######## block 1 ########
Block 1, met2 routing:
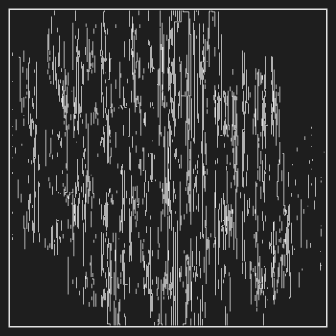
Block 1, congestion heat map:
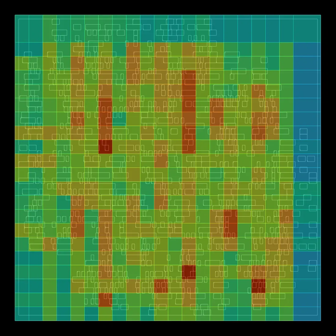
$ cat config.mk
export PLATFORM = sky130hd
export DESIGN_NAME = dvi_stream_monitor
export DESIGN_NICKNAME = d
export VERILOG_FILES = /design/src/rtl/dvi_pkg.sv /design/src/rtl/sync_edge_detect.sv /design/src/rtl/dvi_stream_monitor.sv
export SDC_FILE = /design/constraint.sdc
export NUM_CORES = 1
export LEC_CHECK = 0
export ABC_AREA = 1
export CELL_PAD_IN_SITES_DETAIL_PLACEMENT = 1
export CELL_PAD_IN_SITES_GLOBAL_PLACEMENT = 2
export CORE_MARGIN = 1.5
export CORE_UTILIZATION = 25
export CTS_BUF_LIST = sky130_fd_sc_hd__clkbuf_16
export CTS_CLUSTER_DIAMETER = 150
export DETAILED_ROUTE_END_ITERATION = 8
export GPL_ROUTABILITY_DRIVEN = 0
export GPL_TIMING_DRIVEN = 0
export PLACE_DENSITY = 0.64
export REMOVE_ABC_BUFFERS = 1
export SYNTH_ARGS = -nofsm -noshare
export SYNTH_HDL_FRONTEND = slang
export SYNTH_SLANG_ARGS = --single-unit
export TNS_END_PERCENT = 50
$ cat constraint.sdc
create_clock -name clk_i -period 4.48 [get_ports clk_i]
set_clock_uncertainty 0.2 [all_clocks]
set_input_delay 0.896 -clock clk_i [delete_from_list [all_inputs] [get_ports clk_i]]
set_output_delay 0.896 -clock clk_i [all_outputs]
set_load 0.02 [all_outputs]
$ cat src/rtl/dvi_pkg.sv
// Shared DVI/VGA definitions: monitor FSM states, 640x480@60 timing and the RGB444 pixel type.
package dvi_pkg;

  typedef enum logic [1:0] {
    SEARCH = 2'd0,
    ALIGN  = 2'd1,
    LOCKED = 2'd2
  } mon_state_e;

  localparam int VGA_H_ACTIVE = 640;
  localparam int VGA_H_FRONT  = 16;
  localparam int VGA_H_SYNC   = 96;
  localparam int VGA_H_BACK   = 48;
  localparam int VGA_H_TOTAL  = 800;
  localparam int VGA_V_ACTIVE = 480;
  localparam int VGA_V_FRONT  = 10;
  localparam int VGA_V_SYNC   = 2;
  localparam int VGA_V_BACK   = 33;
  localparam int VGA_V_TOTAL  = 525;

  localparam int COORD_W = 10;
  localparam int HCNT_W  = 12;
  localparam int LIT_W   = 19;
  localparam int SUM_W   = 16;

  typedef struct packed {
    logic [3:0] r;
    logic [3:0] g;
    logic [3:0] b;
  } rgb444_t;

  function automatic logic [5:0] rgb_sum(input rgb444_t p);
    return {2'b00, p.r} + {2'b00, p.g} + {2'b00, p.b};
  endfunction

endpackage

$ cat src/rtl/sync_edge_detect.sv
// Polarity-normalises one raw video control pin and flags its assert/deassert edges.
module sync_edge_detect #(
  parameter bit invert_p = 1'b0
) (
  input  logic clk_i,
  input  logic reset_i,
  input  logic sig_i,
  output logic level_o,
  output logic rise_o,
  output logic fall_o
);

  logic level_d;
  logic level_q;

  always_comb begin
    level_d = sig_i ^ invert_p;
  end

  always_ff @(posedge clk_i) begin
    if (reset_i) begin
      level_q <= 1'b0;
    end else begin
      level_q <= level_d;
    end
  end

  assign level_o = level_d;
  assign rise_o  = level_d & ~level_q;
  assign fall_o  = ~level_d & level_q;

endmodule

$ cat src/rtl/dvi_stream_monitor.sv
// Receive-side DVI monitor: recovers pixel coordinates, checks line/frame timing,
// and publishes per-frame lit-pixel count and colour sum.
module dvi_stream_monitor
  import dvi_pkg::*;
#(
  parameter int h_active_p        = VGA_H_ACTIVE,
  parameter int v_active_p        = VGA_V_ACTIVE,
  parameter int h_total_p         = VGA_H_TOTAL,
  parameter int sync_active_low_p = 1
) (
  input  logic                clk_i,
  input  logic                reset_i,
  input  logic                hsync_i,
  input  logic                vsync_i,
  input  logic                de_i,
  input  logic [3:0]          r_i,
  input  logic [3:0]          g_i,
  input  logic [3:0]          b_i,
  output logic                pixel_valid_o,
  output logic [COORD_W-1:0]  sx_o,
  output logic [COORD_W-1:0]  sy_o,
  output logic [11:0]         rgb_o,
  output logic                locked_o,
  output logic                frame_done_o,
  output logic [LIT_W-1:0]    lit_count_o,
  output logic [SUM_W-1:0]    color_sum_o,
  output logic                err_o
);

  localparam logic [1:0] ST_SEARCH = SEARCH;
  localparam logic [1:0] ST_ALIGN  = ALIGN;
  localparam logic [1:0] ST_LOCKED = LOCKED;

  // Index 0: hsync, 1: vsync, 2: de. Only the syncs carry pin polarity.
  logic [2:0] raw_sig;
  logic [2:0] lvl_sig;
  logic [2:0] rise_sig;
  logic [2:0] fall_sig;

  assign raw_sig = {de_i, vsync_i, hsync_i};

  for (genvar gi = 0; gi < 3; gi++) begin : g_edge
    localparam bit INV = (gi < 2) && (sync_active_low_p != 0);
    sync_edge_detect #(
      .invert_p (INV)
    ) u_edge (
      .clk_i   (clk_i),
      .reset_i (reset_i),
      .sig_i   (raw_sig[gi]),
      .level_o (lvl_sig[gi]),
      .rise_o  (rise_sig[gi]),
      .fall_o  (fall_sig[gi])
    );
  end

  logic unused_edges;
  assign unused_edges = ^{lvl_sig[1:0], fall_sig[1:0], rise_sig[2]};

  logic hs_rise;
  logic vs_rise;
  logic de_lvl;
  logic de_rise;
  logic de_fall;

  assign hs_rise = rise_sig[0];
  assign vs_rise = rise_sig[1];
  assign de_lvl  = lvl_sig[2];
  assign de_rise = rise_sig[2];
  assign de_fall = fall_sig[2];

  logic [1:0]         state_q, state_d;
  logic               align_err_q, align_err_d;
  logic               pixel_valid_q, pixel_valid_d;
  logic [COORD_W-1:0] sx_q, sx_d;
  logic [COORD_W-1:0] sy_q, sy_d;
  logic [11:0]        rgb_q, rgb_d;
  logic [HCNT_W-1:0]  h_cnt_q, h_cnt_d;
  logic               h_seen_q, h_seen_d;
  logic               locked_q, locked_d;
  logic               frame_done_q, frame_done_d;
  logic [LIT_W-1:0]   lit_acc_q, lit_acc_d;
  logic [SUM_W-1:0]   sum_acc_q, sum_acc_d;
  logic [LIT_W-1:0]   lit_count_q, lit_count_d;
  logic [SUM_W-1:0]   color_sum_q, color_sum_d;
  logic               err_q, err_d;

  rgb444_t            rgb_in;
  logic               active;
  logic [COORD_W-1:0] sy_inc;
  logic               line_err;
  logic               hs_err;
  logic               frame_err;
  logic               any_err;

  always_comb begin
    rgb_in = '{r: r_i, g: g_i, b: b_i};
    active = (state_q != ST_SEARCH);

    pixel_valid_d = de_lvl;
    rgb_d         = rgb_in;

    sx_d = sx_q;
    if (de_rise) begin
      sx_d = '0;
    end else if (de_lvl) begin
      sx_d = (sx_q == '1) ? sx_q : sx_q + COORD_W'(1);
    end

    // A line that ends in the same cycle as the vsync edge still counts toward the frame.
    sy_inc = sy_q;
    if (de_fall) begin
      sy_inc = (sy_q == '1) ? sy_q : sy_q + COORD_W'(1);
    end
    sy_d = vs_rise ? '0 : sy_inc;

    h_cnt_d  = hs_rise ? HCNT_W'(1) : ((h_cnt_q == '1) ? h_cnt_q : h_cnt_q + HCNT_W'(1));
    h_seen_d = h_seen_q | hs_rise;

    line_err  = active && ((de_fall && (sx_q != COORD_W'(h_active_p - 1))) || (vs_rise && de_lvl));
    hs_err    = active && hs_rise && h_seen_q && (h_cnt_q != HCNT_W'(h_total_p));
    frame_err = active && vs_rise && (sy_inc != COORD_W'(v_active_p));
    any_err   = line_err | hs_err | frame_err;

    state_d     = state_q;
    align_err_d = align_err_q;
    err_d       = err_q | any_err;
    unique case (state_q)
      ST_SEARCH: begin
        if (vs_rise) begin
          state_d     = ST_ALIGN;
          align_err_d = 1'b0;
        end
      end
      ST_ALIGN: begin
        if (any_err) begin
          align_err_d = 1'b1;
        end
        if (vs_rise) begin
          state_d = (align_err_q || any_err) ? ST_SEARCH : ST_LOCKED;
        end
      end
      ST_LOCKED: begin
        if (any_err) begin
          state_d = ST_SEARCH;
        end
      end
      default: begin
        state_d = ST_SEARCH;
      end
    endcase
    locked_d = (state_d == ST_LOCKED);

    lit_acc_d = lit_acc_q;
    sum_acc_d = sum_acc_q;
    if (active && de_lvl) begin
      if (rgb_in != '0) begin
        lit_acc_d = (lit_acc_q == '1) ? lit_acc_q : lit_acc_q + LIT_W'(1);
      end
      sum_acc_d = sum_acc_q + SUM_W'(rgb_sum(rgb_in));
    end

    // The closing edge publishes the previous frame and starts a fresh one.
    frame_done_d = vs_rise && active;
    lit_count_d  = lit_count_q;
    color_sum_d  = color_sum_q;
    if (frame_done_d) begin
      lit_count_d = lit_acc_q;
      color_sum_d = sum_acc_q;
    end
    if (vs_rise) begin
      lit_acc_d = '0;
      sum_acc_d = '0;
    end
  end

  always_ff @(posedge clk_i) begin
    if (reset_i) begin
      state_q       <= ST_SEARCH;
      align_err_q   <= 1'b0;
      pixel_valid_q <= 1'b0;
      sx_q          <= '0;
      sy_q          <= '0;
      rgb_q         <= '0;
      h_cnt_q       <= '0;
      h_seen_q      <= 1'b0;
      locked_q      <= 1'b0;
      frame_done_q  <= 1'b0;
      lit_acc_q     <= '0;
      sum_acc_q     <= '0;
      lit_count_q   <= '0;
      color_sum_q   <= '0;
      err_q         <= 1'b0;
    end else begin
      state_q       <= state_d;
      align_err_q   <= align_err_d;
      pixel_valid_q <= pixel_valid_d;
      sx_q          <= sx_d;
      sy_q          <= sy_d;
      rgb_q         <= rgb_d;
      h_cnt_q       <= h_cnt_d;
      h_seen_q      <= h_seen_d;
      locked_q      <= locked_d;
      frame_done_q  <= frame_done_d;
      lit_acc_q     <= lit_acc_d;
      sum_acc_q     <= sum_acc_d;
      lit_count_q   <= lit_count_d;
      color_sum_q   <= color_sum_d;
      err_q         <= err_d;
    end
  end

  assign pixel_valid_o = pixel_valid_q;
  assign sx_o          = sx_q;
  assign sy_o          = sy_q;
  assign rgb_o         = rgb_q;
  assign locked_o      = locked_q;
  assign frame_done_o  = frame_done_q;
  assign lit_count_o   = lit_count_q;
  assign color_sum_o   = color_sum_q;
  assign err_o         = err_q;

endmodule

==> out/qor.yml <==
status: "complete, no violations"
period_minus_slack_ps: 4240
final-instance-count-excl-fill: 1110
tapcell.inserted: 280
regToRegSetupSlack_ps: 1440
clkSinkCount: 124
hold_depth: 2
ys_dominant_reg_cell: "sky130_fd_sc_hd__dfxtp_1"
setup.worst_path.start_class: "input port"
combinationalPower_mw: 0.270
chip_area_um2: 23000
most-common-layout-cells: "124 x sky130_fd_sc_hd__dfxtp_1, 109 x sky130_fd_sc_hd__inv_1, 100 x sky130_fd_sc_hd__nor2_1, 92 x sky130_fd_sc_hd__nand2_1, 87 x sky130_fd_sc_hd__clkdlybuf4s50_1"
worstSetupEndpointType: "register"
timing.fmax_mhz: 236
enable_flop_cells: 0
signal_buffers: 88
seq_area_um2: 2480
flops: 124
cts_tree: "built"
final.setup.tns_ps: 0
detailedPlace.worstSlack_ps: -370
internal_power_mw: 2.10
synth_async_sr_flop_share: 0
ctsLongestPathBuffers: 2
path_cells: "clkdlybuf4s50_1 -> fa_1 -> fa_1 -> ha_1 -> inv_1 -> fa_1 -> o21ai_1 -> nand2_1 -> a21oi_1 -> and2_2 -> nand3_1 -> nor2_2 -> xnor2_1 -> nor2_1"
layout_top_cell_excl_fill_tap: "sky130_fd_sc_hd__dfxtp_1"
cts-resized-gates: 0
dr_wl_met2_um: 7520
wl_per_cell_um: 14.5
antenna-diode-count: 0
seq_power_share: 0.418
worst-setup-path-type: "in2reg"
static-leakage-power_nw: 2.87
non_clock_buffer_contribution_to_total_cell_area: 0.123
cap_violations: 0
routed-wl-met3_um: 634
nFillCells: 2630
power.clock.total_mw: 1.34
## Picture notes: 'met2 routing' of block 1
- wire length on this layer: 7,520 um
- longest straight run: 81.3 um

## Picture notes: 'congestion heat map' of block 1
met2 Use GR: 0.247
total track usage: 0.148
most crowded layer after global routing: met2

## cell usage after synthesis (8+ instances only)
master and number:
sky130_fd_sc_hd__clkbuf_1 17, sky130_fd_sc_hd__nor3_1 30, sky130_fd_sc_hd__inv_1 105, sky130_fd_sc_hd__o21ai_0 67, sky130_fd_sc_hd__nor2_1 102, sky130_fd_sc_hd__nand4_1 12, sky130_fd_sc_hd__nand2_1 92, sky130_fd_sc_hd__a21oi_1 70
sky130_fd_sc_hd__nor4_1 10, sky130_fd_sc_hd__dfxtp_1 124, sky130_fd_sc_hd__nand3_1 27, sky130_fd_sc_hd__fa_1 8, sky130_fd_sc_hd__ha_1 12, sky130_fd_sc_hd__xor2_1 18
## flip-flops by register name, summed over array words and instances, names as in the netlist
| signal | count |
|---|---|
| locked_o | 1 |
| state_q | 2 |
| sum_acc_q | 16 |
| rgb_o | 12 |
| align_err_q | 1 |
| sx_o | 10 |
| h_seen_q | 1 |
| sy_o | 10 |
| color_sum_o | 16 |
| g_edge.u_edge.level_q | 3 |
| h_cnt_q | 12 |
| frame_done_o | 1 |
| lit_acc_q | 19 |
| err_o | 1 |
| lit_count_o | 19 |

######## block 2 ########
Block 2, congestion heat map:
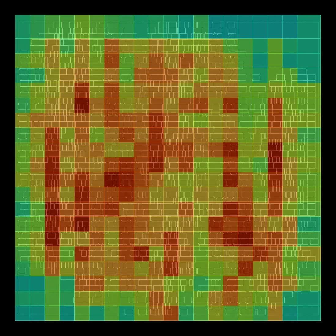
Block 2, the metal 1 layer:
Bar = 50 um.
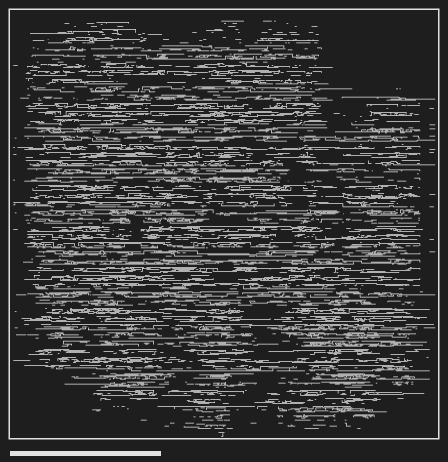
Block 2, wiring heat map:
Bar = 50 um. 28 x 28 tiles, from black (low) to pale yellow (high), scaled to the fullest tile. Values are wire area over tile area, all layers added.
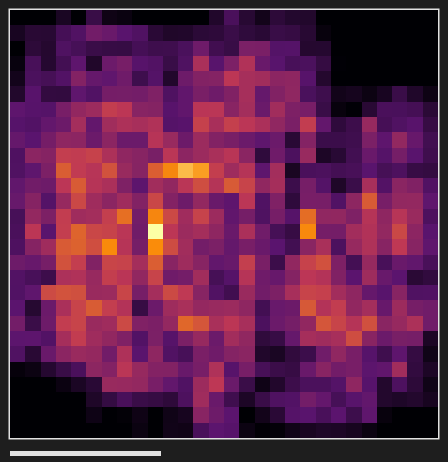
## src/rtl/debug_unit_pkg.sv

```systemverilog
// Shared constants for the UART debug controller: command bytes, FSM encoding, dump size.
package debug_unit_pkg;

  localparam logic [7:0] CMD_LOAD = 8'h4C;
  localparam logic [7:0] CMD_CONT = 8'h43;
  localparam logic [7:0] CMD_STEP = 8'h53;
  localparam logic [7:0] CMD_NEXT = 8'h4E;
  localparam logic [7:0] CMD_EXIT = 8'h45;

  localparam int DUMP_BYTES = 264;

  typedef enum logic [3:0] {
    ST_IDLE       = 4'd0,
    ST_LOAD_CNT   = 4'd1,
    ST_LOAD_BYTE  = 4'd2,
    ST_LOAD_WRITE = 4'd3,
    ST_RUN        = 4'd4,
    ST_STEP_WAIT  = 4'd5,
    ST_STEP_EXEC  = 4'd6,
    ST_DUMP_FETCH = 4'd7,
    ST_DUMP_LATCH = 4'd8,
    ST_DUMP_SEND  = 4'd9,
    ST_DUMP_WAIT  = 4'd10
  } state_e;

endpackage

```

## src/rtl/debug_tx_serializer.sv

```systemverilog
// Splits a 32-bit word into 4 UART bytes, MSB first; one tx_start per byte,
// next byte only after tx_done, then a one-cycle done_o pulse. Starts ignored while busy.
module debug_tx_serializer (
  input  logic        clk,
  input  logic        rst_n,
  input  logic        start_i,
  input  logic [31:0] word_i,
  input  logic        tx_done_i,
  output logic        tx_start_o,
  output logic [7:0]  tx_data_o,
  output logic        done_o
);

  logic        busy_q;
  logic [23:0] sh_q;
  logic [1:0]  cnt_q;
  logic        start_q;
  logic [7:0]  data_q;
  logic        done_q;

  always_ff @(posedge clk) begin
    if (!rst_n) begin
      busy_q  <= 1'b0;
      sh_q    <= '0;
      cnt_q   <= '0;
      start_q <= 1'b0;
      data_q  <= '0;
      done_q  <= 1'b0;
    end else begin
      start_q <= 1'b0;
      done_q  <= 1'b0;
      if (start_i && !busy_q) begin
        busy_q  <= 1'b1;
        data_q  <= word_i[31:24];
        sh_q    <= word_i[23:0];
        cnt_q   <= '0;
        start_q <= 1'b1;
      end else if (busy_q && tx_done_i) begin
        if (cnt_q == 2'd3) begin
          busy_q <= 1'b0;
          done_q <= 1'b1;
        end else begin
          cnt_q   <= cnt_q + 2'd1;
          data_q  <= sh_q[23:16];
          sh_q    <= {sh_q[15:0], 8'h00};
          start_q <= 1'b1;
        end
      end
    end
  end

  assign tx_start_o = start_q;
  assign tx_data_o  = data_q;
  assign done_o     = done_q;

endmodule

```

## src/rtl/debug_unit.sv

```systemverilog
// UART debug controller: loads instruction memory, runs/steps the MIPS core and
// dumps PC, cycle count, registers and data memory; TX paced by i_tx_done.
module debug_unit
  import debug_unit_pkg::*;
#(
  parameter int IMEM_ADDR_W  = 8,
  parameter int N_DMEM_WORDS = 32,
  parameter int DMEM_ADDR_W  = 5
) (
  input  logic                   CLK100MHZ,
  input  logic                   SWITCH_RESET,
  input  logic                   i_rx_done,
  input  logic [7:0]             i_rx_data,
  output logic                   o_tx_start,
  output logic [7:0]             o_tx_data,
  input  logic                   i_tx_done,
  output logic                   o_imem_we,
  output logic [IMEM_ADDR_W-1:0] o_imem_addr,
  output logic [31:0]            o_imem_wdata,
  output logic                   o_cpu_rst_n,
  output logic                   o_cpu_en,
  input  logic                   i_halt,
  input  logic [31:0]            i_pc,
  output logic [4:0]             o_dbg_reg_addr,
  input  logic [31:0]            i_dbg_reg_data,
  output logic [DMEM_ADDR_W-1:0] o_dbg_mem_addr,
  input  logic [31:0]            i_dbg_mem_data,
  output logic [3:0]             o_state
);

  localparam int DumpWords = 34 + N_DMEM_WORDS;

  state_e                 state_q, state_d;
  logic                   step_q, rst_n_q;
  logic [1:0]             bcnt_q;
  logic [31:0]            acc_q, cyc_q, pc_q, word_q, word_sel;
  logic [8:0]             left_q;
  logic [IMEM_ADDR_W-1:0] widx_q;
  logic [6:0]             didx_q;
  logic [4:0]             idx_off;
  logic                   ser_start, ser_done, dump_last;

  assign dump_last = (didx_q == 7'(DumpWords - 1));

  always_ff @(posedge CLK100MHZ) begin
    if (!SWITCH_RESET) state_q <= ST_IDLE;
    else               state_q <= state_d;
  end

  always_comb begin
    state_d = state_q;
    unique case (state_q)
      ST_IDLE: if (i_rx_done) begin
        case (i_rx_data)
          CMD_LOAD: state_d = ST_LOAD_CNT;
          CMD_CONT: state_d = ST_RUN;
          CMD_STEP: state_d = ST_STEP_WAIT;
          default:  state_d = ST_IDLE;
        endcase
      end
      ST_LOAD_CNT:   if (i_rx_done) state_d = ST_LOAD_BYTE;
      ST_LOAD_BYTE:  if (i_rx_done && bcnt_q == 2'd3) state_d = ST_LOAD_WRITE;
      ST_LOAD_WRITE: state_d = (left_q == 9'd1) ? ST_IDLE : ST_LOAD_BYTE;
      ST_RUN:        if (i_halt) state_d = ST_DUMP_FETCH;
      ST_STEP_WAIT: if (i_rx_done) begin
        if (i_rx_data == CMD_NEXT)      state_d = ST_STEP_EXEC;
        else if (i_rx_data == CMD_EXIT) state_d = ST_IDLE;
      end
      ST_STEP_EXEC:  state_d = ST_DUMP_FETCH;
      ST_DUMP_FETCH: state_d = ST_DUMP_LATCH;
      ST_DUMP_LATCH: state_d = ST_DUMP_SEND;
      ST_DUMP_SEND:  state_d = ST_DUMP_WAIT;
      ST_DUMP_WAIT: if (ser_done) begin
        if (!dump_last)             state_d = ST_DUMP_FETCH;
        else if (step_q && !i_halt) state_d = ST_STEP_WAIT;
        else                        state_d = ST_IDLE;
      end
      default: state_d = ST_IDLE;
    endcase
  end

  always_comb begin
    o_cpu_en  = 1'b0;
    o_imem_we = 1'b0;
    ser_start = 1'b0;
    case (state_q)
      ST_RUN, ST_STEP_EXEC: o_cpu_en  = 1'b1;
      ST_LOAD_WRITE:        o_imem_we = 1'b1;
      ST_DUMP_SEND:         ser_start = 1'b1;
      default: ;
    endcase
  end

  always_ff @(posedge CLK100MHZ) begin
    if (!SWITCH_RESET) begin
      step_q  <= 1'b0;
      rst_n_q <= 1'b0;
      bcnt_q  <= '0;
      acc_q   <= '0;
      cyc_q   <= '0;
      pc_q    <= '0;
      word_q  <= '0;
      left_q  <= '0;
      widx_q  <= '0;
      didx_q  <= '0;
    end else begin
      case (state_q)
        ST_IDLE: if (i_rx_done) begin
          if (i_rx_data == CMD_LOAD) rst_n_q <= 1'b0;
          if (i_rx_data == CMD_STEP) step_q  <= 1'b1;
        end
        ST_LOAD_CNT: if (i_rx_done) begin
          left_q <= {i_rx_data == 8'd0, i_rx_data};
          widx_q <= '0;
          bcnt_q <= '0;
          cyc_q  <= '0;
        end
        ST_LOAD_BYTE: if (i_rx_done) begin
          acc_q  <= {acc_q[23:0], i_rx_data};
          bcnt_q <= bcnt_q + 2'd1;
        end
        ST_LOAD_WRITE: begin
          widx_q <= widx_q + IMEM_ADDR_W'(1);
          left_q <= left_q - 9'd1;
          if (left_q == 9'd1) rst_n_q <= 1'b1;
        end
        ST_RUN, ST_STEP_EXEC: cyc_q <= cyc_q + 32'd1;
        ST_STEP_WAIT: if (i_rx_done && i_rx_data == CMD_EXIT) step_q <= 1'b0;
        ST_DUMP_FETCH: if (didx_q == 7'd0) pc_q <= i_pc;
        ST_DUMP_LATCH: word_q <= word_sel;
        ST_DUMP_WAIT: if (ser_done) begin
          if (dump_last) begin
            didx_q <= '0;
            if (!(step_q && !i_halt)) step_q <= 1'b0;
          end else begin
            didx_q <= didx_q + 7'd1;
          end
        end
        default: ;
      endcase
    end
  end

  // Register words sit at dump index 2..33 and memory at 34..; both map to (index-2) mod 32.
  assign idx_off        = didx_q[4:0] - 5'd2;
  assign o_dbg_reg_addr = (didx_q >= 7'd2 && didx_q < 7'd34) ? idx_off : '0;
  assign o_dbg_mem_addr = (didx_q >= 7'd34) ? DMEM_ADDR_W'(idx_off) : '0;

  always_comb begin
    word_sel = i_dbg_mem_data;
    if (didx_q == 7'd0)      word_sel = pc_q;
    else if (didx_q == 7'd1) word_sel = cyc_q;
    else if (didx_q < 7'd34) word_sel = i_dbg_reg_data;
  end

  debug_tx_serializer u_ser (
    .clk        (CLK100MHZ),
    .rst_n      (SWITCH_RESET),
    .start_i    (ser_start),
    .word_i     (word_q),
    .tx_done_i  (i_tx_done),
    .tx_start_o (o_tx_start),
    .tx_data_o  (o_tx_data),
    .done_o     (ser_done)
  );

  assign o_imem_addr  = widx_q;
  assign o_imem_wdata = acc_q;
  assign o_cpu_rst_n  = rst_n_q;
  assign o_state      = state_q;

endmodule

```

## config.mk

```make
export PLATFORM = sky130hd
export DESIGN_NAME = debug_unit
export DESIGN_NICKNAME = d
export VERILOG_FILES = /design/src/rtl/debug_unit_pkg.sv /design/src/rtl/debug_tx_serializer.sv /design/src/rtl/debug_unit.sv
export SDC_FILE = /design/constraint.sdc
export NUM_CORES = 1
export LEC_CHECK = 0
export CORE_UTILIZATION = 47
export CTS_CLUSTER_DIAMETER = 30
export DETAILED_ROUTE_END_ITERATION = 7
export PLACE_DENSITY = 0.76
export SYNTH_ARGS = -nofsm -noshare
export SYNTH_HDL_FRONTEND = slang
export SYNTH_SLANG_ARGS = --single-unit
export TNS_END_PERCENT = 1
```

## constraint.sdc

```tcl
create_clock -name CLK100MHZ -period 2.1 [get_ports CLK100MHZ]
set_input_delay 0.315 -clock CLK100MHZ [delete_from_list [all_inputs] [get_ports CLK100MHZ]]
set_output_delay 0.315 -clock CLK100MHZ [all_outputs]
set_load 0.01 [all_outputs]
```

==> out/qor.yml <==
status: "finished, violations left"
violated_checks: "negative setup slack"
setup.worst_path.start_class: "register"
die_height_um: 142
gr-total-overflow: 0
yosys.area.top_type_share: 0.428
drtPass1Iterations: 5
core_region_area_um2: 19000
min-delay-start: "i_pc[21]"
cts-buffers-inserted: 17
hold_depth: 3
biggest_cell_delay_along_the_critical_path_ps: 410
setup_viol: 68
design.final.nets: 1487
clockRootBuffer: "sky130_fd_sc_hd__clkbuf_16"
ctsLongestPathBuffers: 2
r2r_cells: 10
count_of_standard_cell_rows: 50
leading_area_contributor_after_synthesis: "sky130_fd_sc_hd__dfxtp_1"
synth.lib_cells_used.distinct: 57
routed-wl-met3_um: 2060
pin_count_of_the_biggest_net_entering_global_routing: 65
cts-resized-gates: 61
place_area_um2: 11700
grt_antenna_before_repair: 2
clkSinkCount: 197
post_cts.repair.setup_buffers: 5
post-route-cell-area_um2: 12500
place.detailed.instances: 1601
critPathLaunch: "didx_q[1]"
mean_instance_size_in_the_synthesized_netlist_um2: 7.80
muxShareOfSynthArea: 0.0332
final.setup.worst_slack_ps: -209
initial_utilization: 0.486
final_hold_viol_count: 0
About 'congestion heat map' of block 2:
total track usage: 0.286
most crowded layer after global routing: met2
routed wirelength normalized by instance count: 17.2 um
final cell utilization of the core: 0.657

About 'the metal 1 layer' of block 2:
- nets with wire on the layer: 1,339
- share of all routed wire: 43%
- longest straight run: 38.6 um

About 'wiring heat map' of block 2:
- emptiest ninth of the die: north-east
- fullest tile: 0.82
- nearly empty tiles: 11%
vias after detailed routing: 9,404
post-detailed-routing wire length: 28,300 um

power breakdown:
part	internal, mW	leakage [nW]	switching, mW
combinational	0.761	2.85	0.851
clock	1.64	0.300	1.70
sequential	3.83	1.59	0.0869
total	6.22	4.74	2.64
state kept, by name, indices dropped and copies added, names as in the netlist:
name,count
u_ser.sh_q,24
word_q,32
didx_q,7
pc_q,32
u_ser.tx_start_o,1
o_imem_wdata,32
bcnt_q,2
o_cpu_rst_n,1
o_state,4
cyc_q,32
left_q,9
u_ser.tx_data_o,8
o_imem_addr,8
u_ser.cnt_q,2
u_ser.busy_q,1
step_q,1
u_ser.done_o,1
final cells by class:
| class | count | share of cell area |
|---|---|---|
| inverter | 12 | 0.00392 |
| timing repair buffer | 259 | 0.204 |
| clock buffer | 17 | 0.0342 |
| clock inverter | 15 | 0.0156 |
| multi-input combinational | 878 | 0.399 |
| tap | 260 | 0.0261 |
| antenna | 1 | 0.000201 |
| sequential | 197 | 0.317 |
worst min-delay path, cell delays in order:
cell	delay [ps]
sky130_fd_sc_hd__clkdlybuf4s50_1	400
sky130_fd_sc_hd__nand2_1	60
sky130_fd_sc_hd__a21oi_1	50

######## block 3 ########
<file path="src/rtl/ctrl_pkg.sv">
// Shared encodings and the ID/EX control bundle for the pipeline control unit.
package ctrl_pkg;

   typedef enum logic [2:0] {
      ALU_R     = 3'b000,
      ALU_I     = 3'b001,
      ALU_ADD   = 3'b010,
      ALU_I_JAL = 3'b011,
      ALU_B     = 3'b100,
      ALU_U_LUI = 3'b101,
      ALU_MD    = 3'b110
   } alu_op_e;

   typedef enum logic [2:0] {
      IMM_I = 3'b000,
      IMM_S = 3'b001,
      IMM_B = 3'b010,
      IMM_U = 3'b011,
      IMM_J = 3'b100
   } imm_type_e;

   typedef enum logic [1:0] {
      BR_N    = 2'b00,
      BR_JALR = 2'b01,
      BR_B    = 2'b10,
      BR_JAL  = 2'b11
   } branch_e;

   typedef enum logic {
      MD_IDLE = 1'b0,
      MD_BUSY = 1'b1
   } md_state_e;

   localparam logic [6:0] OP_R      = 7'b0110011;
   localparam logic [6:0] OP_LOAD   = 7'b0000011;
   localparam logic [6:0] OP_IMM    = 7'b0010011;
   localparam logic [6:0] OP_JALR   = 7'b1100111;
   localparam logic [6:0] OP_STORE  = 7'b0100011;
   localparam logic [6:0] OP_BRANCH = 7'b1100011;
   localparam logic [6:0] OP_AUIPC  = 7'b0010111;
   localparam logic [6:0] OP_LUI    = 7'b0110111;
   localparam logic [6:0] OP_JAL    = 7'b1101111;
   localparam logic [6:0] F7_MD     = 7'b0000001;

   typedef struct packed {
      alu_op_e    alu_op;
      imm_type_e  imm_type;
      logic       alu_rs2_sel;
      logic       pc_sel;
      logic       mem_rd_sel;
      branch_e    branch;
      logic       dm_read;
      logic       dm_write;
      logic       reg_write;
      logic       wb_data_sel;
      logic [4:0] rd;
      logic       illegal;
   } ctrl_bundle_t;

endpackage

</file>
<file path="src/rtl/ctrl_decode.sv">
// Pure combinational RV32I(+M) decode: opcode/funct7 to control bundle and register-use flags.
// Zero latency; no flow control.
module ctrl_decode
   import ctrl_pkg::*;
#(
   parameter bit M_EXT = 1'b1
) (
   input  logic [6:0]   opcode,
   input  logic [6:0]   funct7,
   input  logic [4:0]   rd,
   output ctrl_bundle_t ctrl,
   output logic         uses_rs1,
   output logic         uses_rs2
);

   always_comb begin
      ctrl    = '0;
      ctrl.rd = rd;
      case (opcode)
         OP_R: begin
            if (funct7 == F7_MD) begin
               if (M_EXT) begin
                  ctrl.alu_op      = ALU_MD;
                  ctrl.alu_rs2_sel = 1'b1;
                  ctrl.reg_write   = 1'b1;
               end else begin
                  ctrl.illegal = 1'b1;
               end
            end else begin
               ctrl.alu_op      = ALU_R;
               ctrl.alu_rs2_sel = 1'b1;
               ctrl.reg_write   = 1'b1;
            end
         end
         OP_LOAD: begin
            ctrl.alu_op      = ALU_ADD;
            ctrl.imm_type    = IMM_I;
            ctrl.dm_read     = 1'b1;
            ctrl.wb_data_sel = 1'b1;
            ctrl.reg_write   = 1'b1;
         end
         OP_IMM: begin
            ctrl.alu_op    = ALU_I;
            ctrl.imm_type  = IMM_I;
            ctrl.reg_write = 1'b1;
         end
         OP_JALR: begin
            ctrl.alu_op     = ALU_I_JAL;
            ctrl.imm_type   = IMM_I;
            ctrl.mem_rd_sel = 1'b1;
            ctrl.branch     = BR_JALR;
            ctrl.reg_write  = 1'b1;
         end
         OP_STORE: begin
            ctrl.alu_op   = ALU_ADD;
            ctrl.imm_type = IMM_S;
            ctrl.dm_write = 1'b1;
         end
         OP_BRANCH: begin
            ctrl.alu_op      = ALU_B;
            ctrl.imm_type    = IMM_B;
            ctrl.alu_rs2_sel = 1'b1;
            ctrl.branch      = BR_B;
         end
         OP_AUIPC: begin
            ctrl.alu_op     = ALU_ADD;
            ctrl.imm_type   = IMM_U;
            ctrl.pc_sel     = 1'b1;
            ctrl.mem_rd_sel = 1'b1;
            ctrl.reg_write  = 1'b1;
         end
         OP_LUI: begin
            ctrl.alu_op    = ALU_U_LUI;
            ctrl.imm_type  = IMM_U;
            ctrl.reg_write = 1'b1;
         end
         OP_JAL: begin
            ctrl.alu_op     = ALU_ADD;
            ctrl.imm_type   = IMM_J;
            ctrl.mem_rd_sel = 1'b1;
            ctrl.branch     = BR_JAL;
            ctrl.reg_write  = 1'b1;
         end
         default: ctrl.illegal = 1'b1;
      endcase
   end

   // Register-use is decided by opcode alone, so an illegal MD encoding still reads rs1/rs2.
   assign uses_rs1 = !(opcode inside {OP_LUI, OP_AUIPC, OP_JAL});
   assign uses_rs2 = opcode inside {OP_R, OP_STORE, OP_BRANCH};

endmodule

</file>
<file path="src/rtl/pipe_ctrl_unit.sv">
// ID-stage decode into the ID/EX register with load-use, flush-bubble and MD sequencing control.
// One cycle ID->EX; stall_out holds PC and IF/ID on load-use or while an MD op occupies EX.
module pipe_ctrl_unit
   import ctrl_pkg::*;
#(
   parameter bit M_EXT      = 1'b1,
   parameter int MD_LATENCY = 4,
   parameter int CNT_W      = $clog2(MD_LATENCY + 1)
) (
   input  logic        clk,
   input  logic        rst_n,
   input  logic        id_valid,
   input  logic [31:0] id_inst,
   input  logic        ex_flush,
   output logic        stall_out,
   output logic        ex_valid,
   output logic [2:0]  ex_alu_op,
   output logic [2:0]  ex_imm_type,
   output logic        ex_alu_rs2_sel,
   output logic        ex_pc_sel,
   output logic        ex_mem_rd_sel,
   output logic [1:0]  ex_branch_signal,
   output logic        ex_dm_read,
   output logic        ex_dm_write,
   output logic        ex_reg_write,
   output logic        ex_wb_data_sel,
   output logic [4:0]  ex_rd,
   output logic        ex_illegal,
   output logic        md_start,
   output logic        md_done
);

   ctrl_bundle_t     dec;
   ctrl_bundle_t     ex_q;
   logic             ex_vld_q;
   logic             uses_rs1;
   logic             uses_rs2;
   logic [4:0]       rs1;
   logic [4:0]       rs2;
   logic             load_use;
   logic             ex_is_md;
   logic             md_last;
   logic             ex_hold;
   md_state_e        state;
   md_state_e        state_nxt;
   logic [CNT_W-1:0] cnt;
   logic [CNT_W-1:0] cnt_nxt;
   logic             unused_funct3;

   ctrl_decode #(.M_EXT(M_EXT)) u_decode (
      .opcode   (id_inst[6:0]),
      .funct7   (id_inst[31:25]),
      .rd       (id_inst[11:7]),
      .ctrl     (dec),
      .uses_rs1 (uses_rs1),
      .uses_rs2 (uses_rs2)
   );

   assign rs1           = id_inst[19:15];
   assign rs2           = id_inst[24:20];
   assign unused_funct3 = ^id_inst[14:12];

   assign load_use = id_valid & ex_vld_q & ex_q.dm_read & (ex_q.rd != 5'd0) &
                     ((uses_rs1 & (rs1 == ex_q.rd)) | (uses_rs2 & (rs2 == ex_q.rd)));

   // EX is released on the same edge that md_done is presented.
   assign ex_is_md  = ex_vld_q & (ex_q.alu_op == ALU_MD);
   assign md_last   = (state == MD_BUSY) & (cnt == '0);
   assign ex_hold   = ex_is_md & !md_last;
   assign stall_out = load_use | ex_hold;

   always_ff @(posedge clk or negedge rst_n) begin
      if (!rst_n) begin
         ex_vld_q <= 1'b0;
         ex_q     <= '0;
      end else if (!ex_hold) begin
         if (ex_flush | load_use | !id_valid) begin
            ex_vld_q <= 1'b0;
            ex_q     <= '0;
         end else begin
            ex_vld_q <= 1'b1;
            ex_q     <= dec;
         end
      end
   end

   always_ff @(posedge clk or negedge rst_n) begin
      if (!rst_n) begin
         state <= MD_IDLE;
         cnt   <= '0;
      end else begin
         state <= state_nxt;
         cnt   <= cnt_nxt;
      end
   end

   always_comb begin
      state_nxt = state;
      cnt_nxt   = cnt;
      case (state)
         MD_IDLE: begin
            if (ex_is_md) begin
               state_nxt = MD_BUSY;
               cnt_nxt   = CNT_W'(MD_LATENCY - 1);
            end
         end
         MD_BUSY: begin
            if (cnt != '0) begin
               cnt_nxt = cnt - CNT_W'(1);
            end else begin
               state_nxt = MD_IDLE;
            end
         end
      endcase
   end

   always_comb begin
      md_start = (state == MD_IDLE) & ex_is_md;
      md_done  = md_last;
   end

   assign ex_valid         = ex_vld_q;
   assign ex_alu_op        = ex_q.alu_op;
   assign ex_imm_type      = ex_q.imm_type;
   assign ex_alu_rs2_sel   = ex_q.alu_rs2_sel;
   assign ex_pc_sel        = ex_q.pc_sel;
   assign ex_mem_rd_sel    = ex_q.mem_rd_sel;
   assign ex_branch_signal = ex_q.branch;
   assign ex_dm_read       = ex_q.dm_read;
   assign ex_dm_write      = ex_q.dm_write;
   assign ex_reg_write     = ex_q.reg_write;
   assign ex_wb_data_sel   = ex_q.wb_data_sel;
   assign ex_rd            = ex_q.rd;
   assign ex_illegal       = ex_q.illegal;

endmodule

</file>
<file path="config.mk">
export PLATFORM = sky130hd
export DESIGN_NAME = pipe_ctrl_unit
export DESIGN_NICKNAME = d
export VERILOG_FILES = /design/src/rtl/ctrl_pkg.sv /design/src/rtl/ctrl_decode.sv /design/src/rtl/pipe_ctrl_unit.sv
export SDC_FILE = /design/constraint.sdc
export NUM_CORES = 1
export LEC_CHECK = 0
export ABC_AREA = 0
export CAP_MARGIN = 20
export CELL_PAD_IN_SITES_DETAIL_PLACEMENT = 0
export CELL_PAD_IN_SITES_GLOBAL_PLACEMENT = 1
export CORE_AREA = 10 10 78 80
export DETAILED_ROUTE_END_ITERATION = 10
export DIE_AREA = 0 0 88 90
export PLACE_DENSITY = 0.79
export SKIP_LAST_GASP = 1
export SYNTH_ARGS = -nofsm -noshare
export SYNTH_HDL_FRONTEND = slang
export SYNTH_SLANG_ARGS = --single-unit
</file>
<file path="constraint.sdc">
create_clock -name clk -period 6.5 [get_ports clk]
set_clock_uncertainty 0.1 [all_clocks]
set_input_delay 1.625 -clock clk [delete_from_list [all_inputs] [get_ports clk]]
set_output_delay 1.625 -clock clk [all_outputs]
set_load 0.01 [all_outputs]
</file>
Block 3, met2 routing:
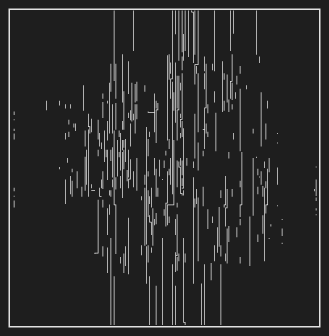
- wire length on this layer: 1,830 um
- nets with wire on the layer: 205
- main direction: vertical
- share of all routed wire: 44%
vias after detailed routing: 1,303
post-detailed-routing wire length: 4160 um
met2 Use GR: 0.159

Block 3, wiring heat map:
Bar = 20 um. 18 x 18 tiles, from black (low) to pale yellow (high), scaled to the fullest tile. Values are wire area over tile area, all layers added.
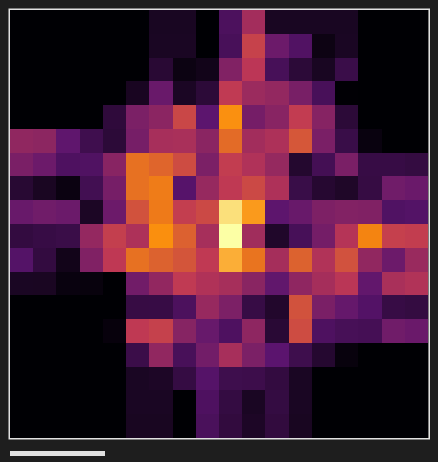
- fullest tile: 0.39
- mean over tiles: 0.084
- densest ninth of the die: centre
routed wirelength normalized by instance count: 16.1 um
total track usage: 0.106

## layer usage
layer,part of all wire,up-vias
met5,0,-
met4,0.012,0
met3,0.072,5
met2,0.44,39
met1,0.48,597
li1,-,662
## worst max-delay path, delay by kind of cell
family	cells	cell delay [ps]
buffers and inverters	2	1200
AND/OR/NAND/NOR	2	380
AND-OR/OR-AND	2	640
## through the flow
step / instances / setup WS (ps) / instance area [um^2] / total power [mW]
detailed placement: 255 / 938 / 2050 / 0.217
CTS: 259 / 935 / 2100 / 0.307
global route: 259 / 795 / 2100 / 0.320
global placement: 255 / 914 / 2050 / 0.217
floorplan: 151 / 1950 / 1440 / 0.184
finish: 259 / 930 / 2100 / 0.304
## path summary, 6_finish.rpt
check                                     from             end  depth (start not counted)
min in group asynchronous                rst_n          cnt[1]                          2
worst min register to register  ex_imm_type[2]  ex_imm_type[2]                          2
max in group asynchronous                rst_n      ex_illegal                          2
worst max-delay path                id_inst[2]       stall_out                          6
worst max register to register        ex_rd[1]    ex_alu_op[0]                          5
worst min-delay path            ex_imm_type[2]  ex_imm_type[2]                          2
==> out/qor.yml <==
max_slew_headroom_at_the_worst_pin: 0.543
hold_path.class: "reg2reg"
seq_area_um2: 626
setup_viol: 0
synth.lib_cells_used.distinct: 41
place_hpwl_um: 3320
area.share.combinational: 0.361
cts_tree: "built"
yosys.area.top_type_share: 0.433
tapcell.inserted: 54
synth.most_common_cell: "sky130_fd_sc_hd__dfrtp_1"
io_buffers: 57
power.clock.fraction: 0.297
status: "complete, no violations"
critPathSlowestCell: "sky130_fd_sc_hd__clkdlybuf4s50_1"
core_region_area_um2: 4600
area_delta_synth_final_pct: 45.3
pin_count_of_the_biggest_net_entering_global_routing: 26
drt_drc_violations_left: 0
clk_transition_reported_paths_ps: 80
fin_worst_hold_slack_ps: 384
cts-resized-gates: 0
ys_sh_xor: 0.0667
antenna-diode-count: 0
layout_clock_buffer_count: 3

######## block 4 ########
Block 4, the metal 1 layer:
Bar = 20 um.
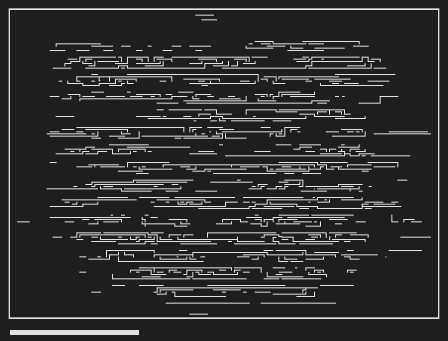
Block 4, congestion heat map:
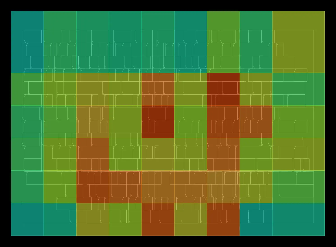
==> config.mk <==
export PLATFORM = sky130hd
export DESIGN_NAME = stream_mux_arbiter_flat
export DESIGN_NICKNAME = d
export VERILOG_FILES = /design/src/rtl/stream_mux_arbiter_if.sv /design/src/rtl/stream_mux_arbiter.sv /design/src/flat_wrapper.sv
export SDC_FILE = /design/constraint.sdc
export NUM_CORES = 1
export LEC_CHECK = 0
export ABC_AREA = 1
export CORE_ASPECT_RATIO = 0.7
export CORE_MARGIN = 2
export CORE_UTILIZATION = 46
export CTS_BUF_LIST = sky130_fd_sc_hd__clkbuf_4
export DETAILED_ROUTE_END_ITERATION = 7
export PLACE_DENSITY = 0.88
export SLEW_MARGIN = 20
export SYNTH_ARGS = -nofsm -noshare
export SYNTH_HDL_FRONTEND = slang
export SYNTH_SLANG_ARGS = --single-unit
==> constraint.sdc <==
create_clock -name clk -period 3.49 [get_ports clk]
set_clock_uncertainty 0.2 [all_clocks]
set_input_delay 0.698 -clock clk [delete_from_list [all_inputs] [get_ports clk]]
set_output_delay 0.698 -clock clk [all_outputs]
set_load 0.1 [all_outputs]
==> src/rtl/stream_mux_arbiter_if.sv <==
// Stream bundle for stream_mux_arbiter: selection controls, N input
// channels with valid/ready, and the single registered output stream.
interface stream_mux_arbiter_if #(
    parameter int WIDTH    = 8,
    parameter int CHANNELS = 4,
    parameter int SEL_W    = 2
);
    logic                      mode;
    logic [SEL_W-1:0]          address;
    logic [CHANNELS*WIDTH-1:0] in_data;
    logic [CHANNELS-1:0]       in_valid;
    logic [CHANNELS-1:0]       in_ready;
    logic [WIDTH-1:0]          out_data;
    logic                      out_valid;
    logic                      out_ready;
    logic [SEL_W-1:0]          out_channel;

    // Producer/consumer side that drives the arbiter.
    modport master (
        output mode, address, in_data, in_valid, out_ready,
        input  in_ready, out_data, out_valid, out_channel
    );

    // Arbiter side.
    modport slave (
        input  mode, address, in_data, in_valid, out_ready,
        output in_ready, out_data, out_valid, out_channel
    );
endinterface

==> src/rtl/stream_mux_arbiter.sv <==
// N-channel valid/ready stream multiplexer with a registered output stage.
// Channel choice is either by external address (mode=0) or round-robin
// among valid channels (mode=1). Data is always registered before output.
module stream_mux_arbiter #(
    parameter int WIDTH    = 8,
    parameter int CHANNELS = 4,
    parameter int SEL_W    = 2
) (
    input  logic                clk,
    input  logic                reset,
    stream_mux_arbiter_if.slave bus
);
    localparam int               VEXT_W   = 2 ** SEL_W;
    localparam logic [SEL_W:0]   CH_LIM   = (SEL_W + 1)'(CHANNELS);
    localparam logic [SEL_W-1:0] LAST_RST = SEL_W'(CHANNELS - 32'sd1);

    logic [WIDTH-1:0]    out_data_r;
    logic                out_valid_r;
    logic [SEL_W-1:0]    out_channel_r;
    logic [SEL_W-1:0]    last_r;

    logic                load_en_s;
    logic [VEXT_W-1:0]   valid_ext_s;
    logic                a_found_s;
    logic                rr_found_s;
    logic [SEL_W-1:0]    rr_idx_s;
    int                  rr_cand_s;
    logic [SEL_W-1:0]    rr_pos_s;
    logic                grant_found_s;
    logic [SEL_W-1:0]    grant_idx_s;
    logic                go_s;
    logic [CHANNELS-1:0] in_ready_s;
    logic [WIDTH-1:0]    sel_data_s;

    // Register may load when empty or when its word is drained this cycle.
    assign load_en_s   = !out_valid_r | bus.out_ready;
    // Zero-extend valids so any SEL_W-wide index is in range.
    assign valid_ext_s = VEXT_W'(bus.in_valid);

    // Addressed grant: out-of-range addresses never grant.
    always_comb begin
        a_found_s = 1'b0;
        if (({1'b0, bus.address} < CH_LIM) && valid_ext_s[bus.address]) begin
            a_found_s = 1'b1;
        end else begin
            a_found_s = 1'b0;
        end
    end

    // Round-robin grant: first valid channel after the last winner, wrapping.
    always_comb begin
        rr_found_s = 1'b0;
        rr_idx_s   = '0;
        rr_cand_s  = 32'sd0;
        rr_pos_s   = '0;
        for (int k = 32'sd1; k <= CHANNELS; k++) begin
            rr_cand_s = int'(last_r) + k;
            if (rr_cand_s >= CHANNELS) begin
                rr_cand_s = rr_cand_s - CHANNELS;
            end else begin
                rr_cand_s = rr_cand_s;
            end
            rr_pos_s = rr_cand_s[SEL_W-1:0];
            if (!rr_found_s && valid_ext_s[rr_pos_s]) begin
                rr_found_s = 1'b1;
                rr_idx_s   = rr_pos_s;
            end else begin
                rr_found_s = rr_found_s;
                rr_idx_s   = rr_idx_s;
            end
        end
    end

    // Pick the grant source according to the selection mode.
    always_comb begin
        grant_found_s = 1'b0;
        grant_idx_s   = '0;
        case (bus.mode)
            1'b0: begin
                grant_found_s = a_found_s;
                grant_idx_s   = bus.address;
            end
            1'b1: begin
                grant_found_s = rr_found_s;
                grant_idx_s   = rr_idx_s;
            end
            default: begin
                grant_found_s = 1'b0;
                grant_idx_s   = '0;
            end
        endcase
    end

    // A grant always implies in_valid, so go_s is exactly the transfer strobe.
    assign go_s = grant_found_s & load_en_s & !reset;

    // One-hot ready and data select for the granted channel.
    always_comb begin
        in_ready_s = '0;
        sel_data_s = '0;
        for (int i = 32'sd0; i < CHANNELS; i++) begin
            if (grant_idx_s == i[SEL_W-1:0]) begin
                in_ready_s[i] = go_s;
                sel_data_s    = bus.in_data[i*WIDTH +: WIDTH];
            end else begin
                in_ready_s[i] = 1'b0;
            end
        end
    end

    // Output register and round-robin pointer update.
    always_ff @(posedge clk) begin
        if (reset) begin
            out_data_r    <= '0;
            out_valid_r   <= 1'b0;
            out_channel_r <= '0;
            last_r        <= LAST_RST;
        end else if (go_s) begin
            out_data_r    <= sel_data_s;
            out_valid_r   <= 1'b1;
            out_channel_r <= grant_idx_s;
            if (bus.mode) begin
                last_r <= grant_idx_s;
            end
        end else if (bus.out_ready && out_valid_r) begin
            out_valid_r <= 1'b0;
        end
    end

    assign bus.in_ready    = in_ready_s;
    assign bus.out_data    = out_data_r;
    assign bus.out_valid   = out_valid_r;
    assign bus.out_channel = out_channel_r;
endmodule

==> src/flat_wrapper.sv <==
// flat-port wrapper written by rule: the top's interface ports become plain ports
module stream_mux_arbiter_flat 
#(
    parameter int WIDTH    = 8,
    parameter int CHANNELS = 4,
    parameter int SEL_W    = 2
)
  (clk, reset, bus_mode, bus_address, bus_in_data, bus_in_valid, bus_out_ready, bus_in_ready, bus_out_data, bus_out_valid, bus_out_channel);
  stream_mux_arbiter_if #(.WIDTH(WIDTH), .CHANNELS(CHANNELS), .SEL_W(SEL_W)) bus_i ();
  input  logic clk;
  input  logic reset;
  input wire logic [$bits(bus_i.mode)-1:0] bus_mode;
  input wire logic [$bits(bus_i.address)-1:0] bus_address;
  input wire logic [$bits(bus_i.in_data)-1:0] bus_in_data;
  input wire logic [$bits(bus_i.in_valid)-1:0] bus_in_valid;
  input wire logic [$bits(bus_i.out_ready)-1:0] bus_out_ready;
  output wire logic [$bits(bus_i.in_ready)-1:0] bus_in_ready;
  output wire logic [$bits(bus_i.out_data)-1:0] bus_out_data;
  output wire logic [$bits(bus_i.out_valid)-1:0] bus_out_valid;
  output wire logic [$bits(bus_i.out_channel)-1:0] bus_out_channel;
  assign bus_i.mode = bus_mode;
  assign bus_i.address = bus_address;
  assign bus_i.in_data = bus_in_data;
  assign bus_i.in_valid = bus_in_valid;
  assign bus_i.out_ready = bus_out_ready;
  assign bus_in_ready = bus_i.in_ready;
  assign bus_out_data = bus_i.out_data;
  assign bus_out_valid = bus_i.out_valid;
  assign bus_out_channel = bus_i.out_channel;
  stream_mux_arbiter #(.WIDTH(WIDTH), .CHANNELS(CHANNELS), .SEL_W(SEL_W)) u_core (.clk(clk), .reset(reset), .bus(bus_i));
endmodule
==> out/qor.yml <==
maxPowerGroup: "combinational logic"
multi_input_comb_area_um2: 902
antenna-diode-count: 0
status: "complete, no violations"
area_share_clock_buf_inv: 0.0155
compound_area_frac: 0.133
period_minus_slack_ps: 3340
ys_dominant_reg_cell: "sky130_fd_sc_hd__dfxtp_1"
cts-resized-gates: 2
worstPathArrival_ps: 2440
non_clock_buffer_contribution_to_total_cell_area: 0.314
final_hold_viol_count: 0
chip_area_um2: 3150
route.vias.total: 1442
grt_pass1_wl_um: 5750
signal_buffers: 60
mean_instance_size_in_the_synthesized_netlist_um2: 6.36
io_buffers: 56
muxShareOfSynthArea: 0
combinationalPower_mw: 0.623
seq_area_um2: 260
most-common-layout-cells: "64 x sky130_fd_sc_hd__nand2_1, 37 x sky130_fd_sc_hd__clkdlybuf4s50_1, 15 x sky130_fd_sc_hd__inv_1, 15 x sky130_fd_sc_hd__nor2_1, 15 x sky130_fd_sc_hd__buf_4"
h_tree_levels: 1
cts-buffers-inserted: 3
synth_async_sr_flop_share: 0
post_synth_net_total: 238
ctsLongestPathBuffers: 2
worst-setup-path-type: "reg2out"
dominant-cell-class: "logic gates"
About 'the metal 1 layer' of block 4:
- longest straight run: 24.8 um
- share of all routed wire: 49%
- nets with wire on the layer: 263

About 'congestion heat map' of block 4:
total track usage: 0.243
final cell utilization of the core: 0.772
met1 GRT Util: 0.370
most crowded layer after global routing: met2
global-route track usage on met3: 0.0212

==> kinds of logic (layout without fill, tap and decap cells) <==
group | count (synthesis) | in the layout
and+or+nand+nor | 129 | 129
buffers and inverters | 26 | 87
AOI/OAI and AO/OA | 28 | 28
DFF | 13 | 13
==> worst max-delay path: cells and delay by family (launching register included) <==
family                 cells  cell delay, ps
flip-flops                 1             630
buffers and inverters      4             430
AND/OR/NAND/NOR           11            1080
==> worst paths after layout <==
| check | end | slack [ps] | cells after the start | from |
|---|---|---|---|---|
| max | bus_in_ready[0] | 150 | 15 | u_core.last_r[1] |
| min | u_core.bus.out_channel[0] | 270 | 2 | u_core.bus.out_channel[0] |
| min reg2reg | u_core.bus.out_channel[0] | 270 | 2 | u_core.bus.out_channel[0] |
| max reg2reg | u_core.bus.out_data[1] | 940 | 17 | u_core.last_r[1] |
==> stage by stage <==
step | area [um^2] | cells | setup TNS [ps]
floorplan | 1260 | 196 | 0
global placement | 1880 | 287 | 0
detailed placement | 1880 | 287 | -2.89
CTS | 1910 | 291 | 0
global route | 1940 | 291 | 0
finish | 1940 | 291 | 0

######## block 5 ########
Block 5, wiring heat map:
Bar = 10 um. 9 x 10 tiles, from black (low) to pale yellow (high), scaled to the fullest tile. Values are wire area over tile area, all layers added.
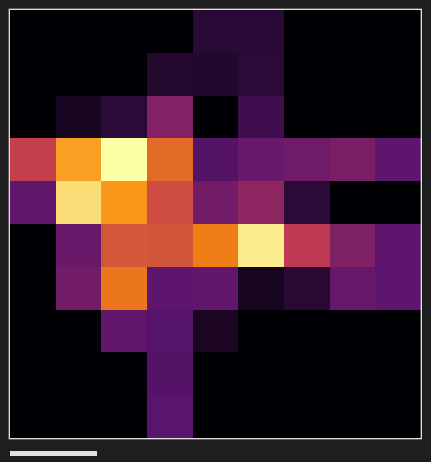
Block 5, local utilization:
Bar = 10 um. 9 x 10 tiles, from black (low) to pale yellow (high), 0 to 100% covered.
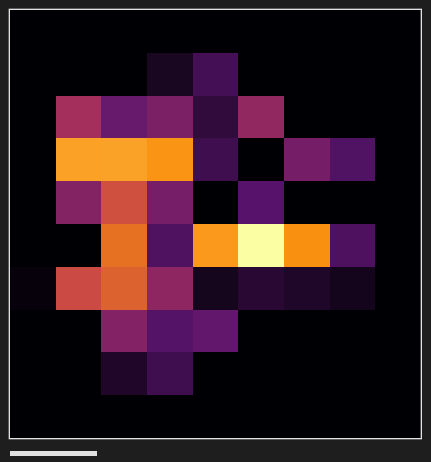
Block 5, congestion heat map:
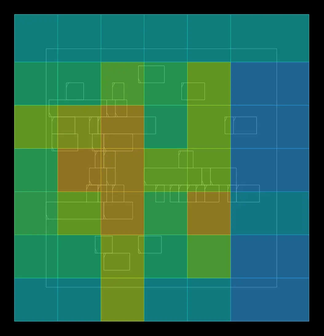
**src/rtl/rd73_pkg.sv**
```systemverilog
// Shared rd73 link definitions: receiver state encoding, default widths and the
// parity function used by both ends of the link.
package rd73_pkg;

  typedef enum logic {RECV, HOLD} rd73_rx_state_t;

  localparam int RD73_DATA_W = 7;
  localparam int RD73_CNT_W  = 3;

  // Even parity: the transmitted parity bit makes the XOR of the whole frame zero.
  function automatic logic rd73_parity(input logic [RD73_DATA_W-1:0] data);
    return ^data;
  endfunction

endpackage

```
**src/rtl/rd73_ones_acc.sv**
```systemverilog
// Running ones-count and parity accumulator for one rd73 frame.
// Data bits feed both the count and the parity; the parity bit feeds parity only.
module rd73_ones_acc
  import rd73_pkg::*;
#(
  parameter int CNT_W = RD73_CNT_W
) (
  input  logic             clk,
  input  logic             rst_n,
  input  logic             clr,
  input  logic             data_en,
  input  logic             par_en,
  input  logic             bit_in,
  output logic [CNT_W-1:0] ones,
  output logic             par
);

  always_ff @(posedge clk or negedge rst_n) begin
    if (!rst_n) begin
      ones <= '0;
      par  <= 1'b0;
    end else if (clr) begin
      ones <= '0;
      par  <= 1'b0;
    end else begin
      if (data_en) ones <= ones + CNT_W'(bit_in);
      if (data_en || par_en) par <= par ^ bit_in;
    end
  end

endmodule

```
**config.mk**
```make
export PLATFORM = sky130hd
export DESIGN_NAME = rd73_ones_acc
export DESIGN_NICKNAME = d
export VERILOG_FILES = /design/src/rtl/rd73_pkg.sv /design/src/rtl/rd73_ones_acc.sv
export SDC_FILE = /design/constraint.sdc
export NUM_CORES = 1
export LEC_CHECK = 0
export ABC_AREA = 1
export CAP_MARGIN = 0
export CELL_PAD_IN_SITES_DETAIL_PLACEMENT = 0
export CELL_PAD_IN_SITES_GLOBAL_PLACEMENT = 1
export CORE_AREA = 5 5 42 44
export CTS_CLUSTER_SIZE = 28
export DETAILED_ROUTE_END_ITERATION = 7
export DIE_AREA = 0 0 47 49
export GPL_TIMING_DRIVEN = 0
export PLACE_DENSITY_LB_ADDON = 0.3
export SETUP_SLACK_MARGIN = 0.05
export SYNTH_ARGS = -nofsm -noshare
export SYNTH_HDL_FRONTEND = slang
export SYNTH_SLANG_ARGS = --single-unit
```
**constraint.sdc**
```tcl
create_clock -name clk -period 1.4 [get_ports clk]
set_input_delay 0.28 -clock clk [delete_from_list [all_inputs] [get_ports clk]]
set_output_delay 0.28 -clock clk [all_outputs]
set_load 0.05 [all_outputs]
```
==> out/qor.yml <==
holdBufCountCts: 0
critPathLaunch: "par"
h_tree_levels: 1
cts-buffers-inserted: 3
synth_area_um2: 216
total_power_mw: 0.346
yosys.area.top_type_share: 0.462
synth.yosys.chip_area_um2: 216
cts-resized-gates: 12
final.signal_inverter_count: 5
crit_fanout: 4
die_height_um: 49
area.share.combinational: 0.276
yosys_register_bits: 4
place_hpwl_um: 438
leading_area_contributor_after_synthesis: "sky130_fd_sc_hd__dfrtp_1"
gp_congestion: 0.728
rsz_0062_raised_after_global_routing: "no"
setup_viol: 0
detailedRoute.firstIterationViolations: 0
ctsLongestPathBuffers: 2
final-instance-count-excl-fill: 55
signal_buffers: 9
initial_utilization: 0.154
status: "complete, no violations"
r2r_cells: 4
io_buffers: 9
final_max_slew_viol_count: 0
area_delta_synth_final_pct: 63.6
biggest_cell_delay_along_the_critical_path_ps: 390
tapcell.inserted: 16
cp_num_cells: 1
worstReg2RegStart: "ones[0]"
most-common-layout-cells: "7 x sky130_fd_sc_hd__nand2_1, 5 x sky130_fd_sc_hd__nand3_1, 5 x sky130_fd_sc_hd__clkdlybuf4s50_1, 4 x sky130_fd_sc_hd__dfrtp_1, 4 x sky130_fd_sc_hd__clkdlybuf4s15_2"
cp_num_buf_inv: 1
About 'wiring heat map' of block 5:
- nearly empty tiles: 49%
- tiles over half the peak: 14%
- fullest tile: 0.22
vias after detailed routing: 223
routed wirelength normalized by instance count: 10.3 um
post-detailed-routing wire length: 565 um
total track usage: 0.0636

About 'local utilization' of block 5:
- fullest tile: 100%
- emptiest ninth of the die: south-east
- tiles over 75% full: 6.7%
- mean over tiles: 14%
- nearly empty tiles: 61%

About 'congestion heat map' of block 5:
most crowded layer after global routing: met2
global-route track usage on met3: 0.0148

[flip-flops by register name, summed over array words and instances, names as in the netlist]
signal  count
par         1
ones        3
[worst register-to-register path, cell delays in order, from the launching register on]
cell                      delay, ps
sky130_fd_sc_hd__dfrtp_1        390
sky130_fd_sc_hd__ha_1           190
sky130_fd_sc_hd__ha_1           260
sky130_fd_sc_hd__nand3_1         80
sky130_fd_sc_hd__nand2_1         60
[cell families (layout without fill, tap and decap cells)]
group | after synthesis | in the layout | share of synthesized area
flops | 4 | 4 | 0.462
simple gates | 15 | 15 | 0.312
compound gates | 1 | 1 | 0.0231
fa+ha+maj | 2 | 2 | 0.116
buf+inv | 5 | 17 | 0.0867
[report_power, final]
group	total (mW)	internal, mW	switching, mW
Combinational	0.0724	0.0286	0.0438
Sequential	0.127	0.122	0.00498
Clock	0.147	0.0961	0.0506
[layer usage]
metal | GRT usage | share of wire | up-vias
met5 | 0 | 0 | -
met4 | 0.0691 | 0 | 0
met3 | 0.0148 | 0.099 | 0
met2 | 0.0860 | 0.48 | 6
met1 | 0.0732 | 0.42 | 104
li1 | - | - | 113

######## block 6 ########
Block 6, the metal 1 layer:
Bar = 10 um.
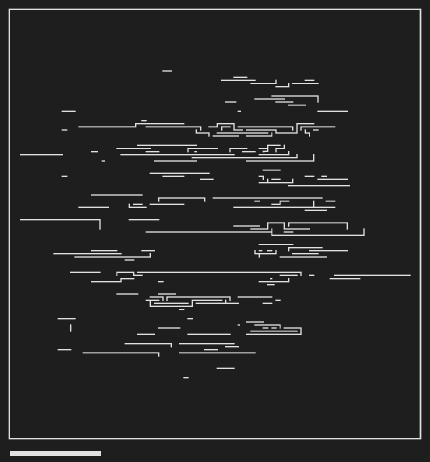
$ cat src/rtl/flag_unit.sv
// flag_unit: execute-stage flag register, branch-condition evaluator and
// one-cycle redirect pulse generator for the fetch stage.
module flag_unit (
    input  logic       clk,
    input  logic       rst,
    input  logic [2:0] alu_flag,
    input  logic [2:0] flag_we,
    input  logic       ex_valid,
    input  logic       stall,
    input  logic       flush,
    input  logic       br_eval,
    input  logic [2:0] br_cond,
    output logic [2:0] flag_q,
    output logic       br_taken,
    output logic       br_redirect
);

    // Bit positions of Z, V and N inside every 3-bit flag vector.
    localparam int FLAG_Z = 2;
    localparam int FLAG_V = 1;
    localparam int FLAG_N = 0;

    // Branch condition codes, evaluated against the effective flags.
    typedef enum logic [2:0] {
        COND_NEQ    = 3'b000,
        COND_EQ     = 3'b001,
        COND_GT     = 3'b010,
        COND_LT     = 3'b011,
        COND_GTE    = 3'b100,
        COND_LTE    = 3'b101,
        COND_OVFL   = 3'b110,
        COND_UNCOND = 3'b111
    } cond_e;

    // Redirect FSM: FIRE lasts one cycle per committed taken branch.
    typedef enum logic {
        ST_IDLE = 1'b0,
        ST_FIRE = 1'b1
    } state_e;

    logic [2:0] r_flag;
    state_e     r_state;
    state_e     w_state_nxt;
    logic       w_upd;
    logic       w_byp;
    logic [2:0] w_wr_mask;
    logic [2:0] w_byp_mask;
    logic [2:0] w_eff;
    logic       w_taken;
    logic       w_commit;

    // Evaluate one condition code against a Z/V/N flag vector.
    function automatic logic cond_true(input logic [2:0] cond, input logic [2:0] flags);
        logic z;
        logic v;
        logic n;
        logic res;
        z   = flags[FLAG_Z];
        v   = flags[FLAG_V];
        n   = flags[FLAG_N];
        res = 1'b0;
        case (cond_e'(cond))
            COND_NEQ:    res = ~z;
            COND_EQ:     res = z;
            COND_GT:     res = ~z & ~n;
            COND_LT:     res = n;
            COND_GTE:    res = z | (~z & ~n);
            COND_LTE:    res = z | n;
            COND_OVFL:   res = v;
            COND_UNCOND: res = 1'b1;
            default:     res = 1'b0;
        endcase
        return res;
    endfunction

    // An instruction commits its flags only when real, not held and not squashed.
    assign w_upd     = ex_valid & ~stall & ~flush;
    assign w_wr_mask = {3{w_upd}} & flag_we;

    // The bypass deliberately ignores stall: a held writer is still older
    // than the branch, so its result is what the branch must see.
    assign w_byp      = ex_valid & ~flush;
    assign w_byp_mask = {3{w_byp}} & flag_we;
    assign w_eff      = (w_byp_mask & alu_flag) | (~w_byp_mask & r_flag);

    assign w_taken  = br_eval & cond_true(br_cond, w_eff);
    assign w_commit = w_taken & ~stall & ~flush;

    // Architectural flag register: each enabled bit takes the ALU value, others hold.
    // NOTE: sequential state is assigned with <= so every register samples
    // pre-edge values regardless of statement order; async reset is in the
    // sensitivity list so it acts without waiting for a clock edge.
    always_ff @(posedge clk or posedge rst) begin
        if (rst) begin
            r_flag <= 3'b000;
        end else begin
            r_flag <= (w_wr_mask & alu_flag) | (~w_wr_mask & r_flag);
        end
    end

    // Redirect FSM state register.
    always_ff @(posedge clk or posedge rst) begin
        if (rst) begin
            r_state <= ST_IDLE;
        end else begin
            r_state <= w_state_nxt;
        end
    end

    // Redirect FSM next state: flush beats stall, stall freezes, a committed
    // taken branch (re)enters FIRE, otherwise FIRE drops back to IDLE.
    always_comb begin
        // NOTE: default assigned first so no path leaves the signal unassigned
        // and no latch is inferred.
        w_state_nxt = r_state;
        if (flush) begin
            w_state_nxt = ST_IDLE;
        end else if (stall) begin
            w_state_nxt = r_state;
        end else if (w_commit) begin
            w_state_nxt = ST_FIRE;
        end else begin
            w_state_nxt = ST_IDLE;
        end
    end

    assign flag_q      = r_flag;
    assign br_taken    = w_taken;
    assign br_redirect = (r_state == ST_FIRE);

endmodule

$ cat config.mk
export PLATFORM = sky130hd
export DESIGN_NAME = flag_unit
export DESIGN_NICKNAME = d
export VERILOG_FILES = /design/src/rtl/flag_unit.sv
export SDC_FILE = /design/constraint.sdc
export NUM_CORES = 1
export LEC_CHECK = 0
export CORE_AREA = 4 4 41 43
export CTS_CLUSTER_DIAMETER = 30
export DETAILED_ROUTE_END_ITERATION = 7
export DIE_AREA = 0 0 45 47
export GPL_ROUTABILITY_DRIVEN = 1
export HOLD_SLACK_MARGIN = 0.1
export RECOVER_POWER = 50
export SYNTH_ARGS = -nofsm -noshare
export SYNTH_HDL_FRONTEND = slang
export SYNTH_SLANG_ARGS = --single-unit
export TNS_END_PERCENT = 100
$ cat constraint.sdc
create_clock -name clk -period 2.51 [get_ports clk]
set_clock_uncertainty 0.15 [all_clocks]
set_input_delay 0.502 -clock clk [delete_from_list [all_inputs] [get_ports clk]]
set_output_delay 0.502 -clock clk [all_outputs]
set_load 0.02 [all_outputs]
==> out/qor.yml <==
grt_antenna_before_repair: 0
synth_seq_share: 0.267
status: "complete, no violations"
cts_tree: "built"
critPathTopFamily: "buffers and inverters"
detailedRoute.firstIterationViolations: 5
area_delta_synth_final_pct: 90.3
drtPass1Iterations: 3
via_count_of_the_first_global_routing_pass: 450
cap_violations: 0
most-common-layout-cells: "15 x sky130_fd_sc_hd__buf_4, 7 x sky130_fd_sc_hd__clkdlybuf4s50_1"
wl_per_cell_um: 12.7
worstPathRequired_ps: 1860
yosys.area.top_type_share: 0.267
synth_adder_area_share: 0
leading_area_contributor_after_synthesis: "sky130_fd_sc_hd__dfrtp_1"
worstSetupEndpointType: "output port"
total_power_mw: 0.326
yosys_register_bits: 4
## Picture notes: 'the metal 1 layer' of block 6
- nets with wire on the layer: 80
- share of all routed wire: 43%
- wire length on this layer: 497 um
- main direction: horizontal
- longest straight run: 17.9 um
post-detailed-routing wire length: 1160 um
vias after detailed routing: 447

-- kinds of logic after synthesis --
group | after synthesis
simple gates | 16
flops | 4
buf+inv | 4
compound gates | 12
mux | 4
-- power breakdown --
group	internal (mW)	total (mW)	leakage, nW	switching, mW
clock	0.0533	0.0767	0.0138	0.0234
combinational	0.0923	0.159	0.264	0.0664
sequential	0.0766	0.0904	0.0496	0.0138
-- cell type report --
cell class | count | area [um^2]
Multi-Input combinational cell | 32 | 280
Sequential cell | 4 | 100
Tap cell | 15 | 18.8
Clock buffer | 3 | 22.5
Timing Repair Buffer | 33 | 278
Inverter | 4 | 15.0
Fill cell | 128 | 587
-- worst max path at each step --
stage,cells after the start,slack [ps],to
CTS,6,0.6,br_taken
detailed placement,7,-750,br_taken
floorplan,5,300,br_taken
global placement,7,-770,br_taken
global route,7,8,br_taken
finish,8,130,br_taken
-- per-layer routing --
layer / vias to the layer above / routed length, um
met3: 5 / 44
met5: - / 0
li1: 233 / -
met1: 194 / 496
met2: 15 / 582
met4: 0 / 36
-- what timing repair did --
item / in CTS / in global routing
buffers inserted: 9 / 0
resized: 19 / 9
endpoints found under the setup margin: 1 / 2
pin swaps: 9 / 6

######## block 7 ########
Block 7, local utilization:
Bar = 10 um. 9 x 9 tiles, from black (low) to pale yellow (high), 0 to 100% covered.
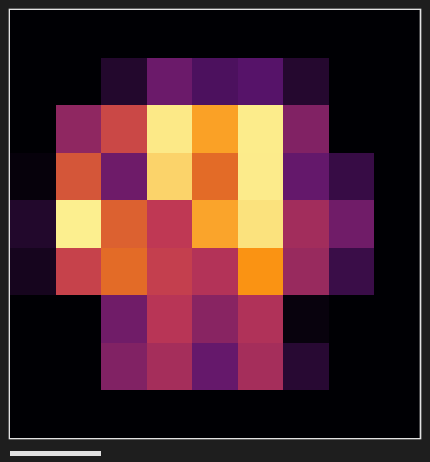
### src/rtl/x_oser_int.sv
// x_oser_int: multi-channel parallel-to-serial output stage with registered Q and gapless word chaining.
// Define X_OSER_UNDERRUN_CNT_EN to add the saturating UNDERRUN_CNT output.
module x_oser_int #(
    parameter int   CHANNELS  = 1,
    parameter int   RATIO     = 4,
    parameter logic INIT      = 1'b0,
    parameter int   LSB_FIRST = 1
) (
    input  logic                      C,
    input  logic                      R_N,
    input  logic                      CE,
    input  logic [CHANNELS*RATIO-1:0] D,
    input  logic                      D_VALID,
    output logic                      D_READY,
    output logic [CHANNELS-1:0]       Q,
    output logic                      Q_VALID,
    output logic                      UNDERRUN
`ifdef X_OSER_UNDERRUN_CNT_EN
    ,
    output logic [7:0]                UNDERRUN_CNT
`endif
);

    localparam int CNT_W = (RATIO > 2) ? $clog2(RATIO) : 1;
    localparam logic [CNT_W-1:0] CNT_LAST = CNT_W'(RATIO - 1);

    generate
        if (RATIO < 2 || RATIO > 8 || CHANNELS < 1 || CHANNELS > 16) begin : g_bad_param
            $fatal(1, "x_oser_int: RATIO must be 2..8 and CHANNELS 1..16");
        end
    endgenerate

    typedef enum logic {
        ST_IDLE,
        ST_SHIFT
    } state_e;

    state_e                         state_q, state_d;
    logic [CNT_W-1:0]               cnt_q, cnt_d;
    logic [CHANNELS-1:0][RATIO-1:0] sh_q, sh_d;
    logic [CHANNELS-1:0]            q_q, q_d;
    logic                           q_valid_q, q_valid_d;
    logic                           underrun_q, underrun_d;
    logic                           at_last;
    logic                           accept;

    assign at_last = (state_q == ST_SHIFT) && (cnt_q == CNT_LAST);
    assign D_READY = R_N && CE && ((state_q == ST_IDLE) || at_last);
    assign accept  = D_READY && D_VALID;

    always_comb begin
        // NOTE: every signal written here gets a default first, so no latch is inferred.
        state_d    = state_q;
        cnt_d      = cnt_q;
        sh_d       = sh_q;
        q_d        = q_q;
        q_valid_d  = q_valid_q;
        underrun_d = 1'b0;
        if (CE) begin
            if (accept) begin
                // The first slot goes straight to Q; the shifter keeps only the remaining slots.
                state_d   = ST_SHIFT;
                cnt_d     = '0;
                q_valid_d = 1'b1;
                for (int c = 0; c < CHANNELS; c++) begin
                    if (LSB_FIRST != 0) begin
                        q_d[c]  = D[c*RATIO];
                        sh_d[c] = D[c*RATIO +: RATIO] >> 1;
                    end else begin
                        q_d[c]  = D[c*RATIO + RATIO - 1];
                        sh_d[c] = D[c*RATIO +: RATIO] << 1;
                    end
                end
            end else if (at_last) begin
                state_d    = ST_IDLE;
                cnt_d      = '0;
                q_d        = {CHANNELS{INIT}};
                q_valid_d  = 1'b0;
                underrun_d = 1'b1;
            end else if (state_q == ST_SHIFT) begin
                cnt_d = cnt_q + CNT_W'(1);
                for (int c = 0; c < CHANNELS; c++) begin
                    if (LSB_FIRST != 0) begin
                        q_d[c]  = sh_q[c][0];
                        sh_d[c] = sh_q[c] >> 1;
                    end else begin
                        q_d[c]  = sh_q[c][RATIO-1];
                        sh_d[c] = sh_q[c] << 1;
                    end
                end
            end
        end
    end

    always_ff @(posedge C) begin
        // NOTE: sequential state uses non-blocking assignments; reset is sampled on the clock edge.
        if (!R_N) begin
            state_q    <= ST_IDLE;
            cnt_q      <= '0;
            sh_q       <= '0;
            q_q        <= {CHANNELS{INIT}};
            q_valid_q  <= 1'b0;
            underrun_q <= 1'b0;
        end else begin
            state_q    <= state_d;
            cnt_q      <= cnt_d;
            sh_q       <= sh_d;
            q_q        <= q_d;
            q_valid_q  <= q_valid_d;
            underrun_q <= underrun_d;
        end
    end

    assign Q        = q_q;
    assign Q_VALID  = q_valid_q;
    assign UNDERRUN = underrun_q;

`ifdef X_OSER_UNDERRUN_CNT_EN
    logic [7:0] ucnt_q, ucnt_d;

    // underrun_d is already forced low while CE=0, so the count holds then.
    always_comb begin
        ucnt_d = ucnt_q;
        if (underrun_d && (ucnt_q != 8'hFF)) begin
            ucnt_d = ucnt_q + 8'd1;
        end
    end

    always_ff @(posedge C) begin
        if (!R_N) begin
            ucnt_q <= 8'd0;
        end else begin
            ucnt_q <= ucnt_d;
        end
    end

    assign UNDERRUN_CNT = ucnt_q;
`endif

endmodule

### config.mk
export PLATFORM = sky130hd
export DESIGN_NAME = x_oser_int
export DESIGN_NICKNAME = d
export VERILOG_FILES = /design/src/rtl/x_oser_int.sv
export SDC_FILE = /design/constraint.sdc
export NUM_CORES = 1
export LEC_CHECK = 0
export ABC_CLOCK_PERIOD_IN_PS = 3600
export CAP_MARGIN = 20
export CORE_AREA = 4 4 41 43
export CTS_BUF_LIST = sky130_fd_sc_hd__clkbuf_8
export DETAILED_ROUTE_END_ITERATION = 12
export DIE_AREA = 0 0 45 47
export GPL_TIMING_DRIVEN = 0
export PLACE_DENSITY = 0.51
export SLEW_MARGIN = 5
export SYNTH_ARGS = -nofsm -noshare
export SYNTH_HDL_FRONTEND = slang
export SYNTH_SLANG_ARGS = --single-unit
### constraint.sdc
create_clock -name C -period 3.6 [get_ports C]
set_input_delay 0.54 -clock C [delete_from_list [all_inputs] [get_ports C]]
set_output_delay 0.54 -clock C [all_outputs]
set_load 0.005 [all_outputs]
==> out/qor.yml <==
synth_async_sr_flop_share: 0
biggest_cell_delay_along_the_critical_path_ps: 640
path_cells: "clkdlybuf4s50_1 -> nand2_2 -> nor2_1 -> clkdlybuf4s50_1"
synth.most_common_cell: "sky130_fd_sc_hd__dfxtp_1"
gate_count_post_synth: 43
critPathSlowestCell: "sky130_fd_sc_hd__clkdlybuf4s50_1"
power.clock.total_mw: 0.111
signal_buffers: 11
floorplan.io_pins: 12
post-route-cell-area_um2: 548
timing.clock.skew_ps: 3.15
detailedPlace.worstSlack_ps: 1130
combinationalPower_mw: 0.0303
tapcell.inserted: 15
final.setup.worst_slack_ps: 1140
multi_input_comb_cells: 34
setup.worst_path.start_class: "input port"
count_of_standard_cell_rows: 13
worst-setup-path-type: "in2out"
sequentialPower_mw: 0.0961
ratio_of_cells_with_drive_above_1_in_the_final_layout: 0.105
ctsLongestPathBuffers: 2
status: "complete, no violations"
post_synth_net_total: 52
final_max_slew_viol_count: 0
area.share.sequential: 0.292
synth.lib_cells_used.distinct: 21
final-instance-count-excl-fill: 72
die_height_um: 47
totalWireLength_um: 768
fin_worst_hold_slack_ps: 474
final_hold_viol_count: 0
grt_pass1_wl_um: 1240
critPathLaunch: "R_N"
clkSinkCount: 8
ys_dominant_reg_cell: "sky130_fd_sc_hd__dfxtp_1"
layout_clock_buffer_count: 3
tightestPinTransition_ps: 307
total_power_mw: 0.237
worstPathRequired_ps: 3060
cts_tree: "built"
core_region_area_um2: 1300
timing.fmax_mhz: 406
worstSetupEndpointType: "output port"
comb_power_share: 0.128
Notes on 'local utilization' of block 7 above:
- nearly empty tiles: 46%
- emptiest ninth of the die: south-east
- fullest tile: 97%
- densest ninth of the die: centre

## cells in the final DEF (no fill, tap or decap), drive strengths merged
master         count
a21boi             2
a21oi              3
a22oi              1
and2               2
clkbuf             3
clkdlybuf4s50     11
dfxtp              8
ha                 1
inv                1
mux2i              2
nand2              8
nand2b             1
nand3              1
nor2               2
nor2b              2
nor3               1
nor3b              1
o21a               1
o21ai              5
o221ai             1
## kinds of logic (layout without fill, tap and decap cells)
group                    count (synthesis)  in the layout  share of synthesized area
flip-flops                               8              8                      0.424
buffers and inverters                    1             15                    0.00992
multiplexers                             2              2                     0.0530
AND-OR/OR-AND                           13             13                      0.209
AND/OR/NAND/NOR                         18             18                      0.272
adder cells (fa/ha/maj)                  1              1                     0.0331
## path summary, 6_finish.rpt
kind / end / slack, ps / depth (start not counted)
max reg2reg: sh_q[0] / 2210 / 5
min: cnt_q[1] / 470 / 2
max: D_READY / 1140 / 4
min reg2reg: cnt_q[1] / 470 / 2
## metal layers
metal / vias to the layer above / part of all wire / global-route usage
met1: 147 / 0.45 / 0.0917
met2: 10 / 0.43 / 0.121
met3: 2 / 0.11 / 0.0651
met5: - / 0 / 0
li1: 179 / - / -
met4: 0 / 0.014 / 0.0351

######## block 8 ########
Block 8, met2 routing:
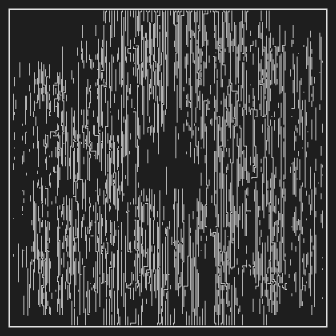
Block 8, congestion heat map:
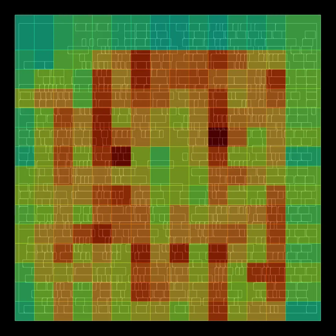
Block 8, local utilization:
Bar = 20 um. 11 x 11 tiles, from black (low) to pale yellow (high), 0 to 100% covered.
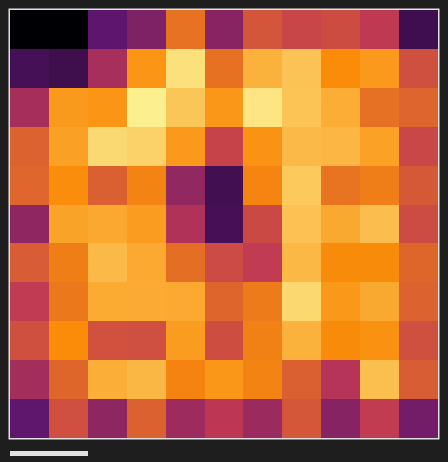
$ cat src/rtl/wb_port_arbiter.sv
// wb_port_arbiter
//   Sole master of the register-file write port. It merges the in-order
//   MEM/WB writeback, which always wins, with a long-latency mul/div result
//   stream held in a one-entry buffer. It also tracks outstanding
//   long-latency destinations for the hazard unit and requests a stall when
//   the buffered result keeps losing the write slot.
//
// Ports
//   clk, reset                : clock, synchronous active-high reset
//   wb_valid/wb_rd/wb_memtoreg/wb_alu_result/wb_load_data : pipeline writeback
//   md_valid/md_ready/md_rd/md_data : long-latency result handshake
//   md_issue/md_issue_rd      : long-latency op issued (scoreboard set)
//   rf_we/rf_waddr/rf_wdata   : registered register-file write port
//   rf_src                    : 0 = pipeline write, 1 = long-latency write
//   pend_mask                 : per-register outstanding long-latency write
//   stall_req                 : buffered result starved, bubble the pipeline
module wb_port_arbiter #(
    parameter int DATA_W     = 32,
    parameter int ADDR_W     = 5,
    parameter int STARVE_MAX = 4
) (
    input  logic                  clk,
    input  logic                  reset,
    input  logic                  wb_valid,
    input  logic [ADDR_W-1:0]     wb_rd,
    input  logic                  wb_memtoreg,
    input  logic [DATA_W-1:0]     wb_alu_result,
    input  logic [DATA_W-1:0]     wb_load_data,
    input  logic                  md_valid,
    output logic                  md_ready,
    input  logic [ADDR_W-1:0]     md_rd,
    input  logic [DATA_W-1:0]     md_data,
    input  logic                  md_issue,
    input  logic [ADDR_W-1:0]     md_issue_rd,
    output logic                  rf_we,
    output logic [ADDR_W-1:0]     rf_waddr,
    output logic [DATA_W-1:0]     rf_wdata,
    output logic                  rf_src,
    output logic [(1<<ADDR_W)-1:0] pend_mask,
    output logic                  stall_req
);

    localparam int NREG = 1 << ADDR_W;
    localparam logic [3:0] CNT_MAX = 4'(STARVE_MAX);

    logic              buf_valid;
    logic [ADDR_W-1:0] buf_rd;
    logic [DATA_W-1:0] buf_data;
    logic [3:0]        starve_cnt;

    logic              pipe_wr;
    logic              drain;
    logic              xfer;
    logic [3:0]        cnt_nxt;
    logic [NREG-1:0]   pend_nxt;

    assign md_ready = !buf_valid;

    always_comb begin
        pipe_wr = wb_valid && (wb_rd != '0);
        // The buffer only gets the port on cycles the pipeline leaves free.
        drain   = buf_valid && !pipe_wr;
        xfer    = md_valid && !buf_valid;

        cnt_nxt = starve_cnt;
        if (drain)
            cnt_nxt = '0;
        else if (buf_valid && (starve_cnt != CNT_MAX))
            cnt_nxt = starve_cnt + 4'd1;

        // Clear first so a same-cycle issue to the same register wins.
        pend_nxt = pend_mask;
        if (drain)
            pend_nxt[buf_rd] = 1'b0;
        if (md_issue && (md_issue_rd != '0))
            pend_nxt[md_issue_rd] = 1'b1;
    end

    always_ff @(posedge clk) begin
        if (reset) begin
            rf_we      <= 1'b0;
            rf_waddr   <= '0;
            rf_wdata   <= '0;
            rf_src     <= 1'b0;
            buf_valid  <= 1'b0;
            buf_rd     <= '0;
            buf_data   <= '0;
            starve_cnt <= '0;
            stall_req  <= 1'b0;
            pend_mask  <= '0;
        end else begin
            if (pipe_wr) begin
                rf_we    <= 1'b1;
                rf_waddr <= wb_rd;
                rf_wdata <= wb_memtoreg ? wb_load_data : wb_alu_result;
                rf_src   <= 1'b0;
            end else if (drain && (buf_rd != '0)) begin
                rf_we    <= 1'b1;
                rf_waddr <= buf_rd;
                rf_wdata <= buf_data;
                rf_src   <= 1'b1;
            end else begin
                // Includes the silent drain of an r0 result.
                rf_we    <= 1'b0;
            end

            if (drain) begin
                buf_valid <= 1'b0;
            end else if (xfer) begin
                buf_valid <= 1'b1;
                buf_rd    <= md_rd;
                buf_data  <= md_data;
            end

            starve_cnt <= cnt_nxt;
            stall_req  <= (cnt_nxt == CNT_MAX);
            pend_mask  <= pend_nxt;
        end
    end

endmodule

$ cat config.mk
export PLATFORM = sky130hd
export DESIGN_NAME = wb_port_arbiter
export DESIGN_NICKNAME = d
export VERILOG_FILES = /design/src/rtl/wb_port_arbiter.sv
export SDC_FILE = /design/constraint.sdc
export NUM_CORES = 1
export LEC_CHECK = 0
export CAP_MARGIN = 20
export CORE_UTILIZATION = 44
export CTS_CLUSTER_DIAMETER = 120
export CTS_CLUSTER_SIZE = 30
export DETAILED_ROUTE_END_ITERATION = 8
export GPL_TIMING_DRIVEN = 0
export PLACE_DENSITY_LB_ADDON = 0.2
export SETUP_SLACK_MARGIN = 0.5
export SKIP_LAST_GASP = 1
export SLEW_MARGIN = 20
export SYNTH_ARGS = -nofsm -noshare
export SYNTH_HDL_FRONTEND = slang
export SYNTH_SLANG_ARGS = --single-unit
$ cat constraint.sdc
create_clock -name clk -period 2.5 [get_ports clk]
set_input_delay 0.5 -clock clk [delete_from_list [all_inputs] [get_ports clk]]
set_output_delay 0.5 -clock clk [all_outputs]
set_load 0.05 [all_outputs]
==> out/qor.yml <==
status: "complete, no violations"
critPathSlowestCell: "sky130_fd_sc_hd__or4_4"
ys_sh_xor: 0.00347
met2_usage: 0.502
clkSinkCount: 114
worst-setup-path-type: "in2reg"
drtPass1Iterations: 5
worstPathRequired_ps: 2770
ys_dominant_reg_cell: "sky130_fd_sc_hd__dfxtp_1"
period_minus_slack_ps: 1950
worstSetupEndpointType: "register"
nFillCells: 860
muxShareOfSynthArea: 0.0655
area_share_clock_buf_inv: 0.0845
die.size.x_um: 109
setup_viol: 0
count_of_standard_cell_rows: 38
final_hold_viol_count: 0
io_buffers: 188
final.setup.tns_ps: 0
gate_count_post_synth: 600
stage_log_warnings: 27
hold_depth: 2
tightestPinTransition_ps: 782
path_cells: "dlygate4sd2_1 -> or4_4 -> o22a_1 -> buf_4 -> buf_6 -> o31ai_1 -> a21oi_1"
chip_area_um2: 11900
critPathLaunch: "wb_rd[3]"
drt_drc_violations_left: 0
regToRegSetupSlack_ps: 640
grt_pass1_wl_um: 25400
largest_family_of_logic_cells_by_area: "AND-OR/OR-AND gates"
final_max_slew_viol_count: 0
cap_violations: 0
holdBufCountCts: 0
synth.lib_cells_used.distinct: 41
enable_flop_cells: 0
signal_buffers: 241
rsz_0062_raised_after_global_routing: "no"
grt_antenna_before_repair: 0
antenna_left: 0
Notes on 'met2 routing' of block 8 above:
- share of all routed wire: 51%
- wire length on this layer: 8,430 um
- nets with wire on the layer: 831
- longest straight run: 50.3 um

Notes on 'congestion heat map' of block 8 above:
total track usage: 0.278
most crowded layer after global routing: met2
met1 GRT Util: 0.331

Notes on 'local utilization' of block 8 above:
- mean over tiles: 64%
- tiles over 75% full: 37%
- fullest tile: 97%
- emptiest ninth of the die: north-west
- nearly empty tiles: 1.7%
floorplan core density: 0.459
core area: 11,000 um^2
final cell utilization of the core: 0.711

-- synth_stat cells, drive strengths merged (3+ instances only) --
library cell and n:
inv 5, nor2 13, nor2b 7, a221oi 33, nand3b 4, nand3 3
a21oi 106, nand2 147, clkbuf 33, mux2i 33, nor3 14, dfxtp 114
buf 20, o31ai 31, o21ai 5, nand2b 6
-- registers in the layout, summed over array words and instances, names as in the netlist --
name,cells
rf_wdata,32
pend_mask,32
buf_valid,1
rf_we,1
starve_cnt,4
buf_rd,5
rf_src,1
stall_req,1
buf_data,32
rf_waddr,5
-- metrics by stage --
step                total power [mW]  instance area, um^2  utilization  cells  setup WS, ps
floorplan                       2.57                 5040            -    600           563
global placement                2.98                 7100        0.647    928          -144
detailed placement              3.00                 7100        0.647    928          -272
CTS                             5.65                 7740        0.705    960           506
global route                    5.83                 7800        0.711    960           512
finish                          5.66                 7800        0.711    960           549
-- what timing repair did --
item | CTS | global route
pin swaps | 3 | 0
gates resized | 97 | 24
endpoints found under the setup margin | 151 | 55
-- power by group --
part,total (mW),internal [mW],switching [mW]
logic,0.987,0.387,0.600
clock network,2.70,1.83,0.869
registers,1.97,1.92,0.0572
total,5.66,4.13,1.53

######## block 9 ########
Block 9, local utilization:
Bar = 20 um. 8 x 12 tiles, from black (low) to pale yellow (high), 0 to 100% covered.
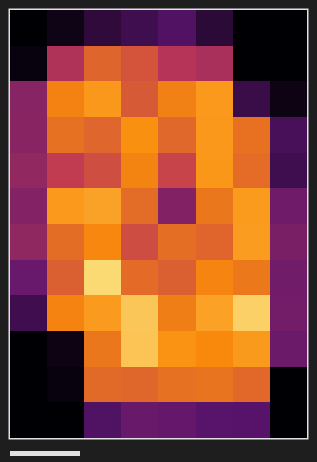
$ cat src/rtl/mem_access_stage.sv
// ----------------------------------------------------------------------------
// mem_access_stage
//
// MEM pipeline stage that sits directly behind EX. It accepts the EX/MEM
// latched effective address and forwarded store value, runs one or two
// data-memory transactions, and returns the load result to MEM/WB. The whole
// pipeline is frozen (stall=1) while an access is in flight.
//
// Supported operations (mem_op):
//   0 NONE, 1 LDW, 2 LDB, 3 STW, 4 STB, 5 LDI, 6 STI, 7 reserved (= NONE)
//   LDI / STI are indirect: the first access reads a pointer from addr_in and
//   the second access loads from / stores to that pointer.
//
// Ports:
//   clk          pipeline clock
//   reset        synchronous, active-high reset
//   valid_in     EX/MEM register holds a live instruction
//   mem_op       operation code (see above)
//   addr_in      effective address from the ALU
//   store_data   forwarded store value
//   dmem_rdata   memory read data, valid with dmem_resp
//   dmem_resp    one-cycle completion pulse from memory (latency >= 1)
//   dmem_address memory address (word aligned)
//   dmem_read    read request, held until dmem_resp
//   dmem_write   write request, held until dmem_resp
//   dmem_wmask   byte enables, bit1 = high byte
//   dmem_wdata   write data
//   mem_data_out load result, valid while done=1 (0 for stores)
//   done         one-cycle pulse when the access completes
//   stall        freeze upstream pipeline registers and MEM/WB
//
// WIDTH is fixed at 16; the byte-lane logic assumes a two-byte word.
// ----------------------------------------------------------------------------
module mem_access_stage #(
    parameter int WIDTH = 16
) (
    input  logic             clk,
    input  logic             reset,
    input  logic             valid_in,
    input  logic [2:0]       mem_op,
    input  logic [WIDTH-1:0] addr_in,
    input  logic [WIDTH-1:0] store_data,
    input  logic [WIDTH-1:0] dmem_rdata,
    input  logic             dmem_resp,
    output logic [WIDTH-1:0] dmem_address,
    output logic             dmem_read,
    output logic             dmem_write,
    output logic [1:0]       dmem_wmask,
    output logic [WIDTH-1:0] dmem_wdata,
    output logic [WIDTH-1:0] mem_data_out,
    output logic             done,
    output logic             stall
);

    // ------------------------------------------------------------------------
    // Encodings
    // ------------------------------------------------------------------------
    localparam logic [1:0] S_IDLE = 2'd0;
    localparam logic [1:0] S_ACC1 = 2'd1;
    localparam logic [1:0] S_ACC2 = 2'd2;
    localparam logic [1:0] S_DONE = 2'd3;

    localparam logic [2:0] OP_NONE = 3'd0;
    localparam logic [2:0] OP_LDW  = 3'd1;
    localparam logic [2:0] OP_LDB  = 3'd2;
    localparam logic [2:0] OP_STW  = 3'd3;
    localparam logic [2:0] OP_STB  = 3'd4;
    localparam logic [2:0] OP_LDI  = 3'd5;
    localparam logic [2:0] OP_STI  = 3'd6;
    localparam logic [2:0] OP_RSVD = 3'd7;

    // ------------------------------------------------------------------------
    // Helper functions
    // ------------------------------------------------------------------------
    // Any code other than NONE and the reserved code starts an access.
    function automatic logic is_mem_op(input logic [2:0] op);
        return (op != OP_NONE) && (op != OP_RSVD);
    endfunction

    function automatic logic is_indirect(input logic [2:0] op);
        return (op == OP_LDI) || (op == OP_STI);
    endfunction

    // Memory is word addressed on the bus; the low address bit only selects
    // a byte lane.
    function automatic logic [WIDTH-1:0] word_align(input logic [WIDTH-1:0] a);
        return {a[WIDTH-1:1], 1'b0};
    endfunction

    function automatic logic [WIDTH-1:0] sext_byte(input logic [7:0] b);
        return {{(WIDTH-8){b[7]}}, b};
    endfunction

    // Result written to MEM/WB. For LDI the byte-select argument is unused
    // because the second access is always a full word.
    function automatic logic [WIDTH-1:0] capture_result(
        input logic [2:0]       op,
        input logic             hi_byte,
        input logic [WIDTH-1:0] rdata
    );
        logic [WIDTH-1:0] res;
        case (op)
            OP_LDW, OP_LDI: res = rdata;
            OP_LDB:         res = hi_byte ? sext_byte(rdata[WIDTH-1 -: 8])
                                          : sext_byte(rdata[7:0]);
            default:        res = '0;
        endcase
        return res;
    endfunction

    // ------------------------------------------------------------------------
    // State and latched operands
    // ------------------------------------------------------------------------
    logic [1:0]       state_q,  state_d;
    logic [2:0]       op_q,     op_d;
    logic [WIDTH-1:0] addr_q,   addr_d;
    logic [WIDTH-1:0] data_q,   data_d;
    logic [WIDTH-1:0] ptr_q,    ptr_d;
    logic [WIDTH-1:0] result_q, result_d;

    logic accept;

    assign accept = valid_in && is_mem_op(mem_op);

    // ------------------------------------------------------------------------
    // Next-state logic
    // ------------------------------------------------------------------------
    always_comb begin
        state_d  = state_q;
        op_d     = op_q;
        addr_d   = addr_q;
        data_d   = data_q;
        ptr_d    = ptr_q;
        result_d = result_q;

        case (state_q)
            S_IDLE: begin
                if (accept) begin
                    state_d = S_ACC1;
                    op_d    = mem_op;
                    addr_d  = addr_in;
                    data_d  = store_data;
                    ptr_d   = '0;
                end
            end

            S_ACC1: begin
                if (dmem_resp) begin
                    if (is_indirect(op_q)) begin
                        ptr_d   = dmem_rdata;
                        state_d = S_ACC2;
                    end else begin
                        result_d = capture_result(op_q, addr_q[0], dmem_rdata);
                        state_d  = S_DONE;
                    end
                end
            end

            S_ACC2: begin
                if (dmem_resp) begin
                    result_d = capture_result(op_q, 1'b0, dmem_rdata);
                    state_d  = S_DONE;
                end
            end

            // DONE is a single cycle; the pipeline advances at its end so the
            // instruction now on the inputs is a new one.
            default: begin
                state_d = S_IDLE;
            end
        endcase
    end

    always_ff @(posedge clk) begin
        if (reset) begin
            state_q  <= S_IDLE;
            op_q     <= OP_NONE;
            addr_q   <= '0;
            data_q   <= '0;
            ptr_q    <= '0;
            result_q <= '0;
        end else begin
            state_q  <= state_d;
            op_q     <= op_d;
            addr_q   <= addr_d;
            data_q   <= data_d;
            ptr_q    <= ptr_d;
            result_q <= result_d;
        end
    end

    // ------------------------------------------------------------------------
    // Memory request decode
    //
    // Driven only from state and latched operands so the bus stays constant
    // for the whole request, regardless of what EX presents meanwhile.
    // ------------------------------------------------------------------------
    always_comb begin
        dmem_read    = 1'b0;
        dmem_write   = 1'b0;
        dmem_wmask   = 2'b00;
        dmem_address = '0;
        dmem_wdata   = '0;

        case (state_q)
            S_ACC1: begin
                dmem_address = word_align(addr_q);
                case (op_q)
                    OP_STW: begin
                        dmem_write = 1'b1;
                        dmem_wmask = 2'b11;
                        dmem_wdata = data_q;
                    end
                    OP_STB: begin
                        // Replicate the byte on both lanes; the mask picks
                        // the lane that is actually written.
                        dmem_write = 1'b1;
                        dmem_wmask = addr_q[0] ? 2'b10 : 2'b01;
                        dmem_wdata = {data_q[7:0], data_q[7:0]};
                    end
                    default: begin
                        // LDW, LDB, and the pointer fetch of LDI / STI
                        dmem_read = 1'b1;
                    end
                endcase
            end

            S_ACC2: begin
                dmem_address = word_align(ptr_q);
                if (op_q == OP_STI) begin
                    dmem_write = 1'b1;
                    dmem_wmask = 2'b11;
                    dmem_wdata = data_q;
                end else begin
                    dmem_read = 1'b1;
                end
            end

            default: begin
            end
        endcase
    end

    // ------------------------------------------------------------------------
    // Pipeline handshake
    // ------------------------------------------------------------------------
    // The accept cycle stalls too, so EX/MEM holds the instruction while the
    // access runs. Held low in reset so the pipeline is never frozen there.
    assign stall = !reset && (((state_q == S_IDLE) && accept) ||
                              (state_q == S_ACC1) ||
                              (state_q == S_ACC2));

    assign done         = (state_q == S_DONE);
    assign mem_data_out = result_q;

endmodule

$ cat config.mk
export PLATFORM = sky130hd
export DESIGN_NAME = mem_access_stage
export DESIGN_NICKNAME = d
export VERILOG_FILES = /design/src/rtl/mem_access_stage.sv
export SDC_FILE = /design/constraint.sdc
export NUM_CORES = 1
export LEC_CHECK = 0
export ABC_CLOCK_PERIOD_IN_PS = 2800
export CORE_ASPECT_RATIO = 1.5
export CORE_MARGIN = 5
export CORE_UTILIZATION = 40
export DETAILED_ROUTE_END_ITERATION = 12
export HOLD_SLACK_MARGIN = 0.1
export PLACE_DENSITY = 0.71
export SLEW_MARGIN = 20
export SYNTH_ARGS = -nofsm -noshare
export SYNTH_HDL_FRONTEND = slang
export SYNTH_SLANG_ARGS = --single-unit
$ cat constraint.sdc
create_clock -name clk -period 2.8 [get_ports clk]
set_input_delay 0.56 -clock clk [delete_from_list [all_inputs] [get_ports clk]]
set_output_delay 0.56 -clock clk [all_outputs]
set_load 0.01 [all_outputs]
==> out/qor.yml <==
crit_fanout: 15
critPathTopFamily: "buffers and inverters"
static-leakage-power_nw: 2.02
post-route-cell-area_um2: 4950
route.vias.total: 3278
place.detailed.instances: 589
critPathSlowestCell: "sky130_fd_sc_hd__clkdlybuf4s50_1"
seq_area_um2: 1360
final_hold_viol_count: 0
die_height_um: 122
antenna_left: 0
detailedPlace.worstSlack_ps: -267
ys_top_cells_by_area: "sky130_fd_sc_hd__dfxtp_1 41%, sky130_fd_sc_hd__mux2i_1 11%, sky130_fd_sc_hd__nor2_1 6.4%"
gp_congestion: 0.815
multi_input_comb_area_um2: 1830
initial_utilization: 0.414
setup_viol: 0
synthTopCellsByCount: "68 x sky130_fd_sc_hd__dfxtp_1, 57 x sky130_fd_sc_hd__nor2_1, 37 x sky130_fd_sc_hd__mux2i_1"
enable_flop_cells: 0
timing.final.crit_share: 0.972
via_count_of_the_first_global_routing_pass: 3301
tightestPinTransition_ps: 917
antenna-diode-count: 0
status: "complete, no violations"
timing.fmax_mhz: 368
synth_area_um2: 3340
stage_log_warnings: 29
io_buffers: 107
cap_violations: 0
wl_per_cell_um: 16.2
hold_depth: 2
count_of_standard_cell_rows: 40
max_slew_headroom_at_the_worst_pin: 0.381
viasPerCell: 5.39
yosys_register_bits: 68
ys_cells: 388
fin_worst_hold_slack_ps: 478
synth.lib_cells_used.distinct: 44
timing.clock.skew_ps: 4.71
synth_adder_area_share: 0.0150
mean_instance_size_in_the_synthesized_netlist_um2: 8.60
synth.most_common_cell: "sky130_fd_sc_hd__dfxtp_1"
clock_insertion_delay_worst_skew_ps: 330
total_power_mw: 4.11
biggest_cell_delay_along_the_critical_path_ps: 580
About 'local utilization' of block 9:
- mean over tiles: 47%
- nearly empty tiles: 12%
- tiles over 75% full: 18%

layer usage:
layer  global-route usage  vias up  share of wire
met5                    0        -              0
met1                0.245     1549           0.44
met4               0.0723        0          0.015
li1                     -     1628              -
met2                0.322       89           0.50
met3               0.0521       12          0.047
timing repair:
item	4_1_cts	5_1_grt
hold buffers	0	0
gates resized	6	17
setup endpoints to repair	10	25
buffers inserted	0	3
gates cloned	0	0
layout make-up:
cell class / instances / share of cell area
multi-input combinational: 282 / 0.370
sequential: 68 / 0.276
timing repair buffer: 131 / 0.254
clock buffer: 10 / 0.0463
tap: 105 / 0.0266
clock inverter: 6 / 0.0228
inverter: 6 / 0.00455
worst paths after layout:
path         startpoint              end  slack (ps)
max          state_q[1]  dmem_address[3]          80
min           ptr_q[12]        ptr_q[12]         480
max reg2reg  state_q[1]         ptr_q[9]         640
min reg2reg   ptr_q[12]        ptr_q[12]         480
registers in the layout, summed over array words and instances, names as in the netlist:
name and flops:
addr_q 16, data_q 16, mem_data_out 16, ptr_q 15
op_q 3, state_q 2

######## block 10 ########
Block 10, local utilization:
Bar = 50 um. 24 x 24 tiles, from black (low) to pale yellow (high), 0 to 100% covered.
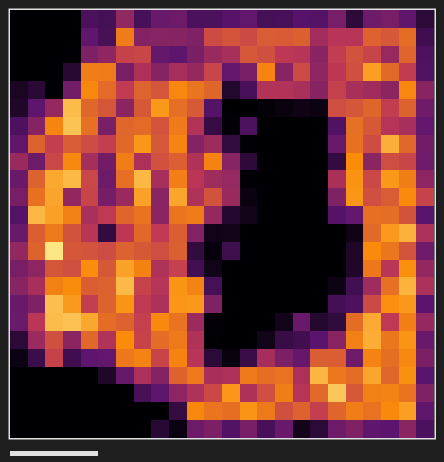
Block 10, wiring heat map:
Bar = 50 um. 24 x 24 tiles, from black (low) to pale yellow (high), scaled to the fullest tile. Values are wire area over tile area, all layers added.
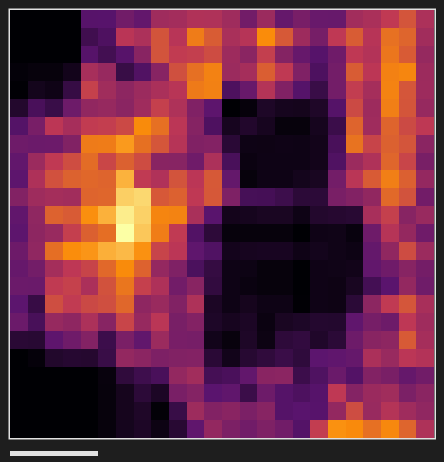
### src/rtl/pipeline_mem_stage.sv
// pipeline_mem_stage: RV64 MEM stage. Issues the EX load/store on a
// valid/ready data-memory port, aligns/extends load data, builds store
// strobes, stalls EX while an access is outstanding, registers to WB.
// Ports: clk/reset (async, active-low), flush, stall (downstream hold),
// *_EX inputs from EX, req_* / resp_* memory port, stall_req to EX,
// *_MEM registered results toward WB.
module pipeline_mem_stage #(
    parameter int XLEN   = 64,
    parameter int ADDR_W = 64
) (
    input  logic              clk,
    input  logic              reset,
    input  logic              flush,
    input  logic              stall,
    input  logic [XLEN-1:0]   alu_result_EX,
    input  logic [XLEN-1:0]   reg_data2_EX,
    input  logic [XLEN-1:0]   pc_EX,
    input  logic [4:0]        rd_EX,
    input  logic              rf_wr_en_EX,
    input  logic [1:0]        rf_wr_sel_EX,
    input  logic [2:0]        dm_rd_ctrl_EX,
    input  logic [2:0]        dm_wr_ctrl_EX,
    output logic              req_valid,
    input  logic              req_ready,
    output logic              req_we,
    output logic [ADDR_W-1:0] req_addr,
    output logic [XLEN-1:0]   req_wdata,
    output logic [7:0]        req_wstrb,
    input  logic              resp_valid,
    input  logic [XLEN-1:0]   resp_rdata,
    output logic              stall_req,
    output logic [XLEN-1:0]   alu_result_MEM,
    output logic [XLEN-1:0]   mem_rdata_MEM,
    output logic [XLEN-1:0]   pc_MEM,
    output logic [4:0]        rd_MEM,
    output logic              rf_wr_en_MEM,
    output logic [1:0]        rf_wr_sel_MEM,
    output logic              misalign_MEM
);
    typedef enum logic [2:0] {IDLE, REQ, RESP, HOLD, DRAIN} state_t;
    state_t state, state_nxt;

    logic            is_store, is_load, access, misaligned, issue;
    logic            signed_ld, req_c, stall_c, cap, mis_b, latch_hold;
    logic [1:0]      sz;
    logic [2:0]      off;
    logic [7:0]      wstrb;
    logic [63:0]     wdata, hold_q, raw, sh, ld_data;

    assign off      = alu_result_EX[2:0];
    assign is_store = (dm_wr_ctrl_EX != 3'd0) && (dm_wr_ctrl_EX <= 3'd4);
    assign is_load  = (dm_rd_ctrl_EX != 3'd0) && !is_store;
    assign access   = is_store || is_load;
    assign issue    = access && !misaligned;

    // sz: 0 byte, 1 half, 2 word, 3 double
    always_comb begin
        sz        = 2'd0;
        signed_ld = 1'b0;
        if (is_store) begin
            sz = 2'(dm_wr_ctrl_EX - 3'd1);
        end else begin
            case (dm_rd_ctrl_EX)
                3'd1:    begin sz = 2'd0; signed_ld = 1'b1; end
                3'd3:    begin sz = 2'd1; signed_ld = 1'b1; end
                3'd4:    sz = 2'd1;
                3'd5:    begin sz = 2'd2; signed_ld = 1'b1; end
                3'd6:    sz = 2'd2;
                3'd7:    sz = 2'd3;
                default: sz = 2'd0;
            endcase
        end
    end

    always_comb begin
        misaligned = 1'b0;
        if (access) begin
            case (sz)
                2'd1:    misaligned = off[0];
                2'd2:    misaligned = |off[1:0];
                2'd3:    misaligned = |off;
                default: misaligned = 1'b0;
            endcase
        end
    end

    always_comb begin
        wstrb = 8'hFF;
        wdata = reg_data2_EX;
        case (sz)
            2'd0: begin
                wstrb = 8'h01 << off;
                wdata = {8{reg_data2_EX[7:0]}};
            end
            2'd1: begin
                wstrb = 8'h03 << off;
                wdata = {4{reg_data2_EX[15:0]}};
            end
            2'd2: begin
                wstrb = 8'h0F << off;
                wdata = {2{reg_data2_EX[31:0]}};
            end
            default: wstrb = 8'hFF;
        endcase
        if (!is_store) wstrb = 8'h00;
    end

    // HOLD replays the response latched while WB was stalled
    assign raw = (state == HOLD) ? hold_q : resp_rdata;
    assign sh  = raw >> {off, 3'b000};

    always_comb begin
        ld_data = sh;
        case (sz)
            2'd0: ld_data = {{56{signed_ld & sh[7]}}, sh[7:0]};
            2'd1: ld_data = {{48{signed_ld & sh[15]}}, sh[15:0]};
            2'd2: ld_data = {{32{signed_ld & sh[31]}}, sh[31:0]};
            default: ld_data = sh;
        endcase
        if (!is_load) ld_data = 64'd0;
    end

    always_comb begin
        state_nxt  = state;
        req_c      = 1'b0;
        stall_c    = 1'b0;
        cap        = 1'b0;
        mis_b      = 1'b0;
        latch_hold = 1'b0;
        case (state)
            IDLE: begin
                stall_c = issue;
                req_c   = issue && !flush;
                cap     = !access;
                mis_b   = access && misaligned;
                if (req_c) state_nxt = req_ready ? RESP : REQ;
            end
            REQ: begin
                stall_c = 1'b1;
                req_c   = !flush;
                if (flush)          state_nxt = IDLE;
                else if (req_ready) state_nxt = RESP;
            end
            RESP: begin
                stall_c = !resp_valid;
                cap     = resp_valid;
                if (flush) begin
                    state_nxt = resp_valid ? IDLE : DRAIN;
                end else if (resp_valid) begin
                    state_nxt  = stall ? HOLD : IDLE;
                    latch_hold = stall;
                end
            end
            HOLD: begin
                stall_c = 1'b1;
                cap     = 1'b1;
                if (flush || !stall) state_nxt = IDLE;
            end
            DRAIN: begin
                stall_c = 1'b1;
                if (resp_valid) state_nxt = IDLE;
            end
            default: state_nxt = IDLE;
        endcase
    end

    // Comb outputs are forced low while reset is asserted
    assign req_valid = reset & req_c;
    assign stall_req = reset & stall_c;
    assign req_we    = reset & is_store;
    assign req_addr  = reset ? {alu_result_EX[ADDR_W-1:3], 3'b000} : '0;
    assign req_wdata = reset ? wdata : '0;
    assign req_wstrb = reset ? wstrb : 8'h00;

    always_ff @(posedge clk or negedge reset) begin
        if (!reset) begin
            state          <= IDLE;
            hold_q         <= '0;
            alu_result_MEM <= '0;
            mem_rdata_MEM  <= '0;
            pc_MEM         <= '0;
            rd_MEM         <= '0;
            rf_wr_en_MEM   <= 1'b0;
            rf_wr_sel_MEM  <= '0;
            misalign_MEM   <= 1'b0;
        end else begin
            state <= state_nxt;
            if (latch_hold) hold_q <= resp_rdata;
            if (flush || (!stall && !cap)) begin
                alu_result_MEM <= '0;
                mem_rdata_MEM  <= '0;
                pc_MEM         <= '0;
                rd_MEM         <= '0;
                rf_wr_en_MEM   <= 1'b0;
                rf_wr_sel_MEM  <= '0;
                misalign_MEM   <= !flush && mis_b;
            end else if (!stall) begin
                alu_result_MEM <= alu_result_EX;
                mem_rdata_MEM  <= ld_data;
                pc_MEM         <= pc_EX;
                rd_MEM         <= rd_EX;
                rf_wr_en_MEM   <= rf_wr_en_EX;
                rf_wr_sel_MEM  <= rf_wr_sel_EX;
                misalign_MEM   <= 1'b0;
            end
        end
    end
endmodule
### config.mk
export PLATFORM = sky130hd
export DESIGN_NAME = pipeline_mem_stage
export DESIGN_NICKNAME = d
export VERILOG_FILES = /design/src/rtl/pipeline_mem_stage.sv
export SDC_FILE = /design/constraint.sdc
export NUM_CORES = 1
export LEC_CHECK = 0
export CORE_AREA = 4 4 236 238
export DETAILED_ROUTE_END_ITERATION = 8
export DIE_AREA = 0 0 240 242
export GPL_TIMING_DRIVEN = 0
export HOLD_SLACK_MARGIN = 0.15
export PLACE_DENSITY = 0.62
export SLEW_MARGIN = 20
export SYNTH_ARGS = -nofsm -noshare
export SYNTH_HDL_FRONTEND = slang
export SYNTH_SLANG_ARGS = --single-unit
### constraint.sdc
create_clock -name clk -period 3.1 [get_ports clk]
set_input_delay 0.31 -clock clk [delete_from_list [all_inputs] [get_ports clk]]
set_output_delay 0.31 -clock clk [all_outputs]
set_load 0.01 [all_outputs]
==> out/qor.yml <==
floorplan.io_pins: 616
totalWireLength_um: 76500
setup.worst_path.end: "req_wstrb[7]"
synth_seq_share: 0.461
period_minus_slack_ps: 3030
post-route-cell-area_um2: 23300
drt_drc_violations_left: 0
timing.clock.skew_ps: 24.5
grt_pass1_wl_um: 107000
most-common-layout-cells: "539 x sky130_fd_sc_hd__clkdlybuf4s50_1, 268 x sky130_fd_sc_hd__dfrtp_1, 163 x sky130_fd_sc_hd__a22o_1, 152 x sky130_fd_sc_hd__nand2_1, 82 x sky130_fd_sc_hd__clkbuf_1"
cts-buffers-inserted: 34
muxShareOfSynthArea: 0.157
synth_area_um2: 14500
clock_insertion_delay_worst_skew_ps: 530
enable_flop_cells: 0
layout_top_cell_excl_fill_tap: "sky130_fd_sc_hd__clkdlybuf4s50_1"
status: "complete, no violations"
gp_congestion: 0.995
antenna_left: 0
min_to: "state[2]"
layout_clock_buffer_count: 50
synthTopCellsByCount: "268 x sky130_fd_sc_hd__dfrtp_1, 163 x sky130_fd_sc_hd__a22o_1, 155 x sky130_fd_sc_hd__nand2_1"
ys_dominant_reg_cell: "sky130_fd_sc_hd__dfrtp_1"
fin_worst_hold_slack_ps: 200
cts_tree: "built"
synth.lib_cells_used.distinct: 60
final.setup.tns_ps: 0
die_height_um: 242
dominant-cell-class: "logic gates"
synth.most_common_cell: "sky130_fd_sc_hd__dfrtp_1"
## Picture notes: 'local utilization' of block 10
- nearly empty tiles: 20%
- fullest tile: 94%
- tiles over 75% full: 8.5%
- densest ninth of the die: west
floorplan core density: 0.271
final cell utilization of the core: 0.434
core area: 53,600 um^2

## Picture notes: 'wiring heat map' of block 10
- nearly empty tiles: 8.2%
- densest ninth of the die: west
- mean over tiles: 0.23

[sequential cells by signal (all words and copies together) (netlist names)]
signal	count
rf_wr_en_MEM	1
alu_result_MEM	64
rf_wr_sel_MEM	2
misalign_MEM	1
rd_MEM	5
pc_MEM	64
state	3
mem_rdata_MEM	64
hold_q	64
[worst max-delay path, cell delays in order]
cell and delay, ps:
sky130_fd_sc_hd__clkdlybuf4s50_1 580, sky130_fd_sc_hd__buf_2 310, sky130_fd_sc_hd__clkbuf_2 280, sky130_fd_sc_hd__clkbuf_4 280
sky130_fd_sc_hd__a21oi_1 120, sky130_fd_sc_hd__a21oi_2 260, sky130_fd_sc_hd__nor2_1 70, sky130_fd_sc_hd__clkdlybuf4s50_1 500
[timing repair]
item,in CTS,in global routing
gates resized,190,30
pin swaps,17,14
setup endpoints to repair,125,55
hold buffers,8,0
hold endpoints to repair,114,0
setup buffers,10,2
[routing by layer]
| layer | vias up | global-route usage | routed length [um] |
|---|---|---|---|
| met4 | 14 | 0.125 | 4510 |
| met2 | 855 | 0.410 | 36000 |
| met1 | 7449 | 0.294 | 28200 |
| met5 | - | 0 | 94 |
| met3 | 174 | 0.0807 | 7670 |
| li1 | 6388 | - | - |

######## block 11 ########
[src/rtl/pattern_busy_sched_pkg.sv]
// ============================================================================
// Module   : pattern_busy_sched_pkg
// Purpose  : Shared pattern parameters: sorter widths, scheduler defaults and
//            the scheduler FSM state encoding.
// Revision : 1.0 - initial release
// ============================================================================
`default_nettype none

package pattern_busy_sched_pkg;

    localparam int DEF_NSEG   = 7;
    localparam int DEF_MXDLYB = 4;
    localparam int DEF_MXCNTB = 16;

    // Best-of-7 sorter key layout; the segment index sits in the top bits.
    localparam int SORT_SEG_W = 3;
    localparam int SORT_KEY_W = 11;

    localparam logic [0:0] ST_RUN   = 1'b0;
    localparam logic [0:0] ST_FLUSH = 1'b1;

endpackage

`default_nettype wire

[src/rtl/pattern_busy_timer.sv]
// ============================================================================
// Module   : pattern_busy_timer
// Purpose  : Single busy-hold down-counter with load and clear (clear wins).
// Revision : 1.0 - initial release
// ============================================================================
`default_nettype none

module pattern_busy_timer #(
    parameter int MXDLYB = 4
) (
    input  logic              clock,
    input  logic              global_reset_n,
    input  logic              clear_i,
    input  logic              load_i,
    input  logic [MXDLYB-1:0] load_val_i,
    output logic              busy_o,
    output logic              busy_next_o
);

    logic [MXDLYB-1:0] cnt_q;
    logic [MXDLYB-1:0] cnt_d;

    always_comb begin
        cnt_d = cnt_q;
        if (clear_i) begin
            cnt_d = '0;
        end else if (load_i) begin
            cnt_d = load_val_i;
        end else if (cnt_q != '0) begin
            cnt_d = cnt_q - 1'b1;
        end
    end

    always_ff @(posedge clock or negedge global_reset_n) begin
        if (!global_reset_n) begin
            cnt_q <= '0;
        end else begin
            cnt_q <= cnt_d;
        end
    end

    assign busy_o      = (cnt_q != '0);
    assign busy_next_o = (cnt_d != '0);

endmodule

`default_nettype wire

[src/rtl/pattern_busy_sched.sv]
// ============================================================================
// Module   : pattern_busy_sched
// Purpose  : Per-segment busy scheduler for the best-of-7 pattern sorter.
//            Optional macro PATTERN_ADJ_BLANK_EN also blanks neighbour segments.
// Revision : 1.0 - initial release
// ============================================================================
`default_nettype none

module pattern_busy_sched
    import pattern_busy_sched_pkg::*;
#(
    parameter int NSEG   = DEF_NSEG,
    parameter int MXDLYB = DEF_MXDLYB,
    parameter int MXCNTB = DEF_MXCNTB
) (
    input  logic              clock,
    input  logic              global_reset_n,
    input  logic              best_vld,
    input  logic [2:0]        best_seg,
    input  logic              best_bsy,
    input  logic [NSEG-1:0]   any_hit,
    input  logic [MXDLYB-1:0] hold_dly,
    input  logic              flush_req,
    input  logic              cnt_clr,
    output logic [NSEG-1:0]   bsy,
    output logic [2:0]        nbusy,
    output logic [MXCNTB-1:0] drop_cnt,
    output logic              seg_err
);

    logic [0:0]        state_q, state_d;
    logic [MXDLYB-1:0] flush_cnt_q, flush_cnt_d;
    logic [NSEG-1:0]   bsy_q, bsy_d;
    logic [2:0]        nbusy_q, nbusy_d;
    logic [MXCNTB-1:0] drop_q, drop_d;
    logic              seg_err_q, seg_err_d;

    logic              w_seg_ok;
    logic              w_accept;
    logic [NSEG-1:0]   w_load;
    logic [NSEG-1:0]   w_busy;
    logic [NSEG-1:0]   w_busy_next;

    assign w_seg_ok = (int'(best_seg) < NSEG);
    assign w_accept = best_vld && !best_bsy && w_seg_ok && (state_q == ST_RUN);

    always_comb begin
        w_load = '0;
        for (int s = 0; s < NSEG; s++) begin
            w_load[s] = w_accept && (int'(best_seg) == s);
`ifdef PATTERN_ADJ_BLANK_EN
            // s-1 never matches for s=0 and s+1=NSEG is never accepted: no wrap.
            w_load[s] = w_load[s] ||
                        (w_accept && ((int'(best_seg) == s - 1) || (int'(best_seg) == s + 1)));
`endif
        end
    end

    for (genvar g = 0; g < NSEG; g++) begin : g_seg
        pattern_busy_timer #(
            .MXDLYB (MXDLYB)
        ) u_timer (
            .clock          (clock),
            .global_reset_n (global_reset_n),
            .clear_i        (flush_req),
            .load_i         (w_load[g]),
            .load_val_i     (hold_dly),
            .busy_o         (w_busy[g]),
            .busy_next_o    (w_busy_next[g])
        );
    end

    // FSM: state register
    always_ff @(posedge clock or negedge global_reset_n) begin
        if (!global_reset_n) begin
            state_q     <= ST_RUN;
            flush_cnt_q <= '0;
        end else begin
            state_q     <= state_d;
            flush_cnt_q <= flush_cnt_d;
        end
    end

    // FSM: next state, flush counter included
    always_comb begin
        state_d     = state_q;
        flush_cnt_d = flush_cnt_q;
        case (state_q)
            ST_RUN: begin
                if (flush_req) begin
                    flush_cnt_d = hold_dly;
                    if (hold_dly != '0) begin
                        state_d = ST_FLUSH;
                    end
                end
            end
            ST_FLUSH: begin
                if (flush_req) begin
                    flush_cnt_d = hold_dly;
                    if (hold_dly == '0) begin
                        state_d = ST_RUN;
                    end
                end else if (flush_cnt_q <= 1) begin
                    flush_cnt_d = '0;
                    state_d     = ST_RUN;
                end else begin
                    flush_cnt_d = flush_cnt_q - 1'b1;
                end
            end
            default: begin
                state_d     = ST_RUN;
                flush_cnt_d = '0;
            end
        endcase
    end

    // FSM: outputs; nbusy is derived from the same next value as bsy
    always_comb begin
        bsy_d   = (state_d == ST_FLUSH) ? {NSEG{1'b1}} : w_busy_next;
        nbusy_d = '0;
        for (int i = 0; i < NSEG; i++) begin
            nbusy_d = nbusy_d + {2'b00, bsy_d[i]};
        end
    end

    always_comb begin
        drop_d = drop_q;
        if (cnt_clr) begin
            drop_d = '0;
        end else if (best_bsy && (|any_hit) && (drop_q != {MXCNTB{1'b1}})) begin
            drop_d = drop_q + 1'b1;
        end
        seg_err_d = seg_err_q;
        if (cnt_clr) begin
            seg_err_d = 1'b0;
        end else if (best_vld && !w_seg_ok) begin
            seg_err_d = 1'b1;
        end
    end

    always_ff @(posedge clock or negedge global_reset_n) begin
        if (!global_reset_n) begin
            bsy_q     <= '0;
            nbusy_q   <= '0;
            drop_q    <= '0;
            seg_err_q <= 1'b0;
        end else begin
            bsy_q     <= bsy_d;
            nbusy_q   <= nbusy_d;
            drop_q    <= drop_d;
            seg_err_q <= seg_err_d;
        end
    end

    assign bsy      = bsy_q;
    assign nbusy    = nbusy_q;
    assign drop_cnt = drop_q;
    assign seg_err  = seg_err_q;

endmodule

`default_nettype wire
[config.mk]
export PLATFORM = sky130hd
export DESIGN_NAME = pattern_busy_sched
export DESIGN_NICKNAME = d
export VERILOG_FILES = /design/src/rtl/pattern_busy_sched_pkg.sv /design/src/rtl/pattern_busy_timer.sv /design/src/rtl/pattern_busy_sched.sv
export SDC_FILE = /design/constraint.sdc
export NUM_CORES = 1
export LEC_CHECK = 0
export CORE_MARGIN = 10
export CORE_UTILIZATION = 30
export CTS_BUF_LIST = sky130_fd_sc_hd__clkbuf_4 sky130_fd_sc_hd__clkbuf_8
export DETAILED_ROUTE_END_ITERATION = 8
export GPL_ROUTABILITY_DRIVEN = 0
export PLACE_DENSITY = 0.52
export SLEW_MARGIN = 20
export SYNTH_ARGS = -nofsm -noshare
export SYNTH_HDL_FRONTEND = slang
export SYNTH_HIERARCHICAL = 1
export SYNTH_SLANG_ARGS = --single-unit
[constraint.sdc]
create_clock -name clock -period 5.3 [get_ports clock]
set_input_delay 1.06 -clock clock [delete_from_list [all_inputs] [get_ports clock]]
set_output_delay 1.06 -clock clock [all_outputs]
set_load 0.05 [all_outputs]
Block 11, met2 routing:
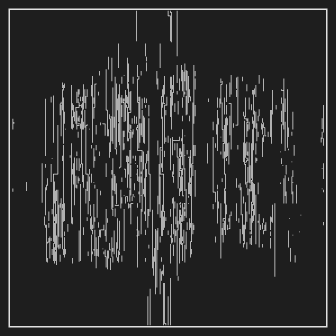
- wire length on this layer: 4,330 um
- main direction: vertical

==> out/qor.yml <==
count_of_standard_cell_rows: 39
min_to: "seg_err"
antenna-diode-count: 0
timing.clock.skew_ps: 11.3
die_height_um: 129
rsz_0062_raised_after_global_routing: "no"
drt_drc_violations_left: 0
clockRootBuffer: "sky130_fd_sc_hd__clkbuf_8"
floorplan.io_pins: 47
final_max_slew_viol_count: 0
mean_instance_size_in_the_synthesized_netlist_um2: 9.22
status: "complete, no violations"
muxShareOfSynthArea: 0.0252
timing.fmax_mhz: 205
synthTopCellsByCount: "60 x sky130_fd_sc_hd__dfrtp_1, 38 x sky130_fd_sc_hd__inv_1, 36 x sky130_fd_sc_hd__nor2_1"
min-delay-start: "seg_err"
power.density_cell_area_nw_per_um2: 484
ys_dominant_reg_cell: "sky130_fd_sc_hd__dfrtp_1"
route.vias.total: 3058
final-instance-count-excl-fill: 592
initial_utilization: 0.309
r2r-end: "nbusy[1]"
ys_cells: 388
max_slew_headroom_at_the_worst_pin: 0.383
cts_tree: "built"
totalWireLength_um: 9150
worstReg2RegStart: "g_seg[0].u_timer/cnt_q[0]"
biggest_cell_delay_along_the_critical_path_ps: 510
gate_count_post_synth: 388
detailedPlace.worstSlack_ps: 15.3
detailedRoute.firstIterationViolations: 251
holdBufCountCts: 0
h_tree_levels: 3
critPathSlowestCell: "sky130_fd_sc_hd__fa_1"
worstPathRequired_ps: 5520
yosys_warnings: 6
viasPerCell: 5.17
vdd.ir_drop.worst_mv: 0.391
==> worst max-delay path by stage <==
stage                   from  endpoint  cells after the start
floorplan           best_bsy  nbusy[1]                     14
global placement    best_bsy  nbusy[1]                     15
detailed placement  best_bsy  nbusy[1]                     15
CTS                 best_bsy  nbusy[1]                     15
global route        best_bsy  nbusy[1]                     15
finish              best_bsy  nbusy[1]                     15
==> area by class of cell <==
cell class	count	area [um^2]	share of cell area
multi-input combinational	275	1860	0.413
sequential	60	1500	0.334
timing repair buffer	60	564	0.125
tap	143	179	0.0398
clock buffer	12	159	0.0353
inverter	38	143	0.0317
clock inverter	4	95.1	0.0211
==> power breakdown <==
| group | switching (mW) | total (mW) | internal [mW] |
|---|---|---|---|
| sequential | 0.115 | 0.703 | 0.589 |
| clock | 0.187 | 0.530 | 0.343 |
| combinational | 0.529 | 0.945 | 0.416 |
==> metal layers <==
metal,part of all wire,vias up,global-route usage
met5,0,-,0
li1,-,1499,-
met1,0.46,1479,0.138
met2,0.47,70,0.194
met3,0.059,10,0.0355
met4,0.0090,0,0.0334

######## block 12 ########
Block 12, local utilization:
Bar = 20 um. 9 x 9 tiles, from black (low) to pale yellow (high), 0 to 100% covered.
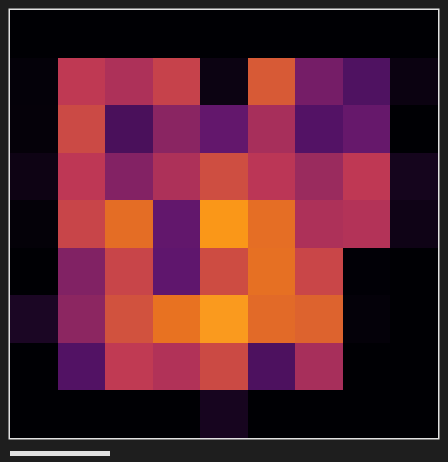
Block 12, wiring heat map:
Bar = 20 um. 17 x 17 tiles, from black (low) to pale yellow (high), scaled to the fullest tile. Values are wire area over tile area, all layers added.
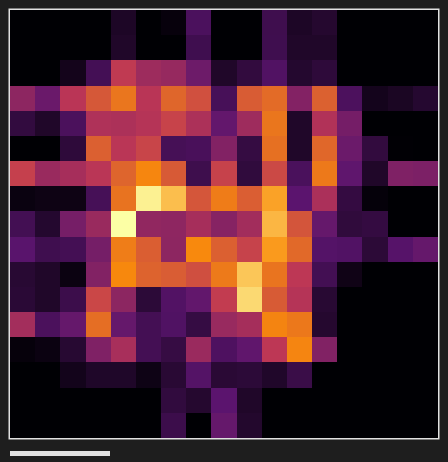
`src/rtl/alu_op_sequencer.sv`:
```
// Handshaked ALU opcode sequencer: accepts one opcode per transaction and drives a
// registered one-hot ALU select, expanding shifts into single-bit steps.
module alu_op_sequencer #(
  parameter int OPC_W   = 4,
  parameter int SHAMT_W = 4
) (
  input  logic               clk,
  input  logic               rst,
  input  logic               op_valid,
  output logic               op_ready,
  input  logic [OPC_W-1:0]   opcode,
  input  logic [SHAMT_W-1:0] shamt,
  output logic [11:0]        sel,
  output logic               sel_valid,
  output logic [SHAMT_W-1:0] step,
  output logic               busy,
  output logic               done,
  output logic               illegal,
  output logic               illegal_seen
);

  typedef enum logic [1:0] {IDLE, EXEC, SHIFT, FAULT} state_t;

  localparam logic [SHAMT_W-1:0] ONE = 1;

  state_t             state_q;
  logic [11:0]        sel_q;
  logic               sel_valid_q;
  logic [SHAMT_W-1:0] step_q;
  logic [SHAMT_W-1:0] last_q;
  logic               done_q;
  logic               illegal_q;
  logic               illegal_seen_q;

  logic [11:0]        op_sel_d;
  logic               op_illegal_d;
  logic               is_shift_d;
  logic               hi_nz_d;
  logic [SHAMT_W-1:0] step_d;

  function automatic logic [11:0] decode_sel(input logic [3:0] op);
    case (op)
      4'h0:    return 12'h001;
      4'h1:    return 12'h002;
      4'h2:    return 12'h004;
      4'h3:    return 12'h008;
      4'h4:    return 12'h010;
      4'h5:    return 12'h020;
      4'h6:    return 12'h040;
      4'h8:    return 12'h080;
      4'h9:    return 12'h100;
      4'hA:    return 12'h200;
      4'hB:    return 12'h400;
      4'hF:    return 12'h800;
      default: return 12'h000;
    endcase
  endfunction

  generate
    if (OPC_W > 4) begin : g_hi
      assign hi_nz_d = |opcode[OPC_W-1:4];
    end else begin : g_nohi
      assign hi_nz_d = 1'b0;
    end
  endgenerate

  // Unmapped low codes decode to zero, so a zero select doubles as the illegal marker.
  always_comb begin
    op_sel_d     = decode_sel(opcode[3:0]);
    op_illegal_d = hi_nz_d || (op_sel_d == 12'h000);
    is_shift_d   = !op_illegal_d && ((opcode[3:0] == 4'hA) || (opcode[3:0] == 4'hB));
    step_d       = step_q + ONE;
  end

  always_ff @(posedge clk) begin
    if (rst) begin
      state_q        <= IDLE;
      sel_q          <= 12'h000;
      sel_valid_q    <= 1'b0;
      step_q         <= '0;
      done_q         <= 1'b0;
      illegal_q      <= 1'b0;
      illegal_seen_q <= 1'b0;
    end else begin
      case (state_q)
        IDLE: begin
          if (op_valid) begin
            step_q <= '0;
            if (op_illegal_d) begin
              state_q        <= FAULT;
              sel_q          <= 12'h000;
              sel_valid_q    <= 1'b0;
              done_q         <= 1'b1;
              illegal_q      <= 1'b1;
              illegal_seen_q <= 1'b1;
            end else if (is_shift_d && (shamt != '0)) begin
              state_q     <= SHIFT;
              sel_q       <= op_sel_d;
              sel_valid_q <= 1'b1;
              done_q      <= (shamt == ONE);
              last_q      <= shamt - ONE;
            end else if (is_shift_d) begin
              // Zero-length shift completes as a no-op without touching the ALU.
              state_q     <= EXEC;
              sel_q       <= 12'h000;
              sel_valid_q <= 1'b0;
              done_q      <= 1'b1;
            end else begin
              state_q     <= EXEC;
              sel_q       <= op_sel_d;
              sel_valid_q <= 1'b1;
              done_q      <= 1'b1;
            end
          end
        end
        SHIFT: begin
          if (step_q == last_q) begin
            state_q     <= IDLE;
            sel_q       <= 12'h000;
            sel_valid_q <= 1'b0;
            step_q      <= '0;
            done_q      <= 1'b0;
          end else begin
            step_q <= step_d;
            done_q <= (step_d == last_q);
          end
        end
        default: begin
          state_q     <= IDLE;
          sel_q       <= 12'h000;
          sel_valid_q <= 1'b0;
          step_q      <= '0;
          done_q      <= 1'b0;
          illegal_q   <= 1'b0;
        end
      endcase
    end
  end

  assign op_ready     = (state_q == IDLE) && !rst;
  assign busy         = (state_q != IDLE);
  assign sel          = sel_q;
  assign sel_valid    = sel_valid_q;
  assign step         = step_q;
  assign done         = done_q;
  assign illegal      = illegal_q;
  assign illegal_seen = illegal_seen_q;

endmodule

```
`config.mk`:
```
export PLATFORM = sky130hd
export DESIGN_NAME = alu_op_sequencer
export DESIGN_NICKNAME = d
export VERILOG_FILES = /design/src/rtl/alu_op_sequencer.sv
export SDC_FILE = /design/constraint.sdc
export NUM_CORES = 1
export LEC_CHECK = 0
export ABC_CLOCK_PERIOD_IN_PS = 1600
export CAP_MARGIN = 20
export CELL_PAD_IN_SITES_DETAIL_PLACEMENT = 0
export CELL_PAD_IN_SITES_GLOBAL_PLACEMENT = 2
export CORE_MARGIN = 8
export CORE_UTILIZATION = 26
export DETAILED_ROUTE_END_ITERATION = 7
export GPL_TIMING_DRIVEN = 0
export MAX_ROUTING_LAYER = met4
export PLACE_DENSITY_LB_ADDON = 0.05
export RECOVER_POWER = 100
export SETUP_SLACK_MARGIN = 0.5
export SYNTH_ARGS = -nofsm -noshare
export SYNTH_HDL_FRONTEND = slang
export SYNTH_SLANG_ARGS = --single-unit
```
`constraint.sdc`:
```
create_clock -name clk -period 1.6 [get_ports clk]
set_clock_uncertainty 0.2 [all_clocks]
set_input_delay 0.32 -clock clk [delete_from_list [all_inputs] [get_ports clk]]
set_output_delay 0.32 -clock clk [all_outputs]
set_load 0.02 [all_outputs]
```
==> out/qor.yml <==
gr-total-overflow: 0
status: "finished, violations left"
cts-buffers-inserted: 3
routed-wl-met3_um: 90
path_cells: "ha_4 -> xor2_1 -> or4_4 -> o31ai_2"
synth.most_common_cell: "sky130_fd_sc_hd__dfxtp_1"
io_buffers: 31
via_count_of_the_first_global_routing_pass: 1246
ratio_of_cells_with_drive_above_1_in_the_final_layout: 0.456
topRoutingLayerUsed: "met4"
setup_viol: 7
h_tree_levels: 1
clk_transition_reported_paths_ps: 100
final_hold_viol_count: 0
leading_area_contributor_after_synthesis: "sky130_fd_sc_hd__dfxtp_1"
timing.final.crit_share: 1.04
grt_pass1_wl_um: 5940
period_minus_slack_ps: 1660
ys_cells: 134
place_area_um2: 1780
post-route-cell-area_um2: 2040
final.setup.worst_slack_ps: -57.0
gp_congestion: 0.719
place_hpwl_um: 2570
r2r_cells: 4
antenna-diode-count: 0
enable_flop_cells: 4
synth.yosys.chip_area_um2: 1270
tightestPinTransition_ps: 309
drtPass1Iterations: 4
violated_checks: "negative setup slack"
seq_power_share: 0.498
## Picture notes: 'local utilization' of block 12
- densest ninth of the die: centre
- nearly empty tiles: 36%
- mean over tiles: 27%
- tiles over 75% full: 2.5%
- fullest tile: 78%
core area: 4720 um^2
floorplan core density: 0.268
final cell utilization of the core: 0.432

## Picture notes: 'wiring heat map' of block 12
- mean over tiles: 0.075
- emptiest ninth of the die: south-east
- fullest tile: 0.32
- nearly empty tiles: 32%
- densest ninth of the die: centre
- tiles over half the peak: 18%
vias after detailed routing: 1,123
total track usage: 0.106
routed wirelength normalized by instance count: 14.7 um
post-detailed-routing wire length: 3650 um

[through the flow]
step	utilization	total power, mW	hold slack (ps)	setup slack (ps)
global placement	0.377	0.981	252	-712
floorplan	-	0.870	254	-18.8
CTS	0.434	1.42	126	-55.8
detailed placement	0.377	0.981	247	-697
finish	0.432	1.41	153	-57.0
global route	0.432	1.48	175	-97.1
[state kept, by name, summed over array words and instances, names as in the netlist]
signal,flops
last_q,4
state_q,2
done,1
illegal_seen,1
sel,12
step,4
illegal,1
sel_valid,1
[cell type report]
| type | count | area, um^2 |
|---|---|---|
| buffer | 4 | 42.5 |
| tap | 67 | 83.8 |
| timing repair buffer | 44 | 403 |
| clock buffer | 4 | 45.0 |
| inverter | 5 | 18.8 |
| multi-input combinational | 99 | 862 |
| sequential | 26 | 586 |
| fill | 483 | 2680 |
[what timing repair did]
item,4_1_cts,5_1_grt
gates cloned,0,0
setup buffers,13,0
endpoints found under the setup margin,52,49
hold endpoints to repair,0,0
gates resized,197,16
pin swaps,14,6
[worst max-delay path, delay by kind of cell (launching register included)]
family                   cells  cell delay, ps
AND-OR/OR-AND                1             180
XOR/XNOR                     1             150
adder cells (fa/ha/maj)      1             250
flip-flops                   1             380
AND/OR/NAND/NOR              1             420

######## block 13 ########
Block 13, local utilization:
Bar = 50 um. 15 x 8 tiles, from black (low) to pale yellow (high), 0 to 100% covered.
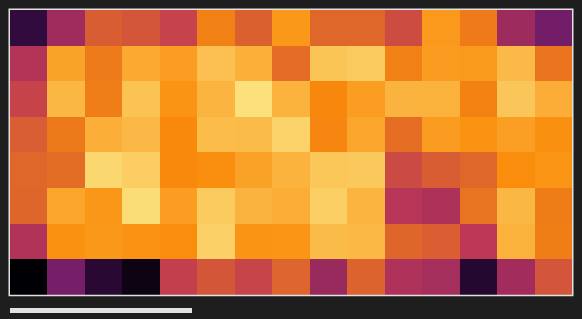
Block 13, met2 routing:
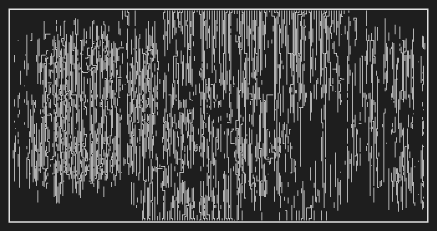
Block 13, congestion heat map:
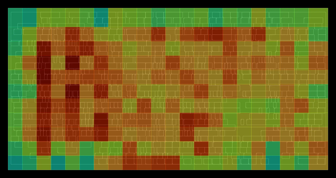
File: src/rtl/keccak_pad_stream_pkg.sv
// Shared constants for the Keccak/SHA-3 streaming pad stage: rates, pad bytes,
// FSM encoding and descriptor field layout.
package keccak_pad_stream_pkg;

    localparam int RATE256_LANES_DEF = 17;
    localparam int RATE512_LANES_DEF = 9;

    localparam logic [7:0] PAD_FIRST = 8'h06;
    localparam logic [7:0] PAD_LAST  = 8'h80;

    localparam int PARMS_LEN_LSB = 0;
    localparam int PARMS_DIG_LSB = 32;
    localparam int PARMS_FIELD_W = 32;

    localparam logic [31:0] DIGEST_512 = 32'd512;

    typedef enum logic [1:0] {
        ST_IDLE   = 2'd0,
        ST_ABSORB = 2'd1,
        ST_PAD    = 2'd2
    } state_t;

    // Keeps the r valid message bytes of a short final word and starts padding at byte r.
    function automatic logic [63:0] pad_tail(input logic [63:0] word, input logic [2:0] r);
        logic [63:0] res;
        res = '0;
        for (int k = 0; k < 8; k++) begin
            if (k < int'(r))
                res[8*k +: 8] = word[8*k +: 8];
            else if (k == int'(r))
                res[8*k +: 8] = PAD_FIRST;
        end
        return res;
    endfunction

endpackage

File: src/rtl/keccak_pad_stream.sv
// Streams a byte-length message into rate-sized lane blocks with SHA-3 padding
// (0x06 ... 0x80), one FSM driving a single registered lane output.
module keccak_pad_stream
    import keccak_pad_stream_pkg::*;
#(
    parameter int RATE256_LANES = RATE256_LANES_DEF,
    parameter int RATE512_LANES = RATE512_LANES_DEF
) (
    input  logic        Clk40,
    input  logic        reset_n,
    input  logic        parms_valid,
    input  logic [63:0] parms_element,
    output logic        parms_ready,
    input  logic        data_valid,
    input  logic [63:0] data_element,
    output logic        data_ready,
    output logic        lane_valid,
    output logic [63:0] lane_data,
    output logic        lane_block_end,
    output logic        lane_msg_end,
    input  logic        lane_ready
);

    state_t      state;
    logic [31:0] len_left;
    logic [7:0]  rate_last;
    logic [7:0]  lane_idx;
    logic        pad06_pending;

    logic        out_free;
    logic        parms_fire;
    logic        data_fire;
    logic        is_last_lane;
    logic        final_word;
    logic [2:0]  tail_bytes;
    logic        tail_short;
    logic [63:0] absorb_word;
    logic [63:0] pad_word;

    assign out_free     = !lane_valid || lane_ready;
    assign data_ready   = (state == ST_ABSORB) && out_free;
    assign parms_fire   = parms_valid && parms_ready;
    assign data_fire    = data_valid && data_ready;
    assign is_last_lane = (lane_idx == rate_last);
    assign final_word   = (len_left <= 32'd8);
    assign tail_bytes   = len_left[2:0];
    assign tail_short   = final_word && (tail_bytes != 3'd0);

    // A short final word carries the 0x06 marker; on the last lane it also takes 0x80.
    always_comb begin
        absorb_word = data_element;
        if (tail_short) begin
            absorb_word = pad_tail(data_element, tail_bytes);
            if (is_last_lane)
                absorb_word[63:56] = absorb_word[63:56] ^ PAD_LAST;
        end
    end

    always_comb begin
        pad_word = '0;
        if (pad06_pending)
            pad_word[7:0] = PAD_FIRST;
        if (is_last_lane)
            pad_word[63:56] = pad_word[63:56] ^ PAD_LAST;
    end

    always_ff @(posedge Clk40 or negedge reset_n) begin
        if (!reset_n) begin
            state          <= ST_IDLE;
            len_left       <= '0;
            rate_last      <= '0;
            lane_idx       <= '0;
            pad06_pending  <= 1'b0;
            parms_ready    <= 1'b0;
            lane_valid     <= 1'b0;
            lane_data      <= '0;
            lane_block_end <= 1'b0;
            lane_msg_end   <= 1'b0;
        end else begin
            if (lane_valid && lane_ready)
                lane_valid <= 1'b0;

            case (state)
                ST_IDLE: begin
                    if (parms_fire) begin
                        parms_ready   <= 1'b0;
                        len_left      <= parms_element[PARMS_LEN_LSB +: PARMS_FIELD_W];
                        lane_idx      <= '0;
                        rate_last     <= (parms_element[PARMS_DIG_LSB +: PARMS_FIELD_W] == DIGEST_512)
                                         ? 8'(RATE512_LANES - 1) : 8'(RATE256_LANES - 1);
                        pad06_pending <= (parms_element[PARMS_LEN_LSB +: PARMS_FIELD_W] == 32'd0);
                        state         <= (parms_element[PARMS_LEN_LSB +: PARMS_FIELD_W] != 32'd0)
                                         ? ST_ABSORB : ST_PAD;
                    end else begin
                        parms_ready <= 1'b1;
                    end
                end

                ST_ABSORB: begin
                    if (data_fire) begin
                        lane_valid     <= 1'b1;
                        lane_data      <= absorb_word;
                        lane_block_end <= is_last_lane;
                        lane_msg_end   <= is_last_lane && tail_short;
                        lane_idx       <= is_last_lane ? 8'd0 : lane_idx + 8'd1;
                        len_left       <= final_word ? 32'd0 : len_left - 32'd8;
                        if (final_word) begin
                            state         <= ST_PAD;
                            pad06_pending <= !tail_short;
                        end
                    end
                end

                ST_PAD: begin
                    // Once the message-end lane is loaded, only its handshake matters.
                    if (lane_valid && lane_msg_end) begin
                        if (lane_ready) begin
                            state       <= ST_IDLE;
                            parms_ready <= 1'b1;
                            lane_idx    <= '0;
                        end
                    end else if (out_free) begin
                        lane_valid     <= 1'b1;
                        lane_data      <= pad_word;
                        lane_block_end <= is_last_lane;
                        lane_msg_end   <= is_last_lane;
                        lane_idx       <= is_last_lane ? 8'd0 : lane_idx + 8'd1;
                        pad06_pending  <= 1'b0;
                    end
                end

                default: begin
                    state <= ST_IDLE;
                end
            endcase
        end
    end

endmodule

File: config.mk
export PLATFORM = sky130hd
export DESIGN_NAME = keccak_pad_stream
export DESIGN_NICKNAME = d
export VERILOG_FILES = /design/src/rtl/keccak_pad_stream_pkg.sv /design/src/rtl/keccak_pad_stream.sv
export SDC_FILE = /design/constraint.sdc
export NUM_CORES = 1
export LEC_CHECK = 0
export CORE_ASPECT_RATIO = 0.5
export CORE_UTILIZATION = 49
export CTS_CLUSTER_DIAMETER = 150
export DETAILED_ROUTE_END_ITERATION = 7
export GPL_ROUTABILITY_DRIVEN = 0
export GPL_TIMING_DRIVEN = 0
export PLACE_DENSITY = 0.86
export SLEW_MARGIN = 30
export SYNTH_ARGS = -nofsm -noshare
export SYNTH_HDL_FRONTEND = slang
export SYNTH_SLANG_ARGS = --single-unit
File: constraint.sdc
create_clock -name Clk40 -period 4.45 [get_ports Clk40]
set_input_delay 0.89 -clock Clk40 [delete_from_list [all_inputs] [get_ports Clk40]]
set_output_delay 0.89 -clock Clk40 [all_outputs]
set_load 0.02 [all_outputs]
==> out/qor.yml <==
enable_flop_cells: 0
synth.most_common_cell: "sky130_fd_sc_hd__dfrtp_1"
ys_cells: 564
totalWireLength_um: 18600
ys_sh_xor: 0.00463
ctsLongestPathBuffers: 2
layout_clock_buffer_count: 18
final_max_slew_viol_count: 0
final.setup.tns_ps: 0
rsz_0062_raised_after_global_routing: "no"
initial_utilization: 0.509
tapcell.inserted: 145
status: "complete, no violations"
area_share_clock_buf_inv: 0.0715
biggest_cell_delay_along_the_critical_path_ps: 620
internal_power_mw: 3.76
synth_adder_area_share: 0.0154
power.clock.fraction: 0.218
## Picture notes: 'local utilization' of block 13
- tiles over 75% full: 52%
- fullest tile: 93%
- nearly empty tiles: 0.80%
- densest ninth of the die: centre

## Picture notes: 'met2 routing' of block 13
- longest straight run: 42.8 um
- wire length on this layer: 8,910 um
met2 Use GR: 0.527
vias after detailed routing: 5,825

## Picture notes: 'congestion heat map' of block 13
final cell utilization of the core: 0.763
most crowded layer after global routing: met2
met1 GRT Util: 0.416
global-route track usage on met3: 0.0817

[cells by family (layout without fill, tap and decap cells)]
| logic type | after synthesis | in the layout |
|---|---|---|
| muxes | 4 | 4 |
| AOI/OAI and AO/OA | 193 | 193 |
| and+or+nand+nor | 189 | 189 |
| buffers and inverters | 55 | 289 |
| DFF | 113 | 113 |
| xor gates and xnor gates | 3 | 3 |
| adders and majority gates | 7 | 7 |
[per-layer routing]
metal | vias to the layer above | part of all wire
met2 | 328 | 0.48
met1 | 2825 | 0.41
li1 | 2618 | -
met3 | 54 | 0.092
met4 | 0 | 0.021
met5 | - | 0
[state kept, by name, summed over array words and instances (netlist names), 2 cells and up]
signal / count
len_left: 32
lane_idx: 8
state: 2
lane_data: 64
rate_last: 2
[worst paths after layout]
kind | start | endpoint | slack [ps] | depth (start not counted)
worst max-delay path | state[1] | data_ready | 690 | 7
worst min register to register | lane_data[10] | lane_data[10] | 470 | 2
max in group asynchronous | reset_n | rate_last[4] | 3450 | 2
min in group Clk40 | lane_data[10] | lane_data[10] | 470 | 2
worst max register to register | state[1] | lane_data[2] | 1390 | 9
worst min-delay path | reset_n | lane_data[14] | 310 | 1

######## block 14 ########
<file path="config.mk">
export PLATFORM = sky130hd
export DESIGN_NAME = control_unit
export DESIGN_NICKNAME = d
export VERILOG_FILES = /design/src/rtl/control_unit_pkg.sv /design/src/rtl/control_unit_decode.sv /design/src/rtl/control_unit.sv
export SDC_FILE = /design/constraint.sdc
export NUM_CORES = 1
export LEC_CHECK = 0
export ABC_CLOCK_PERIOD_IN_PS = 1000
export CORE_AREA = 5 5 42 44
export CTS_CLUSTER_DIAMETER = 120
export DETAILED_ROUTE_END_ITERATION = 8
export DIE_AREA = 0 0 47 49
export PLACE_DENSITY_LB_ADDON = 0.3
export SLEW_MARGIN = 30
export SYNTH_ARGS = -nofsm -noshare
export SYNTH_HDL_FRONTEND = slang
export SYNTH_SLANG_ARGS = --single-unit
</file>
<file path="constraint.sdc">
create_clock -name clk -period 1 [get_ports clk]
set_input_delay 0.15 -clock clk [delete_from_list [all_inputs] [get_ports clk]]
set_output_delay 0.15 -clock clk [all_outputs]
set_load 0.05 [all_outputs]
</file>
<file path="src/rtl/control_unit_pkg.sv">
// Shared constants and control bundle for the MIPS main decoder.
// Optional CONTROL_UNIT_ILLEGAL_EN build adds the Funct legality helper.
package control_unit_pkg;

    localparam logic [5:0] OP_RTYPE = 6'b000000;
    localparam logic [5:0] OP_LW    = 6'b100011;
    localparam logic [5:0] OP_SW    = 6'b101011;
    localparam logic [5:0] OP_BEQ   = 6'b000100;
    localparam logic [5:0] OP_ADDI  = 6'b001000;
    localparam logic [5:0] OP_J     = 6'b000010;

    localparam logic [2:0] ALUOP_ADD   = 3'b000;
    localparam logic [2:0] ALUOP_SUB   = 3'b001;
    localparam logic [2:0] ALUOP_FUNCT = 3'b010;

    localparam logic [5:0] FN_SLL = 6'b000000;
    localparam logic [5:0] FN_ADD = 6'b100000;
    localparam logic [5:0] FN_SUB = 6'b100010;
    localparam logic [5:0] FN_AND = 6'b100100;
    localparam logic [5:0] FN_OR  = 6'b100101;
    localparam logic [5:0] FN_SLT = 6'b101010;

    typedef struct packed {
        logic       reg_dst;
        logic       alu_src;
        logic       mem_to_reg;
        logic       reg_write;
        logic       mem_write;
        logic       branch;
        logic       jump;
        logic [2:0] alu_op;
    } ctrl_t;

    function automatic logic op_defined(input logic [5:0] op);
        return op inside {OP_RTYPE, OP_LW, OP_SW, OP_BEQ, OP_ADDI, OP_J};
    endfunction

    function automatic logic funct_supported(input logic [5:0] fn);
        return fn inside {FN_SLL, FN_ADD, FN_SUB, FN_AND, FN_OR, FN_SLT};
    endfunction

endpackage

</file>
<file path="src/rtl/control_unit_decode.sv">
// Combinational opcode decode into the control bundle.
// With CONTROL_UNIT_ILLEGAL_EN, also flags undefined opcodes / R-type functs.
module control_unit_decode
    import control_unit_pkg::*;
(
    input  logic [5:0] i_opcode,
`ifdef CONTROL_UNIT_ILLEGAL_EN
    input  logic [5:0] i_funct,
    output logic       o_illegal,
`endif
    output ctrl_t      o_ctrl
);

    ctrl_t w_base;

    always_comb begin
        w_base = '0;
        unique case (i_opcode)
            OP_RTYPE: begin
                w_base.reg_dst   = 1'b1;
                w_base.reg_write = 1'b1;
                w_base.alu_op    = ALUOP_FUNCT;
            end
            OP_LW: begin
                w_base.alu_src    = 1'b1;
                w_base.mem_to_reg = 1'b1;
                w_base.reg_write  = 1'b1;
                w_base.alu_op     = ALUOP_ADD;
            end
            OP_SW: begin
                w_base.alu_src   = 1'b1;
                w_base.mem_write = 1'b1;
                w_base.alu_op    = ALUOP_ADD;
            end
            OP_BEQ: begin
                w_base.branch = 1'b1;
                w_base.alu_op = ALUOP_SUB;
            end
            OP_ADDI: begin
                w_base.alu_src   = 1'b1;
                w_base.reg_write = 1'b1;
                w_base.alu_op    = ALUOP_ADD;
            end
            OP_J: begin
                w_base.jump = 1'b1;
            end
            default: w_base = '0;
        endcase
    end

`ifdef CONTROL_UNIT_ILLEGAL_EN
    logic w_bad_rtype;

    assign w_bad_rtype = (i_opcode == OP_RTYPE) && !funct_supported(i_funct);
    assign o_illegal   = !op_defined(i_opcode) || w_bad_rtype;

    // Unsupported R-type keeps its steering but must not commit a write
    always_comb begin
        o_ctrl = w_base;
        if (w_bad_rtype)
            o_ctrl.reg_write = 1'b0;
    end
`else
    assign o_ctrl = w_base;
`endif

endmodule

</file>
<file path="src/rtl/control_unit.sv">
// Registered MIPS main decoder: one-cycle latency, synchronous reset.
// Define CONTROL_UNIT_ILLEGAL_EN to add the registered illegal output.
module control_unit
    import control_unit_pkg::*;
(
    input  logic       clk,
    input  logic       reset,
    input  logic [5:0] opcode,
    input  logic [5:0] Funct,
    output logic [2:0] ALUOp,
    output logic       MemtoReg,
    output logic       MemWrite,
    output logic       Branch,
    output logic       ALUSrc,
    output logic       RegDst,
    output logic       RegWrite,
`ifdef CONTROL_UNIT_ILLEGAL_EN
    output logic       illegal,
`endif
    output logic       Jump
);

    ctrl_t w_ctrl;
    ctrl_t r_ctrl;

`ifdef CONTROL_UNIT_ILLEGAL_EN
    logic w_illegal;
    logic r_illegal;

    control_unit_decode u_decode (
        .i_opcode  (opcode),
        .i_funct   (Funct),
        .o_illegal (w_illegal),
        .o_ctrl    (w_ctrl)
    );

    always_ff @(posedge clk) begin
        if (reset)
            r_illegal <= 1'b0;
        else
            r_illegal <= w_illegal;
    end

    assign illegal = r_illegal;
`else
    logic w_unused_funct;

    assign w_unused_funct = ^Funct;

    control_unit_decode u_decode (
        .i_opcode (opcode),
        .o_ctrl   (w_ctrl)
    );
`endif

    always_ff @(posedge clk) begin
        if (reset)
            r_ctrl <= '0;
        else
            r_ctrl <= w_ctrl;
    end

    assign RegDst   = r_ctrl.reg_dst;
    assign ALUSrc   = r_ctrl.alu_src;
    assign MemtoReg = r_ctrl.mem_to_reg;
    assign RegWrite = r_ctrl.reg_write;
    assign MemWrite = r_ctrl.mem_write;
    assign Branch   = r_ctrl.branch;
    assign Jump     = r_ctrl.jump;
    assign ALUOp    = r_ctrl.alu_op;

endmodule

</file>
Block 14, met2 routing:
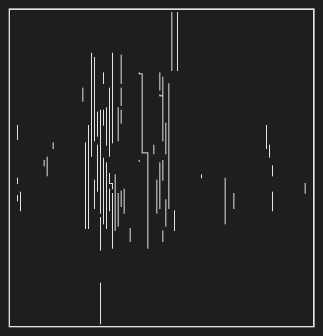
- nets with wire on the layer: 51
- main direction: vertical
met2 Use GR: 0.0995
post-detailed-routing wire length: 740 um
vias after detailed routing: 280

Block 14, congestion heat map:
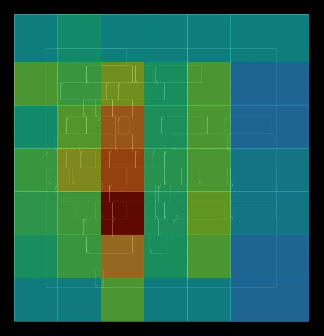
final cell utilization of the core: 0.437
routed wirelength normalized by instance count: 11.2 um
met1 GRT Util: 0.0795
most crowded layer after global routing: met2

==> out/qor.yml <==
viasPerCell: 4.24
cts-resized-gates: 8
cp_num_buf_inv: 1
io_buffers: 16
critPathLaunch: "ALUOp[0]"
final_hold_viol_count: 0
status: "complete, no violations"
routed-wl-met3_um: 96
area_share_clock_buf_inv: 0.0368
cts_tree: "built"
area_delta_synth_final_pct: 117
gr-usage-all-layers: 0.0776
ys_cells: 28
non_clock_buffer_contribution_to_total_cell_area: 0.474
initial_utilization: 0.201
clkSinkCount: 8
clk_transition_reported_paths_ps: 50
setup.worst_path.start_class: "register"
synth.lib_cells_used.distinct: 13
final_max_slew_viol_count: 0
ctsLongestPathBuffers: 2
mean_instance_size_in_the_synthesized_netlist_um2: 10.1
grt_pass1_wl_um: 1170
cts-buffers-inserted: 3
final.signal_inverter_count: 2
## synthesized netlist by cell type
library cell,n,area [um^2]
sky130_fd_sc_hd__nand2b_1,1,6.26
sky130_fd_sc_hd__buf_4,2,15.0
sky130_fd_sc_hd__or4b_1,1,10.0
sky130_fd_sc_hd__conb_1,1,3.75
sky130_fd_sc_hd__or3_1,2,12.5
sky130_fd_sc_hd__nand4b_1,1,8.76
sky130_fd_sc_hd__or3_4,1,11.3
sky130_fd_sc_hd__inv_1,2,7.51
sky130_fd_sc_hd__dfxtp_1,8,160
sky130_fd_sc_hd__a21oi_1,2,10.0
sky130_fd_sc_hd__nor3_1,5,25.0
sky130_fd_sc_hd__nor4_1,1,6.26
sky130_fd_sc_hd__nand3_1,1,5.00
## layout by cell type (no fill, tap or decap), drive strengths merged
cell type | synthesis | routed
nor4 | 1 | 1
conb | 1 | 1
buf | 2 | 14
nand3 | 1 | 1
clkbuf | 0 | 3
nor3 | 5 | 5
or3 | 3 | 3
dlymetal6s2s | 0 | 2
a21oi | 2 | 2
dfxtp | 8 | 8
nand2b | 1 | 1
inv | 2 | 2
dlygate4sd2 | 0 | 5
or4b | 1 | 1
nand4b | 1 | 1

######## block 15 ########
===== src/rtl/seq_ctrl_pkg.sv =====
// Shared encodings for the Y86 SEQ sequencer: states, icodes, status codes.
// Latency: n/a (types, constants and pure functions only).
// Backpressure: n/a.
package seq_ctrl_pkg;

  typedef enum logic [2:0] {
    S_FETCH     = 3'd0,
    S_DECODE    = 3'd1,
    S_EXECUTE   = 3'd2,
    S_MEMORY    = 3'd3,
    S_WRITEBACK = 3'd4,
    S_PCUPD     = 3'd5,
    S_STOP      = 3'd6
  } state_t;

  localparam logic [3:0] I_HALT   = 4'h0;
  localparam logic [3:0] I_NOP    = 4'h1;
  localparam logic [3:0] I_RRMOVL = 4'h2;
  localparam logic [3:0] I_IRMOVL = 4'h3;
  localparam logic [3:0] I_RMMOVL = 4'h4;
  localparam logic [3:0] I_MRMOVL = 4'h5;
  localparam logic [3:0] I_OPL    = 4'h6;
  localparam logic [3:0] I_JXX    = 4'h7;
  localparam logic [3:0] I_CALL   = 4'h8;
  localparam logic [3:0] I_RET    = 4'h9;
  localparam logic [3:0] I_PUSHL  = 4'hA;
  localparam logic [3:0] I_POPL   = 4'hB;

  localparam logic [2:0] SAOK = 3'd1;
  localparam logic [2:0] SHLT = 3'd2;
  localparam logic [2:0] SADR = 3'd3;
  localparam logic [2:0] SINS = 3'd4;

  // Instructions that touch data memory.
  function automatic logic needs_mem(input logic [3:0] ic);
    case (ic)
      I_RMMOVL, I_MRMOVL, I_CALL, I_RET, I_PUSHL, I_POPL: return 1'b1;
      default: return 1'b0;
    endcase
  endfunction

  // Memory instructions that store rather than load.
  function automatic logic mem_write(input logic [3:0] ic);
    case (ic)
      I_RMMOVL, I_CALL, I_PUSHL: return 1'b1;
      default: return 1'b0;
    endcase
  endfunction

  // Instructions that write the register file (cmov gating lives in the datapath).
  function automatic logic writes_reg(input logic [3:0] ic);
    case (ic)
      I_RRMOVL, I_IRMOVL, I_MRMOVL, I_OPL, I_CALL, I_RET, I_PUSHL, I_POPL: return 1'b1;
      default: return 1'b0;
    endcase
  endfunction

endpackage


===== src/rtl/seq_ctrl_mem_timer.sv =====
// Wait counter for the imem/dmem handshakes, shared since only one request is live at a time.
// Latency: timeout is combinational in the LIMIT-th consecutive unacked request cycle.
// Backpressure: counts while req is high and ack low; clears whenever idle or acked.
module mem_timer #(
  parameter int LIMIT = 255
) (
  input  logic clk,
  input  logic rst,
  input  logic i_req,
  input  logic i_ack,
  output logic o_timeout
);

  localparam int CW = (LIMIT < 2) ? 1 : $clog2(LIMIT);
  localparam logic [CW-1:0] LAST = CW'(LIMIT - 1);

  logic [CW-1:0] r_cnt;

  // Count unacked request cycles; saturate at the last value so a disabled limit cannot wrap.
  always_ff @(posedge clk) begin
    if (rst || !i_req || i_ack) begin
      r_cnt <= '0;
    end else if (r_cnt != LAST) begin
      r_cnt <= r_cnt + CW'(1);
    end
  end

  // An ack in the limit cycle wins, so the ack term masks the timeout.
  assign o_timeout = (LIMIT != 0) && i_req && !i_ack && (r_cnt == LAST);

endmodule


===== src/rtl/seq_ctrl.sv =====
// Multi-cycle Y86 SEQ sequencer: stage enables, imem/dmem handshakes, status and retire count.
// Latency: 5 cycles per non-memory instruction, 6 per memory instruction, +1 per ack wait cycle.
// Backpressure: requests held high until ack; timeout after MEM_TIMEOUT wait cycles raises ADR.
module seq_ctrl
  import seq_ctrl_pkg::*;
#(
  parameter int MEM_TIMEOUT = 255
) (
  input  logic        clk,
  input  logic        rst,
  input  logic [3:0]  icode_i,
  input  logic        instr_valid_i,
  output logic        imem_req_o,
  input  logic        imem_ack_i,
  input  logic        imem_error_i,
  output logic        dmem_req_o,
  output logic        dmem_we_o,
  input  logic        dmem_ack_i,
  input  logic        dmem_error_i,
  output logic        fetch_en_o,
  output logic        decode_en_o,
  output logic        exec_en_o,
  output logic        cc_en_o,
  output logic        mem_en_o,
  output logic        wb_en_o,
  output logic        pc_en_o,
  output logic [2:0]  stat_o,
  output logic        halted_o,
  output logic [31:0] retired_o
);

  state_t      r_state;
  state_t      w_next;
  logic [2:0]  r_stat;
  logic [2:0]  w_stat_next;
  logic [3:0]  r_icode;
  logic [31:0] r_retired;
  logic        w_req;
  logic        w_ack;
  logic        w_timeout;

  assign w_req = (r_state == S_FETCH) || (r_state == S_MEMORY);
  assign w_ack = ((r_state == S_FETCH) && imem_ack_i) || ((r_state == S_MEMORY) && dmem_ack_i);

  mem_timer #(.LIMIT(MEM_TIMEOUT)) u_mem_timer (
    .clk       (clk),
    .rst       (rst),
    .i_req     (w_req),
    .i_ack     (w_ack),
    .o_timeout (w_timeout)
  );

  // State and status registers; STOP is only left through reset.
  always_ff @(posedge clk) begin
    if (rst) begin
      r_state <= S_FETCH;
      r_stat  <= SAOK;
    end else begin
      r_state <= w_next;
      r_stat  <= w_stat_next;
    end
  end

  // Capture icode at DECODE so later stages do not depend on the decoder holding it.
  always_ff @(posedge clk) begin
    if (rst) begin
      r_icode <= I_NOP;
    end else if (r_state == S_DECODE) begin
      r_icode <= icode_i;
    end
  end

  // Retire count advances only on PCUPD, so halted or faulting instructions never count.
  always_ff @(posedge clk) begin
    if (rst) begin
      r_retired <= '0;
    end else if (r_state == S_PCUPD) begin
      r_retired <= r_retired + 32'd1;
    end
  end

  // Next state, status update and stage/request decode; everything is forced low during reset.
  always_comb begin
    w_next      = r_state;
    w_stat_next = r_stat;
    imem_req_o  = 1'b0;
    dmem_req_o  = 1'b0;
    dmem_we_o   = 1'b0;
    fetch_en_o  = 1'b0;
    decode_en_o = 1'b0;
    exec_en_o   = 1'b0;
    cc_en_o     = 1'b0;
    mem_en_o    = 1'b0;
    wb_en_o     = 1'b0;
    pc_en_o     = 1'b0;
    halted_o    = 1'b0;
    case (r_state)
      S_FETCH: begin
        imem_req_o = 1'b1;
        if (imem_ack_i) begin
          if (imem_error_i) begin
            w_stat_next = SADR;
            w_next      = S_STOP;
          end else begin
            fetch_en_o = 1'b1;
            w_next     = S_DECODE;
          end
        end else if (w_timeout) begin
          w_stat_next = SADR;
          w_next      = S_STOP;
        end
      end
      S_DECODE: begin
        decode_en_o = 1'b1;
        if (icode_i == I_HALT) begin
          w_stat_next = SHLT;
          w_next      = S_STOP;
        end else if ((icode_i > I_POPL) || !instr_valid_i) begin
          w_stat_next = SINS;
          w_next      = S_STOP;
        end else begin
          w_next = S_EXECUTE;
        end
      end
      S_EXECUTE: begin
        exec_en_o = 1'b1;
        cc_en_o   = (r_icode == I_OPL);
        w_next    = needs_mem(r_icode) ? S_MEMORY : S_WRITEBACK;
      end
      S_MEMORY: begin
        dmem_req_o = 1'b1;
        dmem_we_o  = mem_write(r_icode);
        if (dmem_ack_i) begin
          if (dmem_error_i) begin
            w_stat_next = SADR;
            w_next      = S_STOP;
          end else begin
            mem_en_o = 1'b1;
            w_next   = S_WRITEBACK;
          end
        end else if (w_timeout) begin
          w_stat_next = SADR;
          w_next      = S_STOP;
        end
      end
      S_WRITEBACK: begin
        wb_en_o = writes_reg(r_icode);
        w_next  = S_PCUPD;
      end
      S_PCUPD: begin
        pc_en_o = 1'b1;
        w_next  = S_FETCH;
      end
      S_STOP: begin
        halted_o = 1'b1;
      end
      default: begin
        w_next = S_FETCH;
      end
    endcase
    if (rst) begin
      imem_req_o  = 1'b0;
      dmem_req_o  = 1'b0;
      dmem_we_o   = 1'b0;
      fetch_en_o  = 1'b0;
      decode_en_o = 1'b0;
      exec_en_o   = 1'b0;
      cc_en_o     = 1'b0;
      mem_en_o    = 1'b0;
      wb_en_o     = 1'b0;
      pc_en_o     = 1'b0;
      halted_o    = 1'b0;
    end
  end

  assign stat_o    = r_stat;
  assign retired_o = r_retired;

endmodule


===== config.mk =====
export PLATFORM = sky130hd
export DESIGN_NAME = seq_ctrl
export DESIGN_NICKNAME = d
export VERILOG_FILES = /design/src/rtl/seq_ctrl_pkg.sv /design/src/rtl/seq_ctrl_mem_timer.sv /design/src/rtl/seq_ctrl.sv
export SDC_FILE = /design/constraint.sdc
export NUM_CORES = 1
export LEC_CHECK = 0
export ABC_AREA = 1
export CORE_MARGIN = 1.5
export CORE_UTILIZATION = 40
export DETAILED_ROUTE_END_ITERATION = 10
export PLACE_DENSITY = 0.74
export SETUP_SLACK_MARGIN = 0.2
export SLEW_MARGIN = 20
export SYNTH_ARGS = -nofsm -noshare
export SYNTH_HDL_FRONTEND = slang
export SYNTH_SLANG_ARGS = --single-unit

===== constraint.sdc =====
create_clock -name clk -period 1.6 [get_ports clk]
set_clock_uncertainty 0.05 [all_clocks]
set_input_delay 0.16 -clock clk [delete_from_list [all_inputs] [get_ports clk]]
set_output_delay 0.16 -clock clk [all_outputs]
set_load 0.1 [all_outputs]

Block 15, the metal 1 layer:
Bar = 20 um.
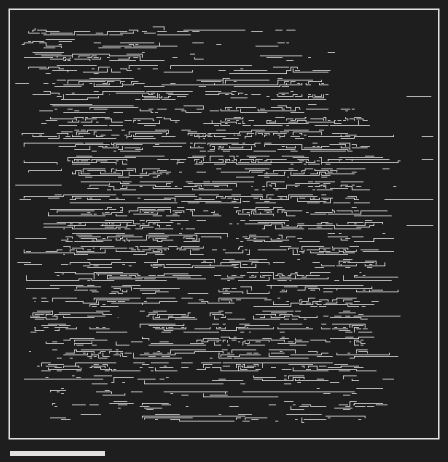
- longest straight run: 24.4 um
- share of all routed wire: 37%
- nets with wire on the layer: 608

==> out/qor.yml <==
status: "finished, violations left"
violated_checks: "negative setup slack"
viasPerCell: 5.42
worst-setup-path-type: "reg2reg"
leading_area_contributor_after_synthesis: "sky130_fd_sc_hd__dfxtp_1"
synth.lib_cells_used.distinct: 29
max_slew_headroom_at_the_worst_pin: 0.786
hold_depth: 3
non_clock_buffer_contribution_to_total_cell_area: 0.292
post_synth_net_total: 529
rsz_0062_raised_after_global_routing: "yes"
timing.final.crit_share: 1.13
setup.worst_path.end: "r_state[2]"
stage_log_warnings: 30
detailedRoute.firstIterationViolations: 273
critPathLaunch: "r_state[2]"
setup.worst_path.start_class: "register"
setup_viol: 20
final.setup.worst_slack_ps: -208
vdd.ir_drop.worst_mv: 1.39
gate_count_post_synth: 515
cts-buffers-inserted: 5
enable_flop_cells: 0
drtPass1Iterations: 5
layout_top_cell_excl_fill_tap: "sky130_fd_sc_hd__nand2_1"
place_area_um2: 4770
critPathSlowestCell: "sky130_fd_sc_hd__dfxtp_4"
wl_per_cell_um: 16.1
totalWireLength_um: 12100
io_buffers: 56
cp_num_cells: 14
Block 15, local utilization:
Bar = 20 um. 9 x 9 tiles, from black (low) to pale yellow (high), 0 to 100% covered.
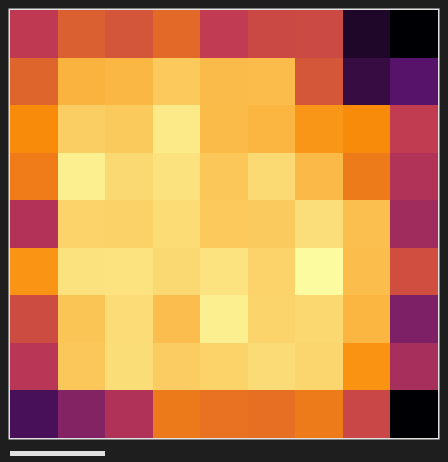
- fullest tile: 99%
- nearly empty tiles: 2.5%
- emptiest ninth of the die: north-east
core area: 7290 um^2
floorplan core density: 0.416
final cell utilization of the core: 0.815

==> registers in the layout (all words and copies together), names as in the netlist, named ones only <==
name               flops
u_mem_timer.r_cnt      8
stat_o                 3
retired_o             32
r_icode                4
r_state                3
==> power by group <==
| part | switching (mW) | internal [mW] |
|---|---|---|
| Combinational | 1.67 | 1.14 |
| Clock | 0.477 | 0.315 |
| Sequential | 0.190 | 1.35 |
==> routing by layer <==
layer	vias up	wire length [um]	global-route usage
met4	0	627	0.135
met3	65	608	0.0465
met2	186	6400	0.462
li1	1898	-	-
met1	1938	4510	0.265
met5	-	0	0
==> cells by family (layout without fill, tap and decap cells) <==
| logic type | Yosys count | after routing | share of synthesized area |
|---|---|---|---|
| buffers and inverters | 70 | 210 | 0.0867 |
| xor gates and xnor gates | 6 | 6 | 0.0173 |
| DFF | 51 | 51 | 0.337 |
| adders and majority gates | 3 | 3 | 0.0124 |
| AOI/OAI and AO/OA | 52 | 52 | 0.0933 |
| and+or+nand+nor | 333 | 333 | 0.454 |
==> timing repair <==
| action | 4_1_cts | 5_1_grt |
|---|---|---|
| setup endpoints to repair | 38 | 57 |
| buffers inserted | 38 | 33 |
| resized | 85 | 84 |
| pin swaps | 48 | 47 |

######## block 16 ########
Block 16, congestion heat map:
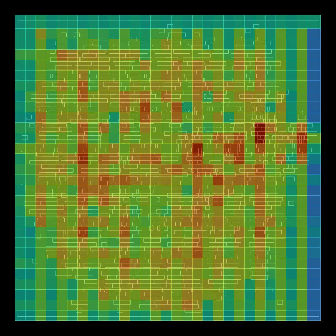
$ cat src/rtl/regwrite_trace_tx.sv
// regwrite_trace_tx: captures CPU register-file writes into a small FIFO and
// streams each one out as a five-byte UART 8N1 frame on a single trace pin.
// Byte order: {3'b101, WriteReg}, then Result bytes least significant first.
// Optional feature macro: TRACE_FILTER_X0_EN (when defined, writes to x0 are
// neither captured nor counted as overflow).
module regwrite_trace_tx #(
  parameter int CLKS_PER_BIT = 16,
  parameter int FIFO_DEPTH   = 8
) (
  input  logic                        clk,
  input  logic                        reset,
  input  logic                        RegWrite,
  input  logic [4:0]                  WriteReg,
  input  logic [31:0]                 Result,
  output logic                        tx,
  output logic                        busy,
  output logic                        overflow,
  output logic [$clog2(FIFO_DEPTH):0] fifo_count
);

  localparam int AW = $clog2(FIFO_DEPTH);
  localparam int CW = (CLKS_PER_BIT > 1) ? $clog2(CLKS_PER_BIT) : 1;
  localparam logic [CW-1:0] LAST_CLK   = CW'(CLKS_PER_BIT - 1);
  localparam logic [AW:0]   FULL_COUNT = (AW+1)'(FIFO_DEPTH);

  typedef enum logic [1:0] {IDLE, START, DATA, STOP} state_t;

  state_t        state, next_state;
  logic [36:0]   mem [FIFO_DEPTH];
  logic [AW-1:0] wr_ptr, rd_ptr;
  logic [39:0]   frame;
  logic [CW-1:0] clk_cnt;
  logic [2:0]    bit_idx, byte_idx;
  logic          capture, pop, push, bit_done, tx_next;

  // Decide whether this edge's write strobe is a traceable event
  always_comb begin
`ifdef TRACE_FILTER_X0_EN
    capture = RegWrite && (WriteReg != 5'd0);
`else
    capture = RegWrite;
`endif
  end

  // A pop frees a slot on the same edge, so a full FIFO can still accept
  assign bit_done = (clk_cnt == LAST_CLK);
  assign pop      = (state == IDLE) && (fifo_count != '0);
  assign push     = capture && ((fifo_count < FULL_COUNT) || pop);

  // FIFO storage; no reset needed since only occupied slots are ever read
  always_ff @(posedge clk) begin
    if (!reset && push) begin
      mem[wr_ptr] <= {WriteReg, Result};
    end
  end

  // FIFO pointers, occupancy and the sticky drop flag
  always_ff @(posedge clk) begin
    if (reset) begin
      wr_ptr     <= '0;
      rd_ptr     <= '0;
      fifo_count <= '0;
      overflow   <= 1'b0;
    end else begin
      if (push) begin
        wr_ptr <= wr_ptr + 1'b1;
      end
      if (pop) begin
        rd_ptr <= rd_ptr + 1'b1;
      end
      if (push && !pop) begin
        fifo_count <= fifo_count + 1'b1;
      end else if (pop && !push) begin
        fifo_count <= fifo_count - 1'b1;
      end
      if (capture && !push) begin
        overflow <= 1'b1;
      end
    end
  end

  // Transmitter state register
  always_ff @(posedge clk) begin
    if (reset) begin
      state <= IDLE;
    end else begin
      state <= next_state;
    end
  end

  // Transmitter next-state logic; bytes follow each other with no gap
  always_comb begin
    next_state = state;
    case (state)
      IDLE:    if (fifo_count != '0) next_state = START;
      START:   if (bit_done) next_state = DATA;
      DATA:    if (bit_done && (bit_idx == 3'd7)) next_state = STOP;
      STOP:    if (bit_done) next_state = (byte_idx < 3'd4) ? START : IDLE;
      default: next_state = IDLE;
    endcase
  end

  // Line level wanted for the current bit period
  always_comb begin
    tx_next = 1'b1;
    case (state)
      START:   tx_next = 1'b0;
      DATA:    tx_next = frame[{byte_idx, bit_idx}];
      default: tx_next = 1'b1;
    endcase
  end

  // Frame register and bit/byte/clock counters
  always_ff @(posedge clk) begin
    if (reset) begin
      frame    <= '0;
      clk_cnt  <= '0;
      bit_idx  <= '0;
      byte_idx <= '0;
    end else begin
      if ((state == IDLE) || bit_done) begin
        clk_cnt <= '0;
      end else begin
        clk_cnt <= clk_cnt + 1'b1;
      end
      case (state)
        IDLE: begin
          if (pop) begin
            frame    <= {mem[rd_ptr][31:0], 3'b101, mem[rd_ptr][36:32]};
            byte_idx <= '0;
            bit_idx  <= '0;
          end
        end
        START:   bit_idx <= '0;
        DATA:    if (bit_done) bit_idx <= bit_idx + 1'b1;
        STOP:    if (bit_done && (byte_idx < 3'd4)) byte_idx <= byte_idx + 1'b1;
        default: ;
      endcase
    end
  end

  // Registered line and busy flag so the pin never glitches
  always_ff @(posedge clk) begin
    if (reset) begin
      tx   <= 1'b1;
      busy <= 1'b0;
    end else begin
      tx   <= tx_next;
      busy <= (state != IDLE) || (fifo_count != '0);
    end
  end

endmodule

$ cat config.mk
export PLATFORM = sky130hd
export DESIGN_NAME = regwrite_trace_tx
export DESIGN_NICKNAME = d
export VERILOG_FILES = /design/src/rtl/regwrite_trace_tx.sv
export SDC_FILE = /design/constraint.sdc
export NUM_CORES = 1
export LEC_CHECK = 0
export CORE_UTILIZATION = 35
export DETAILED_ROUTE_END_ITERATION = 12
export DONT_BUFFER_PORTS = 1
export HOLD_SLACK_MARGIN = 0.12
export PLACE_DENSITY = 0.52
export REMOVE_ABC_BUFFERS = 1
export SETUP_SLACK_MARGIN = 0.5
export SLEW_MARGIN = 20
export SYNTH_ARGS = -nofsm -noshare
export SYNTH_HDL_FRONTEND = slang
export SYNTH_SLANG_ARGS = --single-unit
$ cat constraint.sdc
create_clock -name clk -period 4.3 [get_ports clk]
set_input_delay 0.43 -clock clk [delete_from_list [all_inputs] [get_ports clk]]
set_output_delay 0.43 -clock clk [all_outputs]
set_load 0.03 [all_outputs]
==> out/qor.yml <==
combinationalPower_mw: 1.89
drtPass1Iterations: 4
multi_input_comb_cells: 338
largest_register_ffs: 296
status: "complete, no violations"
viasPerCell: 5.05
cap_violations: 0
simple_logic_cell_fraction_of_the_synthesized_area: 0.0406
multi_input_comb_area_um2: 3660
muxShareOfSynthArea: 0.164
mean_instance_size_in_the_synthesized_netlist_um2: 18.8
area_delta_synth_final_pct: 15.8
enable_flop_cells: 296
pin_count_of_the_biggest_net_entering_global_routing: 79
regToRegSetupSlack_ps: 1310
max_slew_headroom_at_the_worst_pin: 0.268
cp_num_buf_inv: 3
r2r_cells: 13
Notes on 'congestion heat map' of block 16 above:
met2 Use GR: 0.231
total track usage: 0.143
met1 GRT Util: 0.195

-- metrics by stage --
step / std cells / utilization
after global routing: 1351 / 0.415
after CTS: 1349 / 0.415
final: 1351 / 0.415
after floorplan: 705 / -
after global placement: 1237 / 0.373
after detailed placement: 1238 / 0.374
-- how the worst max path moves through the flow --
stage          startpoint             to  slack (ps)  depth (start not counted)
5_1_grt          state[0]  fifo_count[3]        1060                         13
2_1_floorplan   rd_ptr[0]       frame[0]          30                          3
4_1_cts          state[0]  fifo_count[3]        1290                         13
3_5_place_dp     state[0]  fifo_count[3]        1300                         13
6_report         state[0]  fifo_count[3]        1310                         13
3_3_place_gp     state[0]  fifo_count[3]        1480                         13
-- synthesized netlist by cell type (all sizes together), types with 11 or more instances --
library cell / count
edfxtp: 296
mux4: 79
mux2i: 51
nand2: 17
clkbuf: 18
dfxtp: 63
a21oi: 11
ha: 14
buf: 22
nor2: 69
a211oi: 38
-- worst reg2reg max path: cells and delay by family (launching register included) --
family / cells / cell delay, ps
buf+inv: 3 / 400
flops: 1 / 430
simple gates: 3 / 730
compound gates: 3 / 490
fa+ha+maj: 3 / 780
xor+xnor: 1 / 100

######## block 17 ########
$ cat src/rtl/router_mesh_param.sv
// Parametrised single-flit mesh router: per-input FIFOs, XY dimension-order
// routing, per-output round-robin arbitration and registered outputs.
module router_mesh_param #(
  parameter int         DATA_WIDTH = 16,
  parameter int         FIFO_DEPTH = 4,
  parameter int         MESH_X     = 4,
  parameter int         MESH_Y     = 2,
  parameter int         ROUTER_X   = 0,
  parameter int         ROUTER_Y   = 0,
  parameter logic [4:0] PORT_EN    = 5'b11111
) (
  input  logic                    clk,
  input  logic                    rst,
  input  logic [5*DATA_WIDTH-1:0] data_in,
  input  logic [4:0]              valid_in,
  output logic [4:0]              full_out,
  output logic [5*DATA_WIDTH-1:0] data_out,
  output logic [4:0]              valid_out,
  input  logic [4:0]              full_in,
  output logic                    drop_out
);
  // Handshake: an input flit is accepted on a rising edge when valid_in[p] is
  // high and full_out[p] is low; an output flit is presented for exactly one
  // cycle on valid_out[o] and is never retracted once registered.

  localparam int NP = 5;
  localparam int XW = (MESH_X > 1) ? $clog2(MESH_X) : 1;
  localparam int YW = (MESH_Y > 1) ? $clog2(MESH_Y) : 1;
  localparam int AW = $clog2(FIFO_DEPTH);
  localparam int CW = AW + 1;

  localparam logic [2:0] P_LOCAL = 3'd0;
  localparam logic [2:0] P_EAST  = 3'd1;
  localparam logic [2:0] P_WEST  = 3'd2;
  localparam logic [2:0] P_NORTH = 3'd3;
  localparam logic [2:0] P_SOUTH = 3'd4;

  // One extra bit so MESH_X == 2**XW still compares correctly.
  localparam logic [XW:0]   MX    = (XW+1)'(MESH_X);
  localparam logic [XW:0]   RX    = (XW+1)'(ROUTER_X);
  localparam logic [YW:0]   MY    = (YW+1)'(MESH_Y);
  localparam logic [YW:0]   RY    = (YW+1)'(ROUTER_Y);
  localparam logic [CW-1:0] DEPTH = CW'(FIFO_DEPTH);

  logic [DATA_WIDTH-1:0] mem_q    [NP][FIFO_DEPTH];
  logic [AW-1:0]         rd_ptr_q [NP];
  logic [AW-1:0]         wr_ptr_q [NP];
  logic [CW-1:0]         cnt_q    [NP];
  logic [CW-1:0]         cnt_d    [NP];
  logic [NP-1:0]         full_q, full_d;
  logic [2:0]            rr_q     [NP];
  logic [DATA_WIDTH-1:0] dout_q   [NP];
  logic [NP-1:0]         vout_q;
  logic                  drop_q;

  logic [DATA_WIDTH-1:0] head     [NP];
  logic [2:0]            route    [NP];
  logic [NP-1:0]         nonempty, routable, wr_en, pop, drop_pop;
  logic [NP-1:0]         req      [NP];
  logic [NP-1:0]         gnt_v;
  logic [2:0]            gnt_idx  [NP];

  function automatic logic [2:0] add_mod5(input logic [2:0] a, input logic [2:0] b);
    logic [3:0] s;
    s = {1'b0, a} + {1'b0, b};
    if (s >= 4'd5) s = s - 4'd5;
    return s[2:0];
  endfunction

  // Returns {routable, port} for a destination address.
  function automatic logic [3:0] route_of(input logic [XW+YW-1:0] addr);
    logic [XW:0] dx;
    logic [YW:0] dy;
    logic [2:0]  port;
    dx = {1'b0, addr[XW-1:0]};
    dy = {1'b0, addr[XW+YW-1:XW]};
    if (dx > RX)      port = P_EAST;
    else if (dx < RX) port = P_WEST;
    else if (dy > RY) port = P_NORTH;
    else if (dy < RY) port = P_SOUTH;
    else              port = P_LOCAL;
    return {(dx < MX) && (dy < MY) && PORT_EN[port], port};
  endfunction

  always_comb begin
    for (int i = 0; i < NP; i++) begin
      head[i]     = mem_q[i][rd_ptr_q[i]];
      nonempty[i] = (cnt_q[i] != '0);
      {routable[i], route[i]} = route_of(head[i][XW+YW-1:0]);
      wr_en[i]    = valid_in[i] & ~full_q[i] & PORT_EN[i];
      drop_pop[i] = nonempty[i] & ~routable[i];
    end
  end

  always_comb begin
    for (int o = 0; o < NP; o++) begin
      for (int i = 0; i < NP; i++) begin
        req[o][i] = nonempty[i] & routable[i] & (route[i] == 3'(o));
      end
    end
  end

  // Round-robin search from rr_q[o], wrapping 4 -> 0; first requester wins.
  always_comb begin
    logic [2:0] cand;
    cand = '0;
    for (int o = 0; o < NP; o++) begin
      gnt_v[o]   = 1'b0;
      gnt_idx[o] = '0;
      if (PORT_EN[o] && !full_in[o]) begin
        for (int k = 0; k < NP; k++) begin
          cand = add_mod5(rr_q[o], 3'(k));
          if (!gnt_v[o] && req[o][cand]) begin
            gnt_v[o]   = 1'b1;
            gnt_idx[o] = cand;
          end
        end
      end
    end
  end

  always_comb begin
    pop = drop_pop;
    for (int o = 0; o < NP; o++) begin
      if (gnt_v[o]) pop[gnt_idx[o]] = 1'b1;
    end
    for (int i = 0; i < NP; i++) begin
      cnt_d[i]  = cnt_q[i] + CW'(wr_en[i]) - CW'(pop[i]);
      full_d[i] = ~PORT_EN[i] | (cnt_d[i] == DEPTH);
    end
  end

  always_ff @(posedge clk) begin
    for (int i = 0; i < NP; i++) begin
      if (wr_en[i]) mem_q[i][wr_ptr_q[i]] <= data_in[i*DATA_WIDTH +: DATA_WIDTH];
    end
  end

  always_ff @(posedge clk or posedge rst) begin
    if (rst) begin
      for (int i = 0; i < NP; i++) begin
        rd_ptr_q[i] <= '0;
        wr_ptr_q[i] <= '0;
        cnt_q[i]    <= '0;
        rr_q[i]     <= '0;
        dout_q[i]   <= '0;
      end
      full_q <= ~PORT_EN;
      vout_q <= '0;
      drop_q <= 1'b0;
    end else begin
      for (int i = 0; i < NP; i++) begin
        if (wr_en[i]) wr_ptr_q[i] <= wr_ptr_q[i] + AW'(1);
        if (pop[i])   rd_ptr_q[i] <= rd_ptr_q[i] + AW'(1);
        cnt_q[i] <= cnt_d[i];
      end
      for (int o = 0; o < NP; o++) begin
        if (gnt_v[o]) begin
          dout_q[o] <= head[gnt_idx[o]];
          rr_q[o]   <= add_mod5(gnt_idx[o], 3'd1);
        end
      end
      full_q <= full_d;
      vout_q <= gnt_v;
      drop_q <= |drop_pop;
    end
  end

  for (genvar o = 0; o < NP; o++) begin : g_out
    assign data_out[o*DATA_WIDTH +: DATA_WIDTH] = dout_q[o];
  end

  assign valid_out = vout_q;
  assign full_out  = full_q;
  assign drop_out  = drop_q;

endmodule

$ cat config.mk
export PLATFORM = sky130hd
export DESIGN_NAME = router_mesh_param
export DESIGN_NICKNAME = d
export VERILOG_FILES = /design/src/rtl/router_mesh_param.sv
export SDC_FILE = /design/constraint.sdc
export NUM_CORES = 1
export LEC_CHECK = 0
export ABC_AREA = 1
export CORE_MARGIN = 5
export CORE_UTILIZATION = 63
export CTS_CLUSTER_DIAMETER = 200
export DETAILED_ROUTE_END_ITERATION = 10
export GPL_ROUTABILITY_DRIVEN = 0
export PLACE_DENSITY = 0.86
export SLEW_MARGIN = 25
export SYNTH_ARGS = -nofsm -noshare
export SYNTH_HDL_FRONTEND = slang
export SYNTH_SLANG_ARGS = --single-unit
$ cat constraint.sdc
create_clock -name clk -period 8.65 [get_ports clk]
set_clock_uncertainty 0.15 [all_clocks]
set_input_delay 1.73 -clock clk [delete_from_list [all_inputs] [get_ports clk]]
set_output_delay 1.73 -clock clk [all_outputs]
set_load 0.01 [all_outputs]
Block 17, the metal 1 layer:
Bar = 50 um.
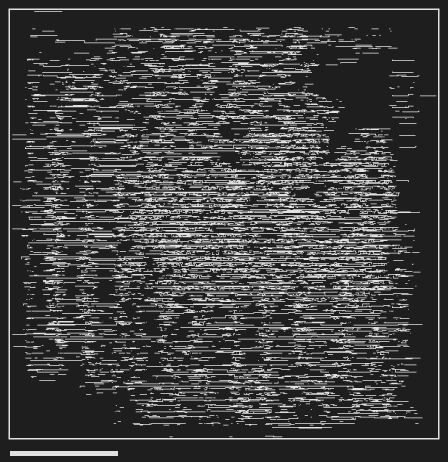
- share of all routed wire: 35%
- main direction: horizontal
- longest straight run: 55.4 um
- nets with wire on the layer: 2,452
- wire length on this layer: 20.7 mm
vias after detailed routing: 17,900
post-detailed-routing wire length: 59,300 um

Block 17, local utilization:
Bar = 50 um. 20 x 20 tiles, from black (low) to pale yellow (high), 0 to 100% covered.
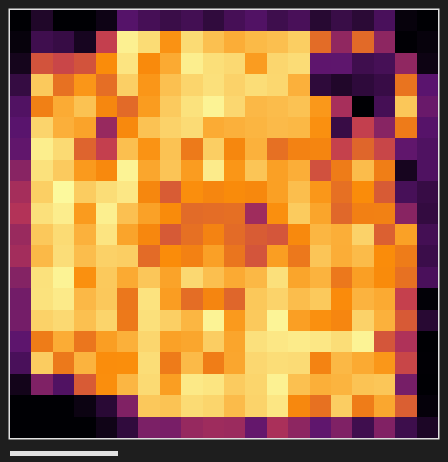
- tiles over 75% full: 51%
- nearly empty tiles: 5.2%
- mean over tiles: 64%

==> path summary, 6_finish.rpt <==
path,from,endpoint,cells past startpoint
max in group asynchronous,rst,rd_ptr_q[0],4
min in group asynchronous,rst,valid_out[3],2
hold reg to reg,data_out[35],data_out[35],0
hold / removal,data_out[35],data_out[35],0
setup reg to reg,rr_q[12],full_out[1],27
setup / recovery,rr_q[12],full_out[1],27
==> cells by family (layout without fill, tap and decap cells) <==
family | after synthesis | in the layout
AOI/OAI and AO/OA | 217 | 217
xor gates and xnor gates | 36 | 36
adders and majority gates | 68 | 68
buffers and inverters | 341 | 477
DFF | 437 | 437
other | 1 | 19
and+or+nand+nor | 1303 | 1303
==> worst max-delay path, delay by kind of cell (launching register included) <==
kind | cells | cell delay (ps)
AND/OR/NAND/NOR | 15 | 2580
flip-flops | 1 | 570
XOR/XNOR | 2 | 380
buffers and inverters | 4 | 590
AND-OR/OR-AND | 1 | 390
adder cells (fa/ha/maj) | 5 | 1510
==> registers in the layout (all words and copies together) (netlist names) <==
| name | count |
|---|---|
| rd_ptr_q | 10 |
| rr_q | 9 |
| valid_out | 4 |
| full_out | 5 |
| data_out | 64 |
| wr_ptr_q | 10 |
| cnt_q | 15 |
| mem_q | 320 |
==> out/qor.yml <==
drt_drc_violations_left: 1
grt_busiest_layer: "met2"
multi_input_comb_cells: 1643
worstPathRequired_ps: 8960
final.setup.worst_slack_ps: 2340
setup.worst_path.start_class: "register"
via_count_of_the_first_global_routing_pass: 17300
dr_wl_met2_um: 28900
signal_buffers: 180
status: "finished, violations left"
largest_family_of_logic_cells_by_area: "simple AND/OR/NAND/NOR gates"
use_met1: 0.359
met2_usage: 0.501
design.final.nets: 2682
drtPass1Iterations: 11
place_area_um2: 24000
h_tree_levels: 2
post-route-cell-area_um2: 25500
final.setup.tns_ps: 0
period_minus_slack_ps: 6310
area_share_clock_buf_inv: 0.0608
yosys.area.top_type_share: 0.432
synth_adder_area_share: 0.0409
timing.fmax_mhz: 158
layout_clock_buffer_count: 59
route.layer.met1.wl_um: 20700
rsz_0062_raised_after_global_routing: "no"
antenna_left: 0
violated_checks: "design-rule violations"
most-common-layout-cells: "776 x sky130_fd_sc_hd__nand2_1, 320 x sky130_fd_sc_hd__edfxtp_1, 232 x sky130_fd_sc_hd__nand3_1, 196 x sky130_fd_sc_hd__nor2_1, 185 x sky130_fd_sc_hd__inv_1"
place.detailed.instances: 2930
setup_viol: 0
max_slew_headroom_at_the_worst_pin: 0.313
synthTopCellsByCount: "776 x sky130_fd_sc_hd__nand2_1, 320 x sky130_fd_sc_hd__edfxtp_1, 232 x sky130_fd_sc_hd__nand3_1"
multi_input_comb_area_um2: 8270

######## block 18 ########
Block 18, wiring heat map:
Bar = 50 um. 31 x 28 tiles, from black (low) to pale yellow (high), scaled to the fullest tile. Values are wire area over tile area, all layers added.
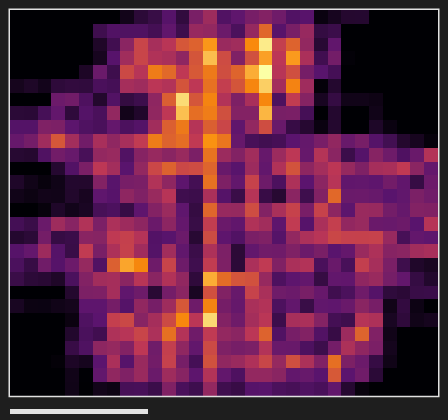
Block 18, the metal 1 layer:
Bar = 50 um.
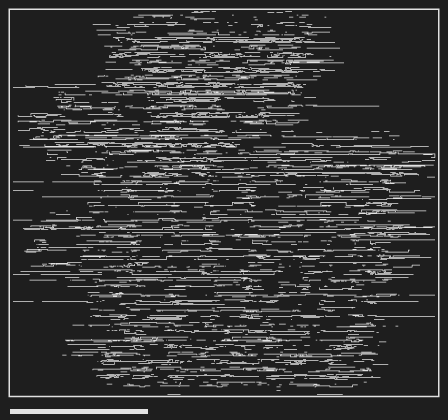
==> src/rtl/gpr_write_port_arbiter_pkg.sv <==
// ============================================================================
// gpr_write_port_arbiter_pkg: shared widths, register-file constants and the
// state/source encodings used by the GPR write port arbiter.
// Revision: 1.0
// ============================================================================
`default_nettype none

package gpr_write_port_arbiter_pkg;

    localparam int c_data_width   = 32;
    localparam int c_address_size = 5;
    localparam int c_reg_count    = 2 ** c_address_size;
    localparam int c_zero_reg     = 0;

    typedef enum logic [0:0] {
        ST_NORMAL  = 1'b0,
        ST_STARVED = 1'b1
    } arb_state_t;

    typedef enum logic [1:0] {
        SRC_NONE   = 2'd0,
        SRC_WB     = 2'd1,
        SRC_FIFO   = 2'd2,
        SRC_BYPASS = 2'd3
    } write_src_t;

endpackage

`default_nettype wire

==> src/rtl/gpr_write_port_arbiter_if.sv <==
// ============================================================================
// gpr_write_port_arbiter_if: producer-side and register-file-side signals of
// the GPR write port arbiter, with master (producers) and slave (arbiter) views.
// Revision: 1.0
// ============================================================================
`default_nettype none

interface gpr_write_port_arbiter_if
    import gpr_write_port_arbiter_pkg::*;
#(
    parameter int DATA_WIDTH   = c_data_width,
    parameter int ADDRESS_SIZE = c_address_size,
    parameter int FIFO_DEPTH   = 4
);

    logic                               wb_write_enable;
    logic [ADDRESS_SIZE-1:0]            wb_write_address;
    logic [DATA_WIDTH-1:0]              wb_write_data;
    logic                               mc_valid;
    logic                               mc_ready;
    logic [ADDRESS_SIZE-1:0]            mc_address;
    logic [DATA_WIDTH-1:0]              mc_data;
    logic                               mc_issue;
    logic [ADDRESS_SIZE-1:0]            mc_issue_address;
    logic                               write_enable;
    logic [ADDRESS_SIZE-1:0]            write_address;
    logic [DATA_WIDTH-1:0]              write_data;
    logic [(2**ADDRESS_SIZE)-1:0]       busy_mask;
    logic                               stall_request;
    logic [$clog2(FIFO_DEPTH+1)-1:0]    fifo_count;

    modport master (
        output wb_write_enable, wb_write_address, wb_write_data,
        output mc_valid, mc_address, mc_data, mc_issue, mc_issue_address,
        input  mc_ready, write_enable, write_address, write_data,
        input  busy_mask, stall_request, fifo_count
    );

    modport slave (
        input  wb_write_enable, wb_write_address, wb_write_data,
        input  mc_valid, mc_address, mc_data, mc_issue, mc_issue_address,
        output mc_ready, write_enable, write_address, write_data,
        output busy_mask, stall_request, fifo_count
    );

endinterface

`default_nettype wire

==> src/rtl/gpr_write_port_arbiter_fifo.sv <==
// ============================================================================
// gpr_write_port_arbiter_fifo: small in-order queue of {address,data} entries
// for multi-cycle results waiting for the write port.
// Revision: 1.0
// ============================================================================
`default_nettype none

module gpr_write_port_arbiter_fifo #(
    parameter int WIDTH = 37,
    parameter int DEPTH = 4
) (
    input  wire logic                          clk,
    input  wire logic                          rst,
    input  wire logic                          i_push,
    input  wire logic                          i_pop,
    input  wire logic [WIDTH-1:0]              i_data,
    output logic      [WIDTH-1:0]              o_head,
    output logic                               o_full,
    output logic                               o_empty,
    output logic      [$clog2(DEPTH+1)-1:0]    o_count
);

    localparam int c_ptr_w   = $clog2(DEPTH);
    localparam int c_count_w = $clog2(DEPTH + 1);

    logic [WIDTH-1:0]     r_mem [DEPTH];
    logic [c_ptr_w-1:0]   r_wr_ptr;
    logic [c_ptr_w-1:0]   r_rd_ptr;
    logic [c_count_w-1:0] r_count;
    logic                 w_do_push;
    logic                 w_do_pop;

    assign o_full    = (r_count == c_count_w'(DEPTH));
    assign o_empty   = (r_count == '0);
    assign o_count   = r_count;
    assign o_head    = r_mem[r_rd_ptr];
    assign w_do_push = i_push & ~o_full;
    assign w_do_pop  = i_pop & ~o_empty;

    // Storage needs no reset: entries are only visible between the pointers.
    always_ff @(posedge clk) begin
        if (w_do_push) begin
            r_mem[r_wr_ptr] <= i_data;
        end
    end

    always_ff @(posedge clk or posedge rst) begin
        if (rst) begin
            r_wr_ptr <= '0;
            r_rd_ptr <= '0;
            r_count  <= '0;
        end else begin
            if (w_do_push) begin
                r_wr_ptr <= r_wr_ptr + c_ptr_w'(1);
            end
            if (w_do_pop) begin
                r_rd_ptr <= r_rd_ptr + c_ptr_w'(1);
            end
            case ({w_do_push, w_do_pop})
                2'b10:   r_count <= r_count + c_count_w'(1);
                2'b01:   r_count <= r_count - c_count_w'(1);
                default: r_count <= r_count;
            endcase
        end
    end

endmodule

`default_nettype wire

==> src/rtl/gpr_write_port_arbiter.sv <==
// ============================================================================
// gpr_write_port_arbiter: merges pipeline writeback and queued multi-cycle
// results onto the single GPR write port; tracks pending multi-cycle writes.
// Revision: 1.0
// ============================================================================
`default_nettype none

module gpr_write_port_arbiter
    import gpr_write_port_arbiter_pkg::*;
#(
    parameter int DATA_WIDTH   = c_data_width,
    parameter int ADDRESS_SIZE = c_address_size,
    parameter int FIFO_DEPTH   = 4,
    parameter int STARVE_LIMIT = 8
) (
    input  wire logic                  system_clock,
    input  wire logic                  reset,
    gpr_write_port_arbiter_if.slave    bus
);

    localparam int c_count_w = $clog2(FIFO_DEPTH + 1);
    localparam int c_age_w   = (STARVE_LIMIT > 2) ? $clog2(STARVE_LIMIT) : 1;
    localparam int c_entry_w = ADDRESS_SIZE + DATA_WIDTH;
    localparam int c_regs    = 2 ** ADDRESS_SIZE;
    localparam logic [c_age_w-1:0]      c_age_max = c_age_w'(STARVE_LIMIT - 1);
    localparam logic [ADDRESS_SIZE-1:0] c_zero    = ADDRESS_SIZE'(c_zero_reg);

    logic                    w_fifo_full;
    logic                    w_fifo_empty;
    logic [c_count_w-1:0]    w_count;
    logic [c_entry_w-1:0]    w_head;
    logic                    w_wb_sel;
    logic                    w_mc_fire;
    logic                    w_mc_nonzero;
    logic                    w_pop;
    logic                    w_push;
    logic                    w_bypass;
    write_src_t              w_src;
    logic [ADDRESS_SIZE-1:0] w_sel_addr;
    logic [DATA_WIDTH-1:0]   w_sel_data;
    logic [c_regs-1:0]       w_set;
    logic [c_regs-1:0]       w_clear;
    logic                    w_issue_conflict;

    arb_state_t              r_state;
    logic                    r_stall_request;
    logic [c_age_w-1:0]      r_age;
    logic                    r_write_enable;
    logic [ADDRESS_SIZE-1:0] r_write_address;
    logic [DATA_WIDTH-1:0]   r_write_data;
    logic [c_regs-1:0]       r_busy_mask;

    gpr_write_port_arbiter_fifo #(
        .WIDTH (c_entry_w),
        .DEPTH (FIFO_DEPTH)
    ) u_fifo (
        .clk     (system_clock),
        .rst     (reset),
        .i_push  (w_push),
        .i_pop   (w_pop),
        .i_data  ({bus.mc_address, bus.mc_data}),
        .o_head  (w_head),
        .o_full  (w_fifo_full),
        .o_empty (w_fifo_empty),
        .o_count (w_count)
    );

    // Writes to r0 are accepted by the handshake but never reach the port or queue.
    assign w_wb_sel     = bus.wb_write_enable & (bus.wb_write_address != c_zero);
    assign w_mc_fire    = bus.mc_valid & ~w_fifo_full;
    assign w_mc_nonzero = (bus.mc_address != c_zero);
    assign w_pop        = ~w_fifo_empty & ~w_wb_sel;
    assign w_bypass     = w_fifo_empty & ~w_wb_sel & w_mc_fire & w_mc_nonzero;
    assign w_push       = w_mc_fire & w_mc_nonzero & ~w_bypass;

    always_comb begin
        w_src      = SRC_NONE;
        w_sel_addr = bus.wb_write_address;
        w_sel_data = bus.wb_write_data;
        if (w_wb_sel) begin
            w_src = SRC_WB;
        end else if (w_pop) begin
            w_src                    = SRC_FIFO;
            {w_sel_addr, w_sel_data} = w_head;
        end else if (w_bypass) begin
            w_src      = SRC_BYPASS;
            w_sel_addr = bus.mc_address;
            w_sel_data = bus.mc_data;
        end
    end

    assign w_set   = (bus.mc_issue && (bus.mc_issue_address != c_zero))
                   ? (c_regs'(1) << bus.mc_issue_address) : '0;
    assign w_clear = ((w_src == SRC_FIFO) || (w_src == SRC_BYPASS))
                   ? (c_regs'(1) << w_sel_addr) : '0;
    assign w_issue_conflict = |(w_set & r_busy_mask & ~w_clear);

    always_ff @(posedge system_clock or posedge reset) begin
        if (reset) begin
            r_write_enable  <= 1'b0;
            r_write_address <= '0;
            r_write_data    <= '0;
            r_busy_mask     <= '0;
        end else begin
            r_write_enable <= (w_src != SRC_NONE);
            if (w_src != SRC_NONE) begin
                r_write_address <= w_sel_addr;
                r_write_data    <= w_sel_data;
            end
            r_busy_mask <= (r_busy_mask & ~w_clear) | w_set;
        end
    end

    // The empty-FIFO exit covers a starve that fires on the same cycle the last entry drains.
    always_ff @(posedge system_clock or posedge reset) begin
        if (reset) begin
            r_state         <= ST_NORMAL;
            r_stall_request <= 1'b0;
            r_age           <= '0;
        end else begin
            if (w_fifo_empty || w_pop) begin
                r_age <= '0;
            end else if (r_age != c_age_max) begin
                r_age <= r_age + c_age_w'(1);
            end
            case (r_state)
                ST_NORMAL: begin
                    if ((r_age == c_age_max) || w_fifo_full) begin
                        r_state         <= ST_STARVED;
                        r_stall_request <= 1'b1;
                    end
                end
                ST_STARVED: begin
                    if (w_fifo_empty || (w_pop && (w_count <= c_count_w'(1)))) begin
                        r_state         <= ST_NORMAL;
                        r_stall_request <= 1'b0;
                    end
                end
                default: begin
                    r_state         <= ST_NORMAL;
                    r_stall_request <= 1'b0;
                end
            endcase
        end
    end

    assign bus.mc_ready      = ~w_fifo_full;
    assign bus.write_enable  = r_write_enable;
    assign bus.write_address = r_write_address;
    assign bus.write_data    = r_write_data;
    assign bus.busy_mask     = r_busy_mask;
    assign bus.stall_request = r_stall_request;
    assign bus.fifo_count    = w_count;

    a_issue_not_busy: assert property (@(posedge system_clock) disable iff (reset)
        !w_issue_conflict);

    a_wb_honours_stall: assert property (@(posedge system_clock) disable iff (reset)
        r_stall_request |=> !bus.wb_write_enable);

endmodule

`default_nettype wire
==> src/flat_wrapper.sv <==
// flat-port wrapper written by rule: the top's interface ports become plain ports
module gpr_write_port_arbiter_flat import gpr_write_port_arbiter_pkg::*;
#(
    parameter int DATA_WIDTH   = c_data_width,
    parameter int ADDRESS_SIZE = c_address_size,
    parameter int FIFO_DEPTH   = 4,
    parameter int STARVE_LIMIT = 8
)
  (system_clock, reset, bus_wb_write_enable, bus_wb_write_address, bus_wb_write_data, bus_mc_valid, bus_mc_address, bus_mc_data, bus_mc_issue, bus_mc_issue_address, bus_mc_ready, bus_write_enable, bus_write_address, bus_write_data, bus_busy_mask, bus_stall_request, bus_fifo_count);
  gpr_write_port_arbiter_if #(.DATA_WIDTH(DATA_WIDTH), .ADDRESS_SIZE(ADDRESS_SIZE), .FIFO_DEPTH(FIFO_DEPTH)) bus_i ();
  input  wire logic system_clock;
  input  wire logic reset;
  input wire logic [$bits(bus_i.wb_write_enable)-1:0] bus_wb_write_enable;
  input wire logic [$bits(bus_i.wb_write_address)-1:0] bus_wb_write_address;
  input wire logic [$bits(bus_i.wb_write_data)-1:0] bus_wb_write_data;
  input wire logic [$bits(bus_i.mc_valid)-1:0] bus_mc_valid;
  input wire logic [$bits(bus_i.mc_address)-1:0] bus_mc_address;
  input wire logic [$bits(bus_i.mc_data)-1:0] bus_mc_data;
  input wire logic [$bits(bus_i.mc_issue)-1:0] bus_mc_issue;
  input wire logic [$bits(bus_i.mc_issue_address)-1:0] bus_mc_issue_address;
  output wire logic [$bits(bus_i.mc_ready)-1:0] bus_mc_ready;
  output wire logic [$bits(bus_i.write_enable)-1:0] bus_write_enable;
  output wire logic [$bits(bus_i.write_address)-1:0] bus_write_address;
  output wire logic [$bits(bus_i.write_data)-1:0] bus_write_data;
  output wire logic [$bits(bus_i.busy_mask)-1:0] bus_busy_mask;
  output wire logic [$bits(bus_i.stall_request)-1:0] bus_stall_request;
  output wire logic [$bits(bus_i.fifo_count)-1:0] bus_fifo_count;
  assign bus_i.wb_write_enable = bus_wb_write_enable;
  assign bus_i.wb_write_address = bus_wb_write_address;
  assign bus_i.wb_write_data = bus_wb_write_data;
  assign bus_i.mc_valid = bus_mc_valid;
  assign bus_i.mc_address = bus_mc_address;
  assign bus_i.mc_data = bus_mc_data;
  assign bus_i.mc_issue = bus_mc_issue;
  assign bus_i.mc_issue_address = bus_mc_issue_address;
  assign bus_mc_ready = bus_i.mc_ready;
  assign bus_write_enable = bus_i.write_enable;
  assign bus_write_address = bus_i.write_address;
  assign bus_write_data = bus_i.write_data;
  assign bus_busy_mask = bus_i.busy_mask;
  assign bus_stall_request = bus_i.stall_request;
  assign bus_fifo_count = bus_i.fifo_count;
  gpr_write_port_arbiter #(.DATA_WIDTH(DATA_WIDTH), .ADDRESS_SIZE(ADDRESS_SIZE), .FIFO_DEPTH(FIFO_DEPTH), .STARVE_LIMIT(STARVE_LIMIT)) u_core (.system_clock(system_clock), .reset(reset), .bus(bus_i));
endmodule
==> config.mk <==
export PLATFORM = sky130hd
export DESIGN_NAME = gpr_write_port_arbiter_flat
export DESIGN_NICKNAME = d
export VERILOG_FILES = /design/src/rtl/gpr_write_port_arbiter_pkg.sv /design/src/rtl/gpr_write_port_arbiter_if.sv /design/src/rtl/gpr_write_port_arbiter_fifo.sv /design/src/rtl/gpr_write_port_arbiter.sv /design/src/flat_wrapper.sv
export SDC_FILE = /design/constraint.sdc
export NUM_CORES = 1
export LEC_CHECK = 0
export ABC_CLOCK_PERIOD_IN_PS = 3700
export CELL_PAD_IN_SITES_DETAIL_PLACEMENT = 0
export CELL_PAD_IN_SITES_GLOBAL_PLACEMENT = 1
export CORE_ASPECT_RATIO = 0.9
export CORE_UTILIZATION = 45
export CTS_BUF_LIST = sky130_fd_sc_hd__clkbuf_8
export CTS_CLUSTER_SIZE = 12
export DETAILED_ROUTE_END_ITERATION = 8
export HOLD_SLACK_MARGIN = 0.02
export PLACE_DENSITY = 0.93
export SETUP_SLACK_MARGIN = 0.05
export SLEW_MARGIN = 30
export SYNTH_ARGS = -nofsm -noshare
export SYNTH_HDL_FRONTEND = slang
export SYNTH_SLANG_ARGS = --single-unit
==> constraint.sdc <==
create_clock -name system_clock -period 3.7 [get_ports system_clock]
set_input_delay 0.74 -clock system_clock [delete_from_list [all_inputs] [get_ports system_clock]]
set_output_delay 0.74 -clock system_clock [all_outputs]
set_load 0.005 [all_outputs]
==> out/qor.yml <==
status: "complete, no violations"
yosys.area.top_type_share: 0.466
gr-usage-all-layers: 0.211
cp_common_cell: "sky130_fd_sc_hd__nor3_1"
place_area_um2: 11500
clockRootBuffer: "sky130_fd_sc_hd__clkbuf_8"
core_region_area_um2: 20800
vdd.ir_drop.worst_mv: 0.347
timing.final.crit_share: 0.752
nFillCells: 1634
synth.yosys.chip_area_um2: 9540
yosys_register_bits: 230
largest_register_ffs: 148
area.share.sequential: 0.532
power.density_cell_area_nw_per_um2: 749
post_cts.repair.setup_buffers: 0
yosys_warnings: 0
viasPerCell: 5.48
antenna_left: 0
cts-buffers-inserted: 38
tightestPinTransition_ps: 986
cts-resized-gates: 0
post-route-cell-area_um2: 12200
max_slew_headroom_at_the_worst_pin: 0.343
flops: 230
mean_instance_size_in_the_synthesized_netlist_um2: 14.7
layout_top_cell_excl_fill_tap: "sky130_fd_sc_hd__clkdlybuf4s50_1"
ctsLongestPathBuffers: 3
worstSetupEndpointType: "register"
synth.lib_cells_used.distinct: 56
drt_drc_violations_left: 0
worst-setup-path-type: "reg2reg"
period_minus_slack_ps: 2780
pin_count_of_the_biggest_net_entering_global_routing: 66
tapcell.inserted: 286
About 'wiring heat map' of block 18:
- fullest tile: 0.59
- mean over tiles: 0.17
- nearly empty tiles: 17%
- tiles over half the peak: 14%
- emptiest ninth of the die: north-east
post-detailed-routing wire length: 22,200 um
routed wirelength normalized by instance count: 19.5 um

About 'the metal 1 layer' of block 18:
- longest straight run: 34.5 um
- main direction: horizontal
- nets with wire on the layer: 836
- wire length on this layer: 9,830 um
- share of all routed wire: 44%

## cell families after synthesis
group | synth area share
xor+xnor | 0.00643
mux | 0.0913
simple gates | 0.0712
buf+inv | 0.0222
flops | 0.681
compound gates | 0.113
fa+ha+maj | 0.0144
## path summary, 6_finish.rpt
| check | cells past startpoint | slack (ps) | to | startpoint |
|---|---|---|---|---|
| setup / recovery | 8 | 920 | u_core.bus.busy_mask[14] | u_core.u_fifo.o_count[0] |
| hold / removal | 2 | 470 | u_core.bus.write_data[28] | u_core.bus.write_data[28] |
| setup reg to reg | 8 | 920 | u_core.bus.busy_mask[14] | u_core.u_fifo.o_count[0] |
| hold reg to reg | 2 | 470 | u_core.bus.write_data[28] | u_core.bus.write_data[28] |
| max in group asynchronous | 3 | 2350 | u_core.u_fifo.r_rd_ptr[1] | reset |
| min in group asynchronous | 2 | 670 | u_core.bus.write_address[1] | reset |
## power breakdown
part | internal (mW) | switching [mW]
sequential | 3.49 | 0.448
clock | 1.15 | 0.988
combinational | 1.65 | 1.42
## per-layer routing
layer,track usage,up-vias,share of wire
met5,0,-,0
met4,0.0918,0,0.028
met3,0.0436,41,0.064
met2,0.321,224,0.47
met1,0.295,3111,0.44
li1,-,2880,-

######## block 19 ########
Block 19, the metal 1 layer:
Bar = 20 um.
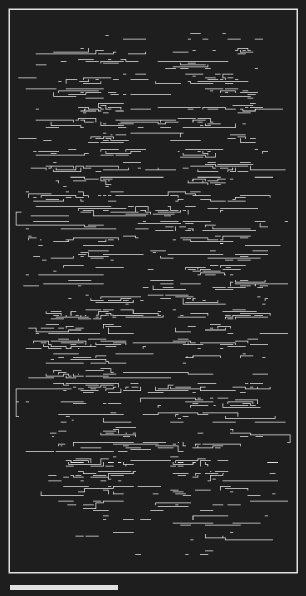
**src/rtl/vga_scanout_param.sv**
```systemverilog
`timescale 1ns/1ps
// vga_scanout_param: parametrised pixel-clock timing generator with packed-pixel fetch from a FWFT FIFO.
// Optional XOR test pattern (input testpat_sel) is built only when VGA_SCANOUT_TESTPAT_EN is defined.
module vga_scanout_param #(
  parameter int               RES_X        = 640,
  parameter int               HFP          = 16,
  parameter int               HSYNC        = 96,
  parameter int               HBP          = 48,
  parameter int               RES_Y        = 480,
  parameter int               VFP          = 10,
  parameter int               VSYNC        = 2,
  parameter int               VBP          = 33,
  parameter logic             HSYNC_POL    = 1'b0,
  parameter logic             VSYNC_POL    = 1'b0,
  parameter int               DATA_W       = 8,
  parameter int               BPP          = 1,
  parameter int               REPEAT_X     = 1,
  parameter logic [BPP-1:0]   UNDERRUN_PIX = '0
) (
  input  logic              clk,
  input  logic              rst_n,
  input  logic [DATA_W-1:0] fifo_data,
  input  logic              fifo_valid,
`ifdef VGA_SCANOUT_TESTPAT_EN
  input  logic              testpat_sel,
`endif
  output logic              fifo_rd,
  output logic              fifo_flush,
  output logic [BPP-1:0]    pixel,
  output logic              de,
  output logic              hsync,
  output logic              vsync,
  output logic              frame_start,
  output logic [15:0]       underrun_cnt
);

  localparam int FX        = RES_X + HFP + HSYNC + HBP;
  localparam int FY        = RES_Y + VFP + VSYNC + VBP;
  localparam int PPW       = DATA_W / BPP;
  localparam int WORD_CLKS = PPW * REPEAT_X;
  localparam int PH_W      = (WORD_CLKS > 1) ? $clog2(WORD_CLKS) : 1;

  localparam logic [11:0]     CX_LAST  = 12'(FX - 1);
  localparam logic [11:0]     CY_LAST  = 12'(FY - 1);
  localparam logic [11:0]     VIS_X    = 12'(RES_X);
  localparam logic [11:0]     VIS_Y    = 12'(RES_Y);
  localparam logic [11:0]     HS_START = 12'(RES_X + HFP);
  localparam logic [11:0]     HS_END   = 12'(RES_X + HFP + HSYNC);
  localparam logic [11:0]     VS_START = 12'(RES_Y + VFP);
  localparam logic [11:0]     VS_END   = 12'(RES_Y + VFP + VSYNC);
  localparam logic [PH_W-1:0] PH_LAST  = PH_W'(WORD_CLKS - 1);

  logic [11:0]       cx;
  logic [11:0]       cy;
  logic [PH_W-1:0]   ph;       // clock position inside the current packed word
  logic              vis;
  logic              wb;
  logic              step;
  logic              hs_act;
  logic              vs_act;

  logic [DATA_W-1:0] shift;
  logic [DATA_W-1:0] shift_n;
  logic              under;
  logic              under_n;
  logic [BPP-1:0]    pixel_n;
  logic [15:0]       ucnt_n;

  assign vis    = (cx < VIS_X) && (cy < VIS_Y);
  assign wb     = vis && (ph == '0);
  assign step   = (REPEAT_X == 1) || !ph[0];
  assign hs_act = (cx >= HS_START) && (cx < HS_END);
  assign vs_act = (cy >= VS_START) && (cy < VS_END);

  // Gated by rst_n so the FIFO is never popped while the engine is held in reset at (0,0).
  assign fifo_rd = rst_n && wb && fifo_valid;

  // NOTE: sequential state uses non-blocking assignments so every register samples pre-edge values.
  always_ff @(posedge clk or negedge rst_n) begin
    if (!rst_n) begin
      cx <= '0;
      cy <= '0;
      ph <= '0;
    end else if (cx == CX_LAST) begin
      cx <= '0;
      ph <= '0;
      cy <= (cy == CY_LAST) ? 12'd0 : cy + 12'd1;
    end else begin
      cx <= cx + 12'd1;
      ph <= (ph == PH_LAST) ? '0 : ph + 1'b1;
    end
  end

`ifdef VGA_SCANOUT_TESTPAT_EN
  logic [7:0] tp_val;
  assign tp_val = cx[7:0] ^ cy[7:0];
`endif

  // NOTE: every always_comb output gets a default first, so no path can infer a latch.
  always_comb begin
    shift_n = shift;
    under_n = under;
    pixel_n = '0;
    ucnt_n  = underrun_cnt;
    if (wb) begin
      if (fifo_valid) begin
        shift_n = fifo_data >> BPP;
        under_n = 1'b0;
        pixel_n = fifo_data[BPP-1:0];
      end else begin
        under_n = 1'b1;
        pixel_n = UNDERRUN_PIX;
        if (underrun_cnt != 16'hFFFF) ucnt_n = underrun_cnt + 16'd1;
      end
    end else if (vis) begin
      if (under) begin
        pixel_n = UNDERRUN_PIX;
      end else if (step) begin
        pixel_n = shift[BPP-1:0];
        shift_n = shift >> BPP;
      end else begin
        pixel_n = pixel;
      end
    end
`ifdef VGA_SCANOUT_TESTPAT_EN
    // Pattern only replaces the displayed value; fetch and underrun accounting keep running.
    if (vis && testpat_sel) pixel_n = tp_val[BPP-1:0];
`endif
  end

  always_ff @(posedge clk or negedge rst_n) begin
    if (!rst_n) begin
      shift        <= '0;
      under        <= 1'b0;
      pixel        <= '0;
      de           <= 1'b0;
      hsync        <= ~HSYNC_POL;
      vsync        <= ~VSYNC_POL;
      fifo_flush   <= 1'b0;
      frame_start  <= 1'b0;
      underrun_cnt <= '0;
    end else begin
      shift        <= shift_n;
      under        <= under_n;
      pixel        <= pixel_n;
      de           <= vis;
      hsync        <= hs_act ? HSYNC_POL : ~HSYNC_POL;
      vsync        <= vs_act ? VSYNC_POL : ~VSYNC_POL;
      fifo_flush   <= (cy >= VIS_Y);
      frame_start  <= (cx == '0) && (cy == '0);
      underrun_cnt <= ucnt_n;
    end
  end

endmodule

```
**config.mk**
```make
export PLATFORM = sky130hd
export DESIGN_NAME = vga_scanout_param
export DESIGN_NICKNAME = d
export VERILOG_FILES = /design/src/rtl/vga_scanout_param.sv
export SDC_FILE = /design/constraint.sdc
export NUM_CORES = 1
export LEC_CHECK = 0
export CAP_MARGIN = 20
export CORE_ASPECT_RATIO = 2
export CORE_UTILIZATION = 55
export DETAILED_ROUTE_END_ITERATION = 10
export PLACE_DENSITY = 0.77
export SYNTH_ARGS = -nofsm -noshare
export SYNTH_HDL_FRONTEND = slang
export SYNTH_SLANG_ARGS = --single-unit
```
**constraint.sdc**
```tcl
create_clock -name clk -period 2.7 [get_ports clk]
set_input_delay 0.405 -clock clk [delete_from_list [all_inputs] [get_ports clk]]
set_output_delay 0.405 -clock clk [all_outputs]
set_load 0.005 [all_outputs]
```
==> out/qor.yml <==
antenna-diode-count: 0
power.density_cell_area_nw_per_um2: 565
cts-buffers-inserted: 9
layout_clock_buffer_count: 14
non_clock_buffer_contribution_to_total_cell_area: 0.101
viasPerCell: 5.73
stage_log_warnings: 30
worstReg2RegStart: "underrun_cnt[0]"
synth.yosys.chip_area_um2: 2850
mean_instance_size_in_the_synthesized_netlist_um2: 10.7
grt_pass1_wl_um: 9660
internal_power_mw: 1.49
yosys_register_bits: 57
cap_violations: 0
clk_transition_reported_paths_ps: 60
static-leakage-power_nw: 1.49
worstPathArrival_ps: 2170
r2r_cells: 6
area_share_clock_buf_inv: 0.0604
total_power_mw: 1.94
place_hpwl_um: 4040
ctsLongestPathBuffers: 2
ys_sh_xor: 0.0768
die_height_um: 104
met2_usage: 0.414
cp_num_cells: 7
regToRegSetupSlack_ps: 560
setup_viol: 0
seq_area_um2: 1430
area.share.sequential: 0.415
tapcell.inserted: 57
area.share.combinational: 0.389
period_minus_slack_ps: 2580
ys_cells: 267
comb_power_share: 0.091
synth_area_um2: 2850
status: "complete, no violations"
gate_count_post_synth: 267
cp_num_buf_inv: 2
ratio_of_cells_with_drive_above_1_in_the_final_layout: 0.143
flops: 57
About 'the metal 1 layer' of block 19:
- nets with wire on the layer: 286
- main direction: horizontal
- share of all routed wire: 38%
- longest straight run: 13.8 um
- wire length on this layer: 2,160 um
post-detailed-routing wire length: 5690 um
met1 GRT Util: 0.269
vias after detailed routing: 2,127

-- power by group through the flow --
stage | clock (mW) | sequential (mW) | combinational [mW]
2_1_floorplan | 0 | 0.942 | 0.0696
4_1_cts | 0.846 | 0.932 | 0.179
6_report | 0.834 | 0.932 | 0.176
3_3_place_gp | 0 | 0.944 | 0.172
3_5_place_dp | 0 | 0.947 | 0.177
5_1_grt | 0.890 | 0.937 | 0.199
-- state kept, by name (all words and copies together), names as in the netlist --
signal and flops:
fifo_flush 1, underrun_cnt 16, cy 12, shift 7, ph 3, de 1
hsync 1, vsync 1, pixel 1, cx 12, under 1, frame_start 1
-- what timing repair did --
action,CTS,global route
endpoints found under the setup margin,0,1
gates resized,0,2
buffers inserted,0,0
-- metrics by stage --
step | utilization | worst slack, ps | hold slack (ps)
3_5_place_dp | 0.657 | 474 | 463
4_1_cts | 0.700 | 8.63 | 271
5_1_grt | 0.701 | 21.4 | 295
6_report | 0.701 | 122 | 239
2_1_floorplan | - | 723 | 109
3_3_place_gp | 0.657 | 584 | 451

######## block 20 ########
Block 20, congestion heat map:
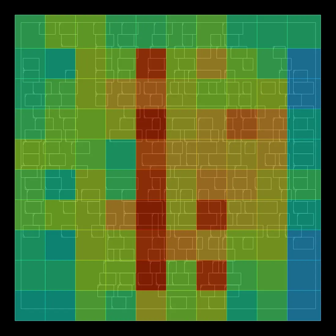
Block 20, the metal 1 layer:
Bar = 20 um.
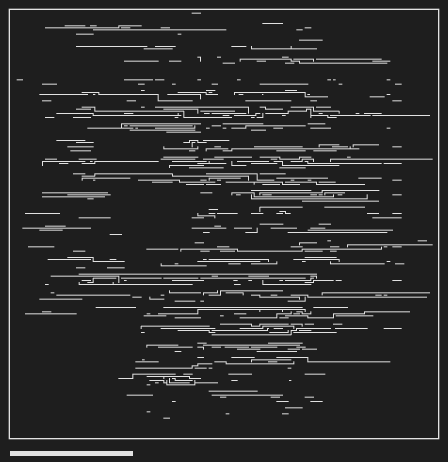
## config.mk

```make
export PLATFORM = sky130hd
export DESIGN_NAME = reg_bus_master
export DESIGN_NICKNAME = d
export VERILOG_FILES = /design/src/rtl/reg_bus_pkg.sv /design/src/rtl/reg_bus_master.sv
export SDC_FILE = /design/constraint.sdc
export NUM_CORES = 1
export LEC_CHECK = 0
export CELL_PAD_IN_SITES_DETAIL_PLACEMENT = 1
export CELL_PAD_IN_SITES_GLOBAL_PLACEMENT = 1
export CORE_UTILIZATION = 25
export DETAILED_ROUTE_END_ITERATION = 7
export GPL_ROUTABILITY_DRIVEN = 0
export PLACE_DENSITY = 0.8
export SYNTH_ARGS = -nofsm -noshare
export SYNTH_HDL_FRONTEND = slang
export SYNTH_SLANG_ARGS = --single-unit
```

## constraint.sdc

```tcl
create_clock -name clk -period 1.75 [get_ports clk]
set_input_delay 0.175 -clock clk [delete_from_list [all_inputs] [get_ports clk]]
set_output_delay 0.175 -clock clk [all_outputs]
set_load 0.01 [all_outputs]
```

## src/rtl/reg_bus_pkg.sv

```systemverilog
// Shared encodings for the register RS/RW/Din/Dout access bus.
// Op codes and FSM states used by the master, slaves and control unit.
package reg_bus_pkg;

    typedef enum logic [1:0] {
        OP_RD  = 2'b00,
        OP_WR  = 2'b01,
        OP_SET = 2'b10,
        OP_CLR = 2'b11
    } op_e;

    typedef enum logic [2:0] {
        IDLE,
        RD_ACC,
        RD_CAP,
        WR_ACC,
        RESP
    } state_e;

    localparam logic BUS_RD = 1'b0;
    localparam logic BUS_WR = 1'b1;

    function automatic int sel_width(input int n);
        return (n > 1) ? $clog2(n) : 1;
    endfunction

endpackage

```

## src/rtl/reg_bus_master.sv

```systemverilog
// Initiator for the register RS/RW/Din/Dout bus: read, write, optional RMW.
// Set/clear read-modify-write is compiled only with REG_BUS_MASTER_RMW_EN.
module reg_bus_master
    import reg_bus_pkg::*;
#(
    parameter int NUM_REGS = 4,
    parameter int DATA_W   = 8,
    localparam int SEL_W   = sel_width(NUM_REGS)
) (
    input  logic                       clk,
    input  logic                       rst,
    input  logic                       cmd_valid,
    output logic                       cmd_ready,
    input  logic [1:0]                 cmd_op,
    input  logic [SEL_W-1:0]           cmd_sel,
    input  logic [DATA_W-1:0]          cmd_wdata,
    output logic                       rsp_valid,
    input  logic                       rsp_ready,
    output logic [DATA_W-1:0]          rsp_data,
    output logic                       rsp_err,
    output logic [NUM_REGS-1:0]        bus_rs,
    output logic                       bus_rw,
    output logic [DATA_W-1:0]          bus_din,
    input  logic [NUM_REGS*DATA_W-1:0] bus_dout
);

    state_e              state_q, state_d;
    logic [SEL_W-1:0]    sel_q, sel_d;
    logic [DATA_W-1:0]   data_q, data_d;
    logic                err_q, err_d;
    logic [DATA_W-1:0]   rd_data;
`ifdef REG_BUS_MASTER_RMW_EN
    op_e                 op_q, op_d;
`endif

    always_ff @(posedge clk) begin
        if (rst) begin
            state_q <= IDLE;
            sel_q   <= '0;
            data_q  <= '0;
            err_q   <= 1'b0;
`ifdef REG_BUS_MASTER_RMW_EN
            op_q    <= OP_RD;
`endif
        end else begin
            state_q <= state_d;
            sel_q   <= sel_d;
            data_q  <= data_d;
            err_q   <= err_d;
`ifdef REG_BUS_MASTER_RMW_EN
            op_q    <= op_d;
`endif
        end
    end

    always_comb begin
        rd_data = '0;
        for (int i = 0; i < NUM_REGS; i++) begin
            if (sel_q == SEL_W'(i)) begin
                rd_data = bus_dout[i*DATA_W +: DATA_W];
            end
        end
    end

    always_comb begin
        state_d = state_q;
        sel_d   = sel_q;
        data_d  = data_q;
        err_d   = err_q;
`ifdef REG_BUS_MASTER_RMW_EN
        op_d    = op_q;
`endif
        case (state_q)
            IDLE: begin
                if (cmd_valid) begin
                    sel_d  = cmd_sel;
                    data_d = cmd_wdata;
                    err_d  = 1'b0;
`ifdef REG_BUS_MASTER_RMW_EN
                    op_d   = op_e'(cmd_op);
`endif
                    if (int'(cmd_sel) >= NUM_REGS) begin
                        err_d   = 1'b1;
                        data_d  = '0;
                        state_d = RESP;
                    end else begin
                        unique case (cmd_op)
                            OP_RD:   state_d = RD_ACC;
                            OP_WR:   state_d = WR_ACC;
`ifdef REG_BUS_MASTER_RMW_EN
                            default: state_d = RD_ACC;
`else
                            default: begin
                                err_d   = 1'b1;
                                data_d  = '0;
                                state_d = RESP;
                            end
`endif
                        endcase
                    end
                end
            end
            RD_ACC: state_d = RD_CAP;
            RD_CAP: begin
`ifdef REG_BUS_MASTER_RMW_EN
                unique case (op_q)
                    OP_SET: begin
                        data_d  = rd_data | data_q;
                        state_d = WR_ACC;
                    end
                    OP_CLR: begin
                        data_d  = rd_data & ~data_q;
                        state_d = WR_ACC;
                    end
                    default: begin
                        data_d  = rd_data;
                        state_d = RESP;
                    end
                endcase
`else
                data_d  = rd_data;
                state_d = RESP;
`endif
            end
            WR_ACC: state_d = RESP;
            RESP: begin
                if (rsp_ready) state_d = IDLE;
            end
            default: state_d = IDLE;
        endcase
    end

    always_comb begin
        cmd_ready = (state_q == IDLE) && !rst;
        rsp_valid = 1'b0;
        rsp_data  = '0;
        rsp_err   = 1'b0;
        bus_rs    = '0;
        bus_rw    = BUS_RD;
        bus_din   = '0;
        case (state_q)
            RD_ACC, RD_CAP, WR_ACC: begin
                for (int i = 0; i < NUM_REGS; i++) begin
                    bus_rs[i] = (sel_q == SEL_W'(i));
                end
                if (state_q == WR_ACC) begin
                    bus_rw  = BUS_WR;
                    bus_din = data_q;
                end
            end
            RESP: begin
                rsp_valid = 1'b1;
                rsp_data  = data_q;
                rsp_err   = err_q;
            end
            default: ;
        endcase
    end

endmodule

```

==> out/qor.yml <==
status: "complete, no violations"
drt_drc_violations_left: 0
antenna_left: 0
timing.clock.skew_ps: 2.75
setup.worst_path.start_class: "register"
final.setup.worst_slack_ps: 102
critPathTopFamily: "buffers and inverters"
mean_instance_size_in_the_synthesized_netlist_um2: 8.95
gr-total-overflow: 0
dr_wl_met2_um: 2020
ys_cells: 128
internal_power_mw: 0.731
ratio_of_cells_with_drive_above_1_in_the_final_layout: 0.227
flops: 14
min-delay-start: "err_q"
multi_input_comb_cells: 100
dominant-cell-class: "buffers"
layout_top_cell_excl_fill_tap: "sky130_fd_sc_hd__clkdlybuf4s50_1"
timing.fmax_mhz: 607
post_synth_net_total: 176
seq_area_um2: 292
place.detailed.instances: 250
io_buffers: 71
max_slew_headroom_at_the_worst_pin: 0.713
regToRegSetupSlack_ps: 140
worstPathRequired_ps: 1570
nFillCells: 517
hold_depth: 2
area_share_clock_buf_inv: 0.0200
compound_area_frac: 0.217
vdd.ir_drop.worst_mv: 0.239
count_of_standard_cell_rows: 24
detailedPlace.worstSlack_ps: 47.7
crit_fanout: 7
static-leakage-power_nw: 1.01
detailedRoute.firstIterationViolations: 41
viasPerCell: 5.00
place_hpwl_um: 3100
About 'congestion heat map' of block 20:
final cell utilization of the core: 0.471
met1 GRT Util: 0.236

About 'the metal 1 layer' of block 20:
- nets with wire on the layer: 214
- longest straight run: 38.6 um
- share of all routed wire: 46%
- wire length on this layer: 1,920 um
post-detailed-routing wire length: 4180 um
vias after detailed routing: 1,294

==> flip-flops by register name, indices dropped and copies added (netlist names) <==
register  flops
err_q         1
state_q       3
data_q        8
sel_q         2
==> worst max path at each step <==
stage,from,to,depth (start not counted)
2_1_floorplan,state_q[2],rsp_data[0],4
3_3_place_gp,state_q[0],bus_din[7],3
3_5_place_dp,state_q[1],data_q[3],4
4_1_cts,state_q[2],bus_din[6],3
5_1_grt,state_q[0],bus_rw,3
6_report,state_q[0],bus_rw,3
==> what timing repair did <==
| action | CTS | global route |
|---|---|---|
| endpoints found under the setup margin | 24 | 14 |
| hold buffers | 0 | 0 |
| pin swaps | 0 | 2 |
| gates resized | 22 | 12 |
| gates cloned | 1 | 0 |
| buffers inserted | 3 | 2 |
==> power groups by stage <==
stage / combinational [mW] / clock, mW / sequential [mW]
5_1_grt: 0.404 / 0.294 / 0.380
2_1_floorplan: 0.190 / 0 / 0.370
6_report: 0.376 / 0.268 / 0.377
3_3_place_gp: 0.361 / 0 / 0.380
4_1_cts: 0.373 / 0.274 / 0.376
3_5_place_dp: 0.371 / 0 / 0.382

######## block 21 ########
`config.mk`:
```
export PLATFORM = sky130hd
export DESIGN_NAME = fft_output_reorder_flat
export DESIGN_NICKNAME = d
export VERILOG_FILES = /design/src/rtl/fft_output_reorder_if.sv /design/src/rtl/fft_output_reorder.sv /design/src/flat_wrapper.sv
export SDC_FILE = /design/constraint.sdc
export NUM_CORES = 2
export LEC_CHECK = 0
export ABC_AREA = 0
export CAP_MARGIN = 0
export CORE_MARGIN = 2
export CORE_UTILIZATION = 40
export CTS_CLUSTER_DIAMETER = 200
export DETAILED_ROUTE_END_ITERATION = 8
export PLACE_DENSITY_LB_ADDON = 0.15
export REMOVE_ABC_BUFFERS = 1
export SLEW_MARGIN = 30
export SYNTH_ARGS = -nofsm -noshare
export SYNTH_HDL_FRONTEND = slang
export SYNTH_SLANG_ARGS = --single-unit
```
`constraint.sdc`:
```
create_clock -name clk -period 25.9 [get_ports clk]
set_clock_uncertainty 0.05 [all_clocks]
set_input_delay 5.18 -clock clk [delete_from_list [all_inputs] [get_ports clk]]
set_output_delay 5.18 -clock clk [all_outputs]
set_load 0.05 [all_outputs]
```
`src/rtl/fft_output_reorder_if.sv`:
```
// Bus bundle for fft_output_reorder: the four-lane butterfly input side with its
// valid/ready handshake, and the natural-order output stream with its handshake.
//   slave  : view taken by the reorder block (consumes groups, produces samples)
//   master : view taken by the surrounding logic (produces groups, consumes samples)
// Signals:
//   in_valid / in_ready               group handshake
//   bf2_output_{0..3}_real/_im        lane 0..3 complex words (opaque DATA_W bits)
//   out_valid / out_ready             sample handshake
//   out_real / out_im                 bin value, out_index bin number, out_last bin 15
//   ovf                               sticky flag, a group was offered while not ready
interface fft_output_reorder_if #(
    parameter int unsigned DATA_W = 32
);
    logic              in_valid;
    logic              in_ready;
    logic [DATA_W-1:0] bf2_output_0_real;
    logic [DATA_W-1:0] bf2_output_1_real;
    logic [DATA_W-1:0] bf2_output_2_real;
    logic [DATA_W-1:0] bf2_output_3_real;
    logic [DATA_W-1:0] bf2_output_0_im;
    logic [DATA_W-1:0] bf2_output_1_im;
    logic [DATA_W-1:0] bf2_output_2_im;
    logic [DATA_W-1:0] bf2_output_3_im;
    logic              out_valid;
    logic              out_ready;
    logic [DATA_W-1:0] out_real;
    logic [DATA_W-1:0] out_im;
    logic [3:0]        out_index;
    logic              out_last;
    logic              ovf;

    modport slave (
        input  in_valid,
        input  bf2_output_0_real, bf2_output_1_real, bf2_output_2_real, bf2_output_3_real,
        input  bf2_output_0_im, bf2_output_1_im, bf2_output_2_im, bf2_output_3_im,
        input  out_ready,
        output in_ready,
        output out_valid, out_real, out_im, out_index, out_last, ovf
    );

    modport master (
        output in_valid,
        output bf2_output_0_real, bf2_output_1_real, bf2_output_2_real, bf2_output_3_real,
        output bf2_output_0_im, bf2_output_1_im, bf2_output_2_im, bf2_output_3_im,
        output out_ready,
        input  in_ready,
        input  out_valid, out_real, out_im, out_index, out_last, ovf
    );
endinterface

```
`src/rtl/fft_output_reorder.sv`:
```
// Output reorder buffer for a 16-point radix-4 FFT.
// Groups of four butterfly outputs arrive in digit-reversed order; group g lane l
// belongs to bin 4*l+g. Two 16-entry complex banks are used ping-pong: one is filled
// while the other is streamed out in natural order (bins 0..15).
// Ports:
//   clk    rising-edge clock
//   reset  synchronous active-high reset (clears flags, pointers, counters, ovf)
//   bus    fft_output_reorder_if.slave (input groups, output samples, ovf)
module fft_output_reorder #(
    parameter int unsigned DATA_W = 32
) (
    input logic                 clk,
    input logic                 reset,
    fft_output_reorder_if.slave bus
);

    // Bank storage is never reset; only the full flags decide what is valid.
    logic [DATA_W-1:0] bank_re_q [2][16];
    logic [DATA_W-1:0] bank_im_q [2][16];

    logic [1:0] full_q,    full_d;
    logic       wr_bank_q, wr_bank_d;
    logic [1:0] wr_grp_q,  wr_grp_d;
    logic       rd_bank_q, rd_bank_d;
    logic [3:0] rd_idx_q,  rd_idx_d;
    logic       ovf_q,     ovf_d;

    logic [DATA_W-1:0] lane_re [4];
    logic [DATA_W-1:0] lane_im [4];

    logic in_ready;
    logic out_valid;
    logic accept;
    logic rd_fire;

    always_comb begin
        lane_re[0] = bus.bf2_output_0_real;
        lane_re[1] = bus.bf2_output_1_real;
        lane_re[2] = bus.bf2_output_2_real;
        lane_re[3] = bus.bf2_output_3_real;
        lane_im[0] = bus.bf2_output_0_im;
        lane_im[1] = bus.bf2_output_1_im;
        lane_im[2] = bus.bf2_output_2_im;
        lane_im[3] = bus.bf2_output_3_im;
    end

    // Both handshakes derive from registered state only, so a bank released this
    // cycle becomes writable next cycle.
    assign in_ready  = ~full_q[wr_bank_q];
    assign out_valid = full_q[rd_bank_q];
    assign accept    = bus.in_valid & in_ready;
    assign rd_fire   = out_valid & bus.out_ready;

    always_comb begin
        full_d    = full_q;
        wr_bank_d = wr_bank_q;
        wr_grp_d  = wr_grp_q;
        rd_bank_d = rd_bank_q;
        rd_idx_d  = rd_idx_q;
        ovf_d     = ovf_q | (bus.in_valid & ~in_ready);

        // A completing write and a releasing read always target different banks
        // (one needs the flag clear, the other set), so both updates can apply.
        if (accept) begin
            wr_grp_d = wr_grp_q + 2'd1;
            if (wr_grp_q == 2'd3) begin
                full_d[wr_bank_q] = 1'b1;
                wr_bank_d         = ~wr_bank_q;
            end
        end

        if (rd_fire) begin
            rd_idx_d = rd_idx_q + 4'd1;
            if (rd_idx_q == 4'd15) begin
                full_d[rd_bank_q] = 1'b0;
                rd_bank_d         = ~rd_bank_q;
            end
        end
    end

    always_ff @(posedge clk) begin
        if (reset) begin
            full_q    <= '0;
            wr_bank_q <= 1'b0;
            wr_grp_q  <= '0;
            rd_bank_q <= 1'b0;
            rd_idx_q  <= '0;
            ovf_q     <= 1'b0;
        end else begin
            full_q    <= full_d;
            wr_bank_q <= wr_bank_d;
            wr_grp_q  <= wr_grp_d;
            rd_bank_q <= rd_bank_d;
            rd_idx_q  <= rd_idx_d;
            ovf_q     <= ovf_d;
        end
    end

    // Radix-4 digit reversal: lane supplies the high digit, group the low digit.
    always_ff @(posedge clk) begin
        if (accept) begin
            for (int unsigned l = 0; l < 4; l++) begin
                bank_re_q[wr_bank_q][{2'(l), wr_grp_q}] <= lane_re[l];
                bank_im_q[wr_bank_q][{2'(l), wr_grp_q}] <= lane_im[l];
            end
        end
    end

    assign bus.in_ready  = in_ready;
    assign bus.out_valid = out_valid;
    assign bus.out_real  = out_valid ? bank_re_q[rd_bank_q][rd_idx_q] : '0;
    assign bus.out_im    = out_valid ? bank_im_q[rd_bank_q][rd_idx_q] : '0;
    assign bus.out_index = out_valid ? rd_idx_q : '0;
    assign bus.out_last  = out_valid & (rd_idx_q == 4'd15);
    assign bus.ovf       = ovf_q;

endmodule

```
`src/flat_wrapper.sv`:
```
// flat-port wrapper written by rule: the top's interface ports become plain ports
module fft_output_reorder_flat 
#(
    parameter int unsigned DATA_W = 32
)
  (clk, reset, bus_in_valid, bus_bf2_output_0_real, bus_bf2_output_1_real, bus_bf2_output_2_real, bus_bf2_output_3_real, bus_bf2_output_0_im, bus_bf2_output_1_im, bus_bf2_output_2_im, bus_bf2_output_3_im, bus_out_ready, bus_in_ready, bus_out_valid, bus_out_real, bus_out_im, bus_out_index, bus_out_last, bus_ovf);
  fft_output_reorder_if #(.DATA_W(DATA_W)) bus_i ();
  input logic clk;
  input logic reset;
  input wire logic [$bits(bus_i.in_valid)-1:0] bus_in_valid;
  input wire logic [$bits(bus_i.bf2_output_0_real)-1:0] bus_bf2_output_0_real;
  input wire logic [$bits(bus_i.bf2_output_1_real)-1:0] bus_bf2_output_1_real;
  input wire logic [$bits(bus_i.bf2_output_2_real)-1:0] bus_bf2_output_2_real;
  input wire logic [$bits(bus_i.bf2_output_3_real)-1:0] bus_bf2_output_3_real;
  input wire logic [$bits(bus_i.bf2_output_0_im)-1:0] bus_bf2_output_0_im;
  input wire logic [$bits(bus_i.bf2_output_1_im)-1:0] bus_bf2_output_1_im;
  input wire logic [$bits(bus_i.bf2_output_2_im)-1:0] bus_bf2_output_2_im;
  input wire logic [$bits(bus_i.bf2_output_3_im)-1:0] bus_bf2_output_3_im;
  input wire logic [$bits(bus_i.out_ready)-1:0] bus_out_ready;
  output wire logic [$bits(bus_i.in_ready)-1:0] bus_in_ready;
  output wire logic [$bits(bus_i.out_valid)-1:0] bus_out_valid;
  output wire logic [$bits(bus_i.out_real)-1:0] bus_out_real;
  output wire logic [$bits(bus_i.out_im)-1:0] bus_out_im;
  output wire logic [$bits(bus_i.out_index)-1:0] bus_out_index;
  output wire logic [$bits(bus_i.out_last)-1:0] bus_out_last;
  output wire logic [$bits(bus_i.ovf)-1:0] bus_ovf;
  assign bus_i.in_valid = bus_in_valid;
  assign bus_i.bf2_output_0_real = bus_bf2_output_0_real;
  assign bus_i.bf2_output_1_real = bus_bf2_output_1_real;
  assign bus_i.bf2_output_2_real = bus_bf2_output_2_real;
  assign bus_i.bf2_output_3_real = bus_bf2_output_3_real;
  assign bus_i.bf2_output_0_im = bus_bf2_output_0_im;
  assign bus_i.bf2_output_1_im = bus_bf2_output_1_im;
  assign bus_i.bf2_output_2_im = bus_bf2_output_2_im;
  assign bus_i.bf2_output_3_im = bus_bf2_output_3_im;
  assign bus_i.out_ready = bus_out_ready;
  assign bus_in_ready = bus_i.in_ready;
  assign bus_out_valid = bus_i.out_valid;
  assign bus_out_real = bus_i.out_real;
  assign bus_out_im = bus_i.out_im;
  assign bus_out_index = bus_i.out_index;
  assign bus_out_last = bus_i.out_last;
  assign bus_ovf = bus_i.ovf;
  fft_output_reorder #(.DATA_W(DATA_W)) u_core (.clk(clk), .reset(reset), .bus(bus_i));
endmodule
```
Block 21, met2 routing:
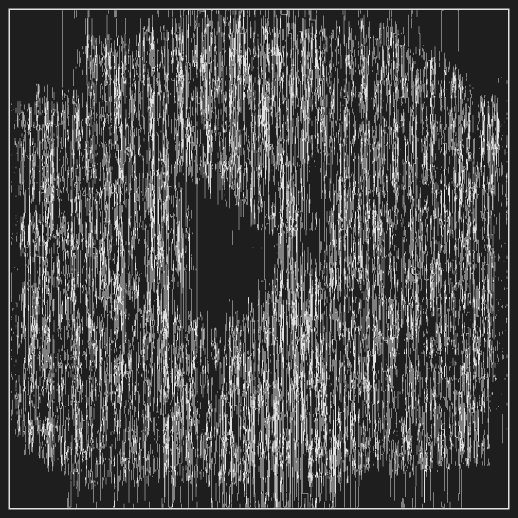
- nets with wire on the layer: 4,743
- longest straight run: 165 um
- wire length on this layer: 118 mm
- share of all routed wire: 49%
- main direction: vertical

==> out/qor.yml <==
status: "complete, no violations"
hold_path.class: "reg2reg"
synthTopCellsByCount: "2,048 x sky130_fd_sc_hd__edfxtp_1, 576 x sky130_fd_sc_hd__a21o_1, 513 x sky130_fd_sc_hd__mux2i_1"
path_cells: "buf_4 -> buf_4 -> buf_6 -> buf_6 -> mux4_2 -> mux2_2 -> a22oi_1 -> nand3_1 -> clkdlybuf4s50_1"
cts-buffers-inserted: 221
ys_dominant_reg_cell: "sky130_fd_sc_hd__edfxtp_1"
worstPathRequired_ps: 20670
timing.fmax_mhz: 84.1
clkSinkCount: 2060
period_minus_slack_ps: 11890
grt_busiest_layer: "met2"
regToRegSetupSlack_ps: 20160
power.density_cell_area_nw_per_um2: 72.4
gr-usage-all-layers: 0.216
io_buffers: 331
use_met1: 0.288
power.share.switching: 0.222
gp_congestion: 0.733
synth_seq_share: 0.708
multi_input_comb_area_um2: 23900
ctsLongestPathBuffers: 3
worst-setup-path-type: "reg2out"
ys_cells: 4823
compound_area_frac: 0.0779
ratio_of_cells_with_drive_above_1_in_the_final_layout: 0.187
gr-total-overflow: 0
floorplan.io_pins: 332
route.vias.total: 46900
ys_sh_xor: 0.000502
final.setup.worst_slack_ps: 14010
place_area_um2: 93700
route.layer.met1.wl_um: 103000
most-common-layout-cells: "2,048 x sky130_fd_sc_hd__edfxtp_1, 576 x sky130_fd_sc_hd__a21o_1, 513 x sky130_fd_sc_hd__mux2i_1, 331 x sky130_fd_sc_hd__clkdlybuf4s50_1"
drt_drc_violations_left: 0
final_max_slew_viol_count: 0
dr_wl_met2_um: 118000
synth.lib_cells_used.distinct: 32
simple_logic_cell_fraction_of_the_synthesized_area: 0.0273
nFillCells: 18700
power.clock.total_mw: 2.99
critPathTopFamily: "buffers and inverters"
## registers in the layout, summed over array words and instances (netlist names), named ones only
register / flops
u_core.bank_im_q: 1024
u_core.rd_idx_q: 4
u_core.wr_bank_q: 1
u_core.bus.ovf: 1
u_core.wr_grp_q: 2
u_core.full_q: 2
u_core.bank_re_q: 1024
u_core.rd_bank_q: 1
## layout make-up
class | count | share of cell area
Clock buffer | 278 | 0.0573
Multi-Input combinational cell | 2431 | 0.238
Antenna cell | 19 | 0.000472
Sequential cell | 2060 | 0.613
Timing Repair Buffer | 432 | 0.0447
Inverter | 7 | 0.000261
Clock inverter | 136 | 0.0106
Tap cell | 2854 | 0.0355
## path summary, 6_finish.rpt
check,startpoint,endpoint,cells after the start
min,u_core.bus.ovf,u_core.bus.ovf,2
max,register,bus_out_real[29],9
min reg2reg,u_core.bus.ovf,u_core.bus.ovf,2
max reg2reg,u_core.wr_bank_q,u_core.bank_im_q[0][250],8
## per-stage QoR
step / TNS, ps / instances
floorplan: -1659960 / 4498
global placement: 0 / 7771
detailed placement: 0 / 7782
CTS: 0 / 8196
global route: 0 / 8213
finish: 0 / 8217

######## block 22 ########
Block 22, the metal 1 layer:
Bar = 20 um.
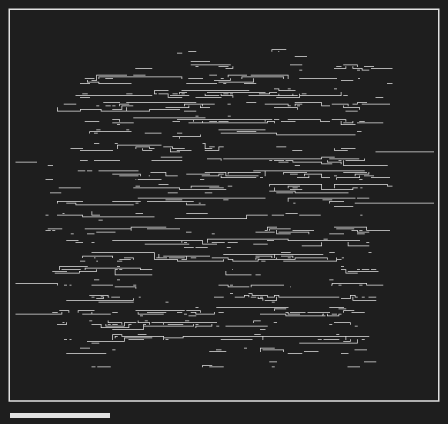
Block 22, wiring heat map:
Bar = 20 um. 17 x 16 tiles, from black (low) to pale yellow (high), scaled to the fullest tile. Values are wire area over tile area, all layers added.
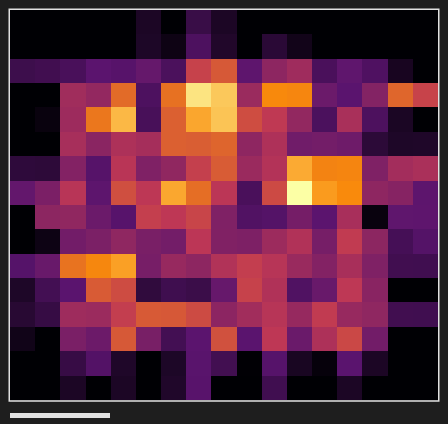
**src/rtl/serial_subtractor.sv**
```systemverilog
// Bit-serial unsigned subtractor: one full-subtractor cell, LSB-first operand
// shift registers, a borrow flop and a result shift register. start/done frame
// each operation. bin/borrow chain words together for wider subtractions.

// One-bit full subtractor: DIFF = X - Y - BIN, B_OUT set when that underflows.
module full_subtractor (
  input  logic X,
  input  logic Y,
  input  logic BIN,
  output logic DIFF,
  output logic B_OUT
);
  assign DIFF  = X ^ Y ^ BIN;
  assign B_OUT = (~X & (Y | BIN)) | (Y & BIN);
endmodule

module serial_subtractor #(
  parameter int WIDTH = 8
) (
  input  logic             clk,
  input  logic             rst_n,
  input  logic             start,
  input  logic [WIDTH-1:0] a,
  input  logic [WIDTH-1:0] b,
  input  logic             bin,
  output logic             busy,
  output logic             done,
  output logic [WIDTH-1:0] diff,
  output logic             borrow
);
  localparam int CNT_W = $clog2(WIDTH);
  localparam logic [CNT_W-1:0] LAST_BIT = CNT_W'(WIDTH - 1);

  typedef enum logic [1:0] {
    S_IDLE  = 2'd0,
    S_SHIFT = 2'd1,
    S_DONE  = 2'd2
  } state_t;

  state_t             state_q, state_d;
  logic [CNT_W-1:0]   cnt_q, cnt_d;
  logic [WIDTH-1:0]   a_sr_q, a_sr_d;
  logic [WIDTH-1:0]   b_sr_q, b_sr_d;
  logic [WIDTH-1:0]   res_q, res_d;
  logic               bflop_q, bflop_d;
  logic [WIDTH-1:0]   diff_q, diff_d;
  logic               borrow_q, borrow_d;
  logic               busy_q, busy_d;
  logic               done_q, done_d;

  logic               cell_diff_s;
  logic               cell_bout_s;
  logic [WIDTH-1:0]   res_shift_s;

  full_subtractor u_cell (
    .X     (a_sr_q[0]),
    .Y     (b_sr_q[0]),
    .BIN   (bflop_q),
    .DIFF  (cell_diff_s),
    .B_OUT (cell_bout_s)
  );

  // Result register shifted right with the new DIFF bit entering at the MSB.
  assign res_shift_s = {cell_diff_s, {(WIDTH-1){1'b0}}} | (res_q >> 1);

  // Next-state and datapath control; every register holds unless changed.
  always_comb begin
    state_d  = state_q;
    cnt_d    = cnt_q;
    a_sr_d   = a_sr_q;
    b_sr_d   = b_sr_q;
    res_d    = res_q;
    bflop_d  = bflop_q;
    diff_d   = diff_q;
    borrow_d = borrow_q;
    case (state_q)
      S_IDLE, S_DONE: begin
        if (start) begin
          state_d = S_SHIFT;
          a_sr_d  = a;
          b_sr_d  = b;
          bflop_d = bin;
          cnt_d   = {CNT_W{1'b0}};
          res_d   = {WIDTH{1'b0}};
        end else begin
          state_d = S_IDLE;
        end
      end
      S_SHIFT: begin
        a_sr_d  = a_sr_q >> 1;
        b_sr_d  = b_sr_q >> 1;
        res_d   = res_shift_s;
        bflop_d = cell_bout_s;
        if (cnt_q == LAST_BIT) begin
          state_d  = S_DONE;
          diff_d   = res_shift_s;
          borrow_d = cell_bout_s;
        end else begin
          cnt_d = cnt_q + CNT_W'(1);
        end
      end
      default: begin
        state_d = S_IDLE;
      end
    endcase
    // Status flags are registered copies of the state being entered.
    busy_d = (state_d == S_SHIFT);
    done_d = (state_d == S_DONE);
  end

  // State, datapath and output registers with synchronous active-low reset.
  always_ff @(posedge clk) begin
    if (!rst_n) begin
      state_q  <= S_IDLE;
      cnt_q    <= {CNT_W{1'b0}};
      a_sr_q   <= {WIDTH{1'b0}};
      b_sr_q   <= {WIDTH{1'b0}};
      res_q    <= {WIDTH{1'b0}};
      bflop_q  <= 1'b0;
      diff_q   <= {WIDTH{1'b0}};
      borrow_q <= 1'b0;
      busy_q   <= 1'b0;
      done_q   <= 1'b0;
    end else begin
      state_q  <= state_d;
      cnt_q    <= cnt_d;
      a_sr_q   <= a_sr_d;
      b_sr_q   <= b_sr_d;
      res_q    <= res_d;
      bflop_q  <= bflop_d;
      diff_q   <= diff_d;
      borrow_q <= borrow_d;
      busy_q   <= busy_d;
      done_q   <= done_d;
    end
  end

  assign busy   = busy_q;
  assign done   = done_q;
  assign diff   = diff_q;
  assign borrow = borrow_q;

endmodule

```
**config.mk**
```make
export PLATFORM = sky130hd
export DESIGN_NAME = serial_subtractor
export DESIGN_NICKNAME = d
export VERILOG_FILES = /design/src/rtl/serial_subtractor.sv
export SDC_FILE = /design/constraint.sdc
export NUM_CORES = 1
export LEC_CHECK = 0
export ABC_AREA = 1
export CELL_PAD_IN_SITES_DETAIL_PLACEMENT = 1
export CELL_PAD_IN_SITES_GLOBAL_PLACEMENT = 2
export CORE_ASPECT_RATIO = 0.9
export CORE_MARGIN = 5
export CORE_UTILIZATION = 36
export DETAILED_ROUTE_END_ITERATION = 16
export DONT_BUFFER_PORTS = 1
export GPL_ROUTABILITY_DRIVEN = 0
export PLACE_DENSITY_LB_ADDON = 0.05
export REMOVE_ABC_BUFFERS = 1
export SYNTH_ARGS = -nofsm -noshare
export SYNTH_HDL_FRONTEND = slang
export SYNTH_SLANG_ARGS = --single-unit
```
**constraint.sdc**
```tcl
create_clock -name clk -period 1.7 [get_ports clk]
set_clock_uncertainty 0.2 [all_clocks]
set_input_delay 0.17 -clock clk [delete_from_list [all_inputs] [get_ports clk]]
set_output_delay 0.17 -clock clk [all_outputs]
set_load 0.03 [all_outputs]
```
==> out/qor.yml <==
period_minus_slack_ps: 1550
crit_fanout: 8
fin_worst_hold_slack_ps: -183
layout_top_cell_excl_fill_tap: "sky130_fd_sc_hd__nand2_1"
place_area_um2: 1850
clkSinkCount: 40
floorplan.io_pins: 31
status: "finished, violations left"
violated_checks: "negative hold slack"
ys_top_cells_by_area: "sky130_fd_sc_hd__dfxtp_1 44%, sky130_fd_sc_hd__nand2_1 8.4%, sky130_fd_sc_hd__nand3_1 7.4%"
final_hold_viol_count: 26
grt_busiest_layer: "met2"
area_delta_synth_final_pct: 9.26
area_share_clock_buf_inv: 0.0555
grt_pass1_wl_um: 7220
topRoutingLayerUsed: "met4"
Notes on 'the metal 1 layer' of block 22 above:
- nets with wire on the layer: 231
- wire length on this layer: 1,880 um
- longest straight run: 37.0 um
- main direction: horizontal
- share of all routed wire: 45%
met1 GRT Util: 0.165
vias after detailed routing: 1,429

Notes on 'wiring heat map' of block 22 above:
- mean over tiles: 0.099
- nearly empty tiles: 21%
- tiles over half the peak: 19%
- densest ninth of the die: centre
post-detailed-routing wire length: 4180 um
routed wirelength normalized by instance count: 14.0 um

[cell families after synthesis]
kind of cell,Yosys count,share of synthesized area
buf+inv,37,0.108
simple gates,131,0.369
compound gates,17,0.0627
flops,40,0.436
fa+ha+maj,3,0.0245
[power groups by stage]
stage          Sequential (mW)  Clock, mW  Combinational, mW
6_report                  1.02      0.777              0.250
3_3_place_gp              1.04          0              0.236
3_5_place_dp              1.04          0              0.246
2_1_floorplan             1.04          0              0.181
4_1_cts                   1.02      0.805              0.257
5_1_grt                   1.03      0.841              0.289
[registers in the layout (all words and copies together), names as in the netlist]
name	cells
state_q	2
done	1
a_sr_q	8
res_q	7
bflop_q	1
busy	1
cnt_q	3
diff	8
b_sr_q	8
borrow	1
[what timing repair did]
item | 4_1_cts | 5_1_grt
hold endpoints to repair | 36 | 26
endpoints found under the setup margin | 0 | 7
resized | 0 | 1
[worst paths after layout]
path             start         to
max           cnt_q[0]    diff[3]
min reg2reg  a_sr_q[7]  a_sr_q[7]
max reg2reg   cnt_q[0]    diff[3]
min              rst_n  b_sr_q[0]

######## block 23 ########
Block 23, wiring heat map:
Bar = 20 um. 19 x 19 tiles, from black (low) to pale yellow (high), scaled to the fullest tile. Values are wire area over tile area, all layers added.
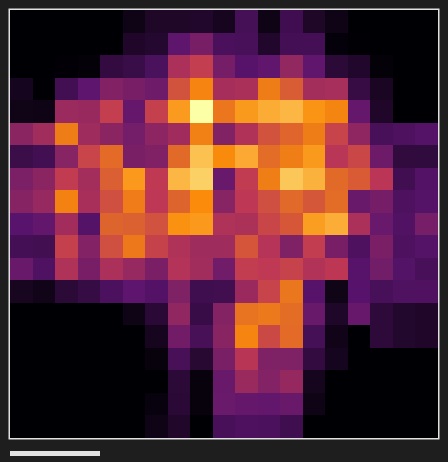
Block 23, congestion heat map:
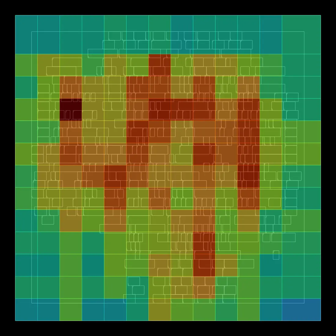
[src/rtl/shift_pkg.sv]
// Shared definitions for the multicycle shifter.
// Holds the op and amount-select encodings, the controller state type
// and a helper that tells real shift ops apart from NOP-like codes.
package shift_pkg;

  // Operation encodings; codes 101-111 behave as NOP
  localparam logic [2:0] OP_NOP = 3'b000;
  localparam logic [2:0] OP_SLL = 3'b001;
  localparam logic [2:0] OP_SRL = 3'b010;
  localparam logic [2:0] OP_SRA = 3'b011;
  localparam logic [2:0] OP_ROR = 3'b100;

  // Shift-amount source encodings
  localparam logic [1:0] AMT_REGB = 2'b00;
  localparam logic [1:0] AMT_IMM  = 2'b01;
  localparam logic [1:0] AMT_MEM  = 2'b10;
  localparam logic [1:0] AMT_ZERO = 2'b11;

  // Controller states
  typedef enum logic [1:0] {
    IDLE  = 2'b00,
    SHIFT = 2'b01,
    DONE  = 2'b10
  } state_e;

  // True only for ops that actually move bits
  function automatic logic isShiftOp(input logic [2:0] opCode);
    return (opCode == OP_SLL) || (opCode == OP_SRL) ||
           (opCode == OP_SRA) || (opCode == OP_ROR);
  endfunction

endpackage

[src/rtl/shift_amt_select.sv]
// Shift-amount source selector (purely combinational).
// Ports:
//   i_amtSel  - 00 reg B, 01 immediate shamt field, 10 memory data, 11 zero
//   i_regB    - register B contents
//   i_imm     - 16-bit instruction immediate; shamt sits at [AMT_W+5:6]
//   i_memOut  - memory data output
//   o_amount  - selected shift amount, AMT_W bits
module shift_amt_select
  import shift_pkg::*;
#(
  parameter int DATA_W = 32,
  parameter int AMT_W  = $clog2(DATA_W)
) (
  input  logic [1:0]        i_amtSel,
  input  logic [DATA_W-1:0] i_regB,
  input  logic [15:0]       i_imm,
  input  logic [DATA_W-1:0] i_memOut,
  output logic [AMT_W-1:0]  o_amount
);

  // Only the low bits of each source matter; the rest are folded away here
  logic w_unused;
  assign w_unused = ^{i_regB, i_imm, i_memOut};

  // Every select code produces a defined amount, including the zero case
  always_comb begin
    o_amount = '0;
    case (i_amtSel)
      AMT_REGB: o_amount = i_regB[AMT_W-1:0];
      AMT_IMM:  o_amount = i_imm[AMT_W+5:6];
      AMT_MEM:  o_amount = i_memOut[AMT_W-1:0];
      default:  o_amount = '0;
    endcase
  end

endmodule

[src/rtl/shift_unit_seq.sv]
// Multicycle shifter with a start/busy/done handshake.
// An accepted start latches the operand, the selected amount and the op;
// the operand is then shifted by up to STEP bits per cycle until the
// remaining amount reaches zero, and done pulses for one cycle.
// Ports:
//   clk      - rising-edge clock
//   reset    - asynchronous, active-low reset
//   start    - request, honoured only in IDLE or DONE
//   amt_sel  - amount source select (see shift_amt_select)
//   op       - 000 NOP, 001 SLL, 010 SRL, 011 SRA, 100 ROR, others NOP
//   data_in  - operand
//   reg_b    - register B contents
//   imm      - instruction immediate
//   mem_out  - memory data output
//   result   - shifted value, stable from DONE until the next accepted start
//   busy     - high while shifting
//   done     - one-cycle completion pulse
module shift_unit_seq
  import shift_pkg::*;
#(
  parameter int DATA_W = 32,
  parameter int AMT_W  = $clog2(DATA_W),
  parameter int STEP   = 1
) (
  input  logic              clk,
  input  logic              reset,
  input  logic              start,
  input  logic [1:0]        amt_sel,
  input  logic [2:0]        op,
  input  logic [DATA_W-1:0] data_in,
  input  logic [DATA_W-1:0] reg_b,
  input  logic [15:0]       imm,
  input  logic [DATA_W-1:0] mem_out,
  output logic [DATA_W-1:0] result,
  output logic              busy,
  output logic              done
);

  // One extra bit so a step count equal to DATA_W still fits
  localparam int NW = AMT_W + 1;

  state_e            r_state;
  state_e            w_nextState;
  logic [DATA_W-1:0] r_result;
  logic [DATA_W-1:0] w_stepResult;
  logic [AMT_W-1:0]  r_remaining;
  logic [AMT_W-1:0]  w_remainingNext;
  logic [AMT_W-1:0]  w_amount;
  logic [2:0]        r_op;
  logic              w_accept;
  logic [NW-1:0]     w_n;
  logic [NW-1:0]     w_rotLeft;

  shift_amt_select #(
    .DATA_W (DATA_W),
    .AMT_W  (AMT_W)
  ) u_amtSelect (
    .i_amtSel (amt_sel),
    .i_regB   (reg_b),
    .i_imm    (imm),
    .i_memOut (mem_out),
    .o_amount (w_amount)
  );

  assign w_accept = start && ((r_state == IDLE) || (r_state == DONE));

  // Bits moved this cycle: the full STEP, or whatever is left if smaller.
  // When the full STEP is taken, remaining >= STEP, so STEP < DATA_W and the
  // truncation to AMT_W bits below is exact.
  always_comb begin
    w_n = NW'(STEP);
    if (int'(r_remaining) < STEP) begin
      w_n = {1'b0, r_remaining};
    end
  end

  assign w_remainingNext = r_remaining - w_n[AMT_W-1:0];
  assign w_rotLeft       = NW'(DATA_W) - w_n;

  // Single step-shift network shared by all ops. Arithmetic right shift keeps
  // the MSB unchanged, so the sign captured at accept is carried through
  // every step without a separate sign register.
  always_comb begin
    w_stepResult = r_result;
    case (r_op)
      OP_SLL:  w_stepResult = r_result << w_n;
      OP_SRL:  w_stepResult = r_result >> w_n;
      OP_SRA:  w_stepResult = $signed(r_result) >>> w_n;
      OP_ROR:  w_stepResult = (r_result >> w_n) | (r_result << w_rotLeft);
      default: w_stepResult = r_result;
    endcase
  end

  // State register; reset aborts any operation in flight
  always_ff @(posedge clk or negedge reset) begin
    if (!reset) begin
      r_state <= IDLE;
    end else begin
      r_state <= w_nextState;
    end
  end

  // Next-state logic: zero amounts and NOP-like ops skip straight to DONE,
  // and DONE can accept a new request directly for back-to-back operation
  always_comb begin
    w_nextState = r_state;
    case (r_state)
      IDLE, DONE: begin
        if (w_accept) begin
          if ((w_amount == '0) || !isShiftOp(op)) begin
            w_nextState = DONE;
          end else begin
            w_nextState = SHIFT;
          end
        end else begin
          w_nextState = IDLE;
        end
      end
      SHIFT: begin
        if (w_remainingNext == '0) begin
          w_nextState = DONE;
        end
      end
      default: w_nextState = IDLE;
    endcase
  end

  // Handshake outputs decoded from state
  always_comb begin
    busy   = (r_state == SHIFT);
    done   = (r_state == DONE);
    result = r_result;
  end

  // Datapath: latch on accept, step while shifting, otherwise hold
  always_ff @(posedge clk or negedge reset) begin
    if (!reset) begin
      r_result    <= '0;
      r_remaining <= '0;
      r_op        <= OP_NOP;
    end else if (w_accept) begin
      r_result    <= data_in;
      r_remaining <= w_amount;
      r_op        <= op;
    end else if (r_state == SHIFT) begin
      r_result    <= w_stepResult;
      r_remaining <= w_remainingNext;
    end
  end

endmodule

[config.mk]
export PLATFORM = sky130hd
export DESIGN_NAME = shift_unit_seq
export DESIGN_NICKNAME = d
export VERILOG_FILES = /design/src/rtl/shift_pkg.sv /design/src/rtl/shift_amt_select.sv /design/src/rtl/shift_unit_seq.sv
export SDC_FILE = /design/constraint.sdc
export NUM_CORES = 1
export LEC_CHECK = 0
export CAP_MARGIN = 20
export CORE_MARGIN = 5
export CORE_UTILIZATION = 42
export CTS_BUF_LIST = sky130_fd_sc_hd__clkbuf_4 sky130_fd_sc_hd__clkbuf_8
export CTS_CLUSTER_DIAMETER = 50
export DETAILED_ROUTE_END_ITERATION = 8
export PLACE_DENSITY = 0.92
export SLEW_MARGIN = 0
export SYNTH_ARGS = -nofsm -noshare
export SYNTH_HDL_FRONTEND = slang
export SYNTH_HIERARCHICAL = 1
export SYNTH_SLANG_ARGS = --single-unit
export TNS_END_PERCENT = 30
[constraint.sdc]
create_clock -name clk -period 3.5 [get_ports clk]
set_input_delay 0.525 -clock clk [delete_from_list [all_inputs] [get_ports clk]]
set_output_delay 0.525 -clock clk [all_outputs]
set_load 0.02 [all_outputs]
==> out/qor.yml <==
clockRootBuffer: "sky130_fd_sc_hd__clkbuf_8"
layout_clock_buffer_count: 7
power.clock.fraction: 0.084
worstPathArrival_ps: 3180
crit_fanout: 14
static-leakage-power_nw: 1.73
max_slew_headroom_at_the_worst_pin: 0.319
area.share.combinational: 0.446
final.setup.tns_ps: 0
via_count_of_the_first_global_routing_pass: 3149
sequentialPower_mw: 1.16
holdBufCountCts: 0
stage_log_warnings: 91
count_of_standard_cell_rows: 31
drt_drc_violations_left: 0
flops: 42
io_buffers: 88
floorplan.io_pins: 154
status: "complete, no violations"
ys_top_cells_by_area: "sky130_fd_sc_hd__dfrtp_1 35%, sky130_fd_sc_hd__nand2_1 7.3%, sky130_fd_sc_hd__mux2i_1 7.3%"
final_hold_viol_count: 0
fin_worst_hold_slack_ps: 135
yosys_warnings: 6
ys_cells: 368
antenna_left: 0
setup.worst_path.end: "result[29]"
synth.yosys.chip_area_um2: 3020
post_cts.repair.setup_buffers: 0
gp_congestion: 0.862
internal_power_mw: 2.07
hold_path.class: "in2async"
cts-resized-gates: 0
synthTopCellsByCount: "59 x sky130_fd_sc_hd__nand2_1, 42 x sky130_fd_sc_hd__dfrtp_1, 42 x sky130_fd_sc_hd__nor2_1"
layout_top_cell_excl_fill_tap: "sky130_fd_sc_hd__clkdlybuf4s50_1"
power.clock.total_mw: 0.342
post_synth_net_total: 490
cts_tree: "built"
antenna-diode-count: 0
pin_count_of_the_biggest_net_entering_global_routing: 46
About 'wiring heat map' of block 23:
- tiles over half the peak: 22%
- emptiest ninth of the die: south-west
- fullest tile: 0.63
post-detailed-routing wire length: 9680 um
total track usage: 0.219
routed wirelength normalized by instance count: 17.7 um
vias after detailed routing: 3,200

About 'congestion heat map' of block 23:
global-route track usage on met3: 0.0550
most crowded layer after global routing: met2
met2 Use GR: 0.351
final cell utilization of the core: 0.575
met1 GRT Util: 0.300

-- cells by family (layout without fill, tap and decap cells) --
kind of cell	after synthesis	in the layout	synth area share
DFF	42	42	0.348
xor gates and xnor gates	1	1	0.00290
buffers and inverters	35	114	0.0489
adders and majority gates	2	2	0.00828
muxes	24	24	0.0841
AOI/OAI and AO/OA	123	123	0.293
other	1	1	0.00124
and+or+nand+nor	140	140	0.214
-- worst max-delay path, cell delays in order (launching register included) --
cell and delay, ps:
sky130_fd_sc_hd__dfrtp_1 470, sky130_fd_sc_hd__nor4_2 370, sky130_fd_sc_hd__nand2_2 270, sky130_fd_sc_hd__inv_2 250, sky130_fd_sc_hd__ha_1 470, sky130_fd_sc_hd__buf_4 270
sky130_fd_sc_hd__nand3_1 80, sky130_fd_sc_hd__o211ai_1 90, sky130_fd_sc_hd__a211oi_1 360, sky130_fd_sc_hd__a31oi_1 80, sky130_fd_sc_hd__a2bb2oi_1 180
-- per-layer routing --
layer	GRT usage	part of all wire
met1	0.300	0.42
met2	0.351	0.48
met3	0.0550	0.094
met4	0.0481	0.0095
met5	0	0
-- registers in the layout, summed over array words and instances (netlist names) --
name,count
r_op,3
r_remaining,5
r_state,2
result,32


## Gallery

Met2 routing.
shot_01.png
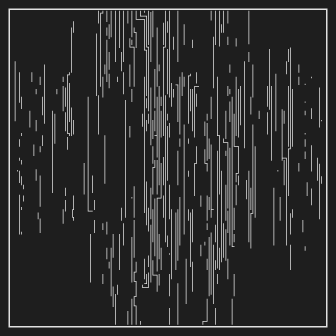
shot_02.png
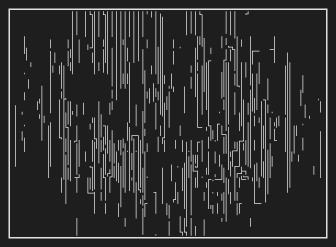
shot_03.png
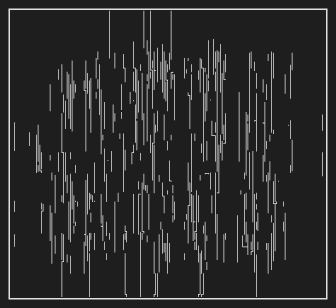
shot_04.png
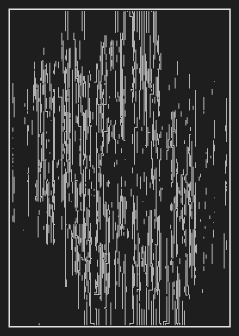
shot_05.png
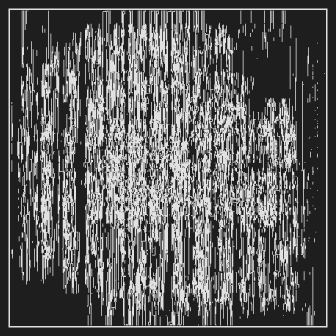
shot_06.png
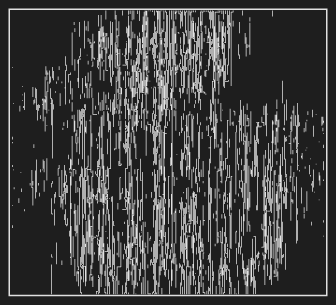
Block 4 is shot_02.png.
Block 9 is shot_04.png.
Block 20 is shot_01.png.
Block 18 is shot_06.png.
Block 22 is shot_03.png.
Block 17 is shot_05.png.

Key to shot_03.png:
- longest straight run: 32.6 um
- share of all routed wire: 48%


==> screenshots <==
Local utilization.
(a)
Bar = 100 um. 24 x 24 tiles, from black (low) to pale yellow (high), 0 to 100% covered.
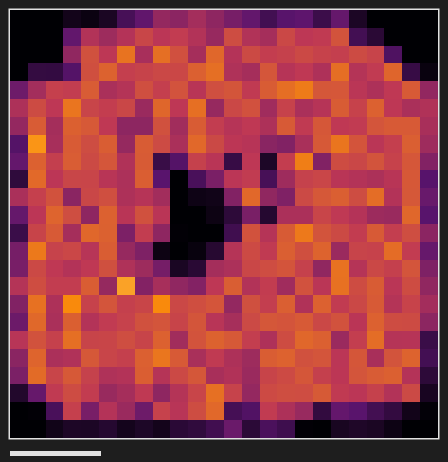
(b)
Bar = 20 um. 7 x 7 tiles, from black (low) to pale yellow (high), 0 to 100% covered.
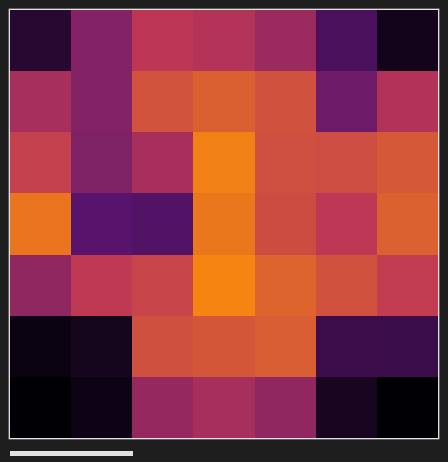
(c)
Bar = 50 um. 13 x 13 tiles, from black (low) to pale yellow (high), 0 to 100% covered.
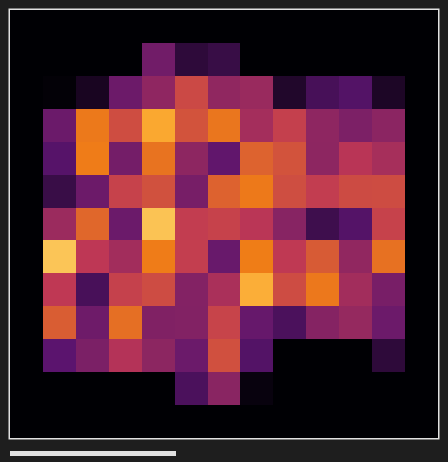
(d)
Bar = 10 um. 9 x 9 tiles, from black (low) to pale yellow (high), 0 to 100% covered.
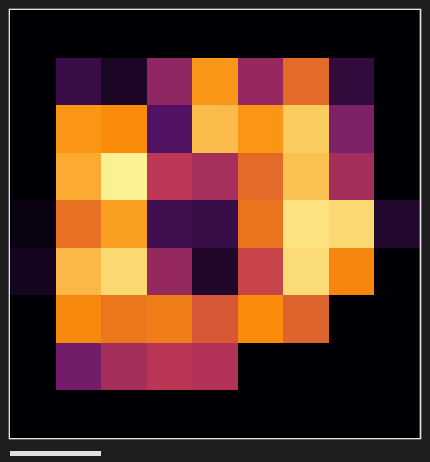
(e)
Bar = 20 um. 9 x 9 tiles, from black (low) to pale yellow (high), 0 to 100% covered.
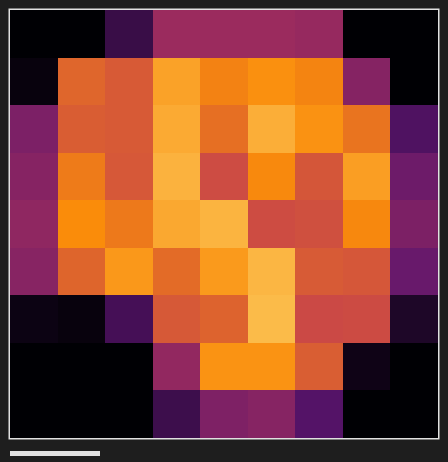
(f)
Bar = 20 um. 9 x 9 tiles, from black (low) to pale yellow (high), 0 to 100% covered.
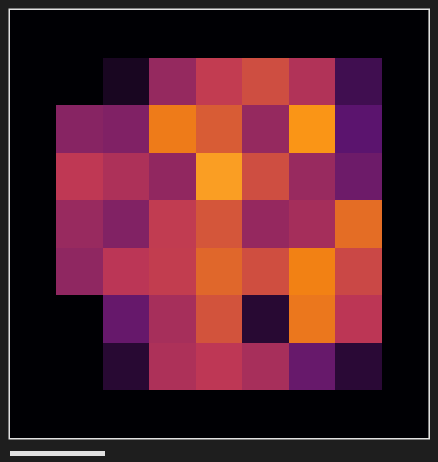
The one with the lowest utilization is (c).
The one with the smallest die is (d).
block 20 -> (b)
block 11 -> (c)
block 23 -> (e)
block 6 -> (d)
block 21 -> (a)
block 3 -> (f)

Key to (d):
- mean over tiles: 33%
- emptiest ninth of the die: south-east
- fullest tile: 97%
- tiles over 75% full: 17%
- nearly empty tiles: 41%

No activity file was given, so power comes from the tool's default toggle rates.
